# ---- fib_seq_gen_flat ----
## config.mk

```make
export PLATFORM = sky130hd
export DESIGN_NAME = fib_seq_gen_flat
export DESIGN_NICKNAME = d
export VERILOG_FILES = /design/src/rtl/fib_pkg.sv /design/src/rtl/fib_seq_gen_if.sv /design/src/rtl/fib_step.sv /design/src/rtl/fib_seq_gen.sv /design/src/flat_wrapper.sv
export SDC_FILE = /design/constraint.sdc
export NUM_CORES = 1
export LEC_CHECK = 0
export CORE_ASPECT_RATIO = 0.7
export CORE_MARGIN = 10
export CORE_UTILIZATION = 45
export CTS_BUF_LIST = sky130_fd_sc_hd__clkbuf_4 sky130_fd_sc_hd__clkbuf_8
export CTS_CLUSTER_DIAMETER = 50
export DETAILED_ROUTE_END_ITERATION = 8
export PLACE_DENSITY = 0.77
export SYNTH_ARGS = -nofsm -noshare
export SYNTH_HDL_FRONTEND = slang
export SYNTH_SLANG_ARGS = --single-unit
```

## constraint.sdc

```tcl
create_clock -name clk -period 3.4 [get_ports clk]
set_input_delay 0.85 -clock clk [delete_from_list [all_inputs] [get_ports clk]]
set_output_delay 0.85 -clock clk [all_outputs]
set_load 0.01 [all_outputs]
```

## src/rtl/fib_pkg.sv

```systemverilog
// Shared types and default sizing for the Fibonacci sequence generator.
package fib_pkg;

  localparam int FIB_WIDTH_DEF = 16;
  localparam int FIB_IDX_W_DEF = 8;

  typedef enum logic [1:0] {
    IDLE = 2'd0,
    RUN  = 2'd1,
    DONE = 2'd2
  } fib_state_t;

endpackage

```

## src/rtl/fib_seq_gen_if.sv

```systemverilog
// Valid/ready output stream carrying one Fibonacci term and its index.
interface fib_seq_gen_if #(
  parameter int WIDTH = 16,
  parameter int IDX_W = 8
) ();

  logic             out_valid;
  logic             out_ready;
  logic [WIDTH-1:0] out_value;
  logic [IDX_W-1:0] out_index;

  modport master (output out_valid, output out_value, output out_index, input out_ready);
  modport slave  (input out_valid, input out_value, input out_index, output out_ready);

endinterface

```

## src/rtl/fib_step.sv

```systemverilog
// Combinational WIDTH-bit adder with carry-out, used to form the next term.
module fib_step #(
  parameter int WIDTH = 16
) (
  input  logic [WIDTH-1:0] a,
  input  logic [WIDTH-1:0] b,
  output logic [WIDTH-1:0] sum,
  output logic             carry
);

  assign {carry, sum} = {1'b0, a} + {1'b0, b};

endmodule

```

## src/rtl/fib_seq_gen.sv

```systemverilog
// Fibonacci term generator: streams F(0),F(1),... up to a programmable limit,
// then stops or wraps, flagging when the next term no longer fits in WIDTH bits.
module fib_seq_gen
  import fib_pkg::*;
#(
  parameter int WIDTH = FIB_WIDTH_DEF,
  parameter int IDX_W = FIB_IDX_W_DEF
) (
  input  logic             clk,
  input  logic             rst_n,
  input  logic             start,
  input  logic [WIDTH-1:0] limit,
  input  logic             wrap_mode,
  fib_seq_gen_if.master    out,
  output logic             done,
  output logic             overflow,
  output logic             wrapped,
  output logic             busy
);

  fib_state_t       state, state_d;
  logic [WIDTH-1:0] cur, cur_d;
  logic [WIDTH-1:0] nxt, nxt_d;
  logic             nxt_ovf, nxt_ovf_d;
  logic [IDX_W-1:0] idx, idx_d;
  logic [WIDTH-1:0] limit_q, limit_d;
  logic             wrap_q, wrap_d;
  logic             overflow_d, wrapped_d;
  logic             valid_q;
  logic [WIDTH-1:0] sum;
  logic             carry;
  logic             xfer, seq_end;

  fib_step #(.WIDTH(WIDTH)) u_step (
    .a     (cur),
    .b     (nxt),
    .sum   (sum),
    .carry (carry)
  );

  assign xfer    = valid_q & out.out_ready;
  assign seq_end = (nxt > limit_q) | nxt_ovf;

  // NOTE: every output of this block gets a default first so no path can infer a latch.
  always_comb begin
    state_d    = state;
    cur_d      = cur;
    nxt_d      = nxt;
    nxt_ovf_d  = nxt_ovf;
    idx_d      = idx;
    limit_d    = limit_q;
    wrap_d     = wrap_q;
    overflow_d = overflow;
    wrapped_d  = 1'b0;

    unique case (state)
      IDLE, DONE: begin
        if (start) begin
          limit_d    = limit;
          wrap_d     = wrap_mode;
          cur_d      = '0;
          nxt_d      = WIDTH'(1);
          idx_d      = '0;
          nxt_ovf_d  = 1'b0;
          overflow_d = 1'b0;
          state_d    = RUN;
        end
      end
      RUN: begin
        if (xfer) begin
          if (seq_end) begin
            overflow_d = overflow | nxt_ovf;
            if (wrap_q) begin
              cur_d     = '0;
              nxt_d     = WIDTH'(1);
              idx_d     = '0;
              nxt_ovf_d = 1'b0;
              wrapped_d = 1'b1;
            end else begin
              state_d = DONE;
            end
          end else begin
            cur_d     = nxt;
            nxt_d     = sum;
            nxt_ovf_d = carry;
            idx_d     = idx + 1'b1;
          end
        end
      end
      default: state_d = IDLE;
    endcase
  end

  // NOTE: sequential state uses non-blocking assignments so all registers update together.
  always_ff @(posedge clk or negedge rst_n) begin
    if (!rst_n) begin
      state    <= IDLE;
      cur      <= '0;
      nxt      <= WIDTH'(1);
      nxt_ovf  <= 1'b0;
      idx      <= '0;
      limit_q  <= '0;
      wrap_q   <= 1'b0;
      overflow <= 1'b0;
      wrapped  <= 1'b0;
      valid_q  <= 1'b0;
      done     <= 1'b0;
      busy     <= 1'b0;
    end else begin
      state    <= state_d;
      cur      <= cur_d;
      nxt      <= nxt_d;
      nxt_ovf  <= nxt_ovf_d;
      idx      <= idx_d;
      limit_q  <= limit_d;
      wrap_q   <= wrap_d;
      overflow <= overflow_d;
      wrapped  <= wrapped_d;
      // Status flags are registered from the next state so they change on the same edge.
      valid_q  <= (state_d == RUN);
      done     <= (state_d == DONE);
      busy     <= (state_d == RUN);
    end
  end

  assign out.out_valid = valid_q;
  assign out.out_value = cur;
  assign out.out_index = idx;

endmodule
```

## src/flat_wrapper.sv

```systemverilog
// flat-port wrapper written by rule: the top's interface ports become plain ports
module fib_seq_gen_flat import fib_pkg::*;
#(
  parameter int WIDTH = FIB_WIDTH_DEF,
  parameter int IDX_W = FIB_IDX_W_DEF
)
  (clk, rst_n, start, limit, wrap_mode, done, overflow, wrapped, busy, out_out_valid, out_out_value, out_out_index, out_out_ready);
  fib_seq_gen_if #(.WIDTH(WIDTH), .IDX_W(IDX_W)) out_i ();
  input  logic clk;
  input  logic rst_n;
  input  logic start;
  input  logic [WIDTH-1:0] limit;
  input  logic wrap_mode;
  output logic done;
  output logic overflow;
  output logic wrapped;
  output logic busy;
  output wire logic [$bits(out_i.out_valid)-1:0] out_out_valid;
  output wire logic [$bits(out_i.out_value)-1:0] out_out_value;
  output wire logic [$bits(out_i.out_index)-1:0] out_out_index;
  input wire logic [$bits(out_i.out_ready)-1:0] out_out_ready;
  assign out_out_valid = out_i.out_valid;
  assign out_out_value = out_i.out_value;
  assign out_out_index = out_i.out_index;
  assign out_i.out_ready = out_out_ready;
  fib_seq_gen #(.WIDTH(WIDTH), .IDX_W(IDX_W)) u_core (.clk(clk), .rst_n(rst_n), .start(start), .limit(limit), .wrap_mode(wrap_mode), .out(out_i), .done(done), .overflow(overflow), .wrapped(wrapped), .busy(busy));
endmodule
```

Figure 1. Gate families picked out (fib_seq_gen_flat).
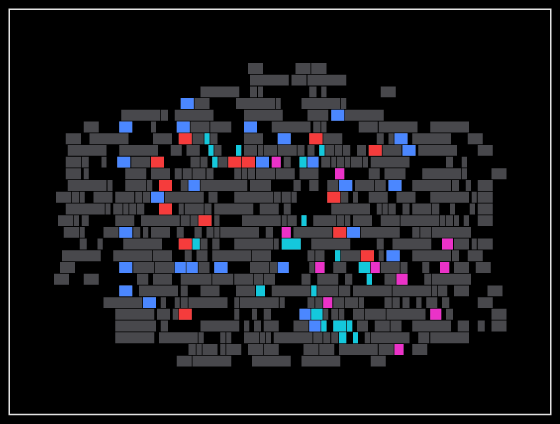
- NOR gates: cyan (cells 20)
- XOR/XNOR gates: red (cells 14)
- AND and OR gates: magenta (cells 11)
- AND-OR and OR-AND gates: blue (cells 27)

==> results.sh <==
# yosys + openroad results
export IMPL_use_met2=0.218
export IMPL_cts_tree="yes"
export IMPL_layout_nets=466
export IMPL_clkSinkCount=64
export IMPL_synthAdderAreaFrac=0.124
export IMPL_crit_type="flip-flop to flip-flop"
export IMPL_yosys_area_share_simple=0.133
export IMPL_top_layer="met4"
export IMPL_dp_hpwl_um=6090
export IMPL_n_all_buffers=56
export IMPL_htreeDepth=3
export IMPL_path_cells="ha_1 -> nand4_2 -> or3_1 -> a21o_1 -> a31oi_1 -> or2_1 -> buf_4 -> o31ai_1 -> a21oi_1"
export IMPL_clk_transition_reported_paths_ps=80
export IMPL_seq_area_mm2=0.00160
export IMPL_outcome="finished, final reports clean"
export IMPL_grt_max_degree=43
export IMPL_area_leaders="dfrtp_1, ha_1, nand2_1"
export IMPL_num_rows=26
export IMPL_cts_setup_buffers=0
export IMPL_grt_pass1_vias=2826
export IMPL_hold_viol=0
export IMPL_top_area_cell="dfrtp_1"
export IMPL_logic_gates=261
export IMPL_synth_nets=412
export IMPL_r2r_start="u_core.nxt[15]"
export IMPL_met1Wirelength_um=3980
export IMPL_via_count=2860
export IMPL_root_buffer="clkbuf_8"
export IMPL_top_logic_kind="AND-OR/OR-AND gates"
export IMPL_lay_top_cells="dfrtp_1, clkdlybuf4s50_1, nand2_1"
export IMPL_yosysSeqAreaShare=0.457
Figure 2. Sequential cells colored by netlist name (fib_seq_gen_flat).
The bar under the picture is 50 µm long. Other sequential cells in the stronger gray, the rest of the logic in the fainter gray.
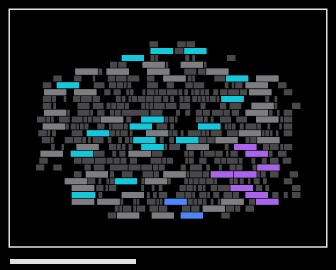
- u_core.state: blue (sequential cells 2)
- u_core.out.out_index: purple (sequential cells 8)
- u_core.nxt: cyan (sequential cells 16)
- not colored: 38

## power breakdown
group          leakage (nW)  total [mW]  switching, mW  internal (mW)
combinational          1.09        2.27           1.25           1.03
sequential            0.792        1.35          0.266           1.08
clock                 0.110       0.682          0.289          0.393
total                  2.00        4.30           1.80           2.50
## flip-flops by register name, indices dropped and copies added (netlist names), 2 cells and up
| name | cells |
|---|---|
| u_core.limit_q | 16 |
| u_core.state | 2 |
| u_core.nxt | 16 |
| u_core.out.out_index | 8 |
| u_core.out.out_value | 16 |
## synth_stat cells, drive strengths merged (2+ instances only)
master  number
or4          3
nand2b       6
a211oi       4
nor3b        2
nor2        12
or3          4
a21o         7
o41ai        2
a31oi        6
a22o        18
nand2       47
nand3        7
or2          3
o31ai        5
nor2b        2
inv         19
clkbuf       5
nor3         3
o21ai       44
ha          33
dfrtp       63
buf          8
nand4        6
xor2         6
xnor2        8
a21oi       20
## worst paths after layout
path / endpoint / slack [ps]
hold reg to reg: u_core.limit_q[0] / 490
max in group asynchronous: u_core.out.out_value[8] / 2430
min in group clk: u_core.limit_q[0] / 490
hold / removal: u_core.wrapped / 480
setup / recovery: u_core.out.out_index[6] / 610
setup reg to reg: u_core.out.out_index[6] / 610

# ---- beam_sum_scheduler ----
Figure 3. Signal wires on met3 (beam_sum_scheduler).
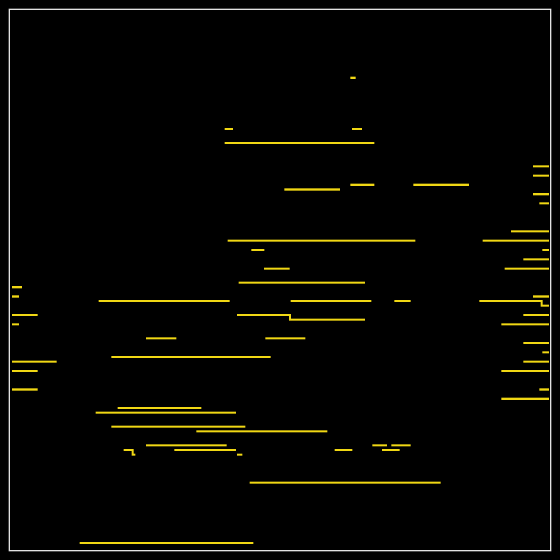
`src/rtl/beam_sum_scheduler_pkg.sv`:
```
// beam_sum_scheduler_pkg: shared sizes, FSM state and delay-index types for the beam summer
package beam_sum_scheduler_pkg;
    localparam int NUMBER_OF_BITS = 16;
    localparam int BUFFER_SIZE = 8;
    localparam int NUM_CH = 4;
    localparam int IDX_W = $clog2(BUFFER_SIZE);
    localparam int CH_W = $clog2(NUM_CH);
    localparam int ACC_W = NUMBER_OF_BITS + CH_W;
    typedef enum logic [1:0] {IDLE, RUN, DRAIN, OUT} state_t;
    typedef logic [IDX_W-1:0] dly_t;
endpackage

```
`src/rtl/beam_delay_cfg_regs.sv`:
```
// beam_delay_cfg_regs: serial shadow delay registers with an active set committed only while idle
module beam_delay_cfg_regs
    import beam_sum_scheduler_pkg::*;
(
    input  logic                    clk,
    input  logic                    reset,
    input  logic [CH_W-1:0]         cfg_sel,
    input  logic                    cfg_bit,
    input  logic                    cfg_shift,
    input  logic                    cfg_commit,
    input  logic                    idle,
    output logic [NUM_CH*IDX_W-1:0] active_flat
);
    dly_t shadow [NUM_CH];
    dly_t active [NUM_CH];
    logic pending;
    always_ff @(posedge clk) begin
        if (reset) begin
            shadow <= '{default: '0};
            active <= '{default: '0};
            pending <= 1'b0;
        end else begin
            if (cfg_shift) shadow[cfg_sel] <= {shadow[cfg_sel][IDX_W-2:0], cfg_bit};
            // non-blocking copy takes the pre-shift shadow when shift and commit coincide
            if (idle && (cfg_commit || pending)) active <= shadow;
            pending <= !idle && (cfg_commit || pending);
        end
    end
    for (genvar i = 0; i < NUM_CH; i++) begin : g_flat
        assign active_flat[i*IDX_W +: IDX_W] = active[i];
    end
endmodule

```
`src/rtl/beam_sum_scheduler.sv`:
```
// beam_sum_scheduler: per-frame delay-and-sum sequencer over one shared buffer read port
// BEAM_SUM_AVG_EN: when defined, sum_data is the channel mean (acc >>> CH_W) instead of the raw sum
module beam_sum_scheduler
    import beam_sum_scheduler_pkg::*;
(
    input  logic                      clk,
    input  logic                      reset,
    input  logic                      frame_strobe,
    input  logic [CH_W-1:0]           cfg_sel,
    input  logic                      cfg_bit,
    input  logic                      cfg_shift,
    input  logic                      cfg_commit,
    input  logic                      ovr_clr,
    output logic                      rd_valid,
    output logic [CH_W-1:0]           rd_ch,
    output logic [IDX_W-1:0]          rd_idx,
    input  logic [NUMBER_OF_BITS-1:0] rd_data,
    output logic [ACC_W-1:0]          sum_data,
    output logic                      sum_valid,
    input  logic                      sum_ready,
    output logic                      busy,
    output logic                      overrun
);
    state_t state, state_nxt;
    logic [CH_W-1:0] ch_cnt;
    logic signed [ACC_W-1:0] acc;
    logic [NUM_CH*IDX_W-1:0] active_flat;
    logic add_en;
    beam_delay_cfg_regs u_cfg (
        .clk         (clk),
        .reset       (reset),
        .cfg_sel     (cfg_sel),
        .cfg_bit     (cfg_bit),
        .cfg_shift   (cfg_shift),
        .cfg_commit  (cfg_commit),
        .idle        (state == IDLE),
        .active_flat (active_flat)
    );
    always_ff @(posedge clk) begin
        if (reset) begin
            state <= IDLE;
            ch_cnt <= '0;
            acc <= '0;
            overrun <= 1'b0;
        end else begin
            state <= state_nxt;
            ch_cnt <= (state == RUN) ? ch_cnt + 1'b1 : '0;
            if (state == IDLE && frame_strobe) acc <= '0;
            else if (add_en) acc <= acc + {{CH_W{rd_data[NUMBER_OF_BITS-1]}}, rd_data};
            overrun <= (frame_strobe && state != IDLE) || (overrun && !ovr_clr);
        end
    end
    // data returns one cycle after issue, so adds lag issues by one cycle
    always_comb begin
        add_en = (state == RUN && ch_cnt != '0) || state == DRAIN;
        state_nxt = (state == IDLE && frame_strobe) ? RUN :
                    (state == RUN && ch_cnt == CH_W'(NUM_CH - 1)) ? DRAIN :
                    (state == DRAIN) ? OUT :
                    (state == OUT && sum_ready) ? IDLE : state;
    end
    assign rd_valid = state == RUN;
    assign rd_ch = ch_cnt;
    assign rd_idx = rd_valid ? active_flat[ch_cnt*IDX_W +: IDX_W] : '0;
    assign sum_valid = state == OUT;
    assign busy = state != IDLE;
`ifdef BEAM_SUM_AVG_EN
    assign sum_data = acc >>> CH_W;
`else
    assign sum_data = acc;
`endif
endmodule

```
`config.mk`:
```
export PLATFORM = sky130hd
export DESIGN_NAME = beam_sum_scheduler
export DESIGN_NICKNAME = d
export VERILOG_FILES = /design/src/rtl/beam_sum_scheduler_pkg.sv /design/src/rtl/beam_delay_cfg_regs.sv /design/src/rtl/beam_sum_scheduler.sv
export SDC_FILE = /design/constraint.sdc
export NUM_CORES = 1
export LEC_CHECK = 0
export ABC_AREA = 1
export CORE_MARGIN = 2
export CORE_UTILIZATION = 53
export DETAILED_ROUTE_END_ITERATION = 6
export PLACE_DENSITY = 0.88
export SLEW_MARGIN = 10
export SYNTH_ARGS = -nofsm -noshare
export SYNTH_HDL_FRONTEND = slang
export SYNTH_SLANG_ARGS = --single-unit
export TNS_END_PERCENT = 50
```
`constraint.sdc`:
```
create_clock -name clk -period 2 [get_ports clk]
set_input_delay 0.2 -clock clk [delete_from_list [all_inputs] [get_ports clk]]
set_output_delay 0.2 -clock clk [all_outputs]
set_load 0.02 [all_outputs]
```
==> results.sh <==
# yosys + openroad results
export IMPL_outcome="finished, final reports clean"
export IMPL_cp_slowest_cell="fa_1"
export IMPL_cts_resized=4
export IMPL_worst_slew_pin_slew_ps=561
export IMPL_mostFrequentLayoutCell="inv_1"
export IMPL_setup_viol=0
export IMPL_fin_area_mm2=0.00367
export IMPL_fp_utilization=0.544
export IMPL_slew_headroom=0.625
export IMPL_diodes=0
export IMPL_fin_worst_skew_ps=9.03
export IMPL_p_sw_mw=0.604
export IMPL_synth_area_per_cell_um2=6.70
export IMPL_grt_pass1_vias=2826
export IMPL_combPwrFrac=0.194
export IMPL_mux_share=0
export IMPL_cts_buffer_depth=2
export IMPL_slew_viol_final=0
About Figure 3:
- share of all routed wire: 6.1%
- main direction: horizontal
- longest straight run: 27.6 µm
- wire length on this layer: 428 µm
- nets with wire on the layer: 50

through the flow:
stage	utilization	setup WS [ps]	cells	TNS, ps	power, mW
3_5_place_dp	0.653	-146	565	-433	1.45
4_1_cts	0.670	151	573	0	2.07
2_1_floorplan	-	101	444	0	1.30
5_1_grt	0.670	6.47	573	0	2.16
6_report	0.670	168	573	0	2.06
3_3_place_gp	0.653	-86.4	565	-210	1.44
layout make-up:
class                   count  area [µm²]
well taps                  72        90.1
fillers                   479        1810
multi-input cells         301        1630
repair buffers             58         562
clock buffers               6        82.6
flip-flops and latches     48         962
inverters                  86         325
clock inverters             2        13.8
how the worst max path moves through the flow:
stage	from	endpoint	cells after the start
2_1_floorplan	sum_data[0]	sum_data[12]	11
3_3_place_gp	rd_data[0]	sum_data[12]	12
3_5_place_dp	rd_data[0]	sum_data[12]	12
4_1_cts	sum_data[0]	sum_data[12]	11
5_1_grt	sum_data[0]	sum_data[12]	11
6_report	sum_data[0]	sum_data[12]	11
sequential cells by signal (all words and copies together) (netlist names):
register and count:
sum_data 18, u_cfg.active_flat 12, u_cfg.shadow 12, rd_ch 2, state 2, overrun 1, u_cfg.pending 1

# ---- edge_event_sched ----
Figure 4. Gate families picked out (edge_event_sched).
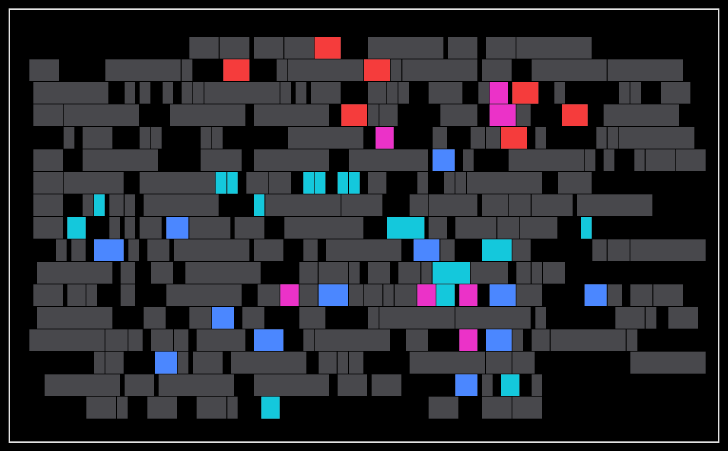
Figure 5. Sequential cells colored by netlist name (edge_event_sched).
The bar under the picture is 20 µm long. Other sequential cells in the stronger gray, the rest of the logic in the fainter gray.
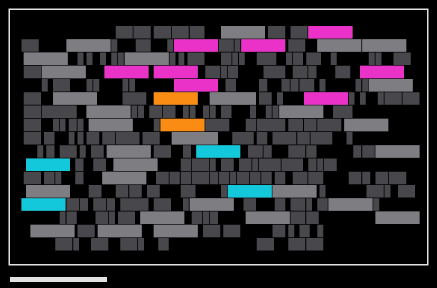
**src/rtl/edge_event_sched.sv**
```systemverilog
// Per-channel rise/fall edge detector feeding a round-robin valid/ready event port; level-to-valid is 2 cycles, events stay stable under backpressure.
// Optional EDGE_EVT_TIMESTAMP_EN adds a free-running timestamp captured when an event becomes pending.
module edge_event_sched #(
    parameter int NUM_CH = 4,
    parameter int SEQ_W  = 8,
    parameter int TS_W   = 16
) (
    input  logic                       clk,
    input  logic                       rst,
    input  logic [NUM_CH-1:0]          sig_in,
    input  logic [2*NUM_CH-1:0]        cfg_mask,
    input  logic                       ovf_clr,
    output logic                       evt_valid,
    input  logic                       evt_ready,
    output logic [$clog2(NUM_CH)-1:0]  evt_ch,
    output logic [1:0]                 evt_kind,
    output logic [SEQ_W-1:0]           evt_seq,
`ifdef EDGE_EVT_TIMESTAMP_EN
    output logic [TS_W-1:0]            evt_ts,
`endif
    output logic [NUM_CH-1:0]          ovf
);

    localparam int CH_W = $clog2(NUM_CH);

    typedef enum logic {IDLE, PRESENT} state_t;

    state_t             state, state_nxt;
    logic [NUM_CH-1:0]  prev, pend, en_edge, grant, ovf_set;
    logic [1:0]         pkind     [NUM_CH];
    logic [1:0]         edge_kind [NUM_CH];
    logic [CH_W-1:0]    last_grant, winner, cand;
    logic               any_pend, arb_found, handshake, load;
    logic [SEQ_W-1:0]   seq_cnt, seq_nxt;
    int                 arb_idx;

    always_comb begin
        for (int i = 0; i < NUM_CH; i++) begin
            edge_kind[i] = prev[i] ? 2'd2 : 2'd1;
            en_edge[i]   = (sig_in[i] ^ prev[i]) & (prev[i] ? cfg_mask[2*i+1] : cfg_mask[2*i]);
        end
    end

    // Round-robin: the first pending channel after the last one granted wins.
    always_comb begin
        winner    = '0;
        cand      = '0;
        arb_found = 1'b0;
        arb_idx   = 0;
        any_pend  = |pend;
        for (int k = 1; k <= NUM_CH; k++) begin
            arb_idx = int'(last_grant) + k;
            if (arb_idx >= NUM_CH) arb_idx = arb_idx - NUM_CH;
            cand = CH_W'(arb_idx);
            if (!arb_found && pend[cand]) begin
                arb_found = 1'b1;
                winner    = cand;
            end
        end
    end

    always_comb begin
        state_nxt = state;
        handshake = (state == PRESENT) && evt_ready;
        load      = any_pend && ((state == IDLE) || handshake);
        seq_nxt   = handshake ? seq_cnt + SEQ_W'(1) : seq_cnt;
        grant     = load ? (NUM_CH'(1) << winner) : '0;
        ovf_set   = en_edge & pend & ~grant;
        case (state)
            IDLE:    if (any_pend) state_nxt = PRESENT;
            PRESENT: if (handshake && !any_pend) state_nxt = IDLE;
            default: state_nxt = IDLE;
        endcase
    end

    assign evt_valid = (state == PRESENT);

    always_ff @(posedge clk or posedge rst) begin
        if (rst) state <= IDLE;
        else     state <= state_nxt;
    end

    always_ff @(posedge clk or posedge rst) begin
        if (rst) begin
            prev       <= '0;
            pend       <= '0;
            ovf        <= '0;
            last_grant <= CH_W'(NUM_CH - 1);
            seq_cnt    <= '0;
            evt_ch     <= '0;
            evt_kind   <= '0;
            evt_seq    <= '0;
            for (int i = 0; i < NUM_CH; i++) pkind[i] <= '0;
        end else begin
            prev    <= sig_in;
            seq_cnt <= seq_nxt;
            ovf     <= (ovf & {NUM_CH{~ovf_clr}}) | ovf_set;
            // A slot that is empty or being granted takes the new edge; a busy one keeps the oldest kind.
            for (int i = 0; i < NUM_CH; i++) begin
                if (grant[i] || !pend[i]) begin
                    pend[i] <= en_edge[i];
                    if (en_edge[i]) pkind[i] <= edge_kind[i];
                end
            end
            if (load) begin
                evt_ch     <= winner;
                evt_kind   <= pkind[winner];
                evt_seq    <= seq_nxt;
                last_grant <= winner;
            end
        end
    end

`ifdef EDGE_EVT_TIMESTAMP_EN
    logic [TS_W-1:0] ts_cnt;
    logic [TS_W-1:0] ts [NUM_CH];

    always_ff @(posedge clk or posedge rst) begin
        if (rst) begin
            ts_cnt <= '0;
            evt_ts <= '0;
            for (int i = 0; i < NUM_CH; i++) ts[i] <= '0;
        end else begin
            ts_cnt <= ts_cnt + TS_W'(1);
            for (int i = 0; i < NUM_CH; i++) begin
                if (en_edge[i] && (!pend[i] || grant[i])) ts[i] <= ts_cnt;
            end
            if (load) evt_ts <= ts[winner];
        end
    end
`endif

endmodule

```
**config.mk**
```make
export PLATFORM = sky130hd
export DESIGN_NAME = edge_event_sched
export DESIGN_NICKNAME = d
export VERILOG_FILES = /design/src/rtl/edge_event_sched.sv
export SDC_FILE = /design/constraint.sdc
export NUM_CORES = 1
export LEC_CHECK = 0
export CAP_MARGIN = 40
export CORE_ASPECT_RATIO = 0.6
export CORE_UTILIZATION = 49
export CTS_CLUSTER_SIZE = 12
export DETAILED_ROUTE_END_ITERATION = 10
export GPL_ROUTABILITY_DRIVEN = 0
export GPL_TIMING_DRIVEN = 0
export HOLD_SLACK_MARGIN = 0.03
export PLACE_DENSITY_LB_ADDON = 0.2
export SYNTH_ARGS = -nofsm -noshare
export SYNTH_HDL_FRONTEND = slang
export SYNTH_SLANG_ARGS = --single-unit
```
**constraint.sdc**
```tcl
create_clock -name clk -period 2.3 [get_ports clk]
set_clock_uncertainty 0.1 [all_clocks]
set_input_delay 0.46 -clock clk [delete_from_list [all_inputs] [get_ports clk]]
set_output_delay 0.46 -clock clk [all_outputs]
set_load 0.02 [all_outputs]
```
==> results.sh <==
# yosys + openroad results
export IMPL_power_mw=3.24
export IMPL_dpl_worst_slack_ps=-119
export IMPL_wl_um=4140
export IMPL_fin_area_mm2=0.00254
export IMPL_yosys_top_cells_count="nand2_1, dfrtp_1, inv_1, o21ai_0, nor2_1"
export IMPL_outcome="finished, final reports clean"
export IMPL_top_area_cell="dfrtp_1"
export IMPL_cts_made_buffers=5
export IMPL_grtUsageMet1=0.327
export IMPL_crit_required_ps=2380
export IMPL_syn_inst=203
export IMPL_p_per_area_mw_per_mm2=1280
export IMPL_hp_class="input pin to async pin"
export IMPL_mux_share=0.0256
export IMPL_yosysSeqAreaShare=0.525
export IMPL_dp_hpwl_um=3110
export IMPL_diodes=0
export IMPL_cp_endpoint="pkind[4]"
export IMPL_cts_tree="yes"
export IMPL_warnings=26
export IMPL_post_route_drc_count=0
export IMPL_period_used=0.925
export IMPL_synth_top_area_share=0.499
export IMPL_clkSinkCount=43
export IMPL_p_leak_nw=1.07
## Picture notes: Figure 4
- NOR gates: cyan (cells 16)
- AND and OR gates: magenta (cells 7)
- XOR/XNOR gates: red (cells 7; where north)
- AND-OR and OR-AND gates: blue (cells 12)

## Picture notes: Figure 5
- pend: cyan (sequential cells 4)
- seq_cnt: magenta (sequential cells 8)
- evt_kind: orange (sequential cells 2)
- not colored: 29

placed cells by master (no fill, tap or decap), types with 2 or more instances in the layout:
master           Yosys  layout
nor2_1               9       9
nand4_1              4       4
a21oi_1              2       2
nand2b_1             2       2
dfstp_2              2       2
a211oi_1             4       4
clkbuf_1             1       2
a31oi_1              2       2
a21bo_2              3       3
nand3_1              2       2
mux2i_1              3       3
buf_4                3       3
nor2b_1              3       3
xnor2_1              7       7
o21ai_0             10      10
o311ai_0             2       2
o22ai_1              5       5
mux2_2               2       2
nand3b_1             4       4
o21a_1               5       5
dfrtp_1             41      41
inv_1               10       9
clkbuf_8             0       5
o31ai_1              2       2
and3_1               2       2
clkdlybuf4s50_1      0      32
nand2_1             44      44
o211ai_1             8       8
buf_2                2       2
power by group:
group	total, mW	internal (mW)	switching, mW
sequential	1.26	1.04	0.215
clock	0.472	0.214	0.257
combinational	1.51	0.677	0.834
total	3.24	1.94	1.31
area by class of cell:
type                       count  area [µm²]  share of cell area
buffer                         6        36.3              0.0143
clock buffer                   6        72.6              0.0286
clock inverter                 2        13.8             0.00542
inverter                      10        37.5              0.0148
multi-input combinational    144         903               0.355
sequential                    43        1080               0.424
tap                           47        58.8              0.0231
timing repair buffer          33         340               0.134

# ---- encoder_8x3_sched ----
Figure 6. Sequential cells colored by netlist name (encoder_8x3_sched).
The bar under the picture is 20 µm long. Other sequential cells in the stronger gray, the rest of the logic in the fainter gray.
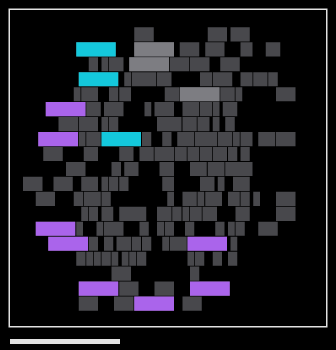
Figure 7. Signal wires on met3 (encoder_8x3_sched).
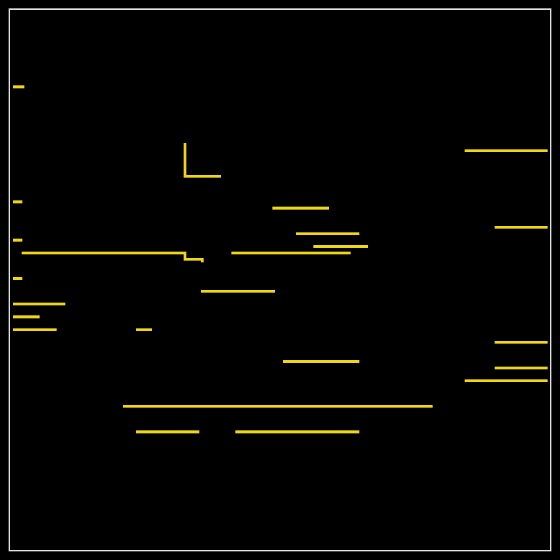
==> config.mk <==
export PLATFORM = sky130hd
export DESIGN_NAME = encoder_8x3_sched
export DESIGN_NICKNAME = d
export VERILOG_FILES = /design/src/rtl/encoder_8x3_sched.sv
export SDC_FILE = /design/constraint.sdc
export NUM_CORES = 1
export LEC_CHECK = 0
export CORE_MARGIN = 2
export CORE_UTILIZATION = 35
export CTS_CLUSTER_DIAMETER = 120
export DETAILED_ROUTE_END_ITERATION = 10
export HOLD_SLACK_MARGIN = 0.03
export SETUP_SLACK_MARGIN = 0.02
export SLEW_MARGIN = 20
export SYNTH_ARGS = -nofsm -noshare
export SYNTH_HDL_FRONTEND = slang
export SYNTH_SLANG_ARGS = --single-unit
==> constraint.sdc <==
create_clock -name clk -period 2.85 [get_ports clk]
set_clock_uncertainty 0.05 [all_clocks]
set_input_delay 0.57 -clock clk [delete_from_list [all_inputs] [get_ports clk]]
set_output_delay 0.57 -clock clk [all_outputs]
set_load 0.01 [all_outputs]
==> src/rtl/encoder_8x3_sched.sv <==
// Sequential 8-to-3 priority encoder: captures a request vector and hands out one index per handshake.
// Optional build macro ENC_MERGE_EN lets new requests merge into the pending set while serving.
module encoder_8x3_sched #(
  parameter int PRIO_HIGH = 1
) (
  input  logic       clk,
  input  logic       rst,
  input  logic       E,
  input  logic       load,
  input  logic [7:0] D,
  output logic [2:0] A,
  output logic       valid,
  input  logic       ready,
  output logic       busy,
  output logic       done,
  output logic [7:0] pending
);

  typedef enum logic {IDLE, SERVE} state_t;
  state_t state;

  // Scan in rising priority so the last set bit seen is the winner.
  function automatic logic [2:0] enc(input logic [7:0] x);
    logic [2:0] r;
    int unsigned idx;
    r = '0;
    for (int unsigned k = 0; k < 8; k++) begin
      idx = (PRIO_HIGH != 0) ? k : 7 - k;
      if (x[idx]) r = idx[2:0];
    end
    return r;
  endfunction

  logic       accept;
  logic       update;
  logic [7:0] served;
  logic [7:0] nxt;
`ifdef ENC_MERGE_EN
  logic       merge;
`endif

  always_comb begin
    accept = (state == SERVE) && E && valid && ready;
    served = accept ? (pending & ~(8'b1 << A)) : pending;
`ifdef ENC_MERGE_EN
    merge  = (state == SERVE) && E && load;
    nxt    = served | (merge ? D : '0);
    update = accept || merge;
`else
    nxt    = served;
    update = accept;
`endif
  end

  always_ff @(posedge clk) begin
    if (rst) begin
      state   <= IDLE;
      pending <= '0;
      A       <= '0;
      valid   <= 1'b0;
      done    <= 1'b0;
    end else begin
      done <= 1'b0;
      if (E) begin
        unique case (state)
          IDLE: begin
            if (load) begin
              pending <= D;
              A       <= enc(D);
              valid   <= |D;
              if (|D) state <= SERVE;
            end
          end
          SERVE: begin
            if (update) begin
              pending <= nxt;
              // A only advances on an accept; a merge alone keeps the offered code.
              if (accept) begin
                A     <= enc(nxt);
                valid <= |nxt;
              end
              if (nxt == '0) begin
                state <= IDLE;
                done  <= 1'b1;
              end
            end
          end
        endcase
      end
    end
  end

  assign busy = (state == SERVE);

endmodule

==> results.sh <==
# yosys + openroad results
export IMPL_outcome="finished, final reports clean"
export IMPL_root_buffer="clkbuf_4"
export IMPL_met1Wirelength_um=1440
export IMPL_antenna_found_initial=0
export IMPL_fp_utilization=0.366
export IMPL_synth_nets=147
export IMPL_cts_made_buffers=3
export IMPL_cts_resized=0
export IMPL_cp_slowest_cell="clkdlybuf4s50_1"
export IMPL_dp_hpwl_um=2210
export IMPL_rsz0062_at_grt="false"
export IMPL_design_core_area_mm2=0.00273
export IMPL_p_sw_mw=0.157
export IMPL_clockBufferCount=4
export IMPL_worstSkewPairLatency_ps=290
export IMPL_top_layer="met4"
export IMPL_finalNonFillerCells=191
export IMPL_dpl_worst_slack_ps=156
export IMPL_gr_total_overflow=0
export IMPL_period_used=0.857
export IMPL_setup_viol=0
export IMPL_hold_viol=0
About Figure 6:
- A: cyan (sequential cells 3)
- pending: purple (sequential cells 8)
- not colored: 3

About Figure 7:
- wire length on this layer: 174 µm
- nets with wire on the layer: 22

power groups by stage:
stage          Clock [mW]  Combinational, mW  Sequential, mW
2_1_floorplan           0             0.0735           0.228
3_3_place_gp            0              0.132           0.231
6_report            0.147              0.134           0.226
4_1_cts             0.151              0.133           0.226
5_1_grt             0.163              0.146           0.229
3_5_place_dp            0              0.132           0.231
logic make-up after synthesis:
group | count (synthesis) | share of synthesized area
AND-OR/OR-AND | 54 | 0.359
buffers and inverters | 16 | 0.0725
multiplexers | 1 | 0.0100
flip-flops | 14 | 0.280
AND/OR/NAND/NOR | 49 | 0.279
layout by cell type (no fill, tap or decap), types with 2 or more instances in the layout:
master,n
o21a_1,4
o22ai_1,2
and3_1,3
nand3_1,4
nor2_1,9
clkdlybuf4s50_1,26
nor3_1,4
nand2_1,12
nor4_1,4
dfxtp_1,14
o41ai_1,3
a21o_1,2
a22oi_1,2
o31ai_1,5
a21oi_1,15
o21ai_0,10
inv_1,8
buf_4,4
clkbuf_4,3
flip-flops by register name (all words and copies together), names as in the netlist:
| register | flops |
|---|---|
| A | 3 |
| busy | 1 |
| done | 1 |
| pending | 8 |
| valid | 1 |

# ---- fdiv_seq ----
Figure 8. Gate families picked out (fdiv_seq).
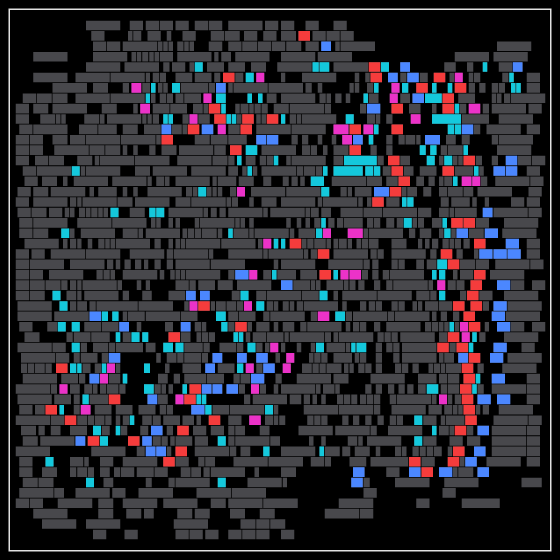
===== config.mk =====
export PLATFORM = sky130hd
export DESIGN_NAME = fdiv_seq
export DESIGN_NICKNAME = d
export VERILOG_FILES = /design/src/rtl/fdiv_seq.sv
export SDC_FILE = /design/constraint.sdc
export NUM_CORES = 1
export LEC_CHECK = 0
export CORE_MARGIN = 1
export CORE_UTILIZATION = 60
export CTS_BUF_LIST = sky130_fd_sc_hd__clkbuf_8
export CTS_CLUSTER_DIAMETER = 200
export DETAILED_ROUTE_END_ITERATION = 10
export GPL_TIMING_DRIVEN = 0
export PLACE_DENSITY = 0.88
export SYNTH_ARGS = -nofsm -noshare
export SYNTH_HDL_FRONTEND = slang
export SYNTH_SLANG_ARGS = --single-unit
export TNS_END_PERCENT = 20

===== constraint.sdc =====
create_clock -name clk -period 10.8 [get_ports clk]
set_input_delay 2.7 -clock clk [delete_from_list [all_inputs] [get_ports clk]]
set_output_delay 2.7 -clock clk [all_outputs]
set_load 0.01 [all_outputs]

===== src/rtl/fdiv_seq.sv =====
// Iterative IEEE-754 binary32 divider: radix-2 restoring division, one quotient bit per cycle,
// round-to-nearest-even, denormals flushed to zero, valid/ready handshake on both sides.
module fdiv_seq (
    input  logic        clk,
    input  logic        rstn,
    input  logic        in_valid,
    output logic        in_ready,
    input  logic [31:0] s,
    input  logic [31:0] t,
    output logic        out_valid,
    input  logic        out_ready,
    output logic [31:0] d,
    output logic        overflow,
    output logic        underflow,
    output logic        divzero
);

    typedef enum logic [2:0] {IDLE, UNPACK, DIV, ROUND, DONE} state_t;

    state_t             r_state;
    logic [31:0]        r_s;
    logic [31:0]        r_t;
    logic               r_sign;
    logic signed [9:0]  r_exp;
    logic [25:0]        r_rem;
    logic [23:0]        r_div;
    logic [25:0]        r_quo;
    logic [4:0]         r_cnt;
    logic [31:0]        r_d;
    logic               r_ovf;
    logic               r_unf;
    logic               r_dz;

    logic [7:0]         w_sExp;
    logic [7:0]         w_tExp;
    logic               w_sZero;
    logic               w_tZero;
    logic               w_sInf;
    logic               w_tInf;
    logic               w_sNan;
    logic               w_tNan;
    logic               w_sign;

    logic               w_ge;
    logic [25:0]        w_remSel;

    logic [22:0]        w_frac;
    logic               w_guard;
    logic               w_sticky;
    logic               w_inc;
    logic [23:0]        w_fracSum;
    logic signed [9:0]  w_expAdj;
    logic signed [9:0]  w_expFinal;

    assign w_sExp  = r_s[30:23];
    assign w_tExp  = r_t[30:23];
    assign w_sZero = (w_sExp == 8'd0);
    assign w_tZero = (w_tExp == 8'd0);
    assign w_sInf  = (w_sExp == 8'hFF) && (r_s[22:0] == 23'd0);
    assign w_tInf  = (w_tExp == 8'hFF) && (r_t[22:0] == 23'd0);
    assign w_sNan  = (w_sExp == 8'hFF) && (r_s[22:0] != 23'd0);
    assign w_tNan  = (w_tExp == 8'hFF) && (r_t[22:0] != 23'd0);
    assign w_sign  = r_s[31] ^ r_t[31];

    // Restoring step: the remainder stays below twice the divisor, so 26 bits never overflow.
    assign w_ge     = (r_rem >= {2'b00, r_div});
    assign w_remSel = w_ge ? (r_rem - {2'b00, r_div}) : r_rem;

    // Normalise q from (0.5, 2) to [1, 2); the hidden bit is always set, so only the fraction is rounded.
    assign w_frac     = r_quo[25] ? r_quo[24:2] : r_quo[23:1];
    assign w_guard    = r_quo[25] ? r_quo[1] : r_quo[0];
    assign w_sticky   = r_quo[25] ? (r_quo[0] | (r_rem != 26'd0)) : (r_rem != 26'd0);
    assign w_inc      = w_guard && (w_sticky || w_frac[0]);
    assign w_fracSum  = {1'b0, w_frac} + {23'd0, w_inc};
    assign w_expAdj   = r_quo[25] ? r_exp : (r_exp - 10'sd1);
    assign w_expFinal = w_fracSum[23] ? (w_expAdj + 10'sd1) : w_expAdj;

    assign in_ready  = (r_state == IDLE);
    assign out_valid = (r_state == DONE);
    assign d         = r_d;
    assign overflow  = r_ovf;
    assign underflow = r_unf;
    assign divzero   = r_dz;

    always_ff @(posedge clk or negedge rstn) begin
        if (!rstn) begin
            r_state <= IDLE;
            r_s     <= 32'd0;
            r_t     <= 32'd0;
            r_sign  <= 1'b0;
            r_exp   <= 10'sd0;
            r_rem   <= 26'd0;
            r_div   <= 24'd0;
            r_quo   <= 26'd0;
            r_cnt   <= 5'd0;
            r_d     <= 32'd0;
            r_ovf   <= 1'b0;
            r_unf   <= 1'b0;
            r_dz    <= 1'b0;
        end else begin
            case (r_state)
                IDLE: begin
                    if (in_valid) begin
                        r_s     <= s;
                        r_t     <= t;
                        r_state <= UNPACK;
                    end
                end
                UNPACK: begin
                    r_sign <= w_sign;
                    if (w_sNan || w_tNan || (w_sZero && w_tZero) || (w_sInf && w_tInf)) begin
                        r_d     <= 32'h7FC00000;
                        r_ovf   <= 1'b0;
                        r_unf   <= 1'b0;
                        r_dz    <= 1'b0;
                        r_state <= DONE;
                    end else if (w_tZero && !w_sInf && !w_sZero) begin
                        r_d     <= {w_sign, 8'hFF, 23'd0};
                        r_ovf   <= 1'b0;
                        r_unf   <= 1'b0;
                        r_dz    <= 1'b1;
                        r_state <= DONE;
                    end else if (w_sInf) begin
                        r_d     <= {w_sign, 8'hFF, 23'd0};
                        r_ovf   <= 1'b0;
                        r_unf   <= 1'b0;
                        r_dz    <= 1'b0;
                        r_state <= DONE;
                    end else if (w_sZero || w_tInf) begin
                        r_d     <= {w_sign, 31'd0};
                        r_ovf   <= 1'b0;
                        r_unf   <= 1'b0;
                        r_dz    <= 1'b0;
                        r_state <= DONE;
                    end else begin
                        r_exp   <= $signed({2'b00, w_sExp}) - $signed({2'b00, w_tExp}) + 10'sd127;
                        r_rem   <= {2'b00, 1'b1, r_s[22:0]};
                        r_div   <= {1'b1, r_t[22:0]};
                        r_quo   <= 26'd0;
                        r_cnt   <= 5'd25;
                        r_state <= DIV;
                    end
                end
                DIV: begin
                    r_quo[r_cnt] <= w_ge;
                    r_rem        <= {w_remSel[24:0], 1'b0};
                    r_cnt        <= r_cnt - 5'd1;
                    if (r_cnt == 5'd0) begin
                        r_state <= ROUND;
                    end
                end
                ROUND: begin
                    r_dz <= 1'b0;
                    if (w_expFinal >= 10'sd255) begin
                        r_d   <= {r_sign, 8'hFF, 23'd0};
                        r_ovf <= 1'b1;
                        r_unf <= 1'b0;
                    end else if (w_expFinal <= 10'sd0) begin
                        r_d   <= {r_sign, 31'd0};
                        r_ovf <= 1'b0;
                        r_unf <= 1'b1;
                    end else begin
                        r_d   <= {r_sign, w_expFinal[7:0], w_fracSum[22:0]};
                        r_ovf <= 1'b0;
                        r_unf <= 1'b0;
                    end
                    r_state <= DONE;
                end
                DONE: begin
                    if (out_ready) begin
                        r_state <= IDLE;
                    end
                end
                default: r_state <= IDLE;
            endcase
        end
    end

endmodule


==> results.sh <==
# yosys + openroad results
export IMPL_placed_cells=1603
export IMPL_crit_required_ps=11180
export IMPL_synth_nets=1349
export IMPL_comb_share=0.466
export IMPL_swShare=0.471
export IMPL_p_leak_nw=5.50
export IMPL_die_x_um=141
export IMPL_area_leaders="dfrtp_1, mux2_2, o21ai_0"
export IMPL_synth_area_per_cell_um2=9.42
export IMPL_design_seq_count=194
export IMPL_p_seq_mw=1.24
export IMPL_power_mw=4.29
export IMPL_dp_hpwl_um=22700
export IMPL_yosys_cell_count_top_type="dfrtp_1"
export IMPL_outcome="finished, final reports clean"
export IMPL_combPwrFrac=0.594
export IMPL_post_route_drc_count=0
export IMPL_placed_cell_area_mm2=0.0131
export IMPL_cts_resized=0
export IMPL_port_buffers=104
export IMPL_arrival_ps=5680
export IMPL_seq_cell_share=0.360
export IMPL_gp_congestion=0.970
export IMPL_edf_count=0
export IMPL_top_power_group="combinational cells"
Notes on Figure 8 above:
- XOR/XNOR gates: red (cells 73)
- AND-OR and OR-AND gates: blue (cells 69; where widely spread)
- AND and OR gates: magenta (cells 41)
- NOR gates: cyan (cells 131)

[registers in the layout, indices dropped and copies added (netlist names)]
| signal | flops |
|---|---|
| d | 32 |
| r_s | 32 |
| r_t | 32 |
| r_quo | 26 |
| r_rem | 26 |
| r_div | 24 |
| r_exp | 10 |
| r_cnt | 5 |
| r_state | 3 |
| divzero | 1 |
| overflow | 1 |
| r_sign | 1 |
| underflow | 1 |
[logic make-up after synthesis]
family          after synthesis  share of synthesized area
simple gates                393                      0.172
compound gates              317                      0.179
flops                       194                      0.416
buf+inv                     126                     0.0452
mux                          92                     0.0855
xor+xnor                     73                     0.0548
fa+ha+maj                    43                     0.0474
[placed cells by master, fill, tap and decap left out, types with 14 or more instances in the layout]
cell type and count:
a22o_2 15, a21o_1 14, clkbuf_8 18, clkbuf_1 48, dfrtp_1 194, nand2_1 114, nor2_1 57, nand4_1 22
inv_1 58, a21oi_1 48, mux2_2 61, ha_1 41, o21ai_0 120, a22oi_1 20, xnor2_1 47, clkdlybuf4s50_1 103
nor4_1 25, xor2_1 26, nand3_1 75, nor3_1 23, mux2i_1 31
[tightest hold or removal path, cell delays in order, from the launching register on]
cell and delay [ps]:
dfrtp_1 340, inv_1 70, nand2_1 60

# ---- ring_scan_sequencer ----
<file path="config.mk">
export PLATFORM = sky130hd
export DESIGN_NAME = ring_scan_sequencer
export DESIGN_NICKNAME = d
export VERILOG_FILES = /design/src/rtl/ring_scan_sequencer.sv
export SDC_FILE = /design/constraint.sdc
export NUM_CORES = 1
export LEC_CHECK = 0
export ABC_AREA = 1
export CAP_MARGIN = 30
export CORE_UTILIZATION = 39
export DETAILED_ROUTE_END_ITERATION = 8
export HOLD_SLACK_MARGIN = 0.05
export PLACE_DENSITY = 0.8
export REMOVE_ABC_BUFFERS = 1
export SLEW_MARGIN = 20
export SYNTH_ARGS = -nofsm -noshare
export SYNTH_HDL_FRONTEND = slang
export SYNTH_SLANG_ARGS = --single-unit
</file>
<file path="constraint.sdc">
create_clock -name clk -period 1.1 [get_ports clk]
set_input_delay 0.11 -clock clk [delete_from_list [all_inputs] [get_ports clk]]
set_output_delay 0.11 -clock clk [all_outputs]
set_load 0.02 [all_outputs]
</file>
<file path="src/rtl/ring_scan_sequencer.sv">
// Prescaled N-bit rotating ring for digit (anode) scanning, with parallel load,
// direction control, output polarity, a decoded position index and step/wrap pulses.
module ring_scan_sequencer #(
  parameter int            N             = 4,
  parameter logic [N-1:0]  INITIAL_VALUE = N'(1),
  parameter int            PRESCALE      = 16,
  parameter bit            ACTIVE_LOW    = 1'b0,
  localparam int           IW            = $clog2(N)
) (
  input  logic          clk,
  input  logic          reset,
  input  logic          enable,
  input  logic          dir,
  input  logic          load,
  input  logic [N-1:0]  load_value,
  output logic [N-1:0]  parallel_out,
  output logic [IW-1:0] index,
  output logic          step,
  output logic          wrap
);

  localparam int            CW       = (PRESCALE > 1) ? $clog2(PRESCALE) : 1;
  localparam logic [CW-1:0] CNT_LAST = CW'(PRESCALE - 1);

  logic [N-1:0]  ring;
  logic [N-1:0]  ring_rot;
  logic [CW-1:0] cnt;
  logic          tick;
  logic          wrap_bit;
  logic          step_q;
  logic          wrap_q;

  // With PRESCALE = 1 the counter is pinned at zero, so every enabled cycle ticks.
  assign tick = enable && (cnt == CNT_LAST);

  // dir = 0 moves bits toward the LSB (bit 0 re-enters at bit N-1); dir = 1 the opposite.
  always_comb begin
    ring_rot = ring;
    wrap_bit = 1'b0;
    if (dir) begin
      ring_rot = {ring[N-2:0], ring[N-1]};
      wrap_bit = ring[N-1];
    end else begin
      ring_rot = {ring[0], ring[N-1:1]};
      wrap_bit = ring[0];
    end
  end

  always_ff @(posedge clk) begin
    if (reset) begin
      ring   <= INITIAL_VALUE;
      cnt    <= '0;
      step_q <= 1'b0;
      wrap_q <= 1'b0;
    end else if (load) begin
      ring   <= load_value;
      cnt    <= '0;
      step_q <= 1'b0;
      wrap_q <= 1'b0;
    end else begin
      if (enable) begin
        cnt <= tick ? '0 : cnt + CW'(1);
      end
      if (tick) begin
        ring <= ring_rot;
      end
      step_q <= tick;
      wrap_q <= tick & wrap_bit;
    end
  end

  // Lowest set bit wins; an all-zero ring reports position 0.
  always_comb begin
    index = '0;
    for (int i = N - 1; i >= 0; i--) begin
      if (ring[i]) begin
        index = IW'(i);
      end
    end
  end

  assign parallel_out = ring ^ {N{ACTIVE_LOW}};
  assign step         = step_q;
  assign wrap         = wrap_q;

endmodule
</file>
Figure 9. Gate families picked out (ring_scan_sequencer).
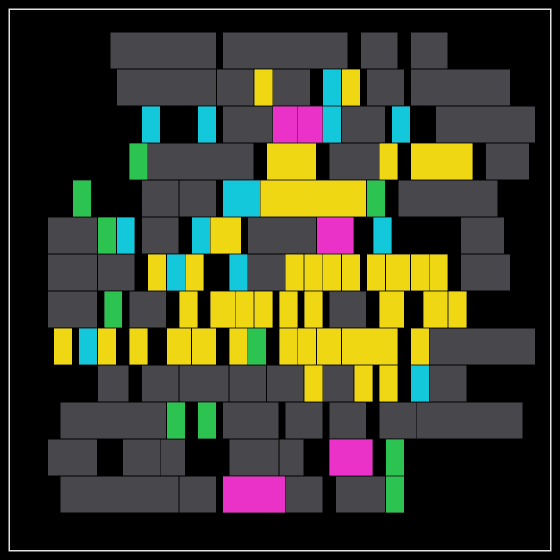
- inverters: green (cells 10)
- NOR gates: cyan (cells 13)
- inverting AOI/OAI gates: magenta (cells 5)
- NAND gates: yellow (cells 40)

Figure 10. Wires at chosen ports, followed through buffers (ring_scan_sequencer).
The bar under the picture is 10 µm long.
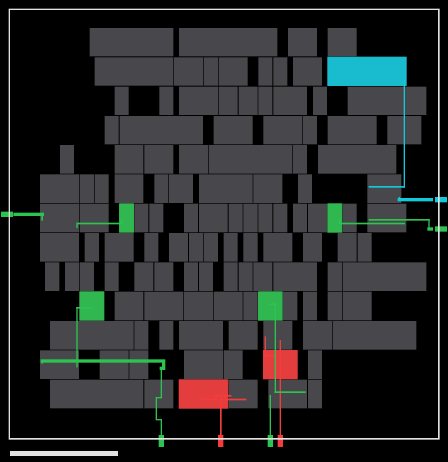
- load_value: green (direction input; end cells 4; buffers 4; wire 61.9 µm)
- wrap: cyan (direction output; end cells 1; buffers 1; wire 16.2 µm)
- index: red (direction output; end cells 2; buffers 2; wire 19.9 µm)

Figure 11. Signal wires on met2 (ring_scan_sequencer).
The bar under the picture is 10 µm long.
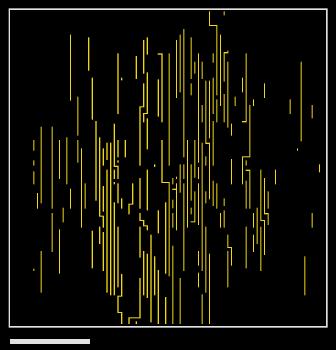
- main direction: vertical
- share of all routed wire: 46%
- wire length on this layer: 728 µm
- nets with wire on the layer: 105

==> results.sh <==
# yosys + openroad results
export IMPL_crit_type="flip-flop to primary output"
export IMPL_cts_made_buffers=3
export IMPL_violations="setup timing"
export IMPL_cts_setup_buffers=0
export IMPL_use_met2=0.340
export IMPL_edf_count=0
export IMPL_combPwrFrac=0.242
export IMPL_cp_num_buf_inv=2
export IMPL_r2r_start="cnt[0]"
export IMPL_final_antenna_net_count=0
export IMPL_outcome="finished with violations"
export IMPL_p_per_area_mw_per_mm2=1050
export IMPL_setup_viol=2
export IMPL_setup_slack_ps=-36.1
export IMPL_hold_buffers=0
-- sequential cells by signal, indices dropped and copies added, names as in the netlist --
| name | flops |
|---|---|
| cnt | 4 |
| step | 1 |
| wrap | 1 |
| parallel_out | 4 |
-- through the flow --
stage | cells | setup TNS, ps | util | hold slack (ps) | worst slack (ps)
4_1_cts | 134 | -68.2 | 0.669 | 474 | -67.2
2_1_floorplan | 82 | -155 | - | 253 | -155
6_report | 135 | -38.1 | 0.701 | 481 | -36.1
3_3_place_gp | 130 | -1480 | 0.641 | 532 | -229
3_5_place_dp | 130 | -1820 | 0.641 | 542 | -254
5_1_grt | 135 | -152 | 0.701 | 491 | -64.9
-- power groups by stage --
stage | clock network [mW] | registers [mW] | logic, mW
after floorplan | 0 | 0.412 | 0.0776
after global placement | 0 | 0.395 | 0.226
after detailed placement | 0 | 0.396 | 0.231
after CTS | 0.355 | 0.390 | 0.225
after global routing | 0.367 | 0.396 | 0.256
final | 0.341 | 0.395 | 0.235
-- layout make-up --
cell class                      instances  area, µm²
Tap cell                               15       18.8
Multi-Input combinational cell         63        349
Inverter                               10       37.5
Timing Repair Buffer                   33        272
Sequential cell                        10        210
Fill cell                             109        394
Clock buffer                            4       36.3

# ---- rf_wb_arbiter ----
$ cat config.mk
export PLATFORM = sky130hd
export DESIGN_NAME = rf_wb_arbiter
export DESIGN_NICKNAME = d
export VERILOG_FILES = /design/src/rtl/rf_wb_arbiter.sv
export SDC_FILE = /design/constraint.sdc
export NUM_CORES = 1
export LEC_CHECK = 0
export ABC_AREA = 1
export CAP_MARGIN = 5
export CORE_AREA = 2 2 137 139
export DETAILED_ROUTE_END_ITERATION = 8
export DIE_AREA = 0 0 139 141
export GPL_ROUTABILITY_DRIVEN = 0
export GPL_TIMING_DRIVEN = 0
export PLACE_DENSITY = 0.73
export SLEW_MARGIN = 20
export SYNTH_ARGS = -nofsm -noshare
export SYNTH_HDL_FRONTEND = slang
export SYNTH_SLANG_ARGS = --single-unit
$ cat constraint.sdc
create_clock -name clk -period 1.2 [get_ports clk]
set_clock_uncertainty 0.05 [all_clocks]
set_input_delay 0.12 -clock clk [delete_from_list [all_inputs] [get_ports clk]]
set_output_delay 0.12 -clock clk [all_outputs]
set_load 0.05 [all_outputs]
$ cat src/rtl/rf_wb_arbiter.sv
// Writeback arbiter: shares the single register-file write port between LSU, MDU and ALU.
// Define RF_WB_ARB_RR_EN for round-robin arbitration; otherwise fixed priority LSU > MDU > ALU.
module rf_wb_arbiter #(
  parameter int unsigned XLEN = 64
) (
  input  logic            clk,
  input  logic            rst_n,
  input  logic            lsu_vld,
  input  logic [4:0]      lsu_rd,
  input  logic [XLEN-1:0] lsu_d,
  input  logic            mdu_vld,
  input  logic [4:0]      mdu_rd,
  input  logic [XLEN-1:0] mdu_d,
  input  logic            alu_vld,
  input  logic [4:0]      alu_rd,
  input  logic [XLEN-1:0] alu_d,
  output logic            lsu_rdy,
  output logic            mdu_rdy,
  output logic            alu_rdy,
  output logic            wr,
  output logic [4:0]      rd,
  output logic [XLEN-1:0] d,
  output logic            byp_vld,
  output logic [4:0]      byp_rd,
  output logic [XLEN-1:0] byp_d
);

  typedef enum logic [1:0] {
    REQ_LSU = 2'd0,
    REQ_MDU = 2'd1,
    REQ_ALU = 2'd2
  } req_e;

  logic [2:0]      nz_req;
  logic [2:0]      disc;
  logic [2:0]      gnt;
  logic            any_gnt;
  req_e            win;
  logic [4:0]      win_rd;
  logic [XLEN-1:0] win_d;

  logic            wr_q, wr_d;
  logic [4:0]      rd_q, rd_d;
  logic [XLEN-1:0] d_q,  d_d;

  // x0 writes are discarded: they handshake at once and never compete for the port
  assign nz_req  = {alu_vld && (alu_rd != '0), mdu_vld && (mdu_rd != '0), lsu_vld && (lsu_rd != '0)};
  assign disc    = {alu_vld && (alu_rd == '0), mdu_vld && (mdu_rd == '0), lsu_vld && (lsu_rd == '0)};
  assign any_gnt = |nz_req;

`ifdef RF_WB_ARB_RR_EN
  req_e last_q, last_d;
  req_e cand0, cand1, cand2;

  function automatic req_e succ(input req_e r);
    case (r)
      REQ_LSU: return REQ_MDU;
      REQ_MDU: return REQ_ALU;
      default: return REQ_LSU;
    endcase
  endfunction

  always_comb begin
    cand0 = succ(last_q);
    cand1 = succ(cand0);
    cand2 = succ(cand1);
  end

  always_comb begin
    win = cand2;
    if (nz_req[cand0])      win = cand0;
    else if (nz_req[cand1]) win = cand1;
  end

  always_comb begin
    last_d = last_q;
    if (any_gnt) last_d = win;
  end

  always_ff @(posedge clk or negedge rst_n) begin
    if (!rst_n) last_q <= REQ_ALU;
    else        last_q <= last_d;
  end
`else
  always_comb begin
    win = REQ_ALU;
    if (nz_req[REQ_LSU])      win = REQ_LSU;
    else if (nz_req[REQ_MDU]) win = REQ_MDU;
  end
`endif

  always_comb begin
    gnt = '0;
    if (any_gnt) gnt[win] = 1'b1;
  end

  assign lsu_rdy = disc[REQ_LSU] | gnt[REQ_LSU];
  assign mdu_rdy = disc[REQ_MDU] | gnt[REQ_MDU];
  assign alu_rdy = disc[REQ_ALU] | gnt[REQ_ALU];

  always_comb begin
    case (win)
      REQ_LSU: begin win_rd = lsu_rd; win_d = lsu_d; end
      REQ_MDU: begin win_rd = mdu_rd; win_d = mdu_d; end
      default: begin win_rd = alu_rd; win_d = alu_d; end
    endcase
  end

  // Address/data hold when idle so the bypass keeps presenting the last write
  always_comb begin
    wr_d = any_gnt;
    rd_d = rd_q;
    d_d  = d_q;
    if (any_gnt) begin
      rd_d = win_rd;
      d_d  = win_d;
    end
  end

  always_ff @(posedge clk or negedge rst_n) begin
    if (!rst_n) begin
      wr_q <= 1'b0;
      rd_q <= '0;
      d_q  <= '0;
    end else begin
      wr_q <= wr_d;
      rd_q <= rd_d;
      d_q  <= d_d;
    end
  end

  assign wr      = wr_q;
  assign rd      = rd_q;
  assign d       = d_q;
  assign byp_vld = wr_q;
  assign byp_rd  = rd_q;
  assign byp_d   = d_q;

endmodule
Figure 12. Signal wires on met3 (rf_wb_arbiter).
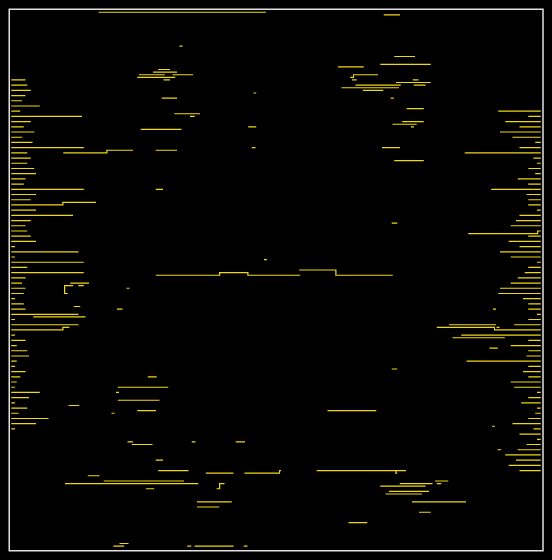
- wire length on this layer: 1440 µm
- longest straight run: 43.5 µm

Figure 13. Routing congestion (rf_wb_arbiter).
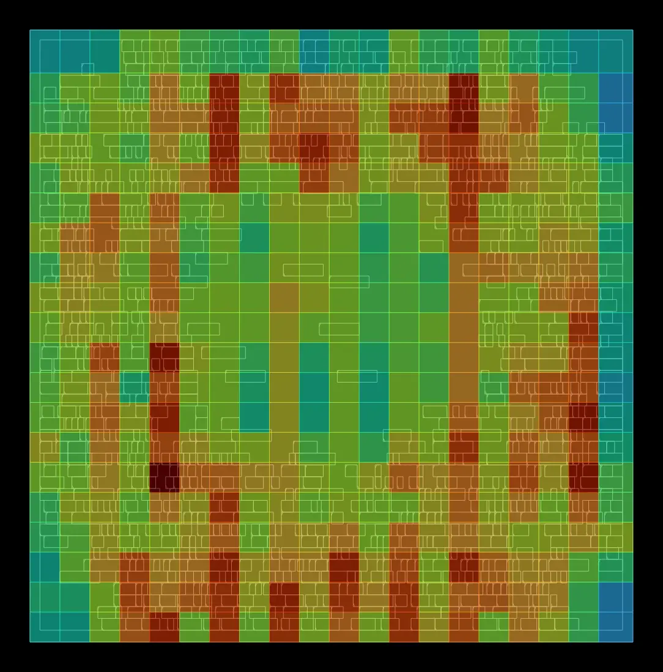
M3 GR Usage: 0.0367
Util after Layout: 0.586
met1 Resource Use GR: 0.290
total track usage: 0.226

## layout by cell type, fill, tap and decap left out, drive strengths merged, types with 2 or more instances in the layout
cell type / instances
nand2: 279
clkinvlp: 2
dfrtp: 70
clkbuf: 61
nand3b: 2
nand3: 206
buf: 282
clkdlybuf4s50: 193
inv: 68
nor2: 15
bufinv: 2
clkinv: 2
dlygate4sd2: 6
## timing repair
action                      CTS  global route
pin swaps                    14             9
setup endpoints to repair   213           168
cloned                        1            13
gates resized              1087           148
buffers inserted             28            21
hold buffers                  1             0
hold endpoints to repair     34             0
## where the power goes
| group | internal (mW) | switching, mW | total [mW] |
|---|---|---|---|
| Combinational | 3.03 | 3.63 | 6.66 |
| Clock | 1.81 | 1.07 | 2.88 |
| Sequential | 2.67 | 0.360 | 3.03 |
## worst max-delay path: cells and delay by family
kind | cells | cell delay [ps]
AND/OR/NAND/NOR | 4 | 420
AND-OR/OR-AND | 1 | 130
buffers and inverters | 4 | 490
## state kept, by name, summed over array words and instances, names as in the netlist
signal,flops
byp_d,64
byp_rd,5
byp_vld,1
==> results.sh <==
# yosys + openroad results
export IMPL_yosys_cell_count_top_type="nand2_1"
export IMPL_synth_top_area_share=0.348
export IMPL_hold_viol=0
export IMPL_placed_cell_area_mm2=0.00893
export IMPL_met1Wirelength_um=9790
export IMPL_violations="setup timing"
export IMPL_num_io_pins=355
export IMPL_first_iter_violations=339
export IMPL_hp_class="input pin to flip-flop"
export IMPL_r2r_setup_slack_ps=280
export IMPL_critPathLaunchType="input pin"
export IMPL_slew_viol_final=0
export IMPL_holdWs_ps=45.5
export IMPL_fp_utilization=0.276
export IMPL_synthAdderAreaFrac=0
export IMPL_dpl_worst_slack_ps=-1370
export IMPL_setup_slack_ps=-140
export IMPL_top_area_cell="dfrtp_1"
export IMPL_r2r_start="byp_d[14]"
export IMPL_dominant_cells="buffers"
export IMPL_rsz0062_at_grt="true"
export IMPL_async_flop_share=1.00
export IMPL_critPathMaxFanout=3
export IMPL_post_route_drc_count=0
export IMPL_clkSinkCount=70
export IMPL_cts_made_buffers=9
export IMPL_outcome="finished with violations"
export IMPL_setup_viol=84
export IMPL_diodes=1
export IMPL_syn_area_mm2=0.00503
export IMPL_top_layer="met4"

# ---- dag_addr_rev ----
Figure 14. Gate families picked out (dag_addr_rev).
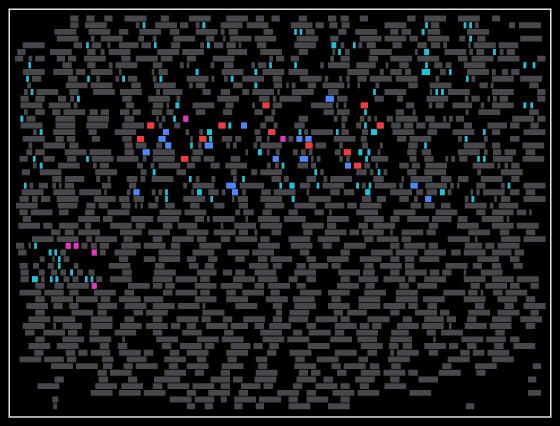
Figure 15. Signal wires on met3 (dag_addr_rev).
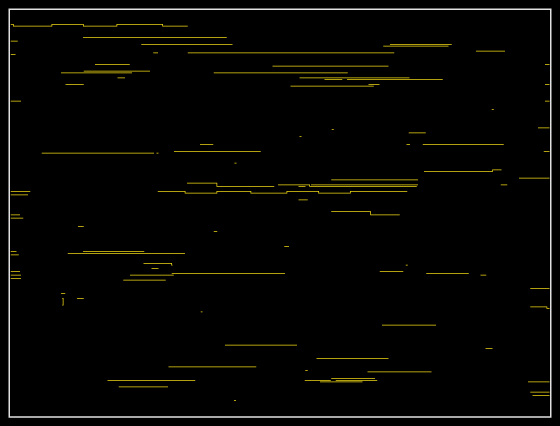
Figure 16. Sequential cells colored by netlist name (dag_addr_rev).
The bar under the picture is 50 µm long. Other sequential cells in the stronger gray, the rest of the logic in the fainter gray.
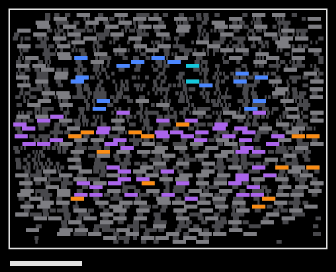
[config.mk]
export PLATFORM = sky130hd
export DESIGN_NAME = dag_addr_rev
export DESIGN_NICKNAME = d
export VERILOG_FILES = /design/src/rtl/dag_pkg.sv /design/src/rtl/dag_sub15.sv /design/src/rtl/dag_addr_rev.sv
export SDC_FILE = /design/constraint.sdc
export NUM_CORES = 1
export LEC_CHECK = 0
export CAP_MARGIN = 10
export CELL_PAD_IN_SITES_DETAIL_PLACEMENT = 1
export CELL_PAD_IN_SITES_GLOBAL_PLACEMENT = 2
export CORE_ASPECT_RATIO = 0.75
export CORE_UTILIZATION = 44
export DETAILED_ROUTE_END_ITERATION = 7
export PLACE_DENSITY_LB_ADDON = 0.1
export REMOVE_ABC_BUFFERS = 1
export SETUP_SLACK_MARGIN = 0.1
export SYNTH_ARGS = -nofsm -noshare
export SYNTH_HDL_FRONTEND = slang
export SYNTH_SLANG_ARGS = --single-unit
[constraint.sdc]
create_clock -name CLK -period 5.2 [get_ports CLK]
set_clock_uncertainty 0.2 [all_clocks]
set_input_delay 1.04 -clock CLK [delete_from_list [all_inputs] [get_ports CLK]]
set_output_delay 1.04 -clock CLK [all_outputs]
set_load 0.02 [all_outputs]
[src/rtl/dag_pkg.sv]
// Shared DAG constants and enumerations for the reverse (decrementing) address path.
package dag_pkg;

    localparam int DAG_AW   = 14;
    localparam int DAG_NREG = 4;

    typedef enum logic [1:0] {
        IDLE = 2'd0,
        SUB  = 2'd1,
        FIX  = 2'd2,
        RSP  = 2'd3
    } dag_rev_state_t;

    typedef enum logic [1:0] {
        SEL_I = 2'd0,
        SEL_M = 2'd1,
        SEL_B = 2'd2,
        SEL_L = 2'd3
    } dag_ld_sel_t;

endpackage

[src/rtl/dag_sub15.sv]
// Combinational W-bit adder with optional operand inversion; y = a + (inv ? ~b : b) + cin.
module dag_sub15
    import dag_pkg::*;
#(
    parameter int W = DAG_AW + 1
) (
    input  logic [W-1:0] a,
    input  logic [W-1:0] b,
    input  logic         inv,
    input  logic         cin,
    output logic [W-1:0] y
);

    logic [W-1:0] b_eff;

    assign b_eff = inv ? ~b : b;
    assign y     = a + b_eff + {{(W-1){1'b0}}, cin};

endmodule

[src/rtl/dag_addr_rev.sv]
// Decrementing post-modify DAG address generator (IDLE -> SUB -> FIX -> RSP).
// Optional macro DAG_BITREV_EN: bit-reverse ADDR for requests on register set 0.
module dag_addr_rev
    import dag_pkg::*;
#(
    parameter int AW   = DAG_AW,
    parameter int NREG = DAG_NREG
) (
    input  logic          CLK,
    input  logic          RST_N,
    input  logic          LD_VLD,
    input  logic [1:0]    LD_SEL,
    input  logic [1:0]    LD_IDX,
    input  logic [AW-1:0] LD_DATA,
    input  logic          REQ_VLD,
    output logic          REQ_RDY,
    input  logic [1:0]    REQ_IDX,
    output logic          RSP_VLD,
    input  logic          RSP_RDY,
    output logic [AW-1:0] ADDR,
    output logic [AW-1:0] NEXT,
    output logic          WRAP
);

    dag_rev_state_t state_q, state_d;

    logic [1:0]    idx_q, idx_d;
    logic [AW-1:0] i_lat_q, i_lat_d;
    logic [AW-1:0] m_lat_q, m_lat_d;
    logic [AW-1:0] b_lat_q, b_lat_d;
    logic [AW-1:0] l_lat_q, l_lat_d;
    logic [AW:0]   d_q, d_d;
    logic [AW-1:0] addr_q, addr_d;
    logic [AW-1:0] next_q, next_d;
    logic          wrap_q, wrap_d;

    logic [AW-1:0] i_q [NREG];
    logic [AW-1:0] i_d [NREG];
    logic [AW-1:0] m_q [NREG];
    logic [AW-1:0] m_d [NREG];
    logic [AW-1:0] b_q [NREG];
    logic [AW-1:0] b_d [NREG];
    logic [AW-1:0] l_q [NREG];
    logic [AW-1:0] l_d [NREG];

    logic [AW:0]   sub_a;
    logic [AW:0]   sub_b;
    logic          sub_inv;
    logic          sub_cin;
    logic [AW:0]   sub_y;

    logic          fix_wrap;
    logic [AW-1:0] fix_next;
    logic [AW-1:0] addr_issue;

    // One adder serves both passes: I - M in SUB, D + L in FIX.
    always_comb begin
        sub_a   = {1'b0, i_lat_q};
        sub_b   = {1'b0, m_lat_q};
        sub_inv = 1'b1;
        sub_cin = 1'b1;
        if (state_q == FIX) begin
            sub_a   = d_q;
            sub_b   = {1'b0, l_lat_q};
            sub_inv = 1'b0;
            sub_cin = 1'b0;
        end
    end

    dag_sub15 #(
        .W (AW + 1)
    ) u_sub (
        .a   (sub_a),
        .b   (sub_b),
        .inv (sub_inv),
        .cin (sub_cin),
        .y   (sub_y)
    );

    // A borrow out of I - M leaves D negative, so it always compares below B.
    assign fix_wrap = (l_lat_q != '0) && ($signed(d_q) < $signed({1'b0, b_lat_q}));
    assign fix_next = fix_wrap ? sub_y[AW-1:0] : d_q[AW-1:0];

`ifdef DAG_BITREV_EN
    logic [AW-1:0] i_rev;

    for (genvar gi = 0; gi < AW; gi++) begin : g_rev
        assign i_rev[gi] = i_lat_q[AW-1-gi];
    end

    assign addr_issue = (idx_q == 2'd0) ? i_rev : i_lat_q;
`else
    assign addr_issue = i_lat_q;
`endif

    always_comb begin
        state_d = state_q;
        idx_d   = idx_q;
        i_lat_d = i_lat_q;
        m_lat_d = m_lat_q;
        b_lat_d = b_lat_q;
        l_lat_d = l_lat_q;
        d_d     = d_q;
        addr_d  = addr_q;
        next_d  = next_q;
        wrap_d  = wrap_q;
        case (state_q)
            IDLE: begin
                if (REQ_VLD) begin
                    idx_d   = REQ_IDX;
                    i_lat_d = i_q[REQ_IDX];
                    m_lat_d = m_q[REQ_IDX];
                    b_lat_d = b_q[REQ_IDX];
                    l_lat_d = l_q[REQ_IDX];
                    state_d = SUB;
                end
            end
            SUB: begin
                d_d     = sub_y;
                state_d = FIX;
            end
            FIX: begin
                next_d  = fix_next;
                wrap_d  = fix_wrap;
                addr_d  = addr_issue;
                state_d = RSP;
            end
            RSP: begin
                if (RSP_RDY) begin
                    state_d = IDLE;
                end
            end
            default: state_d = IDLE;
        endcase
    end

    // Loads land immediately; the FIX write-back overrides a same-cycle load of that I.
    always_comb begin
        for (int k = 0; k < NREG; k++) begin
            i_d[k] = i_q[k];
            m_d[k] = m_q[k];
            b_d[k] = b_q[k];
            l_d[k] = l_q[k];
            if (LD_VLD && (LD_IDX == 2'(k))) begin
                case (dag_ld_sel_t'(LD_SEL))
                    SEL_I:   i_d[k] = LD_DATA;
                    SEL_M:   m_d[k] = LD_DATA;
                    SEL_B:   b_d[k] = LD_DATA;
                    SEL_L:   l_d[k] = LD_DATA;
                    default: ;
                endcase
            end
            if ((state_q == FIX) && (idx_q == 2'(k))) begin
                i_d[k] = fix_next;
            end
        end
    end

    always_ff @(posedge CLK or negedge RST_N) begin
        if (!RST_N) begin
            state_q <= IDLE;
            idx_q   <= '0;
            i_lat_q <= '0;
            m_lat_q <= '0;
            b_lat_q <= '0;
            l_lat_q <= '0;
            d_q     <= '0;
            addr_q  <= '0;
            next_q  <= '0;
            wrap_q  <= 1'b0;
            for (int k = 0; k < NREG; k++) begin
                i_q[k] <= '0;
                m_q[k] <= '0;
                b_q[k] <= '0;
                l_q[k] <= '0;
            end
        end else begin
            state_q <= state_d;
            idx_q   <= idx_d;
            i_lat_q <= i_lat_d;
            m_lat_q <= m_lat_d;
            b_lat_q <= b_lat_d;
            l_lat_q <= l_lat_d;
            d_q     <= d_d;
            addr_q  <= addr_d;
            next_q  <= next_d;
            wrap_q  <= wrap_d;
            for (int k = 0; k < NREG; k++) begin
                i_q[k] <= i_d[k];
                m_q[k] <= m_d[k];
                b_q[k] <= b_d[k];
                l_q[k] <= l_d[k];
            end
        end
    end

    assign REQ_RDY = (state_q == IDLE);
    assign RSP_VLD = (state_q == RSP);
    assign ADDR    = addr_q;
    assign NEXT    = next_q;
    assign WRAP    = wrap_q;

endmodule
==> results.sh <==
# yosys + openroad results
export IMPL_outcome="finished with violations"
export IMPL_violations="DRC"
export IMPL_placed_cells=1628
export IMPL_ys_cells=1165
export IMPL_r2r_setup_slack_ps=1250
export IMPL_design_core_area_mm2=0.0348
export IMPL_vdd_ir_drop_max_uv=284
export IMPL_fp_utilization=0.449
export IMPL_arrival_ps=4210
export IMPL_warnings=30
export IMPL_post_route_drc_count=2
export IMPL_ff_type="dfrtp_1"
export IMPL_critPathMaxFanout=20
export IMPL_swShare=0.383
export IMPL_dp_hpwl_um=26300
export IMPL_cts_tree="yes"
export IMPL_maxCapViolCount=0
About Figure 14:
- NOR gates: cyan (cells 98)
- AND-OR and OR-AND gates: blue (cells 17)
- AND and OR gates: magenta (cells 6)
- XOR/XNOR gates: red (cells 12)

About Figure 15:
- main direction: horizontal
- share of all routed wire: 4.1%
- wire length on this layer: 1680 µm
- nets with wire on the layer: 54

About Figure 16:
- m_q: purple (sequential cells 56)
- b_lat_q: orange (sequential cells 14)
- state_q: cyan (sequential cells 2)
- d_q: blue (sequential cells 15)
- not colored: 241

[state kept, by name (all words and copies together) (netlist names)]
name        cells
ADDR           14
i_q            56
d_q            15
b_q            56
state_q         2
l_q            56
NEXT           14
idx_q           2
l_lat_q        14
addr_issue     14
WRAP            1
m_q            56
b_lat_q        14
m_lat_q        14
[stage by stage]
step	hold slack, ps	setup WS [ps]
6_report	301	1250
5_1_grt	319	795
4_1_cts	304	1230
3_5_place_dp	291	1280
3_3_place_gp	283	1390
2_1_floorplan	271	235
[final cells by class]
cell class | count | area [µm²]
multi-input combinational | 735 | 7050
sequential | 328 | 8210
fill | 3473 | 16900
timing repair buffer | 86 | 826
inverter | 23 | 86.3
clock inverter | 11 | 95.1
tap | 457 | 572
clock buffer | 54 | 1080
[cells by family after synthesis]
| kind of cell | synth area share |
|---|---|
| XOR/XNOR | 0.00672 |
| adder cells (fa/ha/maj) | 0.0253 |
| buffers and inverters | 0.0257 |
| AND-OR/OR-AND | 0.0501 |
| multiplexers | 0.322 |
| flip-flops | 0.525 |
| AND/OR/NAND/NOR | 0.0457 |
[layer usage]
metal	routed length [µm]	vias to the layer above
met5	0	-
met4	675	0
met3	1680	37
met2	18700	157
met1	19500	5144
li1	-	4307

# ---- sync_receiver ----
Figure 17. Routing congestion (sync_receiver).
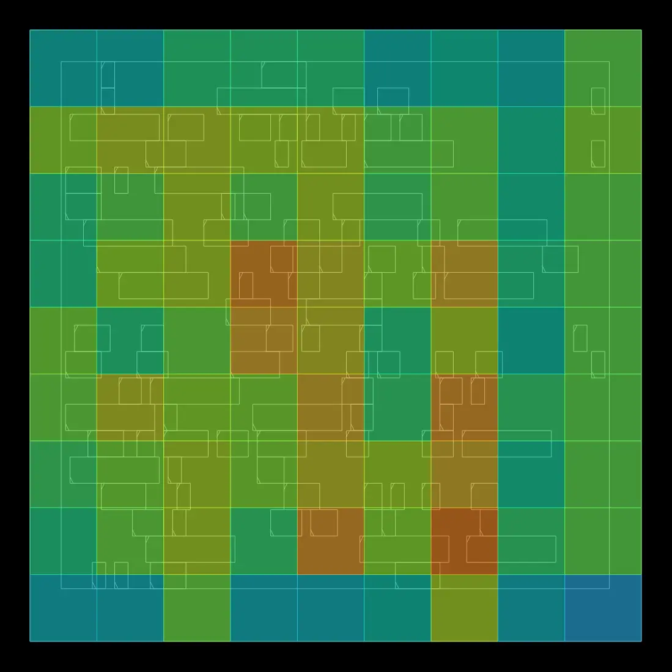
File: config.mk
export PLATFORM = sky130hd
export DESIGN_NAME = sync_receiver
export DESIGN_NICKNAME = d
export VERILOG_FILES = /design/src/rtl/sync_receiver.sv
export SDC_FILE = /design/constraint.sdc
export NUM_CORES = 1
export LEC_CHECK = 0
export CAP_MARGIN = 20
export CELL_PAD_IN_SITES_DETAIL_PLACEMENT = 1
export CELL_PAD_IN_SITES_GLOBAL_PLACEMENT = 1
export CORE_MARGIN = 3
export CORE_UTILIZATION = 30
export DETAILED_ROUTE_END_ITERATION = 8
export PLACE_DENSITY_LB_ADDON = 0.1
export SETUP_SLACK_MARGIN = 0.2
export SYNTH_ARGS = -nofsm -noshare
export SYNTH_HDL_FRONTEND = slang
export SYNTH_SLANG_ARGS = --single-unit
File: constraint.sdc
create_clock -name sysclk_i -period 4.55 [get_ports sysclk_i]
set_clock_uncertainty 0.15 [all_clocks]
set_input_delay 0.91 -clock sysclk_i [delete_from_list [all_inputs] [get_ports sysclk_i]]
set_output_delay 0.91 -clock sysclk_i [all_outputs]
set_load 0.03 [all_outputs]
File: src/rtl/sync_receiver.sv
// sync_receiver: recovers the 16-cycle SYNC square wave on the receiving side of the link.
// It triple-flops the pin and locks a local 16-phase counter to the SYNC rising edge.
// It reports lock and flags/counts edges that are missing or in the wrong place.
// Build option: define SYNC_RX_ERRCNT_EN to include the saturating error counter and clear_i.
//
// state     | meaning
// ----------+-------------------------------------------------------------
// S_SEARCH  | no phase reference; waiting for a rising edge to anchor on
// S_ACQUIRE | anchored; counting consecutive correctly placed edges
// S_LOCKED  | phase trusted; bad events pulse err_o and may drop lock
module sync_receiver #(
  parameter logic [3:0] PHASE_OFFSET = 4'd0,
  parameter int         LOCK_EDGES   = 4,
  parameter int         MISS_LIMIT   = 2
) (
  input  logic       sysclk_i,
  input  logic       reset,
  input  logic       SYNC,
  input  logic       clear_i,
  output logic [3:0] phase_o,
  output logic       locked_o,
  output logic       err_o,
  output logic [7:0] err_count_o
);

  typedef enum logic [1:0] {
    S_SEARCH  = 2'd0,
    S_ACQUIRE = 2'd1,
    S_LOCKED  = 2'd2
  } state_t;

  // Reload lands one past the offset so the detect cycle itself reads PHASE_OFFSET.
  localparam logic [3:0] LP_RELOAD  = PHASE_OFFSET + 4'd1;
  localparam logic [3:0] LP_FALL_PT = PHASE_OFFSET + 4'd8;
  localparam logic [3:0] LP_LOCK    = 4'(LOCK_EDGES);
  localparam logic [2:0] LP_MISS    = 3'(MISS_LIMIT);

  (* IOB = "TRUE", KEEP = "TRUE" *) logic r_q1;
  logic       r_q2;
  logic       r_q3;
  state_t     r_state;
  logic [3:0] r_p;
  logic [3:0] r_good;
  logic [2:0] r_bad;
  logic       r_err;
  logic       r_locked;

  state_t     w_state_nxt;
  logic [3:0] w_p_nxt;
  logic [3:0] w_good_nxt;
  logic [2:0] w_bad_nxt;
  logic       w_err_nxt;

  logic w_rise;
  logic w_fall;
  logic w_edge;
  logic w_at_rise;
  logic w_at_fall;
  logic w_good;
  logic w_bad_event;

  assign w_rise    = r_q2 & ~r_q3;
  assign w_fall    = ~r_q2 & r_q3;
  assign w_edge    = w_rise | w_fall;
  assign w_at_rise = (r_p == PHASE_OFFSET);
  assign w_at_fall = (r_p == LP_FALL_PT);
  assign w_good    = (w_at_rise & w_rise) | (w_at_fall & w_fall);
  // A stray edge and a missed point are mutually exclusive, so at most one bad event per cycle.
  assign w_bad_event = (w_edge & ~w_at_rise & ~w_at_fall)
                     | (w_at_rise & ~w_rise)
                     | (w_at_fall & ~w_fall);

  // Pin capture chain; q1 is the pad-side flop.
  always_ff @(posedge sysclk_i or posedge reset) begin
    if (reset) begin
      r_q1 <= 1'b0;
      r_q2 <= 1'b0;
      r_q3 <= 1'b0;
    end else begin
      r_q1 <= SYNC;
      r_q2 <= r_q1;
      r_q3 <= r_q2;
    end
  end

  // State register plus phase counter, edge counters and registered outputs.
  always_ff @(posedge sysclk_i or posedge reset) begin
    if (reset) begin
      r_state  <= S_SEARCH;
      r_p      <= 4'd0;
      r_good   <= 4'd0;
      r_bad    <= 3'd0;
      r_err    <= 1'b0;
      r_locked <= 1'b0;
    end else begin
      r_state  <= w_state_nxt;
      r_p      <= w_p_nxt;
      r_good   <= w_good_nxt;
      r_bad    <= w_bad_nxt;
      r_err    <= w_err_nxt;
      r_locked <= (w_state_nxt == S_LOCKED);
    end
  end

  // Next-state, phase reload and bad-event decisions.
  always_comb begin
    w_state_nxt = r_state;
    w_p_nxt     = r_p + 4'd1;
    w_good_nxt  = r_good;
    w_bad_nxt   = r_bad;
    w_err_nxt   = 1'b0;
    case (r_state)
      S_SEARCH: begin
        if (w_rise) begin
          w_p_nxt     = LP_RELOAD;
          w_good_nxt  = 4'd1;
          w_state_nxt = (LP_LOCK == 4'd1) ? S_LOCKED : S_ACQUIRE;
        end
      end
      S_ACQUIRE: begin
        if (w_good) begin
          w_good_nxt = r_good + 4'd1;
          if (w_good_nxt == LP_LOCK) begin
            w_state_nxt = S_LOCKED;
          end
        end else if (w_edge) begin
          // A misplaced rise is immediately taken as a fresh anchor.
          if (w_rise) begin
            w_p_nxt     = LP_RELOAD;
            w_good_nxt  = 4'd1;
            w_state_nxt = (LP_LOCK == 4'd1) ? S_LOCKED : S_ACQUIRE;
          end else begin
            w_state_nxt = S_SEARCH;
          end
        end else if (w_at_rise | w_at_fall) begin
          w_state_nxt = S_SEARCH;
        end
      end
      S_LOCKED: begin
        if (w_bad_event) begin
          w_err_nxt = 1'b1;
          w_bad_nxt = r_bad + 3'd1;
          if (w_bad_nxt == LP_MISS) begin
            w_state_nxt = S_SEARCH;
            w_bad_nxt   = 3'd0;
          end
        end else if (w_good) begin
          w_bad_nxt = 3'd0;
        end
      end
      default: begin
        w_state_nxt = S_SEARCH;
      end
    endcase
  end

  assign phase_o  = r_p;
  assign locked_o = r_locked;
  assign err_o    = r_err;

`ifdef SYNC_RX_ERRCNT_EN
  logic [7:0] r_err_cnt;

  // Saturating bad-event counter; clear takes priority over a same-cycle increment.
  always_ff @(posedge sysclk_i or posedge reset) begin
    if (reset) begin
      r_err_cnt <= 8'd0;
    end else if (clear_i) begin
      r_err_cnt <= 8'd0;
    end else if (w_err_nxt && (r_err_cnt != 8'hFF)) begin
      r_err_cnt <= r_err_cnt + 8'd1;
    end
  end

  assign err_count_o = r_err_cnt;
`else
  logic w_unused_clear;
  assign w_unused_clear = clear_i;
  assign err_count_o    = 8'd0;
`endif

endmodule

==> results.sh <==
# yosys + openroad results
export IMPL_outcome="finished, final reports clean"
export IMPL_via_count=641
export IMPL_slew_viol_final=0
export IMPL_setup_tns_ps=0
export IMPL_syn_area_um2=978
export IMPL_logic_gates=66
export IMPL_async_flop_share=1.00
export IMPL_syn_inst=91
export IMPL_min_from="r_q1"
export IMPL_maxCapViolCount=0
export IMPL_setup_viol=0
export IMPL_chipArea_mm2=0.00398
export IMPL_wl_met3_um=61
export IMPL_cpPeakStageDelay_ps=700
export IMPL_root_buffer="clkbuf_4"
export IMPL_p_per_area_mw_per_mm2=414
export IMPL_die_x_um=63.1
export IMPL_yosys_area_share_simple=0.185
export IMPL_holdWs_ps=214
Notes on Figure 17 above:
Util after Layout: 0.363
M2 GR Usage: 0.161
met1 Resource Use GR: 0.138
wire length per cell: 12.1 µm

==> power by group through the flow <==
stage / clock [mW] / sequential [mW] / combinational (mW)
detailed placement: 0 / 0.213 / 0.156
global placement: 0 / 0.212 / 0.153
global route: 0.109 / 0.216 / 0.174
floorplan: 0 / 0.236 / 0.0879
finish: 0.0983 / 0.209 / 0.155
CTS: 0.105 / 0.210 / 0.157
==> registers in the layout, indices dropped and copies added, names as in the netlist <==
name and cells:
err_o 1, r_q1 1, r_good 4, phase_o 4, r_bad 3, r_state 2, r_q2 1, r_q3 1
locked_o 1
==> how the worst max path moves through the flow <==
stage	start	end	slack [ps]	cells after the start
floorplan	phase_o[0]	r_state[0]	2850	6
global placement	phase_o[0]	phase_o[0]	2390	1
detailed placement	phase_o[0]	phase_o[0]	2390	1
CTS	phase_o[0]	phase_o[0]	2050	1
global route	phase_o[3]	phase_o[3]	2000	1
finish	phase_o[0]	phase_o[0]	2070	1
==> layout by cell type (no fill, tap or decap), types with 3 or more instances in the layout <==
master / n
nor2_1: 3
nand2_1: 5
ha_1: 7
a21oi_1: 4
nand3_1: 3
conb_1: 8
clkbuf_4: 3
inv_1: 6
dfrtp_1: 18
nand2b_1: 4
clkdlybuf4s50_1: 8

# ---- uart_rx_fifo_flat ----
Figure 18. Routing congestion (uart_rx_fifo_flat).
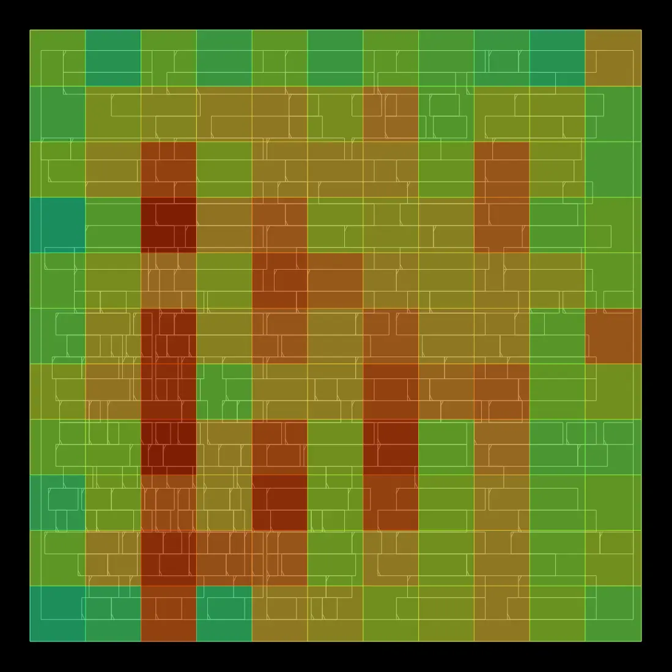
Figure 19. Signal wires on met2 (uart_rx_fifo_flat).
The bar under the picture is 20 µm long.
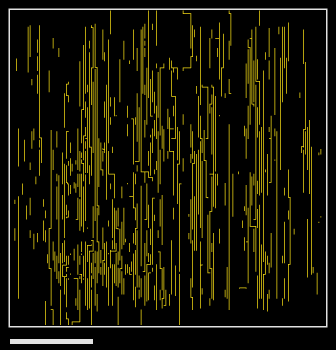
`src/rtl/uart_rx_fifo_if.sv`:
```
`default_nettype none
// +----------------------------------------------------------------------+
// | uart_rx_fifo_if: receiver-side capture and host FWFT read bundle      |
// | Revision: 1.0                                                        |
// +----------------------------------------------------------------------+
interface uart_rx_fifo_if #(
  parameter int wordSize  = 8,
  parameter int addrWidth = 3
);
  logic [wordSize-1:0]  rxDatareg;
  logic                 received;
  logic                 error;
  logic                 notReady;
  logic [wordSize-1:0]  rdData;
  logic                 rdValid;
  logic                 rdReady;
  logic [addrWidth:0]   count;
  logic                 overrun;
  logic                 frameErr;
  logic                 clrStatus;

  // FIFO side
  modport slave (
    input  rxDatareg, received, error, rdReady, clrStatus,
    output notReady, rdData, rdValid, count, overrun, frameErr
  );

  // Receiver/host side
  modport master (
    output rxDatareg, received, error, rdReady, clrStatus,
    input  notReady, rdData, rdValid, count, overrun, frameErr
  );
endinterface
`default_nettype wire

```
`src/rtl/uart_rx_fifo.sv`:
```
`default_nettype none
// +----------------------------------------------------------------------+
// | uart_rx_fifo: edge-captured UART words into a circular FWFT FIFO      |
// | Revision: 1.0                                                        |
// +----------------------------------------------------------------------+
module uart_rx_fifo #(
  parameter int wordSize  = 8,
  parameter int depth     = 8,
  parameter int addrWidth = 3
) (
  input  logic            sampleClk,
  input  logic            rst_b,
  uart_rx_fifo_if.slave   bus
);
  localparam logic [addrWidth:0] DEPTH_CNT = (addrWidth+1)'(depth);

  logic [wordSize-1:0]  mem_q [depth];
  logic [addrWidth-1:0] wrPtr_q, wrPtr_d;
  logic [addrWidth-1:0] rdPtr_q, rdPtr_d;
  logic [addrWidth:0]   count_q, count_d;
  logic                 recv_q, err_q;
  logic                 overrun_q, overrun_d;
  logic                 frameErr_q, frameErr_d;

  logic pushReq, errEvt, pop, push, full;

  assign full    = (count_q == DEPTH_CNT);
  assign pushReq = bus.received & ~recv_q;
  assign errEvt  = bus.error & ~err_q;
  assign pop     = (count_q != '0) & bus.rdReady;
  // A full FIFO still accepts a word when the head leaves in the same cycle
  assign push    = pushReq & (~full | pop);

  always_comb begin
    wrPtr_d    = push ? wrPtr_q + 1'b1 : wrPtr_q;
    rdPtr_d    = pop  ? rdPtr_q + 1'b1 : rdPtr_q;
    count_d    = count_q;
    case ({push, pop})
      2'b10:   count_d = count_q + 1'b1;
      2'b01:   count_d = count_q - 1'b1;
      default: count_d = count_q;
    endcase
    overrun_d  = overrun_q;
    if (pushReq & ~push)  overrun_d = 1'b1;
    else if (bus.clrStatus) overrun_d = 1'b0;
    frameErr_d = frameErr_q;
    if (errEvt)           frameErr_d = 1'b1;
    else if (bus.clrStatus) frameErr_d = 1'b0;
  end

  always_ff @(posedge sampleClk or negedge rst_b) begin
    if (!rst_b) begin
      wrPtr_q    <= '0;
      rdPtr_q    <= '0;
      count_q    <= '0;
      recv_q     <= 1'b0;
      err_q      <= 1'b0;
      overrun_q  <= 1'b0;
      frameErr_q <= 1'b0;
    end else begin
      wrPtr_q    <= wrPtr_d;
      rdPtr_q    <= rdPtr_d;
      count_q    <= count_d;
      recv_q     <= bus.received;
      err_q      <= bus.error;
      overrun_q  <= overrun_d;
      frameErr_q <= frameErr_d;
    end
  end

  // Storage is deliberately left unreset
  always_ff @(posedge sampleClk) begin
    if (push) mem_q[wrPtr_q] <= bus.rxDatareg;
  end

  assign bus.rdData   = mem_q[rdPtr_q];
  assign bus.rdValid  = (count_q != '0);
  assign bus.notReady = full;
  assign bus.count    = count_q;
  assign bus.overrun  = overrun_q;
  assign bus.frameErr = frameErr_q;
endmodule
`default_nettype wire

```
`src/flat_wrapper.sv`:
```
// flat-port wrapper written by rule: the top's interface ports become plain ports
module uart_rx_fifo_flat 
#(
  parameter int wordSize  = 8,
  parameter int depth     = 8,
  parameter int addrWidth = 3
)
  (sampleClk, rst_b, bus_rxDatareg, bus_received, bus_error, bus_rdReady, bus_clrStatus, bus_notReady, bus_rdData, bus_rdValid, bus_count, bus_overrun, bus_frameErr);
  uart_rx_fifo_if #(.wordSize(wordSize), .addrWidth(addrWidth)) bus_i ();
  input  logic sampleClk;
  input  logic rst_b;
  input wire logic [$bits(bus_i.rxDatareg)-1:0] bus_rxDatareg;
  input wire logic [$bits(bus_i.received)-1:0] bus_received;
  input wire logic [$bits(bus_i.error)-1:0] bus_error;
  input wire logic [$bits(bus_i.rdReady)-1:0] bus_rdReady;
  input wire logic [$bits(bus_i.clrStatus)-1:0] bus_clrStatus;
  output wire logic [$bits(bus_i.notReady)-1:0] bus_notReady;
  output wire logic [$bits(bus_i.rdData)-1:0] bus_rdData;
  output wire logic [$bits(bus_i.rdValid)-1:0] bus_rdValid;
  output wire logic [$bits(bus_i.count)-1:0] bus_count;
  output wire logic [$bits(bus_i.overrun)-1:0] bus_overrun;
  output wire logic [$bits(bus_i.frameErr)-1:0] bus_frameErr;
  assign bus_i.rxDatareg = bus_rxDatareg;
  assign bus_i.received = bus_received;
  assign bus_i.error = bus_error;
  assign bus_i.rdReady = bus_rdReady;
  assign bus_i.clrStatus = bus_clrStatus;
  assign bus_notReady = bus_i.notReady;
  assign bus_rdData = bus_i.rdData;
  assign bus_rdValid = bus_i.rdValid;
  assign bus_count = bus_i.count;
  assign bus_overrun = bus_i.overrun;
  assign bus_frameErr = bus_i.frameErr;
  uart_rx_fifo #(.wordSize(wordSize), .depth(depth), .addrWidth(addrWidth)) u_core (.sampleClk(sampleClk), .rst_b(rst_b), .bus(bus_i));
endmodule
```
`config.mk`:
```
export PLATFORM = sky130hd
export DESIGN_NAME = uart_rx_fifo_flat
export DESIGN_NICKNAME = d
export VERILOG_FILES = /design/src/rtl/uart_rx_fifo_if.sv /design/src/rtl/uart_rx_fifo.sv /design/src/flat_wrapper.sv
export SDC_FILE = /design/constraint.sdc
export NUM_CORES = 1
export LEC_CHECK = 0
export CORE_MARGIN = 1
export CORE_UTILIZATION = 61
export CTS_CLUSTER_DIAMETER = 150
export DETAILED_ROUTE_END_ITERATION = 10
export GPL_ROUTABILITY_DRIVEN = 0
export PLACE_DENSITY = 0.84
export SLEW_MARGIN = 20
export SYNTH_ARGS = -nofsm -noshare
export SYNTH_HDL_FRONTEND = slang
export SYNTH_SLANG_ARGS = --single-unit
```
`constraint.sdc`:
```
create_clock -name sampleClk -period 3.8 [get_ports sampleClk]
set_clock_uncertainty 0.05 [all_clocks]
set_input_delay 0.57 -clock sampleClk [delete_from_list [all_inputs] [get_ports sampleClk]]
set_output_delay 0.57 -clock sampleClk [all_outputs]
set_load 0.005 [all_outputs]
```
==> results.sh <==
# yosys + openroad results
export IMPL_outcome="finished, final reports clean"
export IMPL_yosysUniqueCellTypes=39
export IMPL_dp_hpwl_um=3980
export IMPL_dpl_worst_slack_ps=787
export IMPL_p_per_area_mw_per_mm2=669
export IMPL_design_core_area_mm2=0.00520
export IMPL_lay_top_cells="edfxtp_1, clkdlybuf4s50_1, mux4_1"
export IMPL_port_buffers=29
export IMPL_via_count=1810
export IMPL_arrival_ps=2650
export IMPL_syn_inst=183
export IMPL_hold_end="u_core.bus.frameErr"
export IMPL_critical_path_startpoint="u_core.rdPtr_q[0]"
export IMPL_num_rows=26
export IMPL_seq_area_mm2=0.00227
export IMPL_synth_area_per_cell_um2=18.2
export IMPL_gr_total_overflow=0
export IMPL_slew_viol_final=0
export IMPL_vdd_ir_drop_max_uv=455
export IMPL_ys_sh_aoi=0.0472
export IMPL_yosys_top_cells_count="edfxtp_1, mux4_1, dfrtp_1"
export IMPL_syn_area_mm2=0.00334
export IMPL_comb_share=0.251
export IMPL_worstSkewPairLatency_ps=330
export IMPL_crit_required_ps=3180
export IMPL_grt_usage=0.237
export IMPL_clk_transition_reported_paths_ps=70
export IMPL_syn_to_final_growth_pct=16.9
export IMPL_critPathCaptureType="primary output"
export IMPL_routed_via_density=6.05
export IMPL_critPathMaxFanout=17
export IMPL_slew_headroom=0.409
export IMPL_root_buffer="clkbuf_8"
export IMPL_mux_share=0.163
export IMPL_rsz0062_at_grt="false"
export IMPL_final_antenna_net_count=0
export IMPL_clkCellAreaFrac=0.0452
About Figure 18:
met1 Resource Use GR: 0.312
wire length per cell: 20.2 µm
M2 GR Usage: 0.397

About Figure 19:
- main direction: vertical
- nets with wire on the layer: 223
- longest straight run: 45.9 µm
- wire length on this layer: 3160 µm

[worst max-delay path, cell delays in order, from the launching register on]
cell and delay (ps):
dfrtp_1 920, mux4_1 670, mux2_2 290, clkdlybuf4s50_1 440
[through the flow]
stage	cell area (µm²)	std cells
2_1_floorplan	3340	183
5_1_grt	3910	299
3_3_place_gp	3730	283
4_1_cts	3910	299
6_report	3910	299
3_5_place_dp	3730	283
[registers in the layout (all words and copies together) (netlist names)]
signal	count
u_core.bus.count	4
u_core.bus.frameErr	1
u_core.bus.overrun	1
u_core.err_q	1
u_core.mem_q	64
u_core.rdPtr_q	3
u_core.recv_q	1
u_core.wrPtr_q	3
[power breakdown]
part | switching (mW) | leakage, nW | internal, mW
sequential | 0.213 | 0.746 | 1.04
combinational | 0.293 | 0.573 | 0.538
clock | 0.281 | 0.0792 | 0.254
[routing by layer]
layer | track usage | wire length, µm | up-vias
li1 | - | - | 821
met1 | 0.312 | 2610 | 929
met2 | 0.397 | 3160 | 55
met3 | 0.0491 | 225 | 5
met4 | 0.0846 | 60 | 0
met5 | 0 | 0 | -

# ---- ram_arbiter ----
`src/rtl/ram_arb_defs.sv`:
```
// Shared definitions for the two-port RAM arbiter: state encodings and the
// default hold limit.
package ram_arb_defs;

    typedef enum logic [1:0] {
        IDLE = 2'b00,
        OWN0 = 2'b01,
        OWN1 = 2'b10,
        TURN = 2'b11
    } arb_state_e;

    localparam int MAX_HOLD_DEFAULT = 16;

endpackage

```
`src/rtl/arb_hold_counter.sv`:
```
// Counts cycles spent by the current owner; saturates at MAX_HOLD-1 and flags
// the terminal count so the arbiter can preempt a long burst.
module arb_hold_counter
    import ram_arb_defs::*;
#(
    parameter int MAX_HOLD = MAX_HOLD_DEFAULT
) (
    input  logic clk,
    input  logic reset,
    input  logic clr_i,
    input  logic en_i,
    output logic tc_o
);

    localparam int CW = $clog2(MAX_HOLD);
    localparam logic [CW-1:0] CNT_MAX = CW'(MAX_HOLD - 1);

    logic [CW-1:0] cnt_q, cnt_d;

    always_comb begin
        cnt_d = cnt_q;
        if (clr_i)
            cnt_d = '0;
        else if (en_i && (cnt_q != CNT_MAX))
            cnt_d = cnt_q + 1'b1;
    end

    always_ff @(negedge clk or negedge reset) begin
        if (!reset)
            cnt_q <= '0;
        else
            cnt_q <= cnt_d;
    end

    assign tc_o = (cnt_q == CNT_MAX);

endmodule

```
`src/rtl/ram_arbiter.sv`:
```
// Two-requester round-robin arbiter for a 32-word RAM. The owner's access is
// muxed straight through; a one-cycle TURN gap separates ownership changes.
module ram_arbiter
    import ram_arb_defs::*;
#(
    parameter int MAX_HOLD = MAX_HOLD_DEFAULT
) (
    input  logic       clk,
    input  logic       reset,
    input  logic       req0,
    input  logic       req1,
    input  logic [4:0] addr0,
    input  logic [4:0] addr1,
    input  logic       rden0,
    input  logic       rden1,
    input  logic       wren0,
    input  logic       wren1,
    output logic       gnt0,
    output logic       gnt1,
    output logic [4:0] mem_address,
    output logic       mem_rden,
    output logic       mem_wren,
    output logic       busy
);

    arb_state_e state_q, state_d;
    logic       last_q, last_d;   // requester served most recently
    logic       own;
    logic       hold_tc;

    assign own = (state_q == OWN0) || (state_q == OWN1);

    // Held at zero outside ownership, so every entry into OWNx starts from 0.
    arb_hold_counter #(
        .MAX_HOLD (MAX_HOLD)
    ) u_hold (
        .clk   (clk),
        .reset (reset),
        .clr_i (!own),
        .en_i  (own),
        .tc_o  (hold_tc)
    );

    always_comb begin
        state_d = state_q;
        last_d  = last_q;
        case (state_q)
            IDLE, TURN: begin
                if (req0 && req1)
                    state_d = last_q ? OWN0 : OWN1;
                else if (req0)
                    state_d = OWN0;
                else if (req1)
                    state_d = OWN1;
                else
                    state_d = IDLE;
            end
            OWN0: begin
                if (!req0 || (req1 && hold_tc)) begin
                    state_d = TURN;
                    last_d  = 1'b0;
                end
            end
            OWN1: begin
                if (!req1 || (req0 && hold_tc)) begin
                    state_d = TURN;
                    last_d  = 1'b1;
                end
            end
            default: state_d = IDLE;
        endcase
    end

    always_ff @(negedge clk or negedge reset) begin
        if (!reset) begin
            state_q <= IDLE;
            last_q  <= 1'b1;
        end else begin
            state_q <= state_d;
            last_q  <= last_d;
        end
    end

    assign gnt0 = (state_q == OWN0);
    assign gnt1 = (state_q == OWN1);
    assign busy = (state_q != IDLE);

    // Gated on reset as well so a mid-burst reset cannot leak a write.
    always_comb begin
        mem_address = '0;
        mem_rden    = 1'b0;
        mem_wren    = 1'b0;
        if (reset && (state_q == OWN0)) begin
            mem_address = addr0;
            mem_rden    = rden0;
            mem_wren    = wren0;
        end else if (reset && (state_q == OWN1)) begin
            mem_address = addr1;
            mem_rden    = rden1;
            mem_wren    = wren1;
        end
    end

endmodule

```
`config.mk`:
```
export PLATFORM = sky130hd
export DESIGN_NAME = ram_arbiter
export DESIGN_NICKNAME = d
export VERILOG_FILES = /design/src/rtl/ram_arb_defs.sv /design/src/rtl/arb_hold_counter.sv /design/src/rtl/ram_arbiter.sv
export SDC_FILE = /design/constraint.sdc
export NUM_CORES = 1
export LEC_CHECK = 0
export ABC_AREA = 1
export CAP_MARGIN = 20
export CORE_MARGIN = 2
export CORE_UTILIZATION = 37
export CTS_CLUSTER_DIAMETER = 50
export CTS_CLUSTER_SIZE = 20
export DETAILED_ROUTE_END_ITERATION = 12
export PLACE_DENSITY = 0.86
export SLEW_MARGIN = 30
export SYNTH_ARGS = -nofsm -noshare
export SYNTH_HDL_FRONTEND = slang
export SYNTH_SLANG_ARGS = --single-unit
export TNS_END_PERCENT = 10
```
`constraint.sdc`:
```
create_clock -name clk -period 1.5 [get_ports clk]
set_clock_uncertainty 0.1 [all_clocks]
set_input_delay 0.3 -clock clk [delete_from_list [all_inputs] [get_ports clk]]
set_output_delay 0.3 -clock clk [all_outputs]
set_load 0.03 [all_outputs]
```
Figure 20. Gate families picked out (ram_arbiter).
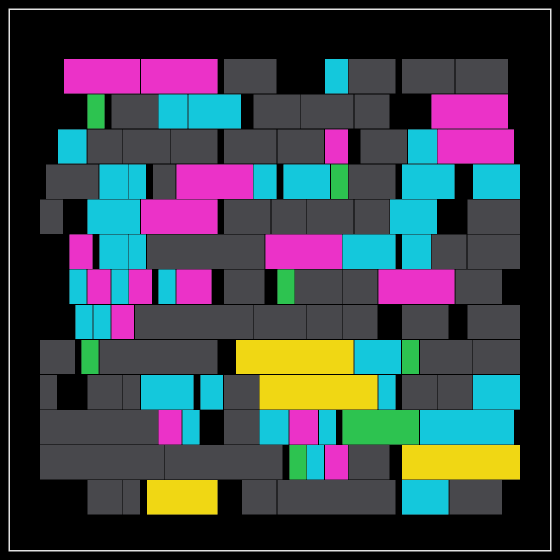
- adder and majority cells: yellow (cells 4; where south)
- inverting AOI/OAI gates: magenta (cells 17; where widely spread)
- inverters: green (cells 7)
- NAND gates: cyan (cells 33)

Figure 21. Signal wires on met3 (ram_arbiter).
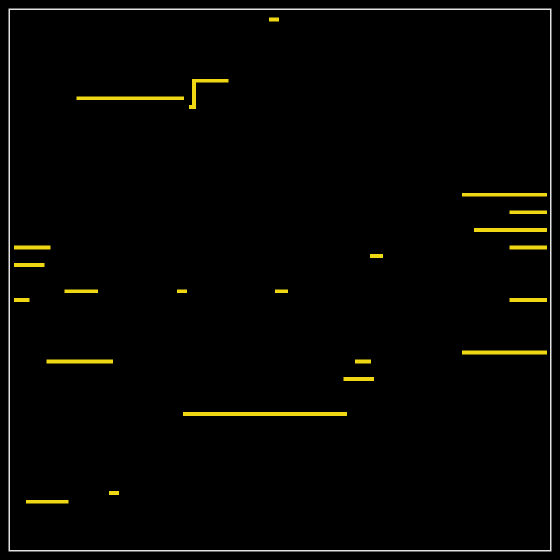
- share of all routed wire: 3.3%
- wire length on this layer: 71.7 µm
- main direction: horizontal
- nets with wire on the layer: 16
- longest straight run: 12.4 µm

==> results.sh <==
# yosys + openroad results
export IMPL_outcome="finished with violations"
export IMPL_violations="setup timing"
export IMPL_seq_area_um2=176
export IMPL_setup_slack_ps=-1080
export IMPL_final_core_util=0.891
export IMPL_setup_viol=13
export IMPL_inverters=7
export IMPL_p_clk_mw=0.189
export IMPL_swShare=0.483
export IMPL_clk_transition_reported_paths_ps=40
export IMPL_synth_area_per_cell_um2=7.17
export IMPL_syn_area_um2=531
export IMPL_r2r_setup_slack_ps=-60
export IMPL_post_route_drc_count=0
export IMPL_area_leaders="dfrtn_1, nand2_1, ha_1"
export IMPL_buf_share=0.329
export IMPL_cp_depth=6
export IMPL_grt_pass1_vias=802
export IMPL_warnings=32
export IMPL_grt_pass1_wl_um=3710
export IMPL_num_io_pins=28
export IMPL_chipArea_mm2=0.00175
export IMPL_synth_top_area_share=0.283
export IMPL_seq_cell_share=0.150
export IMPL_clkSinkCount=7
export IMPL_port_buffers=27
export IMPL_fill_cells=55
export IMPL_edf_count=0
export IMPL_ff2ff_path_depth=8
export IMPL_grt_usage=0.283
export IMPL_cts_made_buffers=3
export IMPL_ff_type="dfrtn_1"
export IMPL_crit_required_ps=1100
export IMPL_comb_share=0.445
==> stage by stage <==
stage | total power [mW] | instances | hold WS [ps] | area [µm²]
2_1_floorplan | 1.19 | 74 | 338 | 651
3_3_place_gp | 1.55 | 124 | 358 | 973
3_5_place_dp | 1.60 | 124 | 379 | 973
4_1_cts | 2.05 | 132 | 384 | 1150
5_1_grt | 2.31 | 132 | 409 | 1170
6_report | 2.18 | 132 | 382 | 1170
==> per-layer routing <==
metal,routed length [µm],global-route usage
met1,832,0.299
met2,1210,0.519
met3,71,0.0435
met4,71,0.168
met5,0,0
==> registers in the layout (all words and copies together), names as in the netlist <==
register / flops
u_hold.cnt_q: 4
state_q: 2
last_q: 1
==> tightest hold or removal path, delay by kind of cell, from the launching register on <==
family	cells	cell delay, ps
simple gates	2	110
flops	1	370
==> timing repair <==
item	in CTS	in global routing
endpoints found under the setup margin	16	14
buffers inserted	4	0
resized	38	10
pin swaps	8	2
==> logic make-up after synthesis <==
kind of cell	synth area share
fa+ha+maj	0.0943
simple gates	0.288
xor+xnor	0.0165
buf+inv	0.0802
compound gates	0.189
flops	0.333

# ---- music_sequencer_flat ----
Figure 22. Sequential cells colored by netlist name (music_sequencer_flat).
The bar under the picture is 20 µm long. Other sequential cells in the stronger gray, the rest of the logic in the fainter gray.
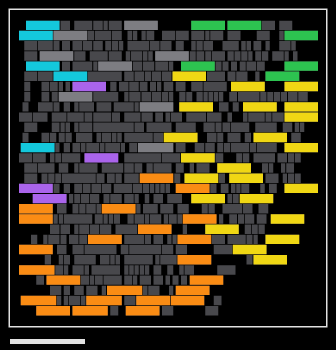
Figure 23. Routing congestion (music_sequencer_flat).
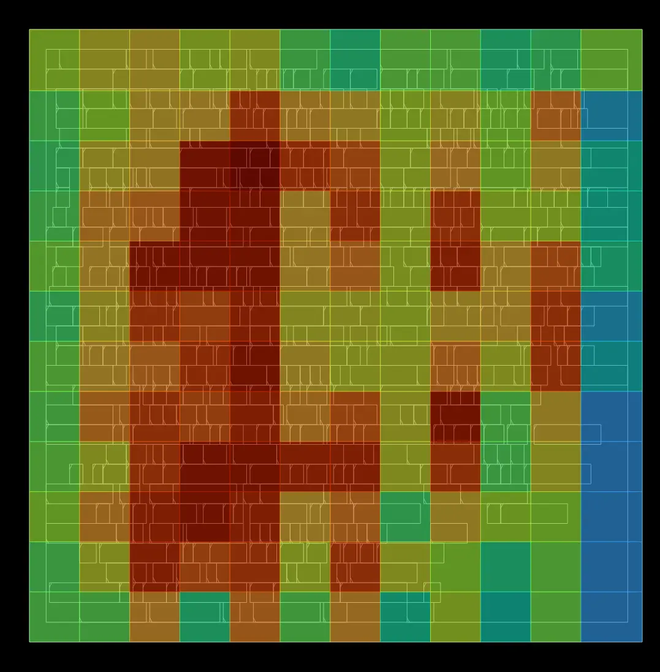
==> src/rtl/music_sequencer_if.sv <==
// music_sequencer_if: control buttons, score ROM port and note output of the music sequencer
interface music_sequencer_if #(parameter int ADDR_W = 6);
  logic play, pause, stop, loop_en;
  logic [ADDR_W-1:0] rom_addr;
  logic [8:0] rom_data;
  logic [4:0] music;
  logic note_valid, busy, paused, done;
  modport master(output play, pause, stop, loop_en, rom_data,
                 input rom_addr, music, note_valid, busy, paused, done);
  modport slave(input play, pause, stop, loop_en, rom_data,
                output rom_addr, music, note_valid, busy, paused, done);
endinterface

==> src/rtl/music_sequencer.sv <==
// music_sequencer: walks a {dur, note} score ROM, holds each note for dur ticks, then a silent gap
module music_sequencer #(
  parameter int SYS_CLK = 50_000_000,
  parameter int TICK_HZ = 8,
  parameter int GAP_CYC = 2_500_000,
  parameter int SONG_LEN = 64,
  parameter int ADDR_W = 6
) (
  input logic clk,
  input logic rst,
  music_sequencer_if.slave bus
);
  localparam int TICK_CYC = SYS_CLK / TICK_HZ;
  localparam int TW = TICK_CYC > 1 ? $clog2(TICK_CYC) : 1;
  localparam int GW = GAP_CYC > 1 ? $clog2(GAP_CYC) : 1;
  localparam logic [TW-1:0] TICK_MAX = TW'(TICK_CYC - 1);
  localparam logic [GW-1:0] GAP_MAX = GW'(GAP_CYC - 1);
  localparam logic [ADDR_W-1:0] LAST = ADDR_W'(SONG_LEN - 1);
  typedef enum logic [2:0] {IDLE, FETCH, LOAD, PLAY, GAP, PAUSED} state_t;
  state_t state, state_n, saved, saved_n;
  logic [ADDR_W-1:0] addr, addr_n;
  logic [4:0] note, note_n;
  logic [3:0] rem, rem_n;
  logic [TW-1:0] tick, tick_n;
  logic [GW-1:0] gap, gap_n;
  logic done_q, done_n, pend, pend_n, fin, tick_w, gap_w;
  assign tick_w = tick == TICK_MAX;
  assign gap_w = gap == GAP_MAX;
  assign fin = (state == LOAD && bus.rom_data[8:5] == 4'd0) || (state == GAP && gap_w && addr == LAST);
  always_comb begin
    state_n = state;
    saved_n = saved;
    addr_n = addr;
    note_n = note;
    rem_n = rem;
    tick_n = tick;
    gap_n = gap;
    done_n = 1'b0;
    pend_n = pend;
    case (state)
      IDLE: state_n = bus.play ? FETCH : IDLE;
      FETCH: state_n = LOAD;
      LOAD: begin
        note_n = bus.rom_data[4:0];
        rem_n = bus.rom_data[8:5];
        tick_n = '0;
        state_n = PLAY;
      end
      PLAY: begin
        tick_n = tick_w ? '0 : tick + 1'b1;
        rem_n = tick_w ? rem - 1'b1 : rem;
        gap_n = '0;
        state_n = tick_w && rem == 4'd1 ? GAP : PLAY;
      end
      GAP: begin
        gap_n = gap + 1'b1;
        addr_n = gap_w ? addr + 1'b1 : addr;
        state_n = gap_w ? FETCH : GAP;
      end
      PAUSED: state_n = bus.play ? saved : PAUSED;
      default: state_n = IDLE;
    endcase
    if (fin) begin
      done_n = 1'b1;
      addr_n = '0;
      state_n = bus.loop_en ? FETCH : IDLE;
    end
    // a pause that would land outside PLAY/GAP is held until the next note is loaded
    if (bus.pause && state inside {FETCH, LOAD, PLAY, GAP}) begin
      if (state inside {PLAY, GAP} && state_n inside {PLAY, GAP}) begin
        saved_n = state_n;
        state_n = PAUSED;
      end else pend_n = 1'b1;
    end
    if (state == LOAD) begin
      if (pend_n && state_n == PLAY) begin
        saved_n = PLAY;
        state_n = PAUSED;
      end
      pend_n = 1'b0;
    end
    if (bus.stop) begin
      state_n = IDLE;
      addr_n = '0;
      done_n = 1'b0;
    end
    if (state_n == IDLE) pend_n = 1'b0;
  end
  always_ff @(posedge clk or posedge rst)
    if (rst) begin
      state <= IDLE;
      saved <= IDLE;
      addr <= '0;
      note <= '0;
      rem <= '0;
      tick <= '0;
      gap <= '0;
      done_q <= 1'b0;
      pend <= 1'b0;
    end else begin
      state <= state_n;
      saved <= saved_n;
      addr <= addr_n;
      note <= note_n;
      rem <= rem_n;
      tick <= tick_n;
      gap <= gap_n;
      done_q <= done_n;
      pend <= pend_n;
    end
  assign bus.rom_addr = addr;
  assign bus.music = state == PLAY ? note : 5'd0;
  assign bus.note_valid = state == PLAY && note != 5'd0;
  assign bus.busy = state != IDLE;
  assign bus.paused = state == PAUSED;
  assign bus.done = done_q;
endmodule

==> src/flat_wrapper.sv <==
// flat-port wrapper written by rule: the top's interface ports become plain ports
module music_sequencer_flat 
#(
  parameter int SYS_CLK = 50_000_000,
  parameter int TICK_HZ = 8,
  parameter int GAP_CYC = 2_500_000,
  parameter int SONG_LEN = 64,
  parameter int ADDR_W = 6
)
  (clk, rst, bus_play, bus_pause, bus_stop, bus_loop_en, bus_rom_data, bus_rom_addr, bus_music, bus_note_valid, bus_busy, bus_paused, bus_done);
  music_sequencer_if #(.ADDR_W(ADDR_W)) bus_i ();
  input logic clk;
  input logic rst;
  input wire logic [$bits(bus_i.play)-1:0] bus_play;
  input wire logic [$bits(bus_i.pause)-1:0] bus_pause;
  input wire logic [$bits(bus_i.stop)-1:0] bus_stop;
  input wire logic [$bits(bus_i.loop_en)-1:0] bus_loop_en;
  input wire logic [$bits(bus_i.rom_data)-1:0] bus_rom_data;
  output wire logic [$bits(bus_i.rom_addr)-1:0] bus_rom_addr;
  output wire logic [$bits(bus_i.music)-1:0] bus_music;
  output wire logic [$bits(bus_i.note_valid)-1:0] bus_note_valid;
  output wire logic [$bits(bus_i.busy)-1:0] bus_busy;
  output wire logic [$bits(bus_i.paused)-1:0] bus_paused;
  output wire logic [$bits(bus_i.done)-1:0] bus_done;
  assign bus_i.play = bus_play;
  assign bus_i.pause = bus_pause;
  assign bus_i.stop = bus_stop;
  assign bus_i.loop_en = bus_loop_en;
  assign bus_i.rom_data = bus_rom_data;
  assign bus_rom_addr = bus_i.rom_addr;
  assign bus_music = bus_i.music;
  assign bus_note_valid = bus_i.note_valid;
  assign bus_busy = bus_i.busy;
  assign bus_paused = bus_i.paused;
  assign bus_done = bus_i.done;
  music_sequencer #(.SYS_CLK(SYS_CLK), .TICK_HZ(TICK_HZ), .GAP_CYC(GAP_CYC), .SONG_LEN(SONG_LEN), .ADDR_W(ADDR_W)) u_core (.clk(clk), .rst(rst), .bus(bus_i));
endmodule
==> config.mk <==
export PLATFORM = sky130hd
export DESIGN_NAME = music_sequencer_flat
export DESIGN_NICKNAME = d
export VERILOG_FILES = /design/src/rtl/music_sequencer_if.sv /design/src/rtl/music_sequencer.sv /design/src/flat_wrapper.sv
export SDC_FILE = /design/constraint.sdc
export NUM_CORES = 1
export LEC_CHECK = 0
export ABC_CLOCK_PERIOD_IN_PS = 2300
export CAP_MARGIN = 20
export CORE_MARGIN = 2
export CORE_UTILIZATION = 58
export DETAILED_ROUTE_END_ITERATION = 6
export GPL_TIMING_DRIVEN = 0
export PLACE_DENSITY = 0.8
export SETUP_SLACK_MARGIN = 0.15
export SYNTH_ARGS = -nofsm -noshare
export SYNTH_HDL_FRONTEND = slang
export SYNTH_SLANG_ARGS = --single-unit
==> constraint.sdc <==
create_clock -name clk -period 2.3 [get_ports clk]
set_input_delay 0.345 -clock clk [delete_from_list [all_inputs] [get_ports clk]]
set_output_delay 0.345 -clock clk [all_outputs]
set_load 0.01 [all_outputs]
==> results.sh <==
# yosys + openroad results
export IMPL_grt_max_degree=69
export IMPL_top_power_group="registers"
export IMPL_placed_cells=508
export IMPL_post_route_drc_count=0
export IMPL_arrival_ps=2500
export IMPL_critPathMaxFanout=5
export IMPL_htreeDepth=3
export IMPL_clk_transition_reported_paths_ps=80
export IMPL_yosys_area_share_simple=0.293
export IMPL_worstSkewPairLatency_ps=360
export IMPL_gr_total_overflow=0
export IMPL_mostFrequentLayoutCell="dfrtp_1"
export IMPL_p_clk_mw=1.04
export IMPL_antenna_found_initial=0
export IMPL_die_h_um=84.3
export IMPL_top_logic_kind="simple AND/OR/NAND/NOR gates"
export IMPL_synthAdderAreaFrac=0.0167
export IMPL_final_antenna_net_count=0
export IMPL_synth_flops=68
export IMPL_swShare=0.319
export IMPL_yosysUniqueCellTypes=61
export IMPL_outcome="finished, final reports clean"
export IMPL_fmax_ghz=0.443
export IMPL_p_seq_mw=1.45
export IMPL_powerComb_mw=0.963
export IMPL_edf_count=0
export IMPL_first_iter_violations=235
export IMPL_ff2ff_path_depth=7
export IMPL_rsz0062_at_grt="true"
export IMPL_area_leaders="dfrtp_1, nand2_1, o21ai_0"
export IMPL_num_rows=29
Notes on Figure 22 above:
- u_core.gap: yellow (sequential cells 22)
- u_core.bus.rom_addr: green (sequential cells 6; where north-east)
- u_core.rem: purple (sequential cells 4; where west)
- u_core.note: cyan (sequential cells 5; where north-west)
- u_core.tick: orange (sequential cells 23)

Notes on Figure 23 above:
M2 GR Usage: 0.465
M3 GR Usage: 0.0482
Util after Layout: 0.770
total track usage: 0.281

[stage by stage]
step / setup TNS [ps] / area (µm²) / total power, mW
2_1_floorplan: 0 / 3740 / 1.91
3_3_place_gp: -63810 / 4130 / 2.09
3_5_place_dp: -3650 / 4130 / 2.12
4_1_cts: 0 / 4620 / 3.27
5_1_grt: -9.01 / 4860 / 3.56
6_report: 0 / 4860 / 3.45
[sequential cells by signal, summed over array words and instances, names as in the netlist]
name                 cells
u_core.bus.rom_addr      6
u_core.tick             23
u_core.state             3
u_core.saved             3
u_core.note              5
u_core.bus.done          1
u_core.rem               4
u_core.pend              1
u_core.gap              22
[layer usage]
metal	vias up	share of wire	GRT usage
met5	-	0	0
met4	0	0.033	0.134
met3	47	0.067	0.0482
met2	185	0.49	0.465
met1	1761	0.41	0.361
li1	1621	-	-
[worst max-delay path, stage by stage (launching register included)]
cell,delay [ps]
dfrtp_1,460
nand4_4,160
or4_4,530
o31ai_4,260
o311ai_1,190
nor2_1,120
a22oi_1,90
o311a_1,310

# ---- xlr8_pcint_arb ----
### src/rtl/xlr8_pcint_arb.sv
// xlr8_pcint_arb: arbitrates pin-change interrupt groups onto the single AVR core request.
// The ARBSR status register is readable on the I/O bus.
// Build option: define XLR8_PCINT_ARB_RR_EN for round-robin arbitration. With it undefined,
// arbitration is fixed priority, where the lowest index wins.
module xlr8_pcint_arb #(
    parameter int unsigned NUM_SRC       = 4,
    parameter int unsigned VEC_BASE      = 0,
    parameter int unsigned TIMEOUT       = 64,
    parameter int unsigned ARBSR_Address = 0
) (
    input  logic               clk,
    input  logic               rstn,
    input  logic [5:0]         adr,
    input  logic               iore,
    output logic [7:0]         dbus_out,
    output logic               out_en,
    input  logic [NUM_SRC-1:0] src_irq,
    output logic [NUM_SRC-1:0] src_ack,
    output logic               core_irq,
    output logic [4:0]         core_vec,
    input  logic               core_ack
);

    localparam logic [5:0] ArbsrAdr = 6'(ARBSR_Address);

    typedef enum logic [1:0] {StIdle, StGrant, StGap} state_e;

    state_e             state_q, state_d;
    logic [2:0]         gidx_q, gidx_d;
    logic [7:0]         timer_q, timer_d;
    logic [2:0]         ptr_q, ptr_d;
    logic [2:0]         last_q, last_d;
    logic               to_q, to_d;
    logic [NUM_SRC-1:0] ack_q, ack_d;

    logic [7:0] req8;
    logic [3:0] cand;
    logic       win_found;
    logic [2:0] win_idx;
    logic       timeout_hit;

    // Zero-padded request vector so any 3-bit index is in range.
    assign req8 = 8'(src_irq);

    // Winner: first requester at or after the pointer, wrapping at NUM_SRC.
    // In the fixed-priority build the pointer stays 0, so this is the lowest requester.
    always_comb begin
        win_found = 1'b0;
        win_idx   = 3'd0;
        cand      = 4'd0;
        for (int unsigned i = 0; i < NUM_SRC; i++) begin
            cand = 4'(ptr_q) + 4'(i);
            if (cand >= 4'(NUM_SRC)) begin
                cand = cand - 4'(NUM_SRC);
            end
            if (!win_found && req8[cand[2:0]]) begin
                win_found = 1'b1;
                win_idx   = cand[2:0];
            end
        end
    end

    // This grant cycle is the TIMEOUT-th one.
    assign timeout_hit = ({1'b0, timer_q} + 9'd1) >= 9'(TIMEOUT);

    // Next state: grant, ack, withdrawal, timeout and status flags.
    always_comb begin
        state_d = state_q;
        gidx_d  = gidx_q;
        timer_d = timer_q;
        ptr_d   = ptr_q;
        last_d  = last_q;
        to_d    = to_q;
        ack_d   = '0;
        // A read clears TO; a timeout set on the same edge overrides it below.
        if (out_en) begin
            to_d = 1'b0;
        end
        case (state_q)
            StIdle: begin
                if (win_found) begin
                    gidx_d  = win_idx;
                    timer_d = 8'd0;
                    state_d = StGrant;
                end
            end
            StGrant: begin
                if (timer_q != 8'hFF) begin
                    timer_d = timer_q + 8'd1;
                end
                if (core_ack) begin
                    for (int unsigned i = 0; i < NUM_SRC; i++) begin
                        ack_d[i] = (gidx_q == 3'(i));
                    end
                    last_d  = gidx_q;
                    state_d = StGap;
`ifdef XLR8_PCINT_ARB_RR_EN
                    ptr_d = (gidx_q == 3'(NUM_SRC - 1)) ? 3'd0 : gidx_q + 3'd1;
`else
                    ptr_d = 3'd0;
`endif
                end else if (!req8[gidx_q]) begin
                    state_d = StIdle;
                end else if (timeout_hit) begin
                    to_d    = 1'b1;
                    state_d = StIdle;
                end
            end
            StGap: begin
                state_d = StIdle;
            end
            default: begin
                state_d = StIdle;
            end
        endcase
    end

    // State registers with synchronous active-low reset.
    always_ff @(posedge clk) begin
        if (!rstn) begin
            state_q <= StIdle;
            gidx_q  <= 3'd0;
            timer_q <= 8'd0;
            ptr_q   <= 3'd0;
            last_q  <= 3'd0;
            to_q    <= 1'b0;
            ack_q   <= '0;
        end else begin
            state_q <= state_d;
            gidx_q  <= gidx_d;
            timer_q <= timer_d;
            ptr_q   <= ptr_d;
            last_q  <= last_d;
            to_q    <= to_d;
            ack_q   <= ack_d;
        end
    end

    assign core_irq = (state_q == StGrant);
    assign core_vec = core_irq ? (5'(VEC_BASE) + {2'b00, gidx_q}) : 5'd0;
    assign src_ack  = ack_q;
    assign out_en   = iore && (adr == ArbsrAdr);
    assign dbus_out = out_en ? {to_q, state_q != StIdle, 3'b000, last_q} : 8'h00;

endmodule

### config.mk
export PLATFORM = sky130hd
export DESIGN_NAME = xlr8_pcint_arb
export DESIGN_NICKNAME = d
export VERILOG_FILES = /design/src/rtl/xlr8_pcint_arb.sv
export SDC_FILE = /design/constraint.sdc
export NUM_CORES = 1
export LEC_CHECK = 0
export CAP_MARGIN = 20
export CORE_AREA = 5 5 47 49
export CTS_BUF_LIST = sky130_fd_sc_hd__clkbuf_4 sky130_fd_sc_hd__clkbuf_8
export CTS_CLUSTER_SIZE = 12
export DETAILED_ROUTE_END_ITERATION = 8
export DIE_AREA = 0 0 52 54
export DONT_BUFFER_PORTS = 1
export GPL_ROUTABILITY_DRIVEN = 0
export PLACE_DENSITY = 0.74
export RECOVER_POWER = 25
export SLEW_MARGIN = 5
export SYNTH_ARGS = -nofsm -noshare
export SYNTH_HDL_FRONTEND = slang
export SYNTH_SLANG_ARGS = --single-unit
### constraint.sdc
create_clock -name clk -period 6.2 [get_ports clk]
set_clock_uncertainty 0.05 [all_clocks]
set_input_delay 1.86 -clock clk [delete_from_list [all_inputs] [get_ports clk]]
set_output_delay 1.86 -clock clk [all_outputs]
set_load 0.05 [all_outputs]
Figure 24. Routing congestion (xlr8_pcint_arb).
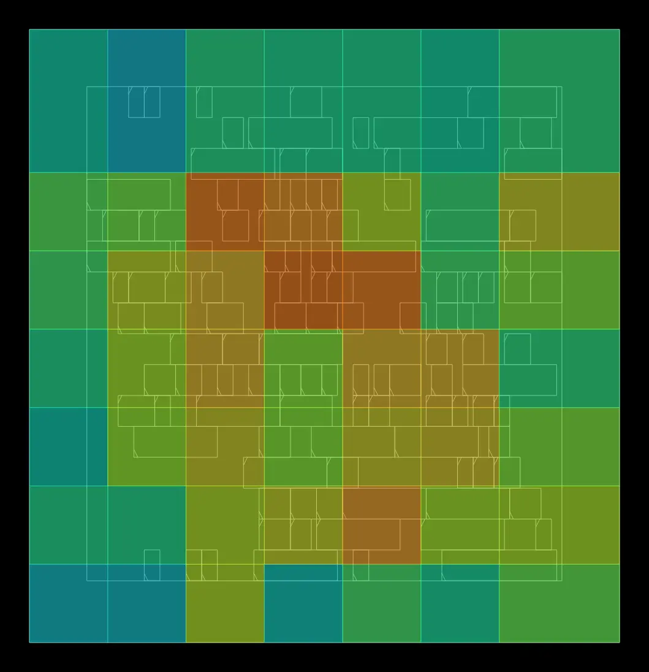
M3 GR Usage: 0.0332
met1 Resource Use GR: 0.160
total track usage: 0.157
Util after Layout: 0.568
M2 GR Usage: 0.287

==> results.sh <==
# yosys + openroad results
export IMPL_outcome="finished, final reports clean"
export IMPL_gr_total_overflow=0
export IMPL_top_area_cell="dfxtp_1"
export IMPL_port_buffers=0
export IMPL_routed_via_density=5.57
export IMPL_grt_max_degree=14
export IMPL_hold_buffers=0
export IMPL_slew_viol_final=0
export IMPL_arrival_ps=3250
export IMPL_via_count=796
export IMPL_p_leak_nw=0.385
export IMPL_root_buffer="clkbuf_4"
export IMPL_yosysUniqueCellTypes=37
export IMPL_synth_top_area_share=0.380
export IMPL_fmax_ghz=0.194
export IMPL_yosys_warnings=0
export IMPL_power_frac_clock=0.264
export IMPL_antenna_found_initial=0
export IMPL_syn_area_mm2=0.00100
export IMPL_p_int_mw=0.161
export IMPL_cpPeakStageDelay_ps=530
export IMPL_yosys_top_cells_count="dfxtp_1, nand2_1, a21oi_1"
export IMPL_clk_transition_reported_paths_ps=100
export IMPL_num_rows=16
export IMPL_powerComb_mw=0.0412
export IMPL_final_antenna_net_count=0
export IMPL_holdWs_ps=406
export IMPL_critPathCaptureType="primary output"
## worst max-delay path by stage
stage	from	endpoint	cells after the start
after global placement	adr[2]	dbus_out[7]	4
after detailed placement	adr[2]	dbus_out[7]	4
final	adr[2]	dbus_out[0]	4
after floorplan	adr[2]	dbus_out[6]	3
after global routing	adr[2]	dbus_out[7]	4
after CTS	adr[2]	dbus_out[7]	4
## cell families after synthesis
logic type      synth area share
mux                       0.0225
flops                      0.380
simple gates               0.277
fa+ha+maj                 0.0250
xor+xnor                  0.0350
compound gates             0.172
other cells              0.00374
buf+inv                   0.0849
## metal layers
layer | up-vias | GRT usage | wire length, µm
li1 | 394 | - | -
met1 | 373 | 0.160 | 863
met2 | 25 | 0.287 | 961
met3 | 4 | 0.0332 | 144
met4 | 0 | 0.105 | 53
met5 | - | 0 | 0
## area by class of cell
| type | instances | area (µm²) |
|---|---|---|
| Sequential cell | 19 | 380 |
| Timing Repair Buffer | 2 | 15.0 |
| Clock inverter | 1 | 5.00 |
| Fill cell | 174 | 787 |
| Multi-Input combinational cell | 86 | 559 |
| Clock buffer | 3 | 22.5 |
| Tap cell | 27 | 33.8 |
| Inverter | 5 | 18.8 |

# ---- load_store_unit_flat ----
Figure 25. Sequential cells colored by netlist name (load_store_unit_flat).
The bar under the picture is 20 µm long. Other sequential cells in the stronger gray, the rest of the logic in the fainter gray.
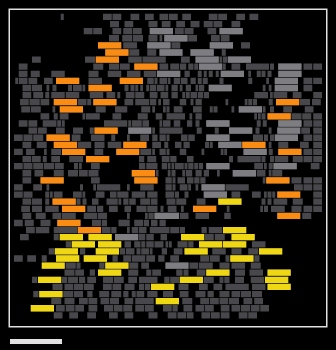
Figure 26. Gate families picked out (load_store_unit_flat).
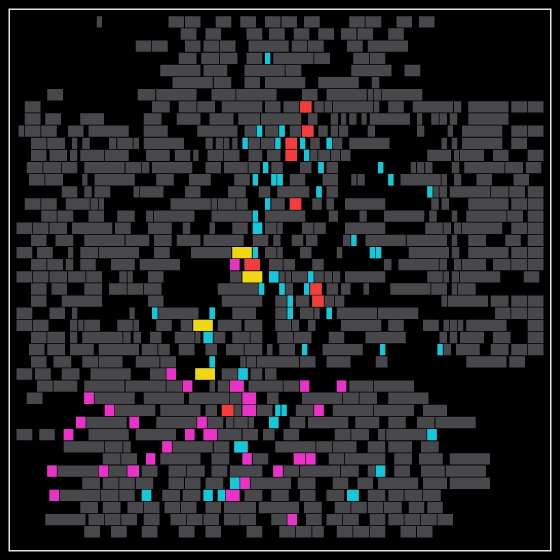
## config.mk

```make
export PLATFORM = sky130hd
export DESIGN_NAME = load_store_unit_flat
export DESIGN_NICKNAME = d
export VERILOG_FILES = /design/src/rtl/lsu_pkg.sv /design/src/rtl/lsu_if.sv /design/src/rtl/lsu_lane_align.sv /design/src/rtl/load_store_unit.sv /design/src/flat_wrapper.sv
export SDC_FILE = /design/constraint.sdc
export NUM_CORES = 1
export LEC_CHECK = 0
export CORE_MARGIN = 1
export CORE_UTILIZATION = 40
export DETAILED_ROUTE_END_ITERATION = 16
export GPL_ROUTABILITY_DRIVEN = 0
export PLACE_DENSITY = 0.78
export SETUP_SLACK_MARGIN = 0.02
export SLEW_MARGIN = 20
export SYNTH_ARGS = -nofsm -noshare
export SYNTH_HDL_FRONTEND = slang
export SYNTH_SLANG_ARGS = --single-unit
```

## constraint.sdc

```tcl
create_clock -name clk -period 3.3 [get_ports clk]
set_input_delay 0.33 -clock clk [delete_from_list [all_inputs] [get_ports clk]]
set_output_delay 0.33 -clock clk [all_outputs]
set_load 0.05 [all_outputs]
```

## src/rtl/lsu_pkg.sv

```systemverilog
// lsu_pkg: shared funct3 encodings, FSM state type and word geometry for the load/store unit
package lsu_pkg;
  localparam logic [2:0] F3_B = 3'b000;
  localparam logic [2:0] F3_H = 3'b001;
  localparam logic [2:0] F3_W = 3'b010;
  localparam logic [2:0] F3_BU = 3'b100;
  localparam logic [2:0] F3_HU = 3'b101;
  localparam int WORD_BYTES = 4;
  typedef enum logic {IDLE, RMW_WR} lsu_state_t;
endpackage

```

## src/rtl/lsu_if.sv

```systemverilog
// lsu_if: core request/response handshake plus data-memory port of the load/store unit
interface lsu_if;
  logic req_valid;
  logic req_ready;
  logic req_we;
  logic [2:0] req_funct3;
  logic [31:0] req_addr;
  logic [31:0] req_wdata;
  logic rsp_valid;
  logic [31:0] rsp_rdata;
  logic rsp_err;
  logic dm_rd_en;
  logic dm_wr_en;
  logic [31:0] dm_addr;
  logic [31:0] dm_wdata;
  logic [31:0] dm_rdata;
  modport slave (
    input req_valid, req_we, req_funct3, req_addr, req_wdata, dm_rdata,
    output req_ready, rsp_valid, rsp_rdata, rsp_err, dm_rd_en, dm_wr_en, dm_addr, dm_wdata
  );
  modport master (
    output req_valid, req_we, req_funct3, req_addr, req_wdata, dm_rdata,
    input req_ready, rsp_valid, rsp_rdata, rsp_err, dm_rd_en, dm_wr_en, dm_addr, dm_wdata
  );
endinterface

```

## src/rtl/lsu_lane_align.sv

```systemverilog
// lsu_lane_align: byte-lane extraction/extension for loads and lane merge for sub-word stores
module lsu_lane_align
  import lsu_pkg::*;
(
  input  logic [2:0]  funct3,
  input  logic [1:0]  off,
  input  logic [31:0] word,
  input  logic [31:0] wdata,
  output logic [31:0] load_data,
  output logic [31:0] store_word,
  output logic        misalign
);
  logic [4:0] sh;
  logic [31:0] lane;
  logic [31:0] mask;
  logic [31:0] data;
  assign sh = {off, 3'b000};
  // shift the addressed lane down for loads and replicate store data into every lane for the merge
  always_comb begin
    lane = word >> sh;
    misalign = funct3[1:0] == 2'b01 ? off[0] : funct3[1:0] == 2'b10 ? |off : 1'b0;
    load_data = funct3 == F3_B  ? {{24{lane[7]}}, lane[7:0]} :
                funct3 == F3_BU ? {24'b0, lane[7:0]} :
                funct3 == F3_H  ? {{16{lane[15]}}, lane[15:0]} :
                funct3 == F3_HU ? {16'b0, lane[15:0]} : word;
    mask = funct3[1:0] == 2'b00 ? 32'h0000_00FF << sh :
           funct3[1:0] == 2'b01 ? 32'h0000_FFFF << sh : '1;
    data = funct3[1:0] == 2'b00 ? {4{wdata[7:0]}} :
           funct3[1:0] == 2'b01 ? {2{wdata[15:0]}} : wdata;
    store_word = (word & ~mask) | (data & mask);
  end
endmodule

```

## src/rtl/load_store_unit.sv

```systemverilog
// load_store_unit: byte-addressed core requests to a word-only data memory, sub-word stores via read-modify-write
module load_store_unit
  import lsu_pkg::*;
#(
  parameter int DEPTH_WORDS = 1024
) (
  input logic clk,
  input logic reset,
  lsu_if.slave bus
);
  lsu_state_t state, next_state;
  logic accept;
  logic legal;
  logic oor;
  logic misalign;
  logic err;
  logic rmw;
  logic [31:0] load_data;
  logic [31:0] store_word;
  logic [31:0] word_idx;
  logic [31:0] lat_idx;
  logic [31:0] lat_data;
  logic rsp_valid;
  logic rsp_err;
  logic [31:0] rsp_rdata;

  lsu_lane_align u_align (
    .funct3(bus.req_funct3),
    .off(bus.req_addr[1:0]),
    .word(bus.dm_rdata),
    .wdata(bus.req_wdata),
    .load_data(load_data),
    .store_word(store_word),
    .misalign(misalign)
  );

  assign word_idx = {2'b00, bus.req_addr[31:2]};
  assign legal = bus.req_we ? (bus.req_funct3 == F3_B || bus.req_funct3 == F3_H || bus.req_funct3 == F3_W)
                            : (bus.req_funct3 == F3_B || bus.req_funct3 == F3_H || bus.req_funct3 == F3_W ||
                               bus.req_funct3 == F3_BU || bus.req_funct3 == F3_HU);
  assign oor = word_idx >= 32'(DEPTH_WORDS);
  assign err = ~legal | misalign | oor;
  assign rmw = bus.req_we & (bus.req_funct3[1:0] != 2'b10);
  assign bus.req_ready = reset & (state == IDLE);
  assign accept = bus.req_valid & bus.req_ready;
  assign bus.dm_rd_en = reset & accept & ~err & (~bus.req_we | rmw);
  assign bus.dm_wr_en = reset & ((state == RMW_WR) | (accept & ~err & bus.req_we & ~rmw));
  assign bus.dm_addr = state == RMW_WR ? lat_idx : word_idx;
  assign bus.dm_wdata = state == RMW_WR ? lat_data : bus.req_wdata;
  assign bus.rsp_valid = rsp_valid;
  assign bus.rsp_err = rsp_err;
  assign bus.rsp_rdata = rsp_rdata;

  // sub-word stores spend one extra cycle writing the merged word back
  always_comb begin
    next_state = IDLE;
    next_state = state == RMW_WR ? IDLE : (accept & ~err & rmw) ? RMW_WR : IDLE;
  end

  // state, response pulse and the latched RMW index/word
  always_ff @(posedge clk or negedge reset) begin
    if (!reset) begin
      state <= IDLE;
      rsp_valid <= 1'b0;
      rsp_err <= 1'b0;
      rsp_rdata <= '0;
      lat_idx <= '0;
      lat_data <= '0;
    end else begin
      state <= next_state;
      rsp_valid <= (accept & (err | ~rmw)) | (state == RMW_WR);
      rsp_err <= accept & err;
      rsp_rdata <= (accept & ~err & ~bus.req_we) ? load_data : '0;
      if (accept & ~err & rmw) begin
        lat_idx <= word_idx;
        lat_data <= store_word;
      end
    end
  end
endmodule

```

## src/flat_wrapper.sv

```systemverilog
// flat-port wrapper written by rule: the top's interface ports become plain ports
module load_store_unit_flat import lsu_pkg::*;
#(
  parameter int DEPTH_WORDS = 1024
)
  (clk, reset, bus_req_valid, bus_req_we, bus_req_funct3, bus_req_addr, bus_req_wdata, bus_dm_rdata, bus_req_ready, bus_rsp_valid, bus_rsp_rdata, bus_rsp_err, bus_dm_rd_en, bus_dm_wr_en, bus_dm_addr, bus_dm_wdata);
  lsu_if bus_i ();
  input logic clk;
  input logic reset;
  input wire logic [$bits(bus_i.req_valid)-1:0] bus_req_valid;
  input wire logic [$bits(bus_i.req_we)-1:0] bus_req_we;
  input wire logic [$bits(bus_i.req_funct3)-1:0] bus_req_funct3;
  input wire logic [$bits(bus_i.req_addr)-1:0] bus_req_addr;
  input wire logic [$bits(bus_i.req_wdata)-1:0] bus_req_wdata;
  input wire logic [$bits(bus_i.dm_rdata)-1:0] bus_dm_rdata;
  output wire logic [$bits(bus_i.req_ready)-1:0] bus_req_ready;
  output wire logic [$bits(bus_i.rsp_valid)-1:0] bus_rsp_valid;
  output wire logic [$bits(bus_i.rsp_rdata)-1:0] bus_rsp_rdata;
  output wire logic [$bits(bus_i.rsp_err)-1:0] bus_rsp_err;
  output wire logic [$bits(bus_i.dm_rd_en)-1:0] bus_dm_rd_en;
  output wire logic [$bits(bus_i.dm_wr_en)-1:0] bus_dm_wr_en;
  output wire logic [$bits(bus_i.dm_addr)-1:0] bus_dm_addr;
  output wire logic [$bits(bus_i.dm_wdata)-1:0] bus_dm_wdata;
  assign bus_i.req_valid = bus_req_valid;
  assign bus_i.req_we = bus_req_we;
  assign bus_i.req_funct3 = bus_req_funct3;
  assign bus_i.req_addr = bus_req_addr;
  assign bus_i.req_wdata = bus_req_wdata;
  assign bus_i.dm_rdata = bus_dm_rdata;
  assign bus_req_ready = bus_i.req_ready;
  assign bus_rsp_valid = bus_i.rsp_valid;
  assign bus_rsp_rdata = bus_i.rsp_rdata;
  assign bus_rsp_err = bus_i.rsp_err;
  assign bus_dm_rd_en = bus_i.dm_rd_en;
  assign bus_dm_wr_en = bus_i.dm_wr_en;
  assign bus_dm_addr = bus_i.dm_addr;
  assign bus_dm_wdata = bus_i.dm_wdata;
  load_store_unit #(.DEPTH_WORDS(DEPTH_WORDS)) u_core (.clk(clk), .reset(reset), .bus(bus_i));
endmodule
```

==> results.sh <==
# yosys + openroad results
export IMPL_ff_type="dfrtp_1"
export IMPL_dr_pass1_iters=5
export IMPL_final_antenna_net_count=0
export IMPL_p_clk_mw=1.00
export IMPL_setup_slack_ps=367
export IMPL_cts_tree="yes"
export IMPL_die_h_um=121
export IMPL_yosys_top_cells_count="dfrtp_1, mux2_2, nand2_1"
export IMPL_routed_via_density=5.49
export IMPL_design_seq_count=97
export IMPL_maxCapViolCount=0
export IMPL_yosysUniqueCellTypes=42
export IMPL_crit_required_ps=2970
export IMPL_warnings=29
export IMPL_hold_buffers=1
export IMPL_buf_share=0.265
export IMPL_design_core_area_mm2=0.0138
export IMPL_root_buffer="clkbuf_16"
export IMPL_logic_gates=386
export IMPL_top_power_group="registers"
export IMPL_edf_count=0
export IMPL_fin_crit_ps=2930
export IMPL_grt_pass1_wl_um=27500
export IMPL_yosysSeqAreaShare=0.429
export IMPL_outcome="finished, final reports clean"
export IMPL_critical_path_startpoint="bus_req_addr[0]"
export IMPL_ys_cells=522
export IMPL_combPwrFrac=0.235
export IMPL_logic_area_mm2=0.00306
export IMPL_rsz0062_at_grt="false"
export IMPL_hp_class="input pin to async pin"
export IMPL_synth_area_per_cell_um2=10.8
export IMPL_p_seq_mw=1.19
export IMPL_clockBufferCount=11
About Figure 25:
- u_core.lat_idx: yellow (sequential cells 30; where a horizontal strip, bottom)
- u_core.lat_data: orange (sequential cells 32)
- not colored: 35

About Figure 26:
- NOR gates: cyan (cells 51)
- AND-OR and OR-AND gates: red (cells 9)
- adder and majority cells: yellow (cells 4; where center)
- AND and OR gates: magenta (cells 30)

==> flip-flops by register name, indices dropped and copies added, names as in the netlist <==
signal / cells
u_core.bus.rsp_rdata: 32
u_core.state: 1
u_core.lat_data: 32
u_core.lat_idx: 30
u_core.bus.rsp_valid: 1
u_core.bus.rsp_err: 1
==> logic make-up (layout without fill, tap and decap cells) <==
logic type / after synthesis / count (layout) / share of synthesized area
AOI/OAI and AO/OA: 103 / 103 / 0.114
adders and majority gates: 4 / 4 / 0.00884
buffers and inverters: 40 / 237 / 0.0336
DFF: 97 / 97 / 0.429
muxes: 138 / 138 / 0.293
other: 1 / 2 / 0.000662
and+or+nand+nor: 139 / 139 / 0.122
==> cell usage in the layout (no fill, tap or decap), drive strengths merged, types with 2 or more instances in the layout <==
cell and count:
a211oi 4, nor2b 6, ha 4, nor4 5, nand3 2, o22ai 7
clkbuf 11, and2 22, nand2b 7, clkinv 3, inv 3, a22oi 15
o21ai 24, or4 2, nor2 38, clkdlybuf4s50 197, buf 20, a21oi 33
nand2 45, o21a 7, mux2 112, conb 2, a221oi 8, dfrtp 97
clkinvlp 2, mux2i 26, nand3b 2, and4 4, nand4 2

# ---- event_count_source_flat ----
File: src/rtl/event_count_source_if.sv
// Event counter bundle: raw event input, count controls and count outputs.
//   event_in     raw asynchronous event line, active-high
//   clear        synchronous count clear, active-high
//   hold         freeze counting while high
//   count_number current modulo-N count
//   count_valid  1-cycle pulse when count_number changes
//   wrap_pulse   1-cycle pulse on the MODULUS-1 -> 0 step
// master drives the controls (stimulus side); slave is the counter itself.
interface event_count_source_if;
  logic       event_in;
  logic       clear;
  logic       hold;
  logic [3:0] count_number;
  logic       count_valid;
  logic       wrap_pulse;

  modport master (
    output event_in,
    output clear,
    output hold,
    input  count_number,
    input  count_valid,
    input  wrap_pulse
  );

  modport slave (
    input  event_in,
    input  clear,
    input  hold,
    output count_number,
    output count_valid,
    output wrap_pulse
  );
endinterface

File: src/rtl/event_count_source.sv
// Event count source: synchronises, debounces and edge-detects a raw event
// line, then keeps a modulo-MODULUS count for the downstream 4-bit comparator.
// Ports:
//   clk    system clock, rising edge
//   rst_n  asynchronous reset, active-low
//   bus    event_count_source_if.slave (event_in, clear, hold in;
//          count_number, count_valid, wrap_pulse out)
// Parameters:
//   MODULUS          count range 0..MODULUS-1, legal 2..16
//   DEBOUNCE_CYCLES  samples a new level must persist beyond the first, legal >= 1
module event_count_source #(
  parameter int unsigned MODULUS         = 10,
  parameter int unsigned DEBOUNCE_CYCLES = 4
) (
  input  logic                       clk,
  input  logic                       rst_n,
  event_count_source_if.slave        bus
);

  localparam int unsigned DcWidth = $clog2(DEBOUNCE_CYCLES + 1);
  localparam logic [DcWidth-1:0] DcMax = DcWidth'(DEBOUNCE_CYCLES);
  localparam logic [DcWidth-1:0] DcOne = DcWidth'(1);
  localparam logic [3:0] MaxCount = 4'(MODULUS - 1);

  typedef enum logic [1:0] {
    StIdleLow,
    StQualHigh,
    StStableHigh,
    StQualLow
  } state_e;

  // Two-flop synchroniser; sync_q[1] is the only view of event_in used below.
  logic [1:0] sync_q;
  logic       s;

  always_ff @(posedge clk or negedge rst_n) begin
    if (!rst_n) begin
      sync_q <= 2'b00;
    end else begin
      sync_q <= {sync_q[0], bus.event_in};
    end
  end

  assign s = sync_q[1];

  // Debounce FSM: state register.
  state_e             state_q, state_d;
  logic [DcWidth-1:0] dc_q, dc_d;
  logic               rise_d, rise_q;

  always_ff @(posedge clk or negedge rst_n) begin
    if (!rst_n) begin
      state_q <= StIdleLow;
      dc_q    <= '0;
      rise_q  <= 1'b0;
    end else begin
      state_q <= state_d;
      dc_q    <= dc_d;
      rise_q  <= rise_d;
    end
  end

  // Debounce FSM: next state. dc counts consecutive samples at the candidate level.
  always_comb begin
    state_d = state_q;
    dc_d    = dc_q;
    unique case (state_q)
      StIdleLow: begin
        if (s) begin
          state_d = StQualHigh;
          dc_d    = DcOne;
        end
      end
      StQualHigh: begin
        if (!s) begin
          state_d = StIdleLow;
          dc_d    = '0;
        end else if (dc_q == DcMax) begin
          state_d = StStableHigh;
          dc_d    = '0;
        end else begin
          dc_d = dc_q + DcOne;
        end
      end
      StStableHigh: begin
        if (!s) begin
          state_d = StQualLow;
          dc_d    = DcOne;
        end
      end
      StQualLow: begin
        if (s) begin
          state_d = StStableHigh;
          dc_d    = '0;
        end else if (dc_q == DcMax) begin
          state_d = StIdleLow;
          dc_d    = '0;
        end else begin
          dc_d = dc_q + DcOne;
        end
      end
      default: begin
        state_d = StIdleLow;
        dc_d    = '0;
      end
    endcase
  end

  // Debounce FSM: output. Only a fresh qualification counts as an event;
  // returning to StStableHigh from a rejected low glitch does not.
  always_comb begin
    rise_d = 1'b0;
    if ((state_q == StQualHigh) && (state_d == StStableHigh)) begin
      rise_d = 1'b1;
    end
  end

  // Modulo counter with clear > event > hold-value priority.
  logic [3:0] count_q, count_d;
  logic       valid_q, valid_d;
  logic       wrap_q, wrap_d;

  always_comb begin
    count_d = count_q;
    valid_d = 1'b0;
    wrap_d  = 1'b0;
    if (bus.clear) begin
      count_d = '0;
      valid_d = (count_q != 4'd0);
    end else if (rise_q && !bus.hold) begin
      valid_d = 1'b1;
      if (count_q == MaxCount) begin
        count_d = '0;
        wrap_d  = 1'b1;
      end else begin
        count_d = count_q + 4'd1;
      end
    end
  end

  always_ff @(posedge clk or negedge rst_n) begin
    if (!rst_n) begin
      count_q <= '0;
      valid_q <= 1'b0;
      wrap_q  <= 1'b0;
    end else begin
      count_q <= count_d;
      valid_q <= valid_d;
      wrap_q  <= wrap_d;
    end
  end

  assign bus.count_number = count_q;
  assign bus.count_valid  = valid_q;
  assign bus.wrap_pulse   = wrap_q;

endmodule
File: src/flat_wrapper.sv
// flat-port wrapper written by rule: the top's interface ports become plain ports
module event_count_source_flat 
#(
  parameter int unsigned MODULUS         = 10,
  parameter int unsigned DEBOUNCE_CYCLES = 4
)
  (clk, rst_n, bus_event_in, bus_clear, bus_hold, bus_count_number, bus_count_valid, bus_wrap_pulse);
  event_count_source_if bus_i ();
  input  logic clk;
  input  logic rst_n;
  input wire logic [$bits(bus_i.event_in)-1:0] bus_event_in;
  input wire logic [$bits(bus_i.clear)-1:0] bus_clear;
  input wire logic [$bits(bus_i.hold)-1:0] bus_hold;
  output wire logic [$bits(bus_i.count_number)-1:0] bus_count_number;
  output wire logic [$bits(bus_i.count_valid)-1:0] bus_count_valid;
  output wire logic [$bits(bus_i.wrap_pulse)-1:0] bus_wrap_pulse;
  assign bus_i.event_in = bus_event_in;
  assign bus_i.clear = bus_clear;
  assign bus_i.hold = bus_hold;
  assign bus_count_number = bus_i.count_number;
  assign bus_count_valid = bus_i.count_valid;
  assign bus_wrap_pulse = bus_i.wrap_pulse;
  event_count_source #(.MODULUS(MODULUS), .DEBOUNCE_CYCLES(DEBOUNCE_CYCLES)) u_core (.clk(clk), .rst_n(rst_n), .bus(bus_i));
endmodule
File: config.mk
export PLATFORM = sky130hd
export DESIGN_NAME = event_count_source_flat
export DESIGN_NICKNAME = d
export VERILOG_FILES = /design/src/rtl/event_count_source_if.sv /design/src/rtl/event_count_source.sv /design/src/flat_wrapper.sv
export SDC_FILE = /design/constraint.sdc
export NUM_CORES = 1
export LEC_CHECK = 0
export ABC_AREA = 1
export CORE_MARGIN = 2
export CORE_UTILIZATION = 30
export DETAILED_ROUTE_END_ITERATION = 16
export PLACE_DENSITY = 0.55
export SLEW_MARGIN = 20
export SYNTH_ARGS = -nofsm -noshare
export SYNTH_HDL_FRONTEND = slang
export SYNTH_SLANG_ARGS = --single-unit
File: constraint.sdc
create_clock -name clk -period 1.5 [get_ports clk]
set_input_delay 0.225 -clock clk [delete_from_list [all_inputs] [get_ports clk]]
set_output_delay 0.225 -clock clk [all_outputs]
set_load 0.01 [all_outputs]
==> results.sh <==
# yosys + openroad results
export IMPL_outcome="finished, final reports clean"
export IMPL_top_logic_kind="simple AND/OR/NAND/NOR gates"
export IMPL_htreeDepth=1
export IMPL_setup_viol=0
export IMPL_period_used=0.931
export IMPL_via_count=558
export IMPL_logic_area_um2=283
export IMPL_critPathMaxFanout=2
export IMPL_cp_depth=1
export IMPL_hp_class="input pin to async pin"
export IMPL_cp_slowest_cell="clkdlybuf4s50_1"
export IMPL_synth_flops=14
export IMPL_fin_worst_skew_ps=2.70
export IMPL_ys_chip_area_um2=693
export IMPL_wl_um=1230
export IMPL_avgRoutedWirePerCell_um=9.44
export IMPL_cts_made_buffers=3
export IMPL_slew_viol_final=0
export IMPL_grt_pass1_vias=499
export IMPL_p_seq_mw=0.466
export IMPL_placed_cell_area_um2=836
export IMPL_seq_cell_share=0.385
export IMPL_path_cells="clkdlybuf4s50_1"
export IMPL_r2r_start="u_core.bus.count_number[0]"
export IMPL_r2r_end="u_core.bus.count_number[0]"
[metal layers]
metal | wire length (µm) | part of all wire
met4 | 8 | 0.0065
met5 | 0 | 0
met1 | 594 | 0.48
met3 | 27 | 0.022
met2 | 598 | 0.49
[cell usage after synthesis]
| cell type | number | area [µm²] |
|---|---|---|
| nor2_4 | 1 | 11.3 |
| a21oi_1 | 1 | 5.00 |
| nand3_2 | 1 | 10.0 |
| xor2_1 | 1 | 8.76 |
| dfrtp_1 | 14 | 350 |
| nand2_1 | 22 | 82.6 |
| ha_1 | 5 | 62.6 |
| nor2_2 | 1 | 6.26 |
| inv_2 | 2 | 7.51 |
| nand3_1 | 3 | 15.0 |
| nand4_1 | 3 | 18.8 |
| nand2_2 | 2 | 12.5 |
| o21ai_0 | 4 | 20.0 |
| inv_1 | 14 | 52.6 |
| nor2_1 | 8 | 30.0 |
[registers in the layout, indices dropped and copies added (netlist names)]
name	flops
u_core.rise_q	1
u_core.sync_q	2
u_core.bus.count_valid	1
u_core.state_q	2
u_core.bus.count_number	4
u_core.bus.wrap_pulse	1
u_core.dc_q	3
[what timing repair did]
item	CTS	global route
buffers inserted	2	3
pin swaps	0	0
gates resized	2	2
endpoints found under the setup margin	4	2
Figure 27. Signal wires on met2 (event_count_source_flat).
The bar under the picture is 20 µm long.
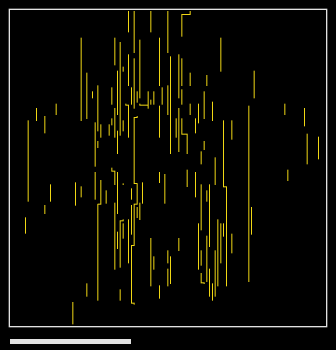
- share of all routed wire: 49%
- main direction: vertical
- nets with wire on the layer: 89
- wire length on this layer: 598 µm


# ---- axi_sram_sched ----
**config.mk**
```make
export PLATFORM = sky130hd
export DESIGN_NAME = axi_sram_sched
export DESIGN_NICKNAME = d
export VERILOG_FILES = /design/src/rtl/axi_sram_sched_pkg.sv /design/src/rtl/axi_sram_sched.sv
export SDC_FILE = /design/constraint.sdc
export NUM_CORES = 1
export LEC_CHECK = 0
export CORE_MARGIN = 4
export CORE_UTILIZATION = 37
export DETAILED_ROUTE_END_ITERATION = 8
export GPL_TIMING_DRIVEN = 0
export HOLD_SLACK_MARGIN = 0.15
export PLACE_DENSITY = 0.78
export SETUP_SLACK_MARGIN = 0.4
export SYNTH_ARGS = -nofsm -noshare
export SYNTH_HDL_FRONTEND = slang
export SYNTH_SLANG_ARGS = --single-unit
```
**constraint.sdc**
```tcl
create_clock -name clk -period 1.9 [get_ports clk]
set_input_delay 0.285 -clock clk [delete_from_list [all_inputs] [get_ports clk]]
set_output_delay 0.285 -clock clk [all_outputs]
set_load 0.01 [all_outputs]
```
**src/rtl/axi_sram_sched_pkg.sv**
```systemverilog
// Shared definitions for the AXI-lite blocks: response codes and the
// scheduler FSM state encoding.
package axi_sram_sched_pkg;

  localparam logic [2:0] RESP_OKAY   = 3'b000;
  localparam logic [2:0] RESP_SLVERR = 3'b010;

  typedef enum logic [2:0] {
    IDLE    = 3'd0,
    RD_MEM  = 3'd1,
    RD_RESP = 3'd2,
    WR_MEM  = 3'd3,
    WR_RESP = 3'd4
  } sram_state_t;

endpackage

```
**src/rtl/axi_sram_sched.sv**
```systemverilog
// AXI-lite to single-port SRAM scheduler. Reads and writes are serialised
// onto one SRAM port with a single transaction in flight; contention is
// resolved by alternating on the last granted direction.
//
// Ports:
//   clk, rst_n                          clock, async active-low reset
//   arvalid/arready/raddr               read address channel
//   rvalid/rready/rresp/rdata           read data channel
//   awvalid/awready/waddr               write address channel
//   wvalid/wready/strob/wdata           write data channel
//   bvalid/bready/bresp                 write response channel
//   mem_en/mem_we/mem_addr/mem_wdata    SRAM command (read data one cycle
//   mem_rdata                           after a mem_en with mem_we==0)
module axi_sram_sched
  import axi_sram_sched_pkg::*;
#(
  parameter int                  DATA_LEN  = 32,
  parameter int                  ADDR_LEN  = 32,
  parameter int                  STROB_LEN = 4,
  parameter logic [ADDR_LEN-1:0] BASE_ADDR = 32'h8000_0000,
  parameter int                  SIZE_LOG2 = 16
) (
  input  logic                 clk,
  input  logic                 rst_n,
  input  logic                 arvalid,
  output logic                 arready,
  input  logic [ADDR_LEN-1:0]  raddr,
  output logic                 rvalid,
  input  logic                 rready,
  output logic [2:0]           rresp,
  output logic [DATA_LEN-1:0]  rdata,
  input  logic                 awvalid,
  output logic                 awready,
  input  logic [ADDR_LEN-1:0]  waddr,
  input  logic                 wvalid,
  output logic                 wready,
  input  logic [STROB_LEN-1:0] strob,
  input  logic [DATA_LEN-1:0]  wdata,
  output logic                 bvalid,
  input  logic                 bready,
  output logic [2:0]           bresp,
  output logic                 mem_en,
  output logic [STROB_LEN-1:0] mem_we,
  output logic [ADDR_LEN-1:0]  mem_addr,
  output logic [DATA_LEN-1:0]  mem_wdata,
  input  logic [DATA_LEN-1:0]  mem_rdata
);

  sram_state_t          state, state_n;
  logic                 last_wr;
  logic                 hit_q;
  logic                 rd_fresh;
  logic [ADDR_LEN-1:0]  addr_q;
  logic [DATA_LEN-1:0]  wdata_q;
  logic [STROB_LEN-1:0] strob_q;
  logic [DATA_LEN-1:0]  rdata_q;

  logic rd_req, wr_req, rd_win, wr_win;
  logic rd_hs, wr_hs;

  // Unsigned, ADDR_LEN-wide window test; a window at least as wide as the
  // address space decodes everything.
  function automatic logic addr_hit(input logic [ADDR_LEN-1:0] a);
    logic [ADDR_LEN-1:0] off;
    off = a - BASE_ADDR;
    if (SIZE_LOG2 >= ADDR_LEN) return 1'b1;
    return (off >> SIZE_LOG2) == '0;
  endfunction

  assign rd_req = arvalid;
  assign wr_req = awvalid && wvalid;
  assign rd_win = rd_req && (!wr_req || last_wr);
  assign wr_win = wr_req && (!rd_req || !last_wr);
  assign rd_hs  = arready && arvalid;
  assign wr_hs  = awready && wready && wr_req;

  always_ff @(posedge clk or negedge rst_n) begin
    if (!rst_n) begin
      state    <= IDLE;
      last_wr  <= 1'b1;
      hit_q    <= 1'b0;
      rd_fresh <= 1'b0;
      addr_q   <= '0;
      wdata_q  <= '0;
      strob_q  <= '0;
      rdata_q  <= '0;
    end else begin
      state    <= state_n;
      rd_fresh <= (state == RD_MEM);
      if (rd_hs) begin
        addr_q  <= raddr;
        hit_q   <= addr_hit(raddr);
        last_wr <= 1'b0;
      end else if (wr_hs) begin
        addr_q  <= waddr;
        wdata_q <= wdata;
        strob_q <= strob;
        hit_q   <= addr_hit(waddr);
        last_wr <= 1'b1;
      end
      if (state == RD_RESP && rd_fresh)
        rdata_q <= hit_q ? mem_rdata : '0;
    end
  end

  always_comb begin
    state_n   = state;
    arready   = 1'b0;
    awready   = 1'b0;
    wready    = 1'b0;
    rvalid    = 1'b0;
    rresp     = RESP_OKAY;
    rdata     = rdata_q;
    bvalid    = 1'b0;
    bresp     = RESP_OKAY;
    mem_en    = 1'b0;
    mem_we    = '0;
    mem_addr  = '0;
    mem_wdata = '0;
    case (state)
      IDLE: begin
        if (rst_n) begin
          if (rd_win) begin
            arready = 1'b1;
            state_n = RD_MEM;
          end else if (wr_win) begin
            awready = 1'b1;
            wready  = 1'b1;
            state_n = WR_MEM;
          end
        end
      end
      RD_MEM: begin
        if (hit_q) begin
          mem_en   = 1'b1;
          mem_addr = addr_q;
        end
        state_n = RD_RESP;
      end
      RD_RESP: begin
        rvalid = 1'b1;
        rresp  = hit_q ? RESP_OKAY : RESP_SLVERR;
        // SRAM data only becomes valid in the first response cycle, so that
        // cycle forwards it directly and later cycles show the captured copy.
        if (rd_fresh) rdata = hit_q ? mem_rdata : '0;
        if (rready) state_n = IDLE;
      end
      WR_MEM: begin
        if (hit_q) begin
          mem_en    = 1'b1;
          mem_we    = strob_q;
          mem_addr  = addr_q;
          mem_wdata = wdata_q;
        end
        state_n = WR_RESP;
      end
      WR_RESP: begin
        bvalid = 1'b1;
        bresp  = hit_q ? RESP_OKAY : RESP_SLVERR;
        if (bready) state_n = IDLE;
      end
      default: state_n = IDLE;
    endcase
  end

endmodule

```
Figure 28. Routing congestion (axi_sram_sched).
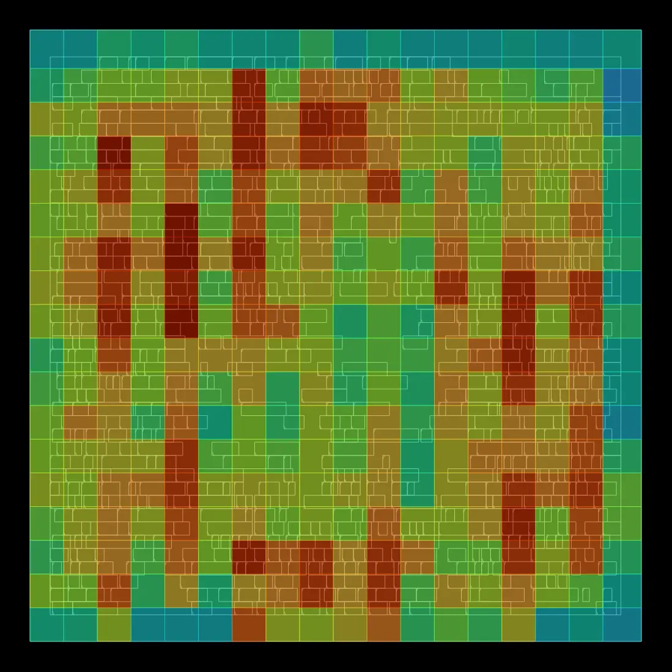
total track usage: 0.233
Util after Layout: 0.699
M3 GR Usage: 0.0627
M2 GR Usage: 0.391
wire length per cell: 19.0 µm

==> results.sh <==
# yosys + openroad results
export IMPL_top_area_cell="dfrtp_1"
export IMPL_outcome="finished with violations"
export IMPL_ys_cells=522
export IMPL_holdWs_ps=-216
export IMPL_gr_total_overflow=0
export IMPL_slew_viol_final=0
export IMPL_hp_class="input pin to async pin"
export IMPL_drive_gt1_frac=0.431
export IMPL_yosysSeqAreaShare=0.522
export IMPL_first_iter_violations=338
export IMPL_setup_slack_ps=-446
export IMPL_ys_chip_area_mm2=0.00508
export IMPL_violations="hold timing, setup timing"
export IMPL_inverters=4
export IMPL_yosys_warnings=0
export IMPL_num_rows=42
export IMPL_grt_pass1_vias=5497
export IMPL_clk_transition_reported_paths_ps=70
export IMPL_cp_endpoint="wready"
export IMPL_layout_nets=978
export IMPL_arrival_ps=2060
export IMPL_setup_viol=165
export IMPL_mux_share=0.111
export IMPL_critPathLaunchType="flip-flop"
export IMPL_path_common_cell="buf_6"
export IMPL_logic_area_mm2=0.00268
export IMPL_post_route_drc_count=0
export IMPL_hold_viol=40
export IMPL_fill_cells=999
export IMPL_dp_hpwl_um=13300
export IMPL_fin_area_mm2=0.00933
export IMPL_routed_via_density=5.17
export IMPL_placed_cells=948
export IMPL_clockBufferCount=13
export IMPL_syn_inst=522
export IMPL_syn_area_mm2=0.00508
export IMPL_cts_made_buffers=9
Figure 29. Signal wires on met3 (axi_sram_sched).
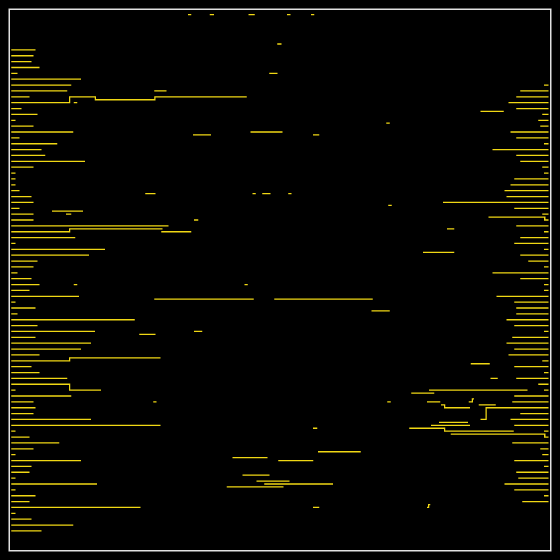
- wire length on this layer: 1510 µm
- longest straight run: 36.1 µm

[flip-flops by register name, summed over array words and instances, names as in the netlist]
name	cells
addr_q	32
rdata_q	32
wdata_q	32
strob_q	4
state	3
hit_q	1
last_wr	1
rd_fresh	1
[layer usage]
layer / vias to the layer above / share of wire
li1: 2451 / -
met2: 236 / 0.49
met3: 31 / 0.078
met1: 2559 / 0.40
met4: 0 / 0.026
met5: - / 0
[logic make-up (layout without fill, tap and decap cells)]
family | Yosys count | after routing
AND/OR/NAND/NOR | 193 | 193
AND-OR/OR-AND | 120 | 120
flip-flops | 106 | 106
multiplexers | 52 | 52
buffers and inverters | 50 | 369
other | 1 | 4
[synthesized netlist by cell type, types with 3 or more instances]
library cell    n
and2_1         32
nor2_1         35
a21oi_1        32
o22ai_1        15
mux2i_1        16
buf_4           8
and3_1         36
nand2_1        69
nor4_1          6
o21ai_0        66
mux2_2         36
dfrtp_1       105
nor3_1          3
clkbuf_1       31
inv_1           4
[power breakdown]
group          internal, mW  switching (mW)
registers              3.33           0.592
clock network          1.02           0.820
logic                  2.03            1.79

# ---- rom_wr_ctrl ----
$ cat src/rtl/rom_wr_ctrl.sv
// ============================================================================
// Module   : rom_wr_ctrl
// Brief    : Write-side initiator for the byte-wide CE_bar/OE_bar/WE_bar bus.
//            Requests are queued in a FIFO and replayed as timed write strobes.
// Revision : 1.0 - initial release
// ============================================================================
`default_nettype none

module rom_wr_ctrl #(
    parameter int ADDR_WD    = 8,
    parameter int DATA_WD    = 8,
    parameter int FIFO_DEPTH = 4,
    parameter int T_SETUP    = 1,
    parameter int T_PULSE    = 2,
    parameter int T_HOLD     = 1
) (
    input  logic               clk,
    input  logic               reset_n,
    input  logic               wr_req_vld,
    output logic               wr_req_rdy,
    input  logic [ADDR_WD-1:0] wr_req_addr,
    input  logic [DATA_WD-1:0] wr_req_data,
    input  logic               rd_bus_active,
    output logic               wr_bus_req,
    output logic [ADDR_WD-1:0] mem_wr_addr,
    output logic [DATA_WD-1:0] mem_wr_data,
    output logic               CE_bar,
    output logic               OE_bar,
    output logic               WE_bar,
    output logic               wr_done,
    output logic [15:0]        wr_cnt
);

    localparam int PTR_W = (FIFO_DEPTH > 1) ? $clog2(FIFO_DEPTH) : 1;
    localparam int ENT_W = ADDR_WD + DATA_WD;
    localparam int T_MAX = (T_SETUP > T_PULSE) ?
                           ((T_SETUP > T_HOLD) ? T_SETUP : T_HOLD) :
                           ((T_PULSE > T_HOLD) ? T_PULSE : T_HOLD);
    localparam int PH_W  = (T_MAX > 1) ? $clog2(T_MAX) : 1;

    localparam logic [PH_W-1:0]  c_ph_setup = PH_W'(T_SETUP - 1);
    localparam logic [PH_W-1:0]  c_ph_pulse = PH_W'(T_PULSE - 1);
    localparam logic [PH_W-1:0]  c_ph_hold  = PH_W'(T_HOLD - 1);
    localparam logic [PTR_W:0]   c_full_cnt = (PTR_W+1)'(FIFO_DEPTH);

    localparam logic [1:0] ST_IDLE  = 2'd0;
    localparam logic [1:0] ST_SETUP = 2'd1;
    localparam logic [1:0] ST_PULSE = 2'd2;
    localparam logic [1:0] ST_HOLD  = 2'd3;

    // ------------------------------------------------------------------
    // Request FIFO
    // ------------------------------------------------------------------
    logic [ENT_W-1:0] r_fifo_mem [FIFO_DEPTH];
    logic [PTR_W-1:0] r_wr_ptr;
    logic [PTR_W-1:0] r_rd_ptr;
    logic [PTR_W:0]   r_count;

    logic             w_full;
    logic             w_empty;
    logic             w_push;
    logic             w_pop;
    logic [ENT_W-1:0] w_head;

    logic [1:0]       r_state;
    logic [1:0]       w_state_nxt;
    logic [PH_W-1:0]  r_phase;
    logic [PH_W-1:0]  w_phase_nxt;
    logic             w_ph_done;
    logic             w_finish;

    assign w_full     = (r_count == c_full_cnt);
    assign w_empty    = (r_count == '0);
    assign w_push     = wr_req_vld & ~w_full;
    // The reader is only consulted before a strobe starts; never mid-write.
    assign w_pop      = (r_state == ST_IDLE) & ~w_empty & ~rd_bus_active;
    assign w_head     = r_fifo_mem[r_rd_ptr];

    assign wr_req_rdy = ~w_full;
    assign wr_bus_req = ~w_empty | (r_state != ST_IDLE);
    assign OE_bar     = 1'b1;

    always_ff @(posedge clk) begin
        if (w_push) begin
            r_fifo_mem[r_wr_ptr] <= {wr_req_addr, wr_req_data};
        end
    end

    always_ff @(posedge clk or negedge reset_n) begin
        if (!reset_n) begin
            r_wr_ptr <= '0;
            r_rd_ptr <= '0;
            r_count  <= '0;
        end else begin
            if (w_push) begin
                r_wr_ptr <= r_wr_ptr + PTR_W'(1);
            end
            if (w_pop) begin
                r_rd_ptr <= r_rd_ptr + PTR_W'(1);
            end
            case ({w_push, w_pop})
                2'b10:   r_count <= r_count + (PTR_W+1)'(1);
                2'b01:   r_count <= r_count - (PTR_W+1)'(1);
                default: r_count <= r_count;
            endcase
        end
    end

    // ------------------------------------------------------------------
    // Strobe sequencer; phase counter counts down from T_x-1 to 0
    // ------------------------------------------------------------------
    assign w_ph_done = (r_phase == '0);
    assign w_finish  = (r_state == ST_HOLD) & w_ph_done;

    always_comb begin
        w_state_nxt = r_state;
        w_phase_nxt = r_phase;
        case (r_state)
            ST_IDLE: begin
                if (w_pop) begin
                    w_state_nxt = ST_SETUP;
                    w_phase_nxt = c_ph_setup;
                end
            end
            ST_SETUP: begin
                if (w_ph_done) begin
                    w_state_nxt = ST_PULSE;
                    w_phase_nxt = c_ph_pulse;
                end else begin
                    w_phase_nxt = r_phase - PH_W'(1);
                end
            end
            ST_PULSE: begin
                if (w_ph_done) begin
                    w_state_nxt = ST_HOLD;
                    w_phase_nxt = c_ph_hold;
                end else begin
                    w_phase_nxt = r_phase - PH_W'(1);
                end
            end
            ST_HOLD: begin
                if (w_ph_done) begin
                    w_state_nxt = ST_IDLE;
                    w_phase_nxt = '0;
                end else begin
                    w_phase_nxt = r_phase - PH_W'(1);
                end
            end
            default: begin
                w_state_nxt = ST_IDLE;
                w_phase_nxt = '0;
            end
        endcase
    end

    // Strobes are flopped from the next state so they never glitch.
    always_ff @(posedge clk or negedge reset_n) begin
        if (!reset_n) begin
            r_state     <= ST_IDLE;
            r_phase     <= '0;
            CE_bar      <= 1'b1;
            WE_bar      <= 1'b1;
            wr_done     <= 1'b0;
            wr_cnt      <= 16'd0;
            mem_wr_addr <= '0;
            mem_wr_data <= '0;
        end else begin
            r_state <= w_state_nxt;
            r_phase <= w_phase_nxt;
            CE_bar  <= (w_state_nxt == ST_IDLE);
            WE_bar  <= (w_state_nxt != ST_PULSE);
            wr_done <= w_finish;
            if (w_finish) begin
                wr_cnt <= wr_cnt + 16'd1;
            end
            if (w_pop) begin
                mem_wr_addr <= w_head[ENT_W-1:DATA_WD];
                mem_wr_data <= w_head[DATA_WD-1:0];
            end
        end
    end

endmodule

`default_nettype wire

$ cat config.mk
export PLATFORM = sky130hd
export DESIGN_NAME = rom_wr_ctrl
export DESIGN_NICKNAME = d
export VERILOG_FILES = /design/src/rtl/rom_wr_ctrl.sv
export SDC_FILE = /design/constraint.sdc
export NUM_CORES = 1
export LEC_CHECK = 0
export CAP_MARGIN = 0
export CORE_MARGIN = 2
export CORE_UTILIZATION = 35
export CTS_BUF_LIST = sky130_fd_sc_hd__clkbuf_8
export DETAILED_ROUTE_END_ITERATION = 10
export PLACE_DENSITY_LB_ADDON = 0.15
export SYNTH_ARGS = -nofsm -noshare
export SYNTH_HDL_FRONTEND = slang
export SYNTH_SLANG_ARGS = --single-unit
$ cat constraint.sdc
create_clock -name clk -period 3.5 [get_ports clk]
set_clock_uncertainty 0.2 [all_clocks]
set_input_delay 0.525 -clock clk [delete_from_list [all_inputs] [get_ports clk]]
set_output_delay 0.525 -clock clk [all_outputs]
set_load 0.03 [all_outputs]
Figure 30. Routing congestion (rom_wr_ctrl).
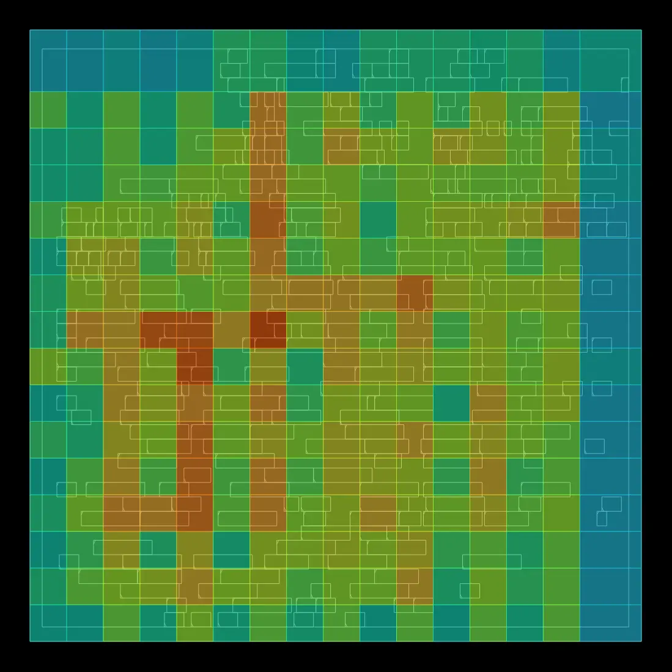
M3 GR Usage: 0.0237
wire length per cell: 16.5 µm
met1 Resource Use GR: 0.166
Util after Layout: 0.436

Figure 31. Gate families picked out (rom_wr_ctrl).
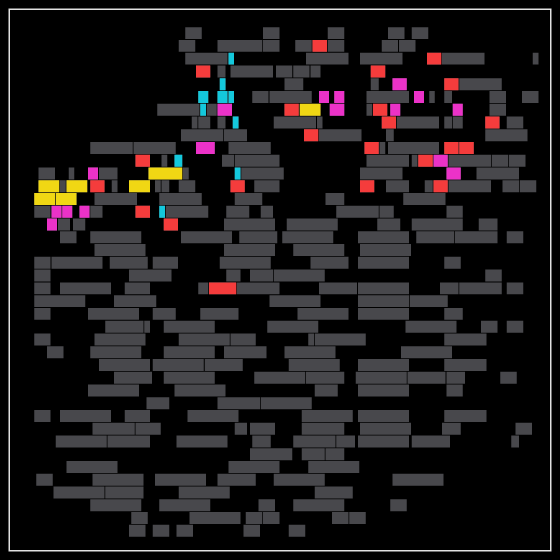
- XOR/XNOR gates: red (cells 22)
- adder and majority cells: yellow (cells 7)
- AND and OR gates: magenta (cells 16)
- NOR gates: cyan (cells 10; where north)

-- registers in the layout, indices dropped and copies added, names as in the netlist, 2 cells and up --
register / cells
r_wr_ptr: 2
r_rd_ptr: 2
r_fifo_mem: 64
mem_wr_data: 8
r_count: 3
r_state: 2
mem_wr_addr: 8
wr_cnt: 16
-- cells in the mapped netlist (4+ instances only) --
master	number
nor2_1	7
nand2_1	6
nand3_1	6
dfrtp_1	43
and4_1	4
buf_4	4
mux2_2	11
mux2_4	7
mux4_2	16
inv_1	6
xor2_1	5
edfxtp_1	64
ha_1	6
and3_1	7
xnor2_1	16
-- layout by cell type, fill, tap and decap left out, types with 3 or more instances in the layout --
cell	synthesis	final
edfxtp_1	64	64
nor2_1	7	7
and4_1	4	4
mux4_2	16	16
and2_1	3	3
ha_1	6	6
clkdlybuf4s50_1	0	55
mux2_2	11	11
nand3_1	6	6
inv_1	6	7
buf_4	4	5
clkbuf_8	0	9
nand2_1	6	6
and3_1	7	7
dfrtp_1	43	43
xnor2_1	16	16
mux2_4	7	7
xor2_1	5	5
-- kinds of logic after synthesis --
logic type	after synthesis
other cells	1
buf+inv	16
compound gates	3
xor+xnor	22
flops	109
fa+ha+maj	7
simple gates	42
mux	35
==> results.sh <==
# yosys + openroad results
export IMPL_outcome="finished, final reports clean"
export IMPL_setup_tns_ps=0
export IMPL_p_seq_mw=1.96
export IMPL_root_buffer="clkbuf_8"
export IMPL_period_used=0.747
export IMPL_crit_type="input pin to flip-flop"
export IMPL_first_iter_violations=132
export IMPL_routed_via_density=4.68
export IMPL_grt_pass1_wl_um=11800
export IMPL_p_per_area_mw_per_mm2=824
export IMPL_ys_cells=235
export IMPL_synth_area_per_cell_um2=18.4
export IMPL_slew_headroom=0.281
export IMPL_clockBufferCount=9
export IMPL_hold_viol=0
export IMPL_inverters=7
export IMPL_cts_made_buffers=9
export IMPL_num_rows=40
export IMPL_critPathMaxFanout=19
export IMPL_worst_slew_pin_slew_ps=1080

# ---- encoder83_seq ----
Figure 32. Routing congestion (encoder83_seq).
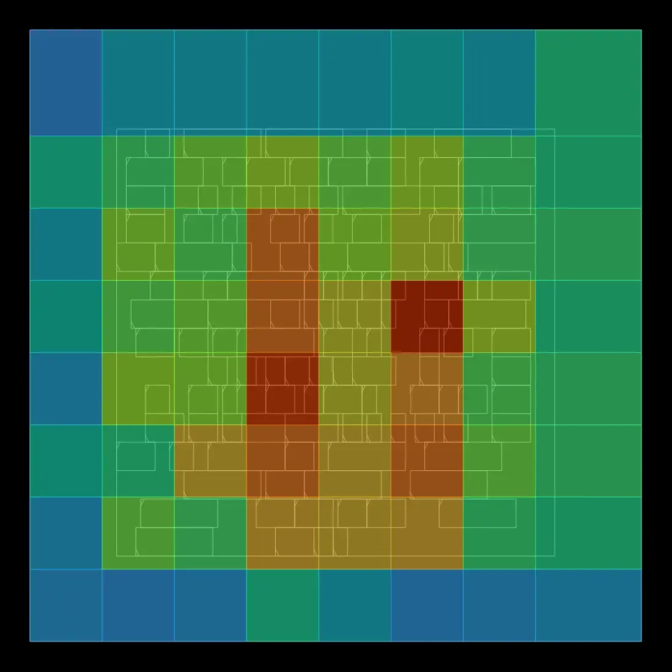
**src/rtl/encoder83_seq.sv**
```systemverilog
// rtl/encoder83_seq.sv - sequential 8-to-3 priority encoder with pending capture and valid/ready grant
module encoder83_seq #(
  parameter bit ACTIVE_LOW = 1'b1
) (
  input  logic       clk,
  input  logic       rst,
  input  logic       enable,
  input  logic [7:0] inp,
  input  logic       ready,
  output logic [2:0] code_out,
  output logic       valid,
  output logic [7:0] pending,
  output logic       overflow
);

  typedef enum logic {IDLE, PRESENT} state_t;

  localparam logic [7:0] DEASSERTED = ACTIVE_LOW ? 8'hFF : 8'h00;

  state_t     state_q, state_d;
  logic [2:0] code_q, code_d;
  logic       valid_q, valid_d;
  logic [7:0] pending_q, pending_d;
  logic       overflow_q, overflow_d;
  logic [7:0] prev_q;

  logic [7:0] asserted, prev_asserted, rise, capture, clr;
  logic [2:0] sel, grant_idx;

  assign asserted      = ACTIVE_LOW ? ~inp : inp;
  assign prev_asserted = ACTIVE_LOW ? ~prev_q : prev_q;
  assign rise          = asserted & ~prev_asserted;
  assign capture       = enable ? rise : 8'h00;
  assign grant_idx     = 3'd7 - code_q;

  // Ascending scan so the highest set bit wins.
  always_comb begin
    sel = 3'd0;
    for (int k = 0; k < 8; k++) begin
      if (pending_q[k]) sel = 3'(k);
    end
  end

  always_comb begin
    state_d = state_q;
    code_d  = code_q;
    valid_d = valid_q;
    clr     = 8'h00;
    case (state_q)
      IDLE: begin
        valid_d = 1'b0;
        if (enable && (pending_q != 8'h00)) begin
          code_d  = 3'd7 - sel;
          valid_d = 1'b1;
          state_d = PRESENT;
        end
      end
      PRESENT: begin
        if (ready) begin
          clr     = 8'd1 << grant_idx;
          valid_d = 1'b0;
          state_d = IDLE;
        end
      end
      default: begin
        state_d = IDLE;
        valid_d = 1'b0;
      end
    endcase
    // A new rise on the bit being cleared re-sets it and is not an overflow.
    pending_d  = (pending_q & ~clr) | capture;
    overflow_d = overflow_q | (|(capture & pending_q & ~clr));
  end

  always_ff @(posedge clk) begin
    if (rst) begin
      state_q    <= IDLE;
      code_q     <= 3'd0;
      valid_q    <= 1'b0;
      pending_q  <= 8'h00;
      overflow_q <= 1'b0;
      prev_q     <= DEASSERTED;
    end else begin
      state_q    <= state_d;
      code_q     <= code_d;
      valid_q    <= valid_d;
      pending_q  <= pending_d;
      overflow_q <= overflow_d;
      prev_q     <= inp;
    end
  end

  assign code_out = code_q;
  assign valid    = valid_q;
  assign pending  = pending_q;
  assign overflow = overflow_q;

endmodule

```
**config.mk**
```make
export PLATFORM = sky130hd
export DESIGN_NAME = encoder83_seq
export DESIGN_NICKNAME = d
export VERILOG_FILES = /design/src/rtl/encoder83_seq.sv
export SDC_FILE = /design/constraint.sdc
export NUM_CORES = 1
export LEC_CHECK = 0
export CORE_MARGIN = 8
export CORE_UTILIZATION = 49
export CTS_CLUSTER_DIAMETER = 120
export CTS_CLUSTER_SIZE = 20
export DETAILED_ROUTE_END_ITERATION = 10
export GPL_ROUTABILITY_DRIVEN = 1
export PLACE_DENSITY = 0.92
export SLEW_MARGIN = 5
export SYNTH_ARGS = -nofsm -noshare
export SYNTH_HDL_FRONTEND = slang
export SYNTH_SLANG_ARGS = --single-unit
```
**constraint.sdc**
```tcl
create_clock -name clk -period 2.8 [get_ports clk]
set_input_delay 0.42 -clock clk [delete_from_list [all_inputs] [get_ports clk]]
set_output_delay 0.42 -clock clk [all_outputs]
set_load 0.02 [all_outputs]
```
==> results.sh <==
# yosys + openroad results
export IMPL_arrival_ps=2150
export IMPL_lay_top_cells="clkdlybuf4s50_1, dfxtp_1, a21oi_1"
export IMPL_outcome="finished, final reports clean"
export IMPL_crit_required_ps=3030
export IMPL_cp_slowest_cell="clkdlybuf4s50_1"
export IMPL_antenna_found_initial=0
export IMPL_syn_to_final_growth_pct=31.9
export IMPL_grt_pass1_wl_um=3470
export IMPL_p_int_mw=0.484
export IMPL_cp_top_family="buffers and inverters"
export IMPL_synthAdderAreaFrac=0
export IMPL_clk_transition_reported_paths_ps=100
export IMPL_top_power_group="registers"
export IMPL_powerComb_mw=0.131
export IMPL_wl_met2_um=1090
export IMPL_combPwrFrac=0.199
export IMPL_p_clk_mw=0.170
export IMPL_top_logic_kind="simple AND/OR/NAND/NOR gates"
export IMPL_grt_pass1_vias=817
export IMPL_fin_area_mm2=0.00116
export IMPL_top_layer="met4"
export IMPL_synth_area_per_cell_um2=9.29
export IMPL_mostFrequentLayoutCell="clkdlybuf4s50_1"
export IMPL_maxCapViolCount=0
export IMPL_mux_share=0.0113
export IMPL_via_count=801
export IMPL_setup_slack_ps=876
export IMPL_fmax_ghz=0.520
export IMPL_die_h_um=58.4
export IMPL_layout_nets=133
export IMPL_clockBufferCount=4
export IMPL_fin_worst_skew_ps=11.9
export IMPL_setup_tns_ps=0
export IMPL_cp_num_buf_inv=2
export IMPL_syn_inst=95
export IMPL_yosys_warnings=0
export IMPL_fp_utilization=0.516
export IMPL_synth_xor_area_share=0
export IMPL_first_iter_violations=24
export IMPL_grtUsageMet1=0.134
export IMPL_dominant_cells="registers"
export IMPL_period_used=0.687
export IMPL_power_mw=0.659
## Picture notes: Figure 32
busiest grt layer: met2
total track usage: 0.128
Util after Layout: 0.681
wire length per cell: 14.5 µm
M2 GR Usage: 0.225

-- worst min path at each step --
stage | endpoint | start | cells after the start | slack (ps)
5_1_grt | valid | valid | 2 | 530
4_1_cts | valid | valid | 2 | 500
3_5_place_dp | pending[0] | prev_q[0] | 2 | 470
3_3_place_gp | pending[3] | prev_q[3] | 2 | 470
2_1_floorplan | pending[0] | prev_q[0] | 2 | 460
6_report | valid | valid | 2 | 490
-- synthesized netlist by cell type --
master,count,area [µm²]
or3_2,1,7.51
nor2_1,5,18.8
nand3_1,1,5.00
or4_1,1,7.51
o21ai_0,6,30.0
a211o_2,1,10.0
nand2b_1,4,25.0
or2_2,9,56.3
inv_2,1,3.75
o32ai_1,1,8.76
dfxtp_1,22,440
o21bai_1,1,7.51
mux2i_1,1,10.0
o31ai_1,3,22.5
clkdlybuf4s50_2,1,11.3
clkbuf_1,1,3.75
buf_6,1,11.3
o22ai_1,1,6.26
nor3_1,1,5.00
nor4_1,2,12.5
nor3b_1,2,15.0
a311o_2,1,11.3
inv_1,3,11.3
nand2_1,3,11.3
a21oi_1,14,70.1
nand3b_1,8,60.1

# ---- fetch_pfq ----
Figure 33. Sequential cells colored by netlist name (fetch_pfq).
The bar under the picture is 50 µm long. Other sequential cells in the stronger gray, the rest of the logic in the fainter gray.
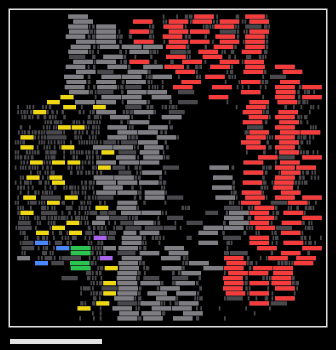
Figure 34. Signal wires on met2 (fetch_pfq).
The bar under the picture is 50 µm long.
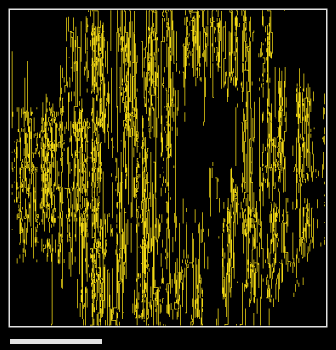
### src/rtl/fetch_pfq.sv
// Instruction fetch unit feeding a first-word-fall-through prefetch queue toward ID.
// Optional macro FETCH_JAL_PREDICT_EN: follow JAL targets at push time instead of PC+4.
module fetch_pfq #(
    parameter int              XLEN     = 32,
    parameter int              DEPTH    = 4,
    parameter logic [XLEN-1:0] PC_RESET = 32'h0000_0000
) (
    input  logic            clk,
    input  logic            rst_n,
    output logic            imem_req_o,
    output logic [XLEN-1:0] imem_addr_o,
    input  logic            imem_ack_i,
    input  logic [31:0]     imem_rdata_i,
    input  logic            redirect_i,
    input  logic [XLEN-1:0] redirect_pc_i,
    output logic            id_valid_o,
    input  logic            id_ready_i,
    output logic [31:0]     id_instr_o,
    output logic [XLEN-1:0] id_pc_o,
    output logic            id_exc_o
);
    localparam int          PW       = $clog2(DEPTH);
    localparam logic [PW:0] CNT_FULL = (PW+1)'(DEPTH);
    localparam logic [31:0] NOP      = 32'h0000_0013;

    typedef enum logic {FETCH, HALT} state_t;

    state_t          r_state;
    logic [XLEN-1:0] r_fpc;
    logic [PW:0]     r_count;
    logic [PW-1:0]   r_wptr;
    logic [PW-1:0]   r_rptr;
    logic [XLEN-1:0] r_pc_q    [DEPTH];
    logic [31:0]     r_instr_q [DEPTH];
    logic [DEPTH-1:0] r_exc_q;

    logic            w_try;
    logic            w_aligned;
    logic            w_mem_push;
    logic            w_exc_push;
    logic            w_push;
    logic            w_pop;
    logic [XLEN-1:0] w_next_pc;

    // Requests are suppressed combinationally during reset and redirect.
    assign w_try       = rst_n && (r_state == FETCH) && (r_count != CNT_FULL) && !redirect_i;
    assign w_aligned   = (r_fpc[1:0] == 2'b00);
    assign imem_req_o  = w_try && w_aligned;
    assign imem_addr_o = r_fpc;
    assign w_mem_push  = imem_req_o && imem_ack_i;
    assign w_exc_push  = w_try && !w_aligned;
    assign w_push      = w_mem_push || w_exc_push;

    assign id_valid_o  = rst_n && (r_count != '0);
    assign w_pop       = id_valid_o && id_ready_i && !redirect_i;
    assign id_instr_o  = r_instr_q[r_rptr];
    assign id_pc_o     = r_pc_q[r_rptr];
    assign id_exc_o    = r_exc_q[r_rptr];

`ifdef FETCH_JAL_PREDICT_EN
    logic [XLEN-1:0] w_jimm;
    assign w_jimm    = {{(XLEN-20){imem_rdata_i[31]}}, imem_rdata_i[19:12], imem_rdata_i[20],
                        imem_rdata_i[30:21], 1'b0};
    assign w_next_pc = (imem_rdata_i[6:0] == 7'b1101111) ? r_fpc + w_jimm : r_fpc + XLEN'(4);
`else
    assign w_next_pc = r_fpc + XLEN'(4);
`endif

    // Queue payload needs no reset: it is never observed while count is zero.
    always_ff @(posedge clk) begin
        if (w_push) begin
            r_pc_q[r_wptr]    <= r_fpc;
            r_instr_q[r_wptr] <= w_mem_push ? imem_rdata_i : NOP;
            r_exc_q[r_wptr]   <= w_exc_push;
        end
    end

    always_ff @(posedge clk) begin
        if (!rst_n) begin
            r_state <= FETCH;
            r_fpc   <= PC_RESET;
            r_count <= '0;
            r_wptr  <= '0;
            r_rptr  <= '0;
        end else if (redirect_i) begin
            r_state <= FETCH;
            r_fpc   <= redirect_pc_i;
            r_count <= '0;
            r_wptr  <= '0;
            r_rptr  <= '0;
        end else begin
            if (w_push)
                r_wptr <= r_wptr + PW'(1);
            if (w_pop)
                r_rptr <= r_rptr + PW'(1);
            if (w_mem_push)
                r_fpc <= w_next_pc;
            // A misaligned PC yields one poisoned entry and parks fetch until redirect.
            if (w_exc_push)
                r_state <= HALT;
            r_count <= r_count + {{PW{1'b0}}, w_push} - {{PW{1'b0}}, w_pop};
        end
    end
endmodule

### config.mk
export PLATFORM = sky130hd
export DESIGN_NAME = fetch_pfq
export DESIGN_NICKNAME = d
export VERILOG_FILES = /design/src/rtl/fetch_pfq.sv
export SDC_FILE = /design/constraint.sdc
export NUM_CORES = 1
export LEC_CHECK = 0
export ABC_AREA = 1
export CAP_MARGIN = 5
export CORE_MARGIN = 2
export CORE_UTILIZATION = 45
export CTS_BUF_LIST = sky130_fd_sc_hd__clkbuf_16
export CTS_CLUSTER_SIZE = 14
export DETAILED_ROUTE_END_ITERATION = 6
export DONT_BUFFER_PORTS = 1
export GPL_TIMING_DRIVEN = 0
export PLACE_DENSITY = 0.68
export SLEW_MARGIN = 20
export SYNTH_ARGS = -nofsm -noshare
export SYNTH_HDL_FRONTEND = slang
export SYNTH_SLANG_ARGS = --single-unit
export TNS_END_PERCENT = 30
### constraint.sdc
create_clock -name clk -period 6.8 [get_ports clk]
set_input_delay 1.36 -clock clk [delete_from_list [all_inputs] [get_ports clk]]
set_output_delay 1.36 -clock clk [all_outputs]
set_load 0.005 [all_outputs]
==> results.sh <==
# yosys + openroad results
export IMPL_lay_top_cells="edfxtp_1, nor2_1, o21ai_0"
export IMPL_hold_viol=0
export IMPL_grt_pass1_vias=8261
export IMPL_area_leaders="edfxtp_1, dfxtp_1, nor2_1"
export IMPL_synth_area_per_cell_um2=10.9
export IMPL_min_path_cells=2
export IMPL_rsz0062_at_grt="false"
export IMPL_outcome="finished, final reports clean"
export IMPL_min_from="r_rptr[1]"
export IMPL_antenna_found_initial=0
export IMPL_cts_resized=0
export IMPL_cts_setup_buffers=0
export IMPL_fin_crit_ps=3860
export IMPL_via_count=8450
export IMPL_fmax_ghz=0.259
export IMPL_arrival_ps=2500
export IMPL_top_logic_kind="simple AND/OR/NAND/NOR gates"
export IMPL_slew_viol_final=0
export IMPL_worstSkewPairLatency_ps=540
export IMPL_yosys_warnings=0
export IMPL_syn_inst=1145
export IMPL_cpPeakStageDelay_ps=550
export IMPL_design_core_area_mm2=0.0276
export IMPL_cts_buffer_depth=3
export IMPL_setup_tns_ps=0
export IMPL_edf_count=260
export IMPL_crit_required_ps=5440
export IMPL_yosys_cell_count_top_type="edfxtp_1"
export IMPL_num_rows=61
export IMPL_ys_cells=1145
export IMPL_clk_transition_reported_paths_ps=60
export IMPL_worst_slew_pin_slew_ps=687
export IMPL_root_buffer="clkbuf_16"
export IMPL_synth_nets=1222
export IMPL_die_x_um=171
export IMPL_port_buffers=0
export IMPL_power_mw=3.95
export IMPL_r2r_setup_slack_ps=3790
export IMPL_wl_um=31000
export IMPL_routed_via_density=5.31
## Picture notes: Figure 33
- imem_addr_o: yellow (sequential cells 32)
- r_rptr: purple (sequential cells 2)
- r_exc_q: green (sequential cells 4; where south-west)
- r_count: blue (sequential cells 3)
- r_instr_q: red (sequential cells 128)

## Picture notes: Figure 34
- longest straight run: 90.1 µm
- nets with wire on the layer: 976
- wire length on this layer: 15300 µm

-- cell type report --
class                      instances  area [µm²]
fill                            2413       13300
timing repair buffer              12         285
multi-input combinational        686        3300
clock inverter                    24         249
buffer                            54         224
tap                              378         473
clock buffer                      31         776
sequential                       302        8650
inverter                         103         387
-- cell families after synthesis --
family,count (synthesis)
and+or+nand+nor,427
DFF,302
AOI/OAI and AO/OA,240
buffers and inverters,157
xor gates and xnor gates,11
adders and majority gates,8
-- metrics by stage --
| step | hold WS, ps | util |
|---|---|---|
| 2_1_floorplan | 461 | - |
| 3_3_place_gp | 496 | 0.471 |
| 3_5_place_dp | 487 | 0.482 |
| 4_1_cts | 502 | 0.519 |
| 5_1_grt | 545 | 0.519 |
| 6_report | 507 | 0.519 |
-- report_power, final --
group          internal, mW  total [mW]  switching, mW
combinational        0.0489       0.154          0.105
clock                  1.02        1.69          0.676
sequential             2.05        2.10         0.0474
total                  3.12        3.95          0.828
-- worst max-delay path, delay by kind of cell, from the launching register on --
family                 cells  cell delay [ps]
AND-OR/OR-AND              2              610
flip-flops                 1              370
buffers and inverters      2              990

# ---- mmv_sequencer_flat ----
## src/rtl/mmv_sequencer_if.sv

```systemverilog
// mmv_sequencer_if: memory read port and input-FIFO write port between the
// matrix-vector sequencer (master) and the memory / FIFO fabric (slave).
interface mmv_sequencer_if #(
    parameter int ROWS       = 8,
    parameter int COLS       = 8,
    parameter int DATA_WIDTH = 8,
    parameter int ADDR_WIDTH = 32
);
    logic [ADDR_WIDTH-1:0]      mem_address;
    logic                       mem_read;
    logic                       mem_waitrequest;
    logic [COLS*DATA_WIDTH-1:0] mem_readdata;
    logic                       mem_readdatavalid;
    logic [ROWS:0]              fifo_wrreq;
    logic [DATA_WIDTH-1:0]      fifo_wdata;
    logic [ROWS:0]              fifo_wrfull;
    logic [ROWS:0]              fifo_rdempty;

    modport master (
        output mem_address, mem_read, fifo_wrreq, fifo_wdata,
        input  mem_waitrequest, mem_readdata, mem_readdatavalid,
               fifo_wrfull, fifo_rdempty
    );

    modport slave (
        input  mem_address, mem_read, fifo_wrreq, fifo_wdata,
        output mem_waitrequest, mem_readdata, mem_readdatavalid,
               fifo_wrfull, fifo_rdempty
    );
endinterface

```

## src/rtl/mmv_sequencer.sv

```systemverilog
// mmv_sequencer: on start, fetches ROWS A-row words and one B-vector word,
// unpacks each word LSB byte first into FIFOs 0..ROWS, then enables the first
// MAC of the chain for COLS cycles and waits ROWS cycles for the chain to
// drain before raising done.
// Optional read timeout in WAIT: define MMV_SEQ_TIMEOUT_EN.
module mmv_sequencer #(
    parameter int          ROWS       = 8,
    parameter int          COLS       = 8,
    parameter int          DATA_WIDTH = 8,
    parameter int          ADDR_WIDTH = 32,
    parameter int unsigned BASE_ADDR  = 0
) (
    input  logic            clk,
    input  logic            rst,
    input  logic            start,
    output logic            busy,
    output logic            done,
    output logic            err,
    output logic            mac_en,
    output logic            mac_clr,
    mmv_sequencer_if.master bus
);
    localparam int IDX_W  = $clog2(ROWS + 1);
    localparam int CNT_W  = $clog2(COLS + 1);
    localparam int WORD_W = COLS * DATA_WIDTH;

    localparam logic [ROWS:0] SEL0 = {{ROWS{1'b0}}, 1'b1};

    typedef enum logic [2:0] {
        S_IDLE  = 3'd0,
        S_FETCH = 3'd1,
        S_WAIT  = 3'd2,
        S_FILL  = 3'd3,
        S_CALC  = 3'd4,
        S_DRAIN = 3'd5,
        S_DONE  = 3'd6
    } state_t;

    state_t                state_r, state_next_s;
    logic [IDX_W-1:0]      idx_r, idx_next_s;
    logic [CNT_W-1:0]      byte_cnt_r, byte_cnt_next_s;
    logic [CNT_W-1:0]      col_cnt_r, col_cnt_next_s;
    logic [IDX_W-1:0]      drain_cnt_r, drain_cnt_next_s;
    logic [WORD_W-1:0]     shift_r, shift_next_s;
    logic                  mem_read_r;
    logic [ADDR_WIDTH-1:0] mem_address_r;
    logic                  mac_clr_r;
    logic                  busy_r;
    logic                  done_r;
    logic                  start_go_s;
    logic [ROWS:0]         wrreq_s;
    logic                  mac_en_s;
    logic                  unused_rdempty_s;

`ifdef MMV_SEQ_TIMEOUT_EN
    logic [7:0]            tmo_cnt_r, tmo_cnt_next_s;
    logic                  err_r, err_next_s;
`endif

    // only the B FIFO empty flag gates the chain; the A FIFOs drain behind it
    assign unused_rdempty_s = ^bus.fifo_rdempty[ROWS-1:0];

    // start is honoured only when no run is in progress
    assign start_go_s = start && ((state_r == S_IDLE) || (state_r == S_DONE));

    // next-state, datapath updates and the same-cycle FIFO / MAC strobes
    always_comb begin
        state_next_s     = state_r;
        idx_next_s       = idx_r;
        byte_cnt_next_s  = byte_cnt_r;
        col_cnt_next_s   = col_cnt_r;
        drain_cnt_next_s = drain_cnt_r;
        shift_next_s     = shift_r;
        wrreq_s          = {(ROWS + 1){1'b0}};
        mac_en_s         = 1'b0;
`ifdef MMV_SEQ_TIMEOUT_EN
        tmo_cnt_next_s   = tmo_cnt_r;
        err_next_s       = err_r;
`endif
        case (state_r)
            S_IDLE, S_DONE: begin
                if (start_go_s) begin
                    state_next_s     = S_FETCH;
                    idx_next_s       = {IDX_W{1'b0}};
                    byte_cnt_next_s  = {CNT_W{1'b0}};
                    col_cnt_next_s   = {CNT_W{1'b0}};
                    drain_cnt_next_s = {IDX_W{1'b0}};
`ifdef MMV_SEQ_TIMEOUT_EN
                    err_next_s       = 1'b0;
`endif
                end else begin
                    state_next_s = state_r;
                end
            end
            S_FETCH: begin
                if (!bus.mem_waitrequest) begin
                    state_next_s   = S_WAIT;
`ifdef MMV_SEQ_TIMEOUT_EN
                    tmo_cnt_next_s = 8'd0;
`endif
                end else begin
                    state_next_s = S_FETCH;
                end
            end
            S_WAIT: begin
                if (bus.mem_readdatavalid) begin
                    shift_next_s    = bus.mem_readdata;
                    byte_cnt_next_s = {CNT_W{1'b0}};
                    state_next_s    = S_FILL;
                end else begin
`ifdef MMV_SEQ_TIMEOUT_EN
                    if (tmo_cnt_r == 8'd254) begin
                        state_next_s = S_DONE;
                        err_next_s   = 1'b1;
                    end else begin
                        tmo_cnt_next_s = tmo_cnt_r + 8'd1;
                    end
`else
                    state_next_s = S_WAIT;
`endif
                end
            end
            S_FILL: begin
                if (!bus.fifo_wrfull[idx_r]) begin
                    wrreq_s      = SEL0 << idx_r;
                    shift_next_s = shift_r >> DATA_WIDTH;
                    if (byte_cnt_r == CNT_W'(COLS - 1)) begin
                        byte_cnt_next_s = {CNT_W{1'b0}};
                        if (idx_r == IDX_W'(ROWS)) begin
                            state_next_s   = S_CALC;
                            col_cnt_next_s = {CNT_W{1'b0}};
                        end else begin
                            idx_next_s   = idx_r + IDX_W'(1);
                            state_next_s = S_FETCH;
                        end
                    end else begin
                        byte_cnt_next_s = byte_cnt_r + CNT_W'(1);
                    end
                end else begin
                    wrreq_s = {(ROWS + 1){1'b0}};
                end
            end
            S_CALC: begin
                mac_en_s = ~bus.fifo_rdempty[ROWS];
                if (mac_en_s) begin
                    if (col_cnt_r == CNT_W'(COLS - 1)) begin
                        col_cnt_next_s   = {CNT_W{1'b0}};
                        drain_cnt_next_s = {IDX_W{1'b0}};
                        state_next_s     = S_DRAIN;
                    end else begin
                        col_cnt_next_s = col_cnt_r + CNT_W'(1);
                    end
                end else begin
                    col_cnt_next_s = col_cnt_r;
                end
            end
            S_DRAIN: begin
                if (drain_cnt_r == IDX_W'(ROWS - 1)) begin
                    drain_cnt_next_s = {IDX_W{1'b0}};
                    state_next_s     = S_DONE;
                end else begin
                    drain_cnt_next_s = drain_cnt_r + IDX_W'(1);
                end
            end
            default: begin
                state_next_s = S_IDLE;
            end
        endcase
    end

    // state, counters, shift register and registered outputs
    always_ff @(posedge clk or posedge rst) begin
        if (rst) begin
            state_r       <= S_IDLE;
            idx_r         <= {IDX_W{1'b0}};
            byte_cnt_r    <= {CNT_W{1'b0}};
            col_cnt_r     <= {CNT_W{1'b0}};
            drain_cnt_r   <= {IDX_W{1'b0}};
            shift_r       <= {WORD_W{1'b0}};
            mem_read_r    <= 1'b0;
            mem_address_r <= {ADDR_WIDTH{1'b0}};
            mac_clr_r     <= 1'b0;
            busy_r        <= 1'b0;
            done_r        <= 1'b0;
        end else begin
            state_r       <= state_next_s;
            idx_r         <= idx_next_s;
            byte_cnt_r    <= byte_cnt_next_s;
            col_cnt_r     <= col_cnt_next_s;
            drain_cnt_r   <= drain_cnt_next_s;
            shift_r       <= shift_next_s;
            mem_read_r    <= (state_next_s == S_FETCH);
            mem_address_r <= (state_next_s == S_FETCH)
                             ? (ADDR_WIDTH'(BASE_ADDR) + ADDR_WIDTH'(idx_next_s))
                             : {ADDR_WIDTH{1'b0}};
            mac_clr_r     <= start_go_s;
            busy_r        <= (state_next_s != S_IDLE) && (state_next_s != S_DONE);
            done_r        <= (state_next_s == S_DONE);
        end
    end

`ifdef MMV_SEQ_TIMEOUT_EN
    // read-timeout counter and sticky error flag (cleared by an accepted start)
    always_ff @(posedge clk or posedge rst) begin
        if (rst) begin
            tmo_cnt_r <= 8'd0;
            err_r     <= 1'b0;
        end else begin
            tmo_cnt_r <= tmo_cnt_next_s;
            err_r     <= err_next_s;
        end
    end

    assign err = err_r;
`else
    assign err = 1'b0;
`endif

    assign busy            = busy_r;
    assign done            = done_r;
    assign mac_clr         = mac_clr_r;
    assign mac_en          = mac_en_s;
    assign bus.mem_read    = mem_read_r;
    assign bus.mem_address = mem_address_r;
    assign bus.fifo_wrreq  = wrreq_s;
    assign bus.fifo_wdata  = shift_r[DATA_WIDTH-1:0];
endmodule

```

## src/flat_wrapper.sv

```systemverilog
// flat-port wrapper written by rule: the top's interface ports become plain ports
module mmv_sequencer_flat 
#(
    parameter int          ROWS       = 8,
    parameter int          COLS       = 8,
    parameter int          DATA_WIDTH = 8,
    parameter int          ADDR_WIDTH = 32,
    parameter int unsigned BASE_ADDR  = 0
)
  (clk, rst, start, busy, done, err, mac_en, mac_clr, bus_mem_address, bus_mem_read, bus_fifo_wrreq, bus_fifo_wdata, bus_mem_waitrequest, bus_mem_readdata, bus_mem_readdatavalid, bus_fifo_wrfull, bus_fifo_rdempty);
  mmv_sequencer_if #(.ROWS(ROWS), .COLS(COLS), .DATA_WIDTH(DATA_WIDTH), .ADDR_WIDTH(ADDR_WIDTH)) bus_i ();
  input  logic clk;
  input  logic rst;
  input  logic start;
  output logic busy;
  output logic done;
  output logic err;
  output logic mac_en;
  output logic mac_clr;
  output wire logic [$bits(bus_i.mem_address)-1:0] bus_mem_address;
  output wire logic [$bits(bus_i.mem_read)-1:0] bus_mem_read;
  output wire logic [$bits(bus_i.fifo_wrreq)-1:0] bus_fifo_wrreq;
  output wire logic [$bits(bus_i.fifo_wdata)-1:0] bus_fifo_wdata;
  input wire logic [$bits(bus_i.mem_waitrequest)-1:0] bus_mem_waitrequest;
  input wire logic [$bits(bus_i.mem_readdata)-1:0] bus_mem_readdata;
  input wire logic [$bits(bus_i.mem_readdatavalid)-1:0] bus_mem_readdatavalid;
  input wire logic [$bits(bus_i.fifo_wrfull)-1:0] bus_fifo_wrfull;
  input wire logic [$bits(bus_i.fifo_rdempty)-1:0] bus_fifo_rdempty;
  assign bus_mem_address = bus_i.mem_address;
  assign bus_mem_read = bus_i.mem_read;
  assign bus_fifo_wrreq = bus_i.fifo_wrreq;
  assign bus_fifo_wdata = bus_i.fifo_wdata;
  assign bus_i.mem_waitrequest = bus_mem_waitrequest;
  assign bus_i.mem_readdata = bus_mem_readdata;
  assign bus_i.mem_readdatavalid = bus_mem_readdatavalid;
  assign bus_i.fifo_wrfull = bus_fifo_wrfull;
  assign bus_i.fifo_rdempty = bus_fifo_rdempty;
  mmv_sequencer #(.ROWS(ROWS), .COLS(COLS), .DATA_WIDTH(DATA_WIDTH), .ADDR_WIDTH(ADDR_WIDTH), .BASE_ADDR(BASE_ADDR)) u_core (.clk(clk), .rst(rst), .start(start), .busy(busy), .done(done), .err(err), .mac_en(mac_en), .mac_clr(mac_clr), .bus(bus_i));
endmodule
```

## config.mk

```make
export PLATFORM = sky130hd
export DESIGN_NAME = mmv_sequencer_flat
export DESIGN_NICKNAME = d
export VERILOG_FILES = /design/src/rtl/mmv_sequencer_if.sv /design/src/rtl/mmv_sequencer.sv /design/src/flat_wrapper.sv
export SDC_FILE = /design/constraint.sdc
export NUM_CORES = 1
export LEC_CHECK = 0
export ABC_AREA = 1
export CAP_MARGIN = 20
export CELL_PAD_IN_SITES_DETAIL_PLACEMENT = 1
export CELL_PAD_IN_SITES_GLOBAL_PLACEMENT = 1
export CORE_UTILIZATION = 37
export DETAILED_ROUTE_END_ITERATION = 16
export PLACE_DENSITY = 0.9
export SYNTH_ARGS = -nofsm -noshare
export SYNTH_HDL_FRONTEND = slang
export SYNTH_SLANG_ARGS = --single-unit
```

## constraint.sdc

```tcl
create_clock -name clk -period 8.4 [get_ports clk]
set_clock_uncertainty 0.15 [all_clocks]
set_input_delay 1.68 -clock clk [delete_from_list [all_inputs] [get_ports clk]]
set_output_delay 1.68 -clock clk [all_outputs]
set_load 0.05 [all_outputs]
```

Figure 35. Routing congestion (mmv_sequencer_flat).
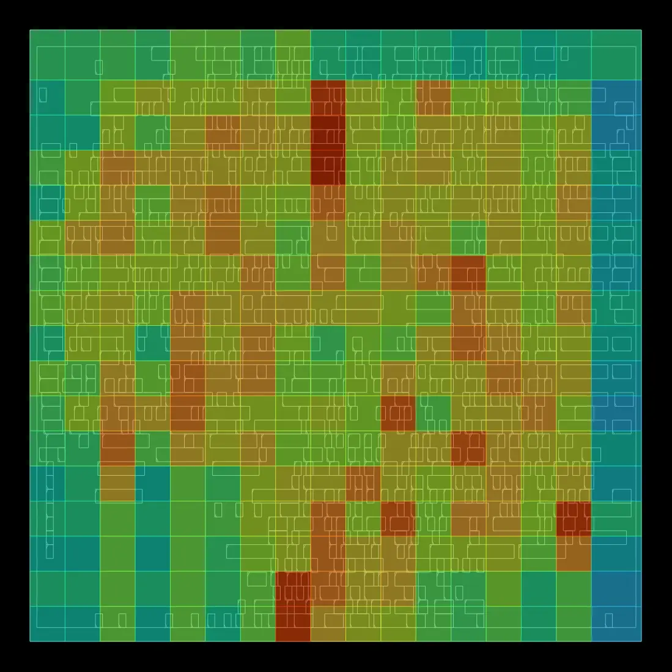
M3 GR Usage: 0.0401
M2 GR Usage: 0.309
busiest grt layer: met2

Figure 36. Gate families picked out (mmv_sequencer_flat).
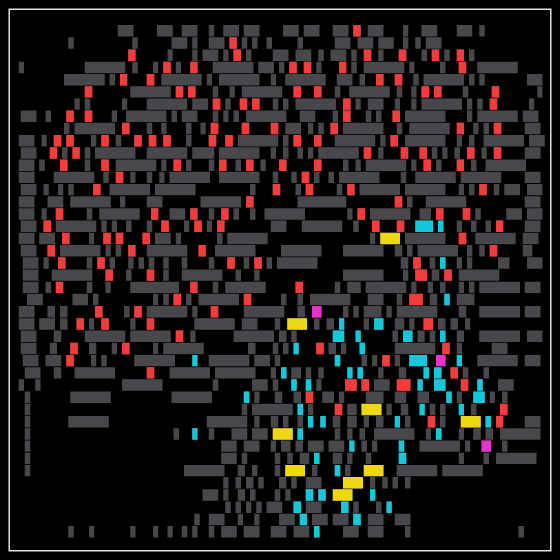
- adder and majority cells: yellow (cells 9)
- NOR gates: cyan (cells 53)
- AND and OR gates: magenta (cells 3)
- inverting AOI/OAI gates: red (cells 141)

==> results.sh <==
# yosys + openroad results
export IMPL_mux_share=0
export IMPL_area_leaders="dfrtp_1, nand2_1, o21ai_0"
export IMPL_path_cells="clkdlybuf4s50_1 -> inv_1 -> nand2_1 -> nand3_1 -> nand2_1 -> nand2_2 -> nand3_2 -> nor3_1 -> clkdlybuf4s50_1"
export IMPL_yosysUniqueCellTypes=30
export IMPL_antenna_found_initial=0
export IMPL_clkSinkCount=91
export IMPL_grt_usage=0.182
export IMPL_grt_pass1_vias=4447
export IMPL_power_frac_clock=0.192
export IMPL_layout_nets=866
export IMPL_cts_setup_buffers=0
export IMPL_drive_gt1_frac=0.0477
export IMPL_hold_end="u_core.shift_r[2]"
export IMPL_first_iter_violations=196
export IMPL_fill_cells=1738
export IMPL_seq_area_mm2=0.00228
export IMPL_root_buffer="clkbuf_16"
export IMPL_r2r_setup_slack_ps=5350
export IMPL_p_sw_mw=1.03
export IMPL_outcome="finished, final reports clean"
export IMPL_hp_class="flip-flop to flip-flop"
export IMPL_ff2ff_path_depth=12
export IMPL_cp_depth=9
export IMPL_edf_count=0
export IMPL_critical_path_startpoint="bus_fifo_wrfull[4]"
export IMPL_cts_buffer_depth=2
export IMPL_dr_pass1_iters=4
export IMPL_final_antenna_net_count=0
export IMPL_slew_viol_final=0
export IMPL_taps=176
export IMPL_hold_buffers=0
export IMPL_ff_type="dfrtp_1"
export IMPL_cp_top_family="buffers and inverters"
export IMPL_vdd_ir_drop_max_uv=198
export IMPL_async_flop_share=1.00
export IMPL_cts_made_buffers=9
export IMPL_p_seq_frac=0.303
Figure 37. Signal wires on met2 (mmv_sequencer_flat).
The bar under the picture is 20 µm long.
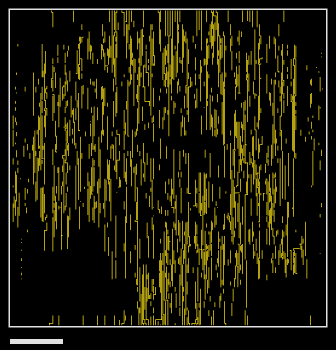
- wire length on this layer: 6170 µm
- nets with wire on the layer: 720
- main direction: vertical

[registers in the layout (all words and copies together), names as in the netlist]
name                    flops
u_core.bus.mem_address      4
u_core.bus.mem_read         1
u_core.busy                 1
u_core.byte_cnt_r           4
u_core.col_cnt_r            4
u_core.done                 1
u_core.drain_cnt_r          4
u_core.idx_r                4
u_core.mac_clr              1
u_core.shift_r             64
u_core.state_r              3
[per-stage QoR]
step	utilization	power, mW	hold WS, ps	setup slack (ps)	instances
floorplan	-	1.63	315	3250	717
global placement	0.453	1.77	331	2850	935
detailed placement	0.453	1.82	337	2790	935
CTS	0.477	2.27	351	2780	951
global route	0.477	2.44	374	2620	951
finish	0.477	2.24	345	2770	951
[per-layer routing]
metal | GRT usage | wire [µm] | share of wire
met5 | 0 | 0 | 0
met4 | 0.0494 | 193 | 0.015
met3 | 0.0401 | 504 | 0.040
met2 | 0.309 | 6170 | 0.49
met1 | 0.234 | 5820 | 0.46
[cells in the final DEF, fill, tap and decap left out, drive strengths merged, types with 3 or more instances in the layout]
cell,count
or2,3
nor3b,3
o21ai,130
dfrtp,91
clkdlybuf4s50,104
nand4,5
inv,100
nor3,8
nand3,36
buf,3
conb,29
nand2,182
clkbuf,12
a21oi,7
ha,9
nor2,42

# ---- bit_sampler_deser_flat ----
Figure 38. Gate families picked out (bit_sampler_deser_flat).
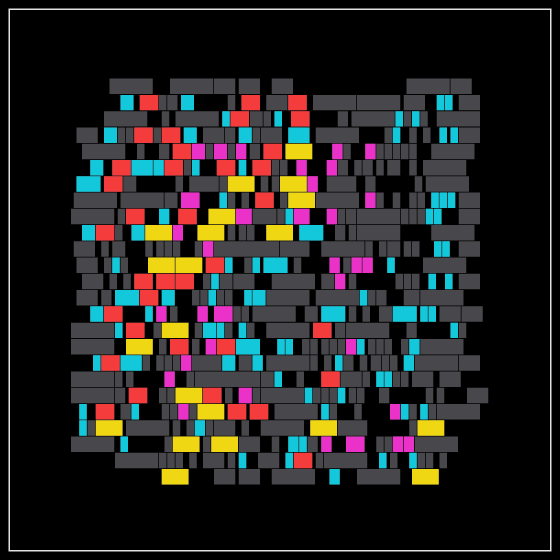
Figure 39. Signal wires on met3 (bit_sampler_deser_flat).
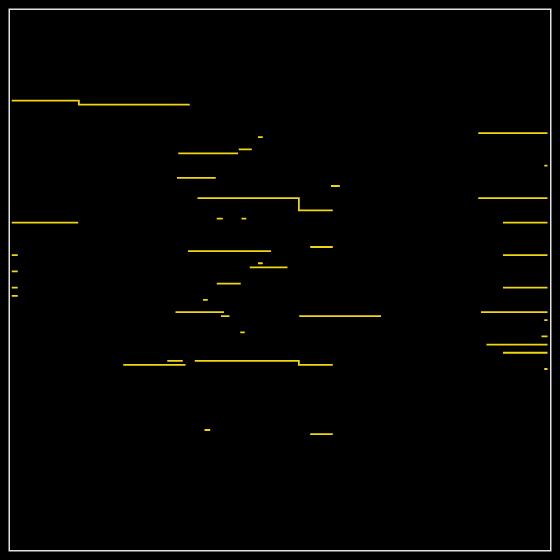
Figure 40. Signal wires on met2 (bit_sampler_deser_flat).
The bar under the picture is 20 µm long.
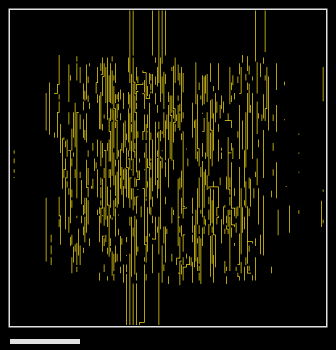
$ cat config.mk
export PLATFORM = sky130hd
export DESIGN_NAME = bit_sampler_deser_flat
export DESIGN_NICKNAME = d
export VERILOG_FILES = /design/src/rtl/bit_sampler_deser_if.sv /design/src/rtl/bit_sampler_deser.sv /design/src/flat_wrapper.sv
export SDC_FILE = /design/constraint.sdc
export NUM_CORES = 1
export LEC_CHECK = 0
export ABC_AREA = 1
export CAP_MARGIN = 20
export CORE_MARGIN = 10
export CORE_UTILIZATION = 60
export DETAILED_ROUTE_END_ITERATION = 8
export GPL_TIMING_DRIVEN = 0
export HOLD_SLACK_MARGIN = 0.08
export PLACE_DENSITY = 0.81
export SYNTH_ARGS = -nofsm -noshare
export SYNTH_HDL_FRONTEND = slang
export SYNTH_SLANG_ARGS = --single-unit
$ cat constraint.sdc
create_clock -name clk_200M -period 7.6 [get_ports clk_200M]
set_input_delay 0.76 -clock clk_200M [delete_from_list [all_inputs] [get_ports clk_200M]]
set_output_delay 0.76 -clock clk_200M [all_outputs]
set_load 0.005 [all_outputs]
$ cat src/rtl/bit_sampler_deser_if.sv
// bit_sampler_deser_if: byte delivery channel of the bit sampler/deserializer.
//   data_out   [7:0] : deserialized byte, first received bit in bit 7
//   data_valid       : data_out holds a byte not yet taken by the consumer
//   data_ready       : consumer accepts data_out when high with data_valid
//   overrun          : one-cycle pulse when an untaken byte was overwritten
// Modports: master = deserializer (byte producer), slave = consumer.
interface bit_sampler_deser_if;
  logic [7:0] data_out;
  logic       data_valid;
  logic       data_ready;
  logic       overrun;

  modport master (
    output data_out,
    output data_valid,
    output overrun,
    input  data_ready
  );

  modport slave (
    input  data_out,
    input  data_valid,
    input  overrun,
    output data_ready
  );
endinterface

$ cat src/rtl/bit_sampler_deser.sv
// bit_sampler_deser: samples the asynchronous serial line at mid-bit using a
// phase counter re-aligned on every data edge, hunts for SYNC_WORD and then
// deserializes the stream into bytes over a valid/ready channel.
//
// Ports:
//   clk_200M       : sole clock, all logic on posedge
//   rst            : synchronous active-high reset
//   signal         : asynchronous serial data
//   clk_freq [15:0]: bit period in clk_200M cycles (recovery stage output)
//   sync_pulse     : one-cycle pulse when SYNC_WORD is matched
//   locked         : high while deserializing data bytes
//   bus            : byte channel (bit_sampler_deser_if.master)
//
// Build option: BIT_SAMPLER_MAJORITY_EN -- 2-of-3 majority sampling at
// half-1/half/half+1 (one extra cycle of sample latency). Undefined: single
// sample at phase == half.
//
// state  | meaning
// IDLE   | bit period out of range, waiting for a valid clk_freq
// HUNT   | shift register cleared, waiting for the first data edge
// SEARCH | shifting samples, looking for SYNC_WORD
// DATA   | locked, assembling bytes of 8 samples
module bit_sampler_deser #(
  parameter logic [7:0]  SYNC_WORD  = 8'hA5,
  parameter logic [15:0] MIN_PERIOD = 16'd4,
  parameter logic [15:0] MAX_PERIOD = 16'd800,
  parameter logic [3:0]  MAX_RUN    = 4'd8
) (
  input  logic        clk_200M,
  input  logic        rst,
  input  logic        signal,
  input  logic [15:0] clk_freq,
  output logic        sync_pulse,
  output logic        locked,
  bit_sampler_deser_if.master bus
);

  localparam logic [1:0] ST_IDLE   = 2'd0;
  localparam logic [1:0] ST_HUNT   = 2'd1;
  localparam logic [1:0] ST_SEARCH = 2'd2;
  localparam logic [1:0] ST_DATA   = 2'd3;

  logic        sig_m;
  logic        sig_s;
  logic        sig_d;
  logic        edge_det;
  logic        pv;
  logic [15:0] half;
  logic [15:0] phase;
  logic        phase_wrap;
  logic        hit;
  logic        hit_bit;
  logic        samp_vld;
  logic        samp_bit;
  logic [3:0]  run_cnt;
  logic [3:0]  run_nxt;
  logic        run_loss;
  logic [7:0]  shreg;
  logic [7:0]  shifted;
  logic [2:0]  bit_cnt;
  logic [1:0]  state;
  logic [7:0]  data_out_q;
  logic        data_valid_q;
  logic        overrun_q;

  always_ff @(posedge clk_200M) begin
    if (rst) begin
      sig_m <= 1'b0;
      sig_s <= 1'b0;
      sig_d <= 1'b0;
    end else begin
      sig_m <= signal;
      sig_s <= sig_m;
      sig_d <= sig_s;
    end
  end

  assign pv   = (clk_freq >= MIN_PERIOD) && (clk_freq <= MAX_PERIOD);
  assign half = clk_freq >> 1;

  // clk_freq-1 only matters while pv holds; an invalid period parks phase at 0.
  assign phase_wrap = !pv || (phase >= clk_freq - 16'd1);

`ifdef BIT_SAMPLER_MAJORITY_EN
  logic s_early;
  logic s_mid;
  logic in_win;

  // A transition inside the three-sample window is treated as a glitch so it
  // cannot throw away the partially collected vote.
  assign in_win   = pv && (phase >= half - 16'd1) && (phase <= half + 16'd1);
  assign edge_det = (sig_s != sig_d) && !in_win;
  assign hit      = (phase == half + 16'd1);
  assign hit_bit  = (s_early & s_mid) | (s_early & sig_s) | (s_mid & sig_s);

  always_ff @(posedge clk_200M) begin
    if (rst) begin
      s_early <= 1'b0;
      s_mid   <= 1'b0;
    end else begin
      if (phase == half - 16'd1) s_early <= sig_s;
      if (phase == half)         s_mid   <= sig_s;
    end
  end
`else
  assign edge_det = (sig_s != sig_d);
  assign hit      = (phase == half);
  assign hit_bit  = sig_s;
`endif

  always_ff @(posedge clk_200M) begin
    if (rst) begin
      phase    <= 16'd0;
      samp_vld <= 1'b0;
      samp_bit <= 1'b0;
      run_cnt  <= 4'd0;
    end else begin
      if (edge_det || phase_wrap) phase <= 16'd0;
      else                        phase <= phase + 16'd1;
      samp_vld <= hit;
      samp_bit <= hit_bit;
      run_cnt  <= run_nxt;
    end
  end

  // Samples since the last edge, saturating; an edge always restarts the run.
  always_comb begin
    run_nxt = run_cnt;
    if (edge_det)                           run_nxt = 4'd0;
    else if (samp_vld && run_cnt != 4'hF)   run_nxt = run_cnt + 4'd1;
  end

  assign run_loss = samp_vld && !edge_det && (run_nxt >= MAX_RUN);
  assign shifted  = {shreg[6:0], samp_bit};

  always_ff @(posedge clk_200M) begin
    if (rst) begin
      state        <= ST_IDLE;
      shreg        <= 8'd0;
      bit_cnt      <= 3'd0;
      data_out_q   <= 8'd0;
      data_valid_q <= 1'b0;
      overrun_q    <= 1'b0;
      sync_pulse   <= 1'b0;
    end else begin
      sync_pulse <= 1'b0;
      overrun_q  <= 1'b0;
      if (data_valid_q && bus.data_ready) data_valid_q <= 1'b0;

      if (!pv) begin
        state   <= ST_IDLE;
        shreg   <= 8'd0;
        bit_cnt <= 3'd0;
      end else begin
        case (state)
          ST_IDLE: begin
            state <= ST_HUNT;
          end
          ST_HUNT: begin
            shreg   <= 8'd0;
            bit_cnt <= 3'd0;
            if (edge_det) state <= ST_SEARCH;
          end
          ST_SEARCH, ST_DATA: begin
            if (run_loss) begin
              state   <= ST_HUNT;
              shreg   <= 8'd0;
              bit_cnt <= 3'd0;
            end else if (samp_vld) begin
              shreg <= shifted;
              if (state == ST_SEARCH) begin
                if (shifted == SYNC_WORD) begin
                  sync_pulse <= 1'b1;
                  bit_cnt    <= 3'd0;
                  state      <= ST_DATA;
                end
              end else begin
                bit_cnt <= bit_cnt + 3'd1;
                if (bit_cnt == 3'd7) begin
                  // A load in the same cycle as a transfer wins over the clear.
                  data_out_q   <= shifted;
                  data_valid_q <= 1'b1;
                  overrun_q    <= data_valid_q && !bus.data_ready;
                end
              end
            end
          end
          default: state <= ST_IDLE;
        endcase
      end
    end
  end

  assign locked         = (state == ST_DATA);
  assign bus.data_out   = data_out_q;
  assign bus.data_valid = data_valid_q;
  assign bus.overrun    = overrun_q;

endmodule

$ cat src/flat_wrapper.sv
// flat-port wrapper written by rule: the top's interface ports become plain ports
module bit_sampler_deser_flat 
#(
  parameter logic [7:0]  SYNC_WORD  = 8'hA5,
  parameter logic [15:0] MIN_PERIOD = 16'd4,
  parameter logic [15:0] MAX_PERIOD = 16'd800,
  parameter logic [3:0]  MAX_RUN    = 4'd8
)
  (clk_200M, rst, signal, clk_freq, sync_pulse, locked, bus_data_out, bus_data_valid, bus_overrun, bus_data_ready);
  bit_sampler_deser_if bus_i ();
  input  logic clk_200M;
  input  logic rst;
  input  logic signal;
  input  logic [15:0] clk_freq;
  output logic sync_pulse;
  output logic locked;
  output wire logic [$bits(bus_i.data_out)-1:0] bus_data_out;
  output wire logic [$bits(bus_i.data_valid)-1:0] bus_data_valid;
  output wire logic [$bits(bus_i.overrun)-1:0] bus_overrun;
  input wire logic [$bits(bus_i.data_ready)-1:0] bus_data_ready;
  assign bus_data_out = bus_i.data_out;
  assign bus_data_valid = bus_i.data_valid;
  assign bus_overrun = bus_i.overrun;
  assign bus_i.data_ready = bus_data_ready;
  bit_sampler_deser #(.SYNC_WORD(SYNC_WORD), .MIN_PERIOD(MIN_PERIOD), .MAX_PERIOD(MAX_PERIOD), .MAX_RUN(MAX_RUN)) u_core (.clk_200M(clk_200M), .rst(rst), .signal(signal), .clk_freq(clk_freq), .sync_pulse(sync_pulse), .locked(locked), .bus(bus_i));
endmodule
==> results.sh <==
# yosys + openroad results
export IMPL_synth_top_area_share=0.317
export IMPL_seq_cell_share=0.270
export IMPL_rsz0062_at_grt="false"
export IMPL_power_mw=0.507
export IMPL_p_seq_frac=0.488
export IMPL_crit_type="input pin to flip-flop"
export IMPL_clkSinkCount=47
export IMPL_gp_congestion=0.886
export IMPL_chipArea_mm2=0.00815
export IMPL_outcome="finished, final reports clean"
export IMPL_first_iter_violations=75
export IMPL_grt_max_degree=15
export IMPL_worst_slew_pin_slew_ps=459
export IMPL_drive_gt1_frac=0.0833
export IMPL_top_power_group="registers"
export IMPL_fin_worst_skew_ps=13.7
export IMPL_setup_tns_ps=0
export IMPL_largest_register_ffs=16
export IMPL_grt_pass1_wl_um=10800
export IMPL_p_seq_mw=0.247
export IMPL_cts_made_buffers=5
export IMPL_syn_inst=417
export IMPL_die_h_um=90.3
export IMPL_cts_setup_buffers=0
export IMPL_yosysSeqAreaShare=0.317
export IMPL_maxCapViolCount=0
export IMPL_syn_to_final_growth_pct=17.8
export IMPL_vdd_ir_drop_max_uv=106
export IMPL_hold_buffers=0
export IMPL_ys_cells=417
export IMPL_dominant_cells="logic gates"
export IMPL_combPwrFrac=0.085
export IMPL_gr_total_overflow=0
Notes on Figure 38 above:
- XOR/XNOR gates: red (cells 36)
- adder and majority cells: yellow (cells 21)
- NOR gates: cyan (cells 90)
- inverting AOI/OAI gates: magenta (cells 33)

Notes on Figure 39 above:
- longest straight run: 18.4 µm
- nets with wire on the layer: 31

Notes on Figure 40 above:
- share of all routed wire: 50%
- longest straight run: 24.5 µm
- wire length on this layer: 3050 µm
- main direction: vertical
- nets with wire on the layer: 392

==> cell families (layout without fill, tap and decap cells) <==
| logic type | after synthesis | after routing | share of synthesized area |
|---|---|---|---|
| AOI/OAI and AO/OA | 33 | 33 | 0.0625 |
| and+or+nand+nor | 211 | 211 | 0.330 |
| xor gates and xnor gates | 36 | 36 | 0.106 |
| DFF | 47 | 47 | 0.317 |
| buffers and inverters | 69 | 108 | 0.0950 |
| adders and majority gates | 21 | 21 | 0.0886 |
==> per-layer routing <==
layer / up-vias / wire, µm / track usage
li1: 1392 / - / -
met1: 1174 / 2630 / 0.163
met2: 48 / 3050 / 0.278
met3: 17 / 250 / 0.0382
met4: 0 / 175 / 0.0703
met5: - / 0 / 0
==> metrics by stage <==
stage	instance area [µm²]	instances	setup WS [ps]
after floorplan	2960	417	4630
after global placement	3360	515	3880
after detailed placement	3360	515	3810
after CTS	3490	523	4090
after global routing	3490	523	3780
final	3490	523	4080
==> critical path, delay by kind of cell <==
kind	cells	cell delay, ps
AND/OR/NAND/NOR	10	1580
buffers and inverters	2	680
AND-OR/OR-AND	2	310
adder cells (fa/ha/maj)	1	270
XOR/XNOR	1	150

# ---- pac_motion ----
<file path="config.mk">
export PLATFORM = sky130hd
export DESIGN_NAME = pac_motion
export DESIGN_NICKNAME = d
export VERILOG_FILES = /design/src/rtl/pac_motion.sv
export SDC_FILE = /design/constraint.sdc
export NUM_CORES = 1
export LEC_CHECK = 0
export CORE_ASPECT_RATIO = 1.1
export CORE_MARGIN = 3
export CORE_UTILIZATION = 55
export DETAILED_ROUTE_END_ITERATION = 8
export PLACE_DENSITY_LB_ADDON = 0.3
export SLEW_MARGIN = 20
export SYNTH_ARGS = -nofsm -noshare
export SYNTH_HDL_FRONTEND = slang
export SYNTH_SLANG_ARGS = --single-unit
</file>
<file path="constraint.sdc">
create_clock -name clk -period 11.1 [get_ports clk]
set_input_delay 2.22 -clock clk [delete_from_list [all_inputs] [get_ports clk]]
set_output_delay 2.22 -clock clk [all_outputs]
set_load 0.02 [all_outputs]
</file>
<file path="src/rtl/pac_motion.sv">
// rtl/pac_motion.sv - Pac-Man movement, chasing ghost, capture detection and game state.
module pac_motion #(
    parameter int TICK_DIV   = 833333,
    parameter int PAC_STEP   = 2,
    parameter int GHOST_STEP = 1,
    parameter int PAC_X0     = 304,
    parameter int PAC_Y0     = 224,
    parameter int GHOST_X0   = 0,
    parameter int GHOST_Y0   = 0,
    parameter int X_MAX      = 608,
    parameter int Y_MAX      = 448,
    parameter int COLL       = 24
) (
    input  logic       clk,
    input  logic       rst,
    input  logic [3:0] dir,
    input  logic       start,
    output logic [9:0] PacX,
    output logic [8:0] PacY,
    output logic [1:0] state,
    output logic [9:0] GhostX,
    output logic [8:0] GhostY,
    output logic [1:0] game_st,
    output logic       tick
);
    localparam int CW = (TICK_DIV > 1) ? $clog2(TICK_DIV) : 1;
    localparam logic [CW-1:0] CNT_LAST = CW'(TICK_DIV - 1);

    localparam logic [1:0] GS_IDLE   = 2'b00;
    localparam logic [1:0] GS_PLAY   = 2'b01;
    localparam logic [1:0] GS_CAUGHT = 2'b10;

    localparam logic [1:0] FACE_DOWN  = 2'b00;
    localparam logic [1:0] FACE_UP    = 2'b01;
    localparam logic [1:0] FACE_RIGHT = 2'b10;
    localparam logic [1:0] FACE_LEFT  = 2'b11;

    localparam logic signed [11:0] PAC_DX = 12'(PAC_STEP);
    localparam logic signed [11:0] X_LIM  = 12'(X_MAX);
    localparam logic signed [10:0] PAC_DY = 11'(PAC_STEP);
    localparam logic signed [10:0] Y_LIM  = 11'(Y_MAX);
    localparam logic [10:0] G_STEP = 11'(GHOST_STEP);
    localparam logic [10:0] COLL_D = 11'(COLL);

    localparam logic [9:0] PAC_X_RST   = 10'(PAC_X0);
    localparam logic [8:0] PAC_Y_RST   = 9'(PAC_Y0);
    localparam logic [9:0] GHOST_X_RST = 10'(GHOST_X0);
    localparam logic [8:0] GHOST_Y_RST = 9'(GHOST_Y0);

    function automatic logic [10:0] abs11(input logic [10:0] v);
        return v[10] ? (~v + 11'd1) : v;
    endfunction

    logic [CW-1:0] tick_cnt;
    logic [CW-1:0] cnt_next;

    assign cnt_next = (tick_cnt == CNT_LAST) ? '0 : tick_cnt + 1'b1;

    // tick is registered against the counter's next value so it is high exactly while tick_cnt == TICK_DIV-1
    always_ff @(posedge clk) begin
        if (rst) begin
            tick_cnt <= '0;
            tick     <= 1'b0;
        end else begin
            tick_cnt <= cnt_next;
            tick     <= (cnt_next == CNT_LAST);
        end
    end

    logic [1:0] heading;
    always_comb begin
        heading = state;
        if (dir[3])      heading = FACE_UP;
        else if (dir[2]) heading = FACE_DOWN;
        else if (dir[1]) heading = FACE_LEFT;
        else if (dir[0]) heading = FACE_RIGHT;
    end

    logic signed [11:0] pac_x_w;
    logic signed [10:0] pac_y_w;
    logic [9:0] pac_x_nx;
    logic [8:0] pac_y_nx;
    always_comb begin
        pac_x_w = $signed({2'b00, PacX});
        pac_y_w = $signed({2'b00, PacY});
        case (heading)
            FACE_UP:   pac_y_w = pac_y_w - PAC_DY;
            FACE_DOWN: pac_y_w = pac_y_w + PAC_DY;
            FACE_LEFT: pac_x_w = pac_x_w - PAC_DX;
            default:   pac_x_w = pac_x_w + PAC_DX;
        endcase
        if (pac_x_w < 12'sd0)      pac_x_nx = '0;
        else if (pac_x_w > X_LIM)  pac_x_nx = X_LIM[9:0];
        else                       pac_x_nx = pac_x_w[9:0];
        if (pac_y_w < 11'sd0)      pac_y_nx = '0;
        else if (pac_y_w > Y_LIM)  pac_y_nx = Y_LIM[8:0];
        else                       pac_y_nx = pac_y_w[8:0];
    end

    // Ghost chases Pac-Man's pre-tick position along the dominant axis, X winning ties
    logic [10:0] dx, dy, adx, ady;
    logic [9:0]  ghost_x_nx;
    logic [8:0]  ghost_y_nx;
    always_comb begin
        dx = {1'b0, PacX} - {1'b0, GhostX};
        dy = {2'b00, PacY} - {2'b00, GhostY};
        adx = abs11(dx);
        ady = abs11(dy);
        ghost_x_nx = GhostX;
        ghost_y_nx = GhostY;
        if (adx != 11'd0 && adx >= ady) begin
            if (adx < G_STEP)  ghost_x_nx = PacX;
            else if (dx[10])   ghost_x_nx = GhostX - G_STEP[9:0];
            else               ghost_x_nx = GhostX + G_STEP[9:0];
        end else if (ady != 11'd0) begin
            if (ady < G_STEP)  ghost_y_nx = PacY;
            else if (dy[10])   ghost_y_nx = GhostY - G_STEP[8:0];
            else               ghost_y_nx = GhostY + G_STEP[8:0];
        end
    end

    logic [10:0] cdx, cdy;
    logic        caught;
    assign cdx    = abs11({1'b0, pac_x_nx} - {1'b0, ghost_x_nx});
    assign cdy    = abs11({2'b00, pac_y_nx} - {2'b00, ghost_y_nx});
    assign caught = (cdx < COLL_D) && (cdy < COLL_D);

    always_ff @(posedge clk) begin
        if (rst) begin
            PacX    <= PAC_X_RST;
            PacY    <= PAC_Y_RST;
            GhostX  <= GHOST_X_RST;
            GhostY  <= GHOST_Y_RST;
            state   <= FACE_RIGHT;
            game_st <= GS_IDLE;
        end else begin
            case (game_st)
                GS_IDLE, GS_CAUGHT: begin
                    if (start) begin
                        PacX    <= PAC_X_RST;
                        PacY    <= PAC_Y_RST;
                        GhostX  <= GHOST_X_RST;
                        GhostY  <= GHOST_Y_RST;
                        state   <= FACE_RIGHT;
                        game_st <= GS_PLAY;
                    end
                end
                GS_PLAY: begin
                    if (dir != 4'b0000) state <= heading;
                    if (tick) begin
                        PacX   <= pac_x_nx;
                        PacY   <= pac_y_nx;
                        GhostX <= ghost_x_nx;
                        GhostY <= ghost_y_nx;
                        if (caught) game_st <= GS_CAUGHT;
                    end
                end
                default: game_st <= GS_IDLE;
            endcase
        end
    end
endmodule
</file>
==> results.sh <==
# yosys + openroad results
export IMPL_cts_tree="yes"
export IMPL_rsz0062_at_grt="false"
export IMPL_ys_sh_aoi=0.241
export IMPL_cpPeakStageDelay_ps=700
export IMPL_setup_tns_ps=0
export IMPL_p_leak_nw=3.10
export IMPL_top_power_group="the clock network"
export IMPL_gp_congestion=0.911
export IMPL_setup_slack_ps=3240
export IMPL_ys_chip_area_mm2=0.00703
export IMPL_root_buffer="clkbuf_16"
export IMPL_antenna_found_initial=0
export IMPL_arrival_ps=8120
export IMPL_cp_top_family="AND-OR/OR-AND gates"
export IMPL_fmax_ghz=0.127
export IMPL_area_leaders="dfxtp_1, ha_1, xnor2_1"
export IMPL_cts_setup_buffers=0
export IMPL_cp_num_buf_inv=2
export IMPL_critPathCaptureType="flip-flop"
export IMPL_fin_area_mm2=0.00787
export IMPL_post_route_drc_count=0
export IMPL_p_clk_mw=0.287
export IMPL_yosys_top_cells_count="nor2_1, a21oi_1, ha_1"
export IMPL_avgRoutedWirePerCell_um=16.1
export IMPL_r2r_setup_slack_ps=3460
export IMPL_powerComb_mw=0.0629
export IMPL_synth_area_per_cell_um2=7.56
export IMPL_diodes=0
export IMPL_p_sw_mw=0.149
export IMPL_p_seq_frac=0.398
export IMPL_synth_top_area_share=0.179
export IMPL_yosysSeqAreaShare=0.179
export IMPL_grt_pass1_wl_um=29300
export IMPL_min_path_cells=1
export IMPL_outcome="finished, final reports clean"
export IMPL_yosys_area_share_simple=0.239
export IMPL_mostFrequentLayoutCell="nor2_1"
export IMPL_synth_flops=63
export IMPL_drive_gt1_frac=0.0540
export IMPL_die_x_um=114
==> cell type report <==
class | instances | area (µm²) | area share
clock buffers | 10 | 239 | 0.0304
clock inverters | 5 | 57.6 | 0.00732
inverters | 57 | 216 | 0.0275
multi-input cells | 777 | 5390 | 0.686
flip-flops and latches | 63 | 1260 | 0.160
well taps | 154 | 193 | 0.0245
repair buffers | 51 | 505 | 0.0643
==> worst max-delay path by stage <==
stage	endpoint	depth (start not counted)
floorplan	game_st[1]	22
global placement	game_st[1]	22
detailed placement	game_st[1]	22
CTS	game_st[1]	22
global route	game_st[1]	22
finish	game_st[1]	22
==> logic make-up (layout without fill, tap and decap cells) <==
kind of cell	Yosys count	after routing
flip-flops	63	63
AND/OR/NAND/NOR	335	335
AND-OR/OR-AND	253	253
multiplexers	16	16
XOR/XNOR	97	97
adder cells (fa/ha/maj)	76	76
buffers and inverters	90	123
==> layer usage <==
metal  vias to the layer above  share of wire  track usage
met2                       190           0.46        0.398
li1                       3416              -            -
met3                        32          0.055       0.0360
met1                      3208           0.46        0.340
met4                         0          0.023       0.0860
met5                         -              0            0
Figure 41. Sequential cells colored by netlist name (pac_motion).
The bar under the picture is 20 µm long. Other sequential cells in the stronger gray, the rest of the logic in the fainter gray.
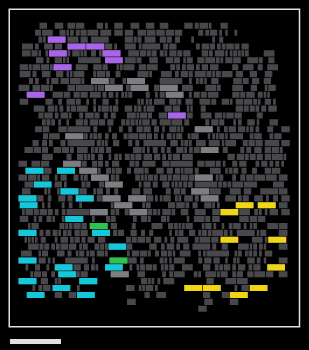
- GhostX: yellow (sequential cells 10; where south-east)
- game_st: green (sequential cells 2)
- tick_cnt: cyan (sequential cells 20)
- GhostY: purple (sequential cells 9; where north-west)
- not colored: 22

Figure 42. Signal wires on met3 (pac_motion).
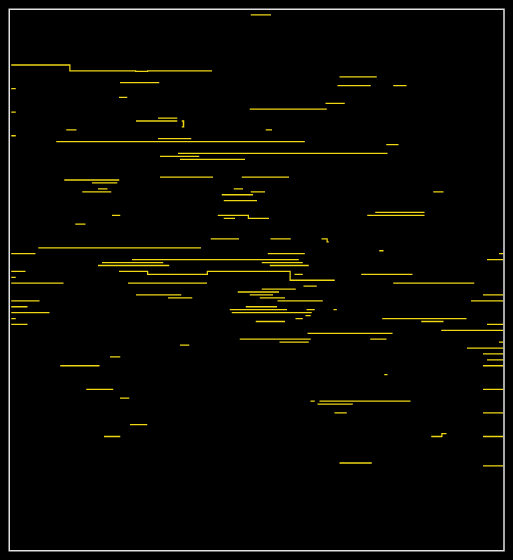
- share of all routed wire: 5.5%
- main direction: horizontal
- nets with wire on the layer: 88
- longest straight run: 57.0 µm
- wire length on this layer: 979 µm


# ---- hazard_stall_ctrl_flat ----
==> src/rtl/hazard_stall_ctrl_if.sv <==
// Pipeline-control bundle between the hazard/stall sequencer and the MIPS datapath.
// The slave side is the sequencer; the master side is the pipeline that feeds it.
interface hazard_stall_ctrl_if #(
  parameter int unsigned CNT_W = 16
);
  logic [4:0]       id_rs;
  logic [4:0]       id_rt;
  logic             id_uses_rt;
  logic             ex_memread;
  logic [4:0]       ex_rt;
  logic             ex_branch_taken;
  logic             mem_access;
  logic             dmem_ready;

  logic             pc_en;
  logic             ifid_en;
  logic             ifid_flush;
  logic             idex_en;
  logic             idex_flush;
  logic             exmem_en;
  logic             memwb_bubble;
  logic             err_timeout;
  logic [CNT_W-1:0] stall_cnt;
  logic [CNT_W-1:0] flush_cnt;

  modport slave (
    input  id_rs, id_rt, id_uses_rt, ex_memread, ex_rt, ex_branch_taken,
           mem_access, dmem_ready,
    output pc_en, ifid_en, ifid_flush, idex_en, idex_flush, exmem_en,
           memwb_bubble, err_timeout, stall_cnt, flush_cnt
  );

  modport master (
    output id_rs, id_rt, id_uses_rt, ex_memread, ex_rt, ex_branch_taken,
           mem_access, dmem_ready,
    input  pc_en, ifid_en, ifid_flush, idex_en, idex_flush, exmem_en,
           memwb_bubble, err_timeout, stall_cnt, flush_cnt
  );
endinterface

==> src/rtl/hazard_stall_ctrl.sv <==
// Central sequencer for the 5-stage pipe: freezes on slow dmem, flushes on taken
// branches, inserts one bubble on load-use, and halts on a memory timeout.
module hazard_stall_ctrl #(
  parameter int unsigned MEM_TIMEOUT = 255,
  parameter int unsigned CNT_W       = 16
) (
  input  logic               clk,
  input  logic               rst,
  hazard_stall_ctrl_if.slave bus
);

  typedef enum logic [1:0] {
    RUN      = 2'd0,
    MEM_WAIT = 2'd1,
    HALT     = 2'd2
  } state_e;

  localparam logic [15:0] TIMEOUT_LIM = 16'(MEM_TIMEOUT);

  state_e           state_q, state_d;
  logic [15:0]      wait_q, wait_d;
  logic             err_q, err_d;
  logic [CNT_W-1:0] stall_q, stall_d;
  logic [CNT_W-1:0] flush_q, flush_d;

  logic mem_hold;
  logic load_use;
  logic pc_en, ifid_en, ifid_flush, idex_en, idex_flush, exmem_en, memwb_bubble;
  logic flush_evt;

  assign mem_hold = bus.mem_access & ~bus.dmem_ready;
  assign load_use = bus.ex_memread && (bus.ex_rt != 5'd0) &&
                    ((bus.ex_rt == bus.id_rs) ||
                     (bus.id_uses_rt && (bus.ex_rt == bus.id_rt)));

  always_comb begin
    // NOTE: every output gets a default first so no path leaves one unassigned (no latch).
    pc_en        = 1'b1;
    ifid_en      = 1'b1;
    ifid_flush   = 1'b0;
    idex_en      = 1'b1;
    idex_flush   = 1'b0;
    exmem_en     = 1'b1;
    memwb_bubble = 1'b0;
    flush_evt    = 1'b0;
    if (rst) begin
      // defaults already describe the forced reset pattern
    end else if ((state_q == HALT) || mem_hold) begin
      pc_en        = 1'b0;
      ifid_en      = 1'b0;
      idex_en      = 1'b0;
      exmem_en     = 1'b0;
      memwb_bubble = 1'b1;
    end else if (bus.ex_branch_taken) begin
      // The ID instruction is squashed, so any load-use stall on it is moot.
      ifid_flush = 1'b1;
      idex_flush = 1'b1;
      flush_evt  = 1'b1;
    end else if (load_use) begin
      pc_en      = 1'b0;
      ifid_en    = 1'b0;
      idex_flush = 1'b1;
    end
  end

  always_comb begin
    state_d = state_q;
    wait_d  = wait_q;
    err_d   = err_q;
    stall_d = stall_q;
    flush_d = flush_q;
    unique case (state_q)
      RUN: begin
        if (mem_hold) begin
          state_d = MEM_WAIT;
          wait_d  = 16'd1;
        end
      end
      MEM_WAIT: begin
        if (!mem_hold) begin
          state_d = RUN;
          wait_d  = 16'd0;
        end else if (wait_q >= TIMEOUT_LIM) begin
          state_d = HALT;
          err_d   = 1'b1;
        end else begin
          wait_d = wait_q + 16'd1;
        end
      end
      HALT:    state_d = HALT;
      default: state_d = RUN;
    endcase
    if (!pc_en && (stall_q != '1)) stall_d = stall_q + 1'b1;
    if (flush_evt && (flush_q != '1)) flush_d = flush_q + 1'b1;
  end

  always_ff @(posedge clk) begin
    // NOTE: non-blocking assignments so every register samples pre-edge values.
    if (rst) begin
      state_q <= RUN;
      wait_q  <= '0;
      err_q   <= 1'b0;
      stall_q <= '0;
      flush_q <= '0;
    end else begin
      state_q <= state_d;
      wait_q  <= wait_d;
      err_q   <= err_d;
      stall_q <= stall_d;
      flush_q <= flush_d;
    end
  end

  assign bus.pc_en        = pc_en;
  assign bus.ifid_en      = ifid_en;
  assign bus.ifid_flush   = ifid_flush;
  assign bus.idex_en      = idex_en;
  assign bus.idex_flush   = idex_flush;
  assign bus.exmem_en     = exmem_en;
  assign bus.memwb_bubble = memwb_bubble;
  assign bus.err_timeout  = err_q;
  assign bus.stall_cnt    = stall_q;
  assign bus.flush_cnt    = flush_q;

endmodule

==> src/flat_wrapper.sv <==
// flat-port wrapper written by rule: the top's interface ports become plain ports
module hazard_stall_ctrl_flat 
#(
  parameter int unsigned MEM_TIMEOUT = 255,
  parameter int unsigned CNT_W       = 16
)
  (clk, rst, bus_id_rs, bus_id_rt, bus_id_uses_rt, bus_ex_memread, bus_ex_rt, bus_ex_branch_taken, bus_mem_access, bus_dmem_ready, bus_pc_en, bus_ifid_en, bus_ifid_flush, bus_idex_en, bus_idex_flush, bus_exmem_en, bus_memwb_bubble, bus_err_timeout, bus_stall_cnt, bus_flush_cnt);
  hazard_stall_ctrl_if #(.CNT_W(CNT_W)) bus_i ();
  input  logic clk;
  input  logic rst;
  input wire logic [$bits(bus_i.id_rs)-1:0] bus_id_rs;
  input wire logic [$bits(bus_i.id_rt)-1:0] bus_id_rt;
  input wire logic [$bits(bus_i.id_uses_rt)-1:0] bus_id_uses_rt;
  input wire logic [$bits(bus_i.ex_memread)-1:0] bus_ex_memread;
  input wire logic [$bits(bus_i.ex_rt)-1:0] bus_ex_rt;
  input wire logic [$bits(bus_i.ex_branch_taken)-1:0] bus_ex_branch_taken;
  input wire logic [$bits(bus_i.mem_access)-1:0] bus_mem_access;
  input wire logic [$bits(bus_i.dmem_ready)-1:0] bus_dmem_ready;
  output wire logic [$bits(bus_i.pc_en)-1:0] bus_pc_en;
  output wire logic [$bits(bus_i.ifid_en)-1:0] bus_ifid_en;
  output wire logic [$bits(bus_i.ifid_flush)-1:0] bus_ifid_flush;
  output wire logic [$bits(bus_i.idex_en)-1:0] bus_idex_en;
  output wire logic [$bits(bus_i.idex_flush)-1:0] bus_idex_flush;
  output wire logic [$bits(bus_i.exmem_en)-1:0] bus_exmem_en;
  output wire logic [$bits(bus_i.memwb_bubble)-1:0] bus_memwb_bubble;
  output wire logic [$bits(bus_i.err_timeout)-1:0] bus_err_timeout;
  output wire logic [$bits(bus_i.stall_cnt)-1:0] bus_stall_cnt;
  output wire logic [$bits(bus_i.flush_cnt)-1:0] bus_flush_cnt;
  assign bus_i.id_rs = bus_id_rs;
  assign bus_i.id_rt = bus_id_rt;
  assign bus_i.id_uses_rt = bus_id_uses_rt;
  assign bus_i.ex_memread = bus_ex_memread;
  assign bus_i.ex_rt = bus_ex_rt;
  assign bus_i.ex_branch_taken = bus_ex_branch_taken;
  assign bus_i.mem_access = bus_mem_access;
  assign bus_i.dmem_ready = bus_dmem_ready;
  assign bus_pc_en = bus_i.pc_en;
  assign bus_ifid_en = bus_i.ifid_en;
  assign bus_ifid_flush = bus_i.ifid_flush;
  assign bus_idex_en = bus_i.idex_en;
  assign bus_idex_flush = bus_i.idex_flush;
  assign bus_exmem_en = bus_i.exmem_en;
  assign bus_memwb_bubble = bus_i.memwb_bubble;
  assign bus_err_timeout = bus_i.err_timeout;
  assign bus_stall_cnt = bus_i.stall_cnt;
  assign bus_flush_cnt = bus_i.flush_cnt;
  hazard_stall_ctrl #(.MEM_TIMEOUT(MEM_TIMEOUT), .CNT_W(CNT_W)) u_core (.clk(clk), .rst(rst), .bus(bus_i));
endmodule
==> config.mk <==
export PLATFORM = sky130hd
export DESIGN_NAME = hazard_stall_ctrl_flat
export DESIGN_NICKNAME = d
export VERILOG_FILES = /design/src/rtl/hazard_stall_ctrl_if.sv /design/src/rtl/hazard_stall_ctrl.sv /design/src/flat_wrapper.sv
export SDC_FILE = /design/constraint.sdc
export NUM_CORES = 1
export LEC_CHECK = 0
export CORE_UTILIZATION = 41
export DETAILED_ROUTE_END_ITERATION = 8
export PLACE_DENSITY = 0.7
export SLEW_MARGIN = 20
export SYNTH_ARGS = -nofsm -noshare
export SYNTH_HDL_FRONTEND = slang
export SYNTH_SLANG_ARGS = --single-unit
==> constraint.sdc <==
create_clock -name clk -period 2.5 [get_ports clk]
set_input_delay 0.5 -clock clk [delete_from_list [all_inputs] [get_ports clk]]
set_output_delay 0.5 -clock clk [all_outputs]
set_load 0.02 [all_outputs]
Figure 43. Routing congestion (hazard_stall_ctrl_flat).
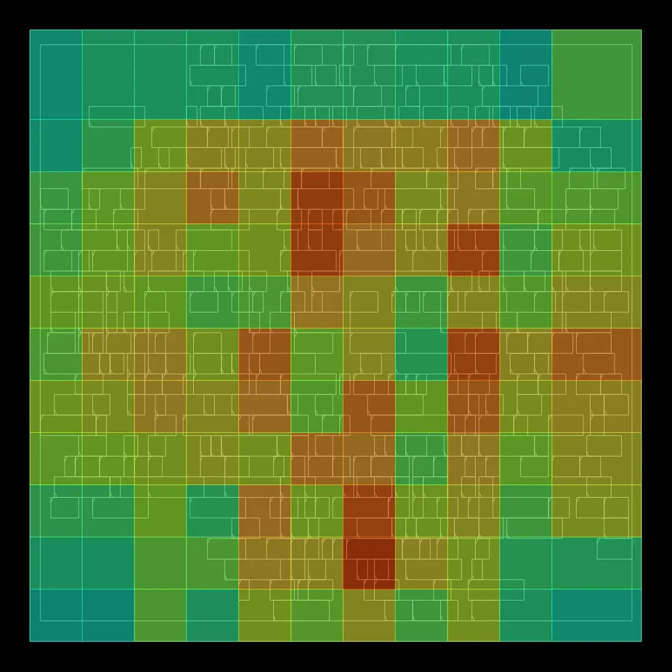
M3 GR Usage: 0.0607
M2 GR Usage: 0.330

==> results.sh <==
# yosys + openroad results
export IMPL_logic_area_mm2=0.00144
export IMPL_critical_path_startpoint="bus_id_rs[3]"
export IMPL_buf_share=0.226
export IMPL_grt_pass1_wl_um=10100
export IMPL_outcome="finished, final reports clean"
export IMPL_swShare=0.231
export IMPL_gp_congestion=0.831
export IMPL_arrival_ps=1910
export IMPL_p_clk_mw=0.598
export IMPL_dpl_worst_slack_ps=-581
export IMPL_fp_utilization=0.428
export IMPL_dp_hpwl_um=4530
export IMPL_placed_cell_area_mm2=0.00338
export IMPL_mux_share=0.00786
export IMPL_fin_crit_ps=2410
export IMPL_taps=75
export IMPL_design_seq_count=51
export IMPL_slew_headroom=0.610
export IMPL_hold_viol=0
export IMPL_slew_viol_final=0
export IMPL_port_buffers=61
export IMPL_seq_area_mm2=0.00102
export IMPL_syn_area_mm2=0.00255
export IMPL_cp_slowest_cell="clkdlybuf4s50_1"
export IMPL_via_count=2504
export IMPL_final_core_util=0.590
export IMPL_top_power_group="registers"
export IMPL_warnings=28
export IMPL_clkCellAreaFrac=0.0335
export IMPL_power_mw=1.60
export IMPL_post_route_drc_count=0
export IMPL_syn_inst=304
export IMPL_p_seq_mw=0.824
Figure 44. Signal wires on met3 (hazard_stall_ctrl_flat).
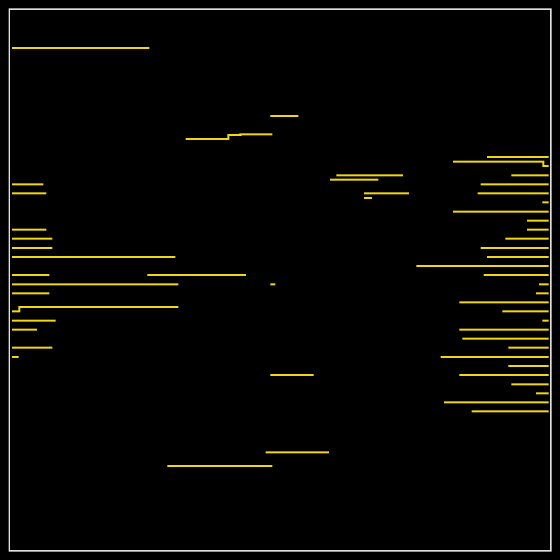
- longest straight run: 24.6 µm
- share of all routed wire: 7.6%
- nets with wire on the layer: 50
- wire length on this layer: 480 µm

[flip-flops by register name, summed over array words and instances, names as in the netlist]
signal	cells
u_core.bus.flush_cnt	16
u_core.bus.err_timeout	1
u_core.wait_q	16
u_core.bus.stall_cnt	16
u_core.state_q	2
[cell usage after synthesis, drive strengths merged (5+ instances only)]
cell type   n  area [µm²]
xor2       23         201
or3        11        68.8
buf         5        48.8
a21oi      19        98.9
inv        12        45.0
nor4        6        37.5
nor2       46         173
clkbuf      5        18.8
and3        6        37.5
or4         6        48.8
dfxtp      51        1020
nand2      21        78.8
nand3      14        75.1
o21ai      14        70.1
nand4      10        62.6
xnor2       8        70.1
[what timing repair did]
item                                    4_1_cts  5_1_grt
cloned                                        0        0
pin swaps                                     4        8
gates resized                                30       22
endpoints found under the setup margin        7        3
buffers inserted                              1        0
hold endpoints to repair                      0        0
[layer usage]
metal,GRT usage,vias to the layer above,share of wire
met5,0,-,0
met1,0.238,1179,0.44
met4,0.0750,0,0.014
li1,-,1258,-
met2,0.330,60,0.47
met3,0.0607,7,0.076
[worst max-delay path, delay by kind of cell]
kind,cells,cell delay [ps]
AND/OR/NAND/NOR,2,120
buffers and inverters,3,760
AND-OR/OR-AND,2,390
XOR/XNOR,1,150

# ---- pkg_gen ----
Figure 45. Sequential cells colored by netlist name (pkg_gen).
The bar under the picture is 50 µm long. Other sequential cells in the stronger gray, the rest of the logic in the fainter gray.
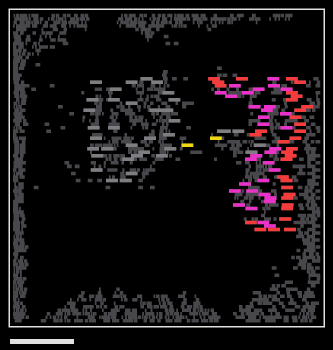
<file path="src/rtl/pkg_gen.sv">
// pkg_gen: free-running test-packet generator for the 512-bit stream.
// Emits PKT_BEATS-beat packets of known content, separated by a
// programmable number of idle cycles, while io_start is held high.
//
// state | meaning
// ------+-----------------------------------------------------------
// IDLE  | no packet in flight, outputs zero, waiting for io_start
// SEND  | presenting a beat, advancing on valid & ready
// GAP   | inter-packet idle period, counting down the sampled gap
module pkg_gen #(
    parameter int PKT_BEATS = 4
) (
    input  logic         clock,
    input  logic         reset,
    input  logic         io_start,
    input  logic [31:0]  io_idle_cycle,
    input  logic         io_data_out_ready,
    output logic         io_data_out_valid,
    output logic [511:0] io_data_out_bits_data,
    output logic [63:0]  io_data_out_bits_keep,
    output logic         io_data_out_bits_last
);

    localparam int BW = (PKT_BEATS > 1) ? $clog2(PKT_BEATS) : 1;
    localparam logic [BW-1:0] LAST_BEAT = BW'(PKT_BEATS - 1);

    typedef enum logic [1:0] {
        IDLE = 2'd0,
        SEND = 2'd1,
        GAP  = 2'd2
    } state_t;

    state_t          state, state_n;
    logic [BW-1:0]   beat, beat_n;
    logic [31:0]     seq, seq_n;
    logic [31:0]     gap_cnt, gap_cnt_n;
    logic            hs;
    logic            at_last;

    logic            valid_n;
    logic            last_n;
    logic [511:0]    data_n;
    logic [63:0]     keep_n;

    // Beat content: word0 = sequence number, word1 = beat index, word i = i.
    function automatic logic [511:0] payload(input logic [31:0] s, input logic [BW-1:0] b);
        logic [511:0] p;
        p = '0;
        p[31:0]  = s;
        p[63:32] = 32'(b);
        for (int i = 2; i < 16; i++) begin
            p[32*i +: 32] = 32'(i);
        end
        return p;
    endfunction

    // Next-state, counter and next-output computation.
    always_comb begin
        state_n   = state;
        beat_n    = beat;
        seq_n     = seq;
        gap_cnt_n = gap_cnt;
        hs        = io_data_out_valid & io_data_out_ready;
        at_last   = (beat == LAST_BEAT);

        case (state)
            IDLE: begin
                if (io_start) begin
                    state_n = SEND;
                    beat_n  = '0;
                end
            end
            SEND: begin
                if (hs) begin
                    if (!at_last) begin
                        beat_n = beat + 1'b1;
                    end else begin
                        beat_n = '0;
                        seq_n  = seq + 32'd1;
                        // Gap length is latched only here, so mid-packet
                        // changes to io_idle_cycle wait for this boundary.
                        if (io_idle_cycle != 32'd0) begin
                            state_n   = GAP;
                            gap_cnt_n = io_idle_cycle;
                        end else if (!io_start) begin
                            state_n = IDLE;
                        end
                    end
                end
            end
            GAP: begin
                gap_cnt_n = gap_cnt - 32'd1;
                if (gap_cnt <= 32'd1) begin
                    gap_cnt_n = '0;
                    state_n   = io_start ? SEND : IDLE;
                end
            end
            default: begin
                state_n = IDLE;
            end
        endcase

        // Outputs are computed from the upcoming state so they can be registered.
        valid_n = (state_n == SEND);
        data_n  = valid_n ? payload(seq_n, beat_n) : '0;
        keep_n  = valid_n ? '1 : '0;
        last_n  = valid_n && (beat_n == LAST_BEAT);
    end

    // FSM state register.
    always_ff @(posedge clock or negedge reset) begin
        if (!reset) begin
            state <= IDLE;
        end else begin
            state <= state_n;
        end
    end

    // Beat, sequence and gap counters.
    always_ff @(posedge clock or negedge reset) begin
        if (!reset) begin
            beat    <= '0;
            seq     <= '0;
            gap_cnt <= '0;
        end else begin
            beat    <= beat_n;
            seq     <= seq_n;
            gap_cnt <= gap_cnt_n;
        end
    end

    // Registered stream outputs; they hold while a beat is backpressured.
    always_ff @(posedge clock or negedge reset) begin
        if (!reset) begin
            io_data_out_valid     <= 1'b0;
            io_data_out_bits_data <= '0;
            io_data_out_bits_keep <= '0;
            io_data_out_bits_last <= 1'b0;
        end else begin
            io_data_out_valid     <= valid_n;
            io_data_out_bits_data <= data_n;
            io_data_out_bits_keep <= keep_n;
            io_data_out_bits_last <= last_n;
        end
    end

endmodule

</file>
<file path="config.mk">
export PLATFORM = sky130hd
export DESIGN_NAME = pkg_gen
export DESIGN_NICKNAME = d
export VERILOG_FILES = /design/src/rtl/pkg_gen.sv
export SDC_FILE = /design/constraint.sdc
export NUM_CORES = 1
export LEC_CHECK = 0
export CAP_MARGIN = 20
export CORE_AREA = 2 2 241 243
export CTS_CLUSTER_DIAMETER = 40
export DETAILED_ROUTE_END_ITERATION = 10
export DIE_AREA = 0 0 243 245
export GPL_TIMING_DRIVEN = 0
export PLACE_DENSITY = 0.49
export SKIP_LAST_GASP = 1
export SYNTH_ARGS = -nofsm -noshare
export SYNTH_HDL_FRONTEND = slang
export SYNTH_SLANG_ARGS = --single-unit
</file>
<file path="constraint.sdc">
create_clock -name clock -period 4.04 [get_ports clock]
set_input_delay 0.808 -clock clock [delete_from_list [all_inputs] [get_ports clock]]
set_output_delay 0.808 -clock clock [all_outputs]
set_load 0.01 [all_outputs]
</file>
==> results.sh <==
# yosys + openroad results
export IMPL_yosysUniqueCellTypes=59
export IMPL_rsz0062_at_grt="false"
export IMPL_hp_class="input pin to async pin"
export IMPL_setup_slack_ps=544
export IMPL_cts_setup_buffers=0
export IMPL_clk_transition_reported_paths_ps=80
export IMPL_synth_area_per_cell_um2=8.91
export IMPL_hold_viol=0
export IMPL_via_count=7208
export IMPL_root_buffer="clkbuf_16"
export IMPL_die_x_um=243
export IMPL_critPathMaxFanout=10
export IMPL_p_per_area_mw_per_mm2=421
export IMPL_yosys_warnings=0
export IMPL_yosys_cell_count_top_type="buf_4"
export IMPL_r2r_end="gap_cnt[28]"
export IMPL_mostFrequentLayoutCell="buf_4"
export IMPL_slew_viol_final=0
export IMPL_placed_cells=2398
export IMPL_crit_required_ps=4310
export IMPL_fin_worst_skew_ps=7.75
export IMPL_num_io_pins=614
export IMPL_p_leak_nw=7.34
export IMPL_ff2ff_path_depth=7
export IMPL_edf_count=0
export IMPL_critical_path_startpoint="io_idle_cycle[11]"
export IMPL_outcome="finished, final reports clean"
export IMPL_cts_tree="yes"
export IMPL_syn_inst=1020
export IMPL_top_logic_kind="buffers and inverters"
export IMPL_lay_top_cells="buf_4, conb_1, clkdlybuf4s50_1"
export IMPL_ys_cells=1020
export IMPL_r2r_setup_slack_ps=870
export IMPL_num_rows=88
export IMPL_port_buffers=166
export IMPL_fill_cells=6317
export IMPL_avgRoutedWirePerCell_um=10.3
export IMPL_grt_pass1_vias=6293
export IMPL_dpl_worst_slack_ps=217
export IMPL_htreeDepth=3
export IMPL_cts_made_buffers=9
export IMPL_cts_buffer_depth=2
export IMPL_critPathLaunchType="input pin"
export IMPL_warnings=27
Notes on Figure 45 above:
- io_data_out_bits_data: red (sequential cells 34)
- seq: magenta (sequential cells 32)
- state: yellow (sequential cells 2)
- not colored: 36

## final cells by class
cell class / count / area, µm² / area share
clock inverters: 6 / 58.8 / 0.00429
inverters: 8 / 30.0 / 0.00219
plain buffers: 563 / 4190 / 0.306
well taps: 765 / 957 / 0.0698
flip-flops and latches: 104 / 2610 / 0.190
multi-input cells: 791 / 3940 / 0.287
diodes: 1 / 2.50 / 0.000183
clock buffers: 10 / 239 / 0.0174
repair buffers: 167 / 1690 / 0.123
## metal layers
metal / GRT usage / routed length (µm)
met5: 0 / 13
met4: 0.0141 / 226
met3: 0.0213 / 2110
met2: 0.134 / 12400
met1: 0.0919 / 10100
## critical path, delay by kind of cell
kind,cells,cell delay [ps]
AND-OR/OR-AND,2,290
buffers and inverters,2,1100
AND/OR/NAND/NOR,4,1570
## flip-flops by register name, summed over array words and instances, names as in the netlist
name	count
beat	2
state	2
io_data_out_bits_last	1
io_data_out_bits_keep	1
io_data_out_bits_data	34
seq	32
gap_cnt	32
## where the power goes
group | internal [mW] | switching (mW) | leakage [nW]
Sequential | 1.23 | 0.333 | 1.40
Clock | 0.451 | 0.453 | 0.143
Combinational | 1.96 | 1.34 | 5.80


==> notes/layouts.md <==
Pictures saved along the way, in no particular order.

Gate families picked out.
picture 1
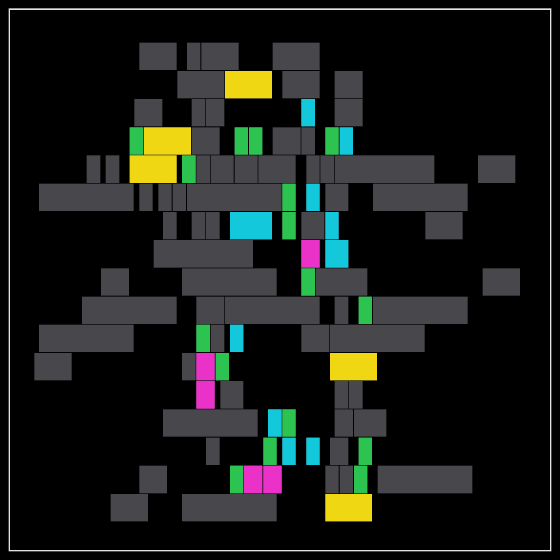
picture 2
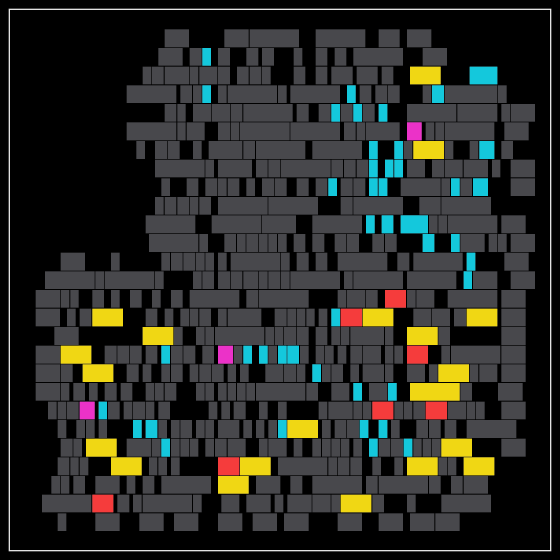
picture 3
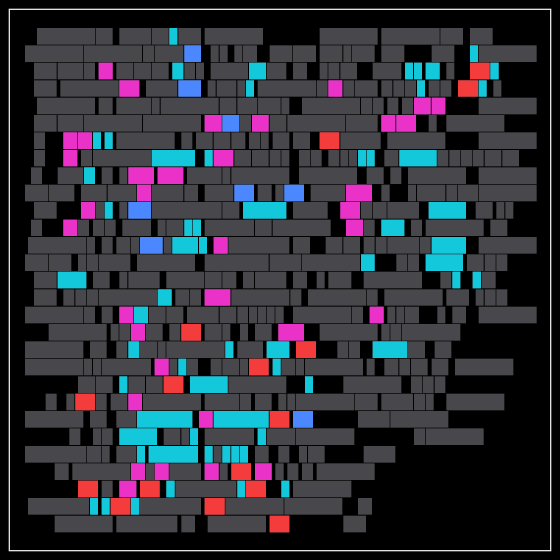
picture 4
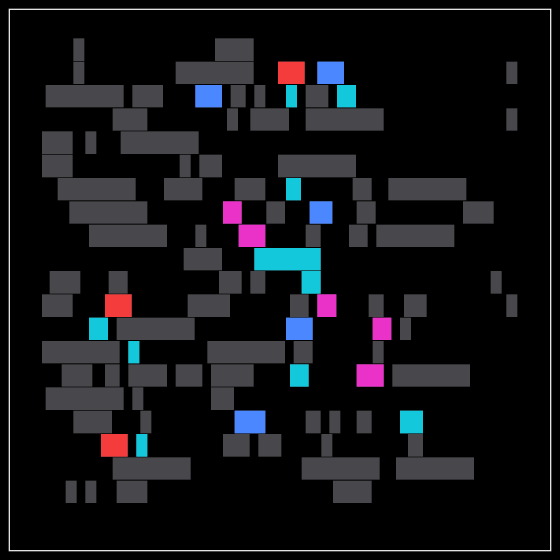
picture 5
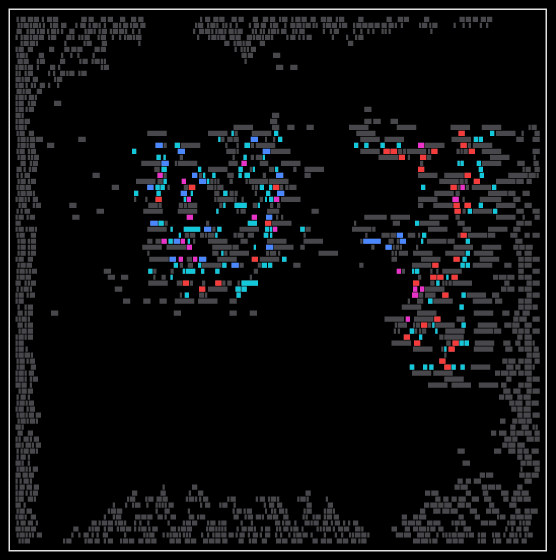
picture 6
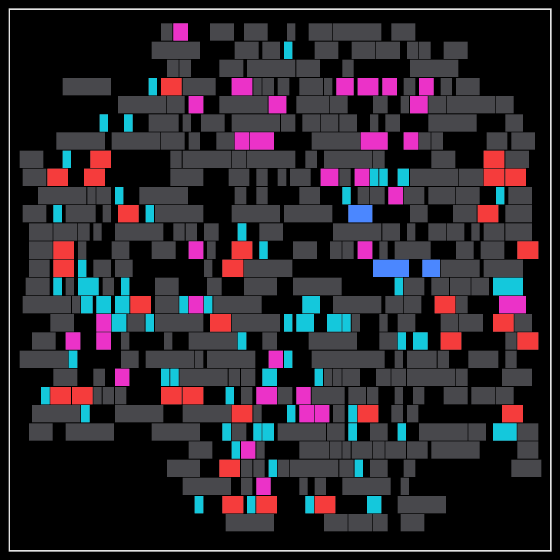
beam_sum_scheduler: picture 2
event_count_source_flat: picture 1
pkg_gen: picture 5
sync_receiver: picture 4
hazard_stall_ctrl_flat: picture 6
music_sequencer_flat: picture 3
The one with the most cells is picture 5.

Key to picture 5:
- XOR/XNOR gates: red (cells 39)
- AND-OR and OR-AND gates: blue (cells 23)
- NOR gates: cyan (cells 116)
- AND and OR gates: magenta (cells 21)


==> screenshots <==
Routing congestion.
Plate I
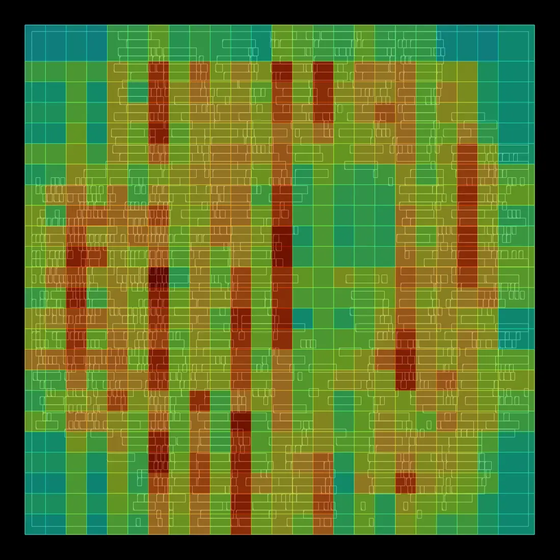
Plate II
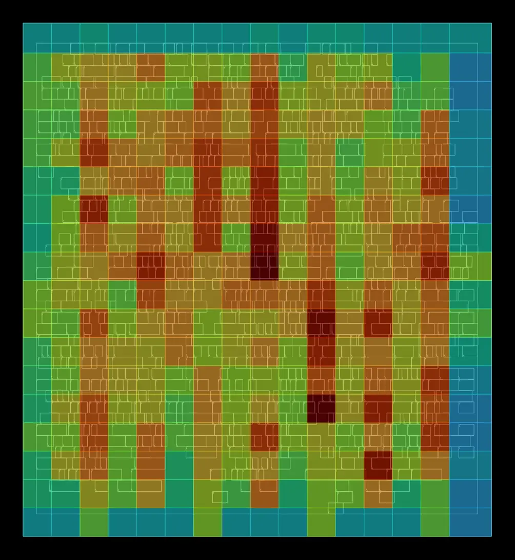
Plate III
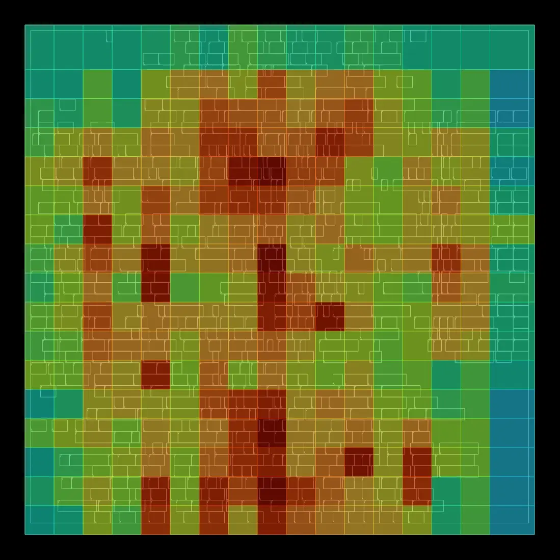
Plate IV
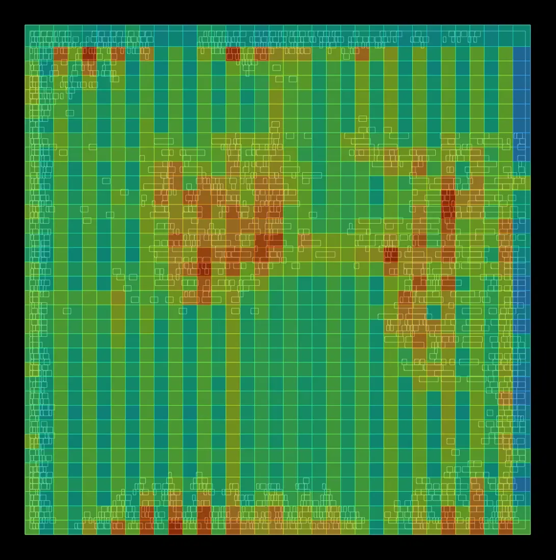
Plate V
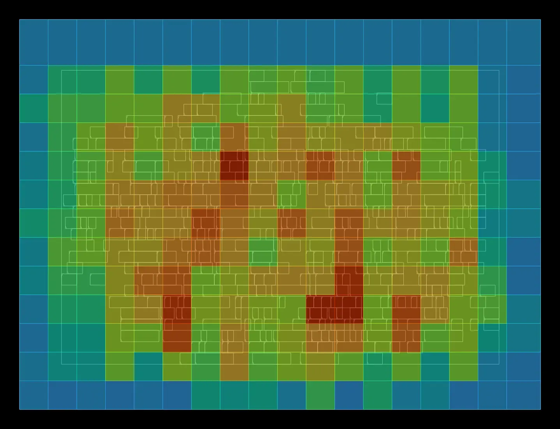
Plate VI
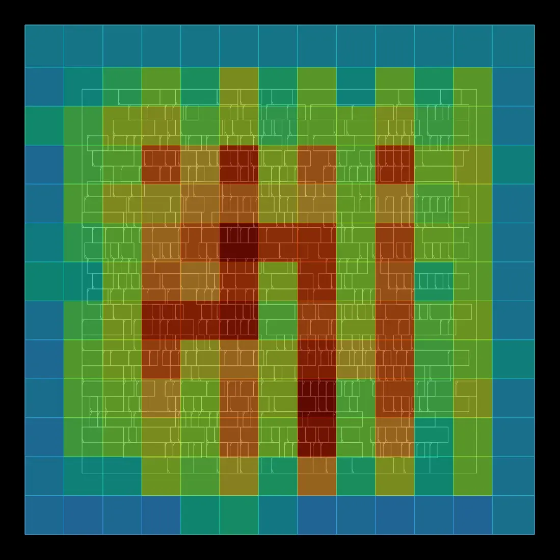
pac_motion -> Plate II
bit_sampler_deser_flat -> Plate VI
fib_seq_gen_flat -> Plate V
fetch_pfq -> Plate I
pkg_gen -> Plate IV
load_store_unit_flat -> Plate III

Power and IR drop assume default switching activity.
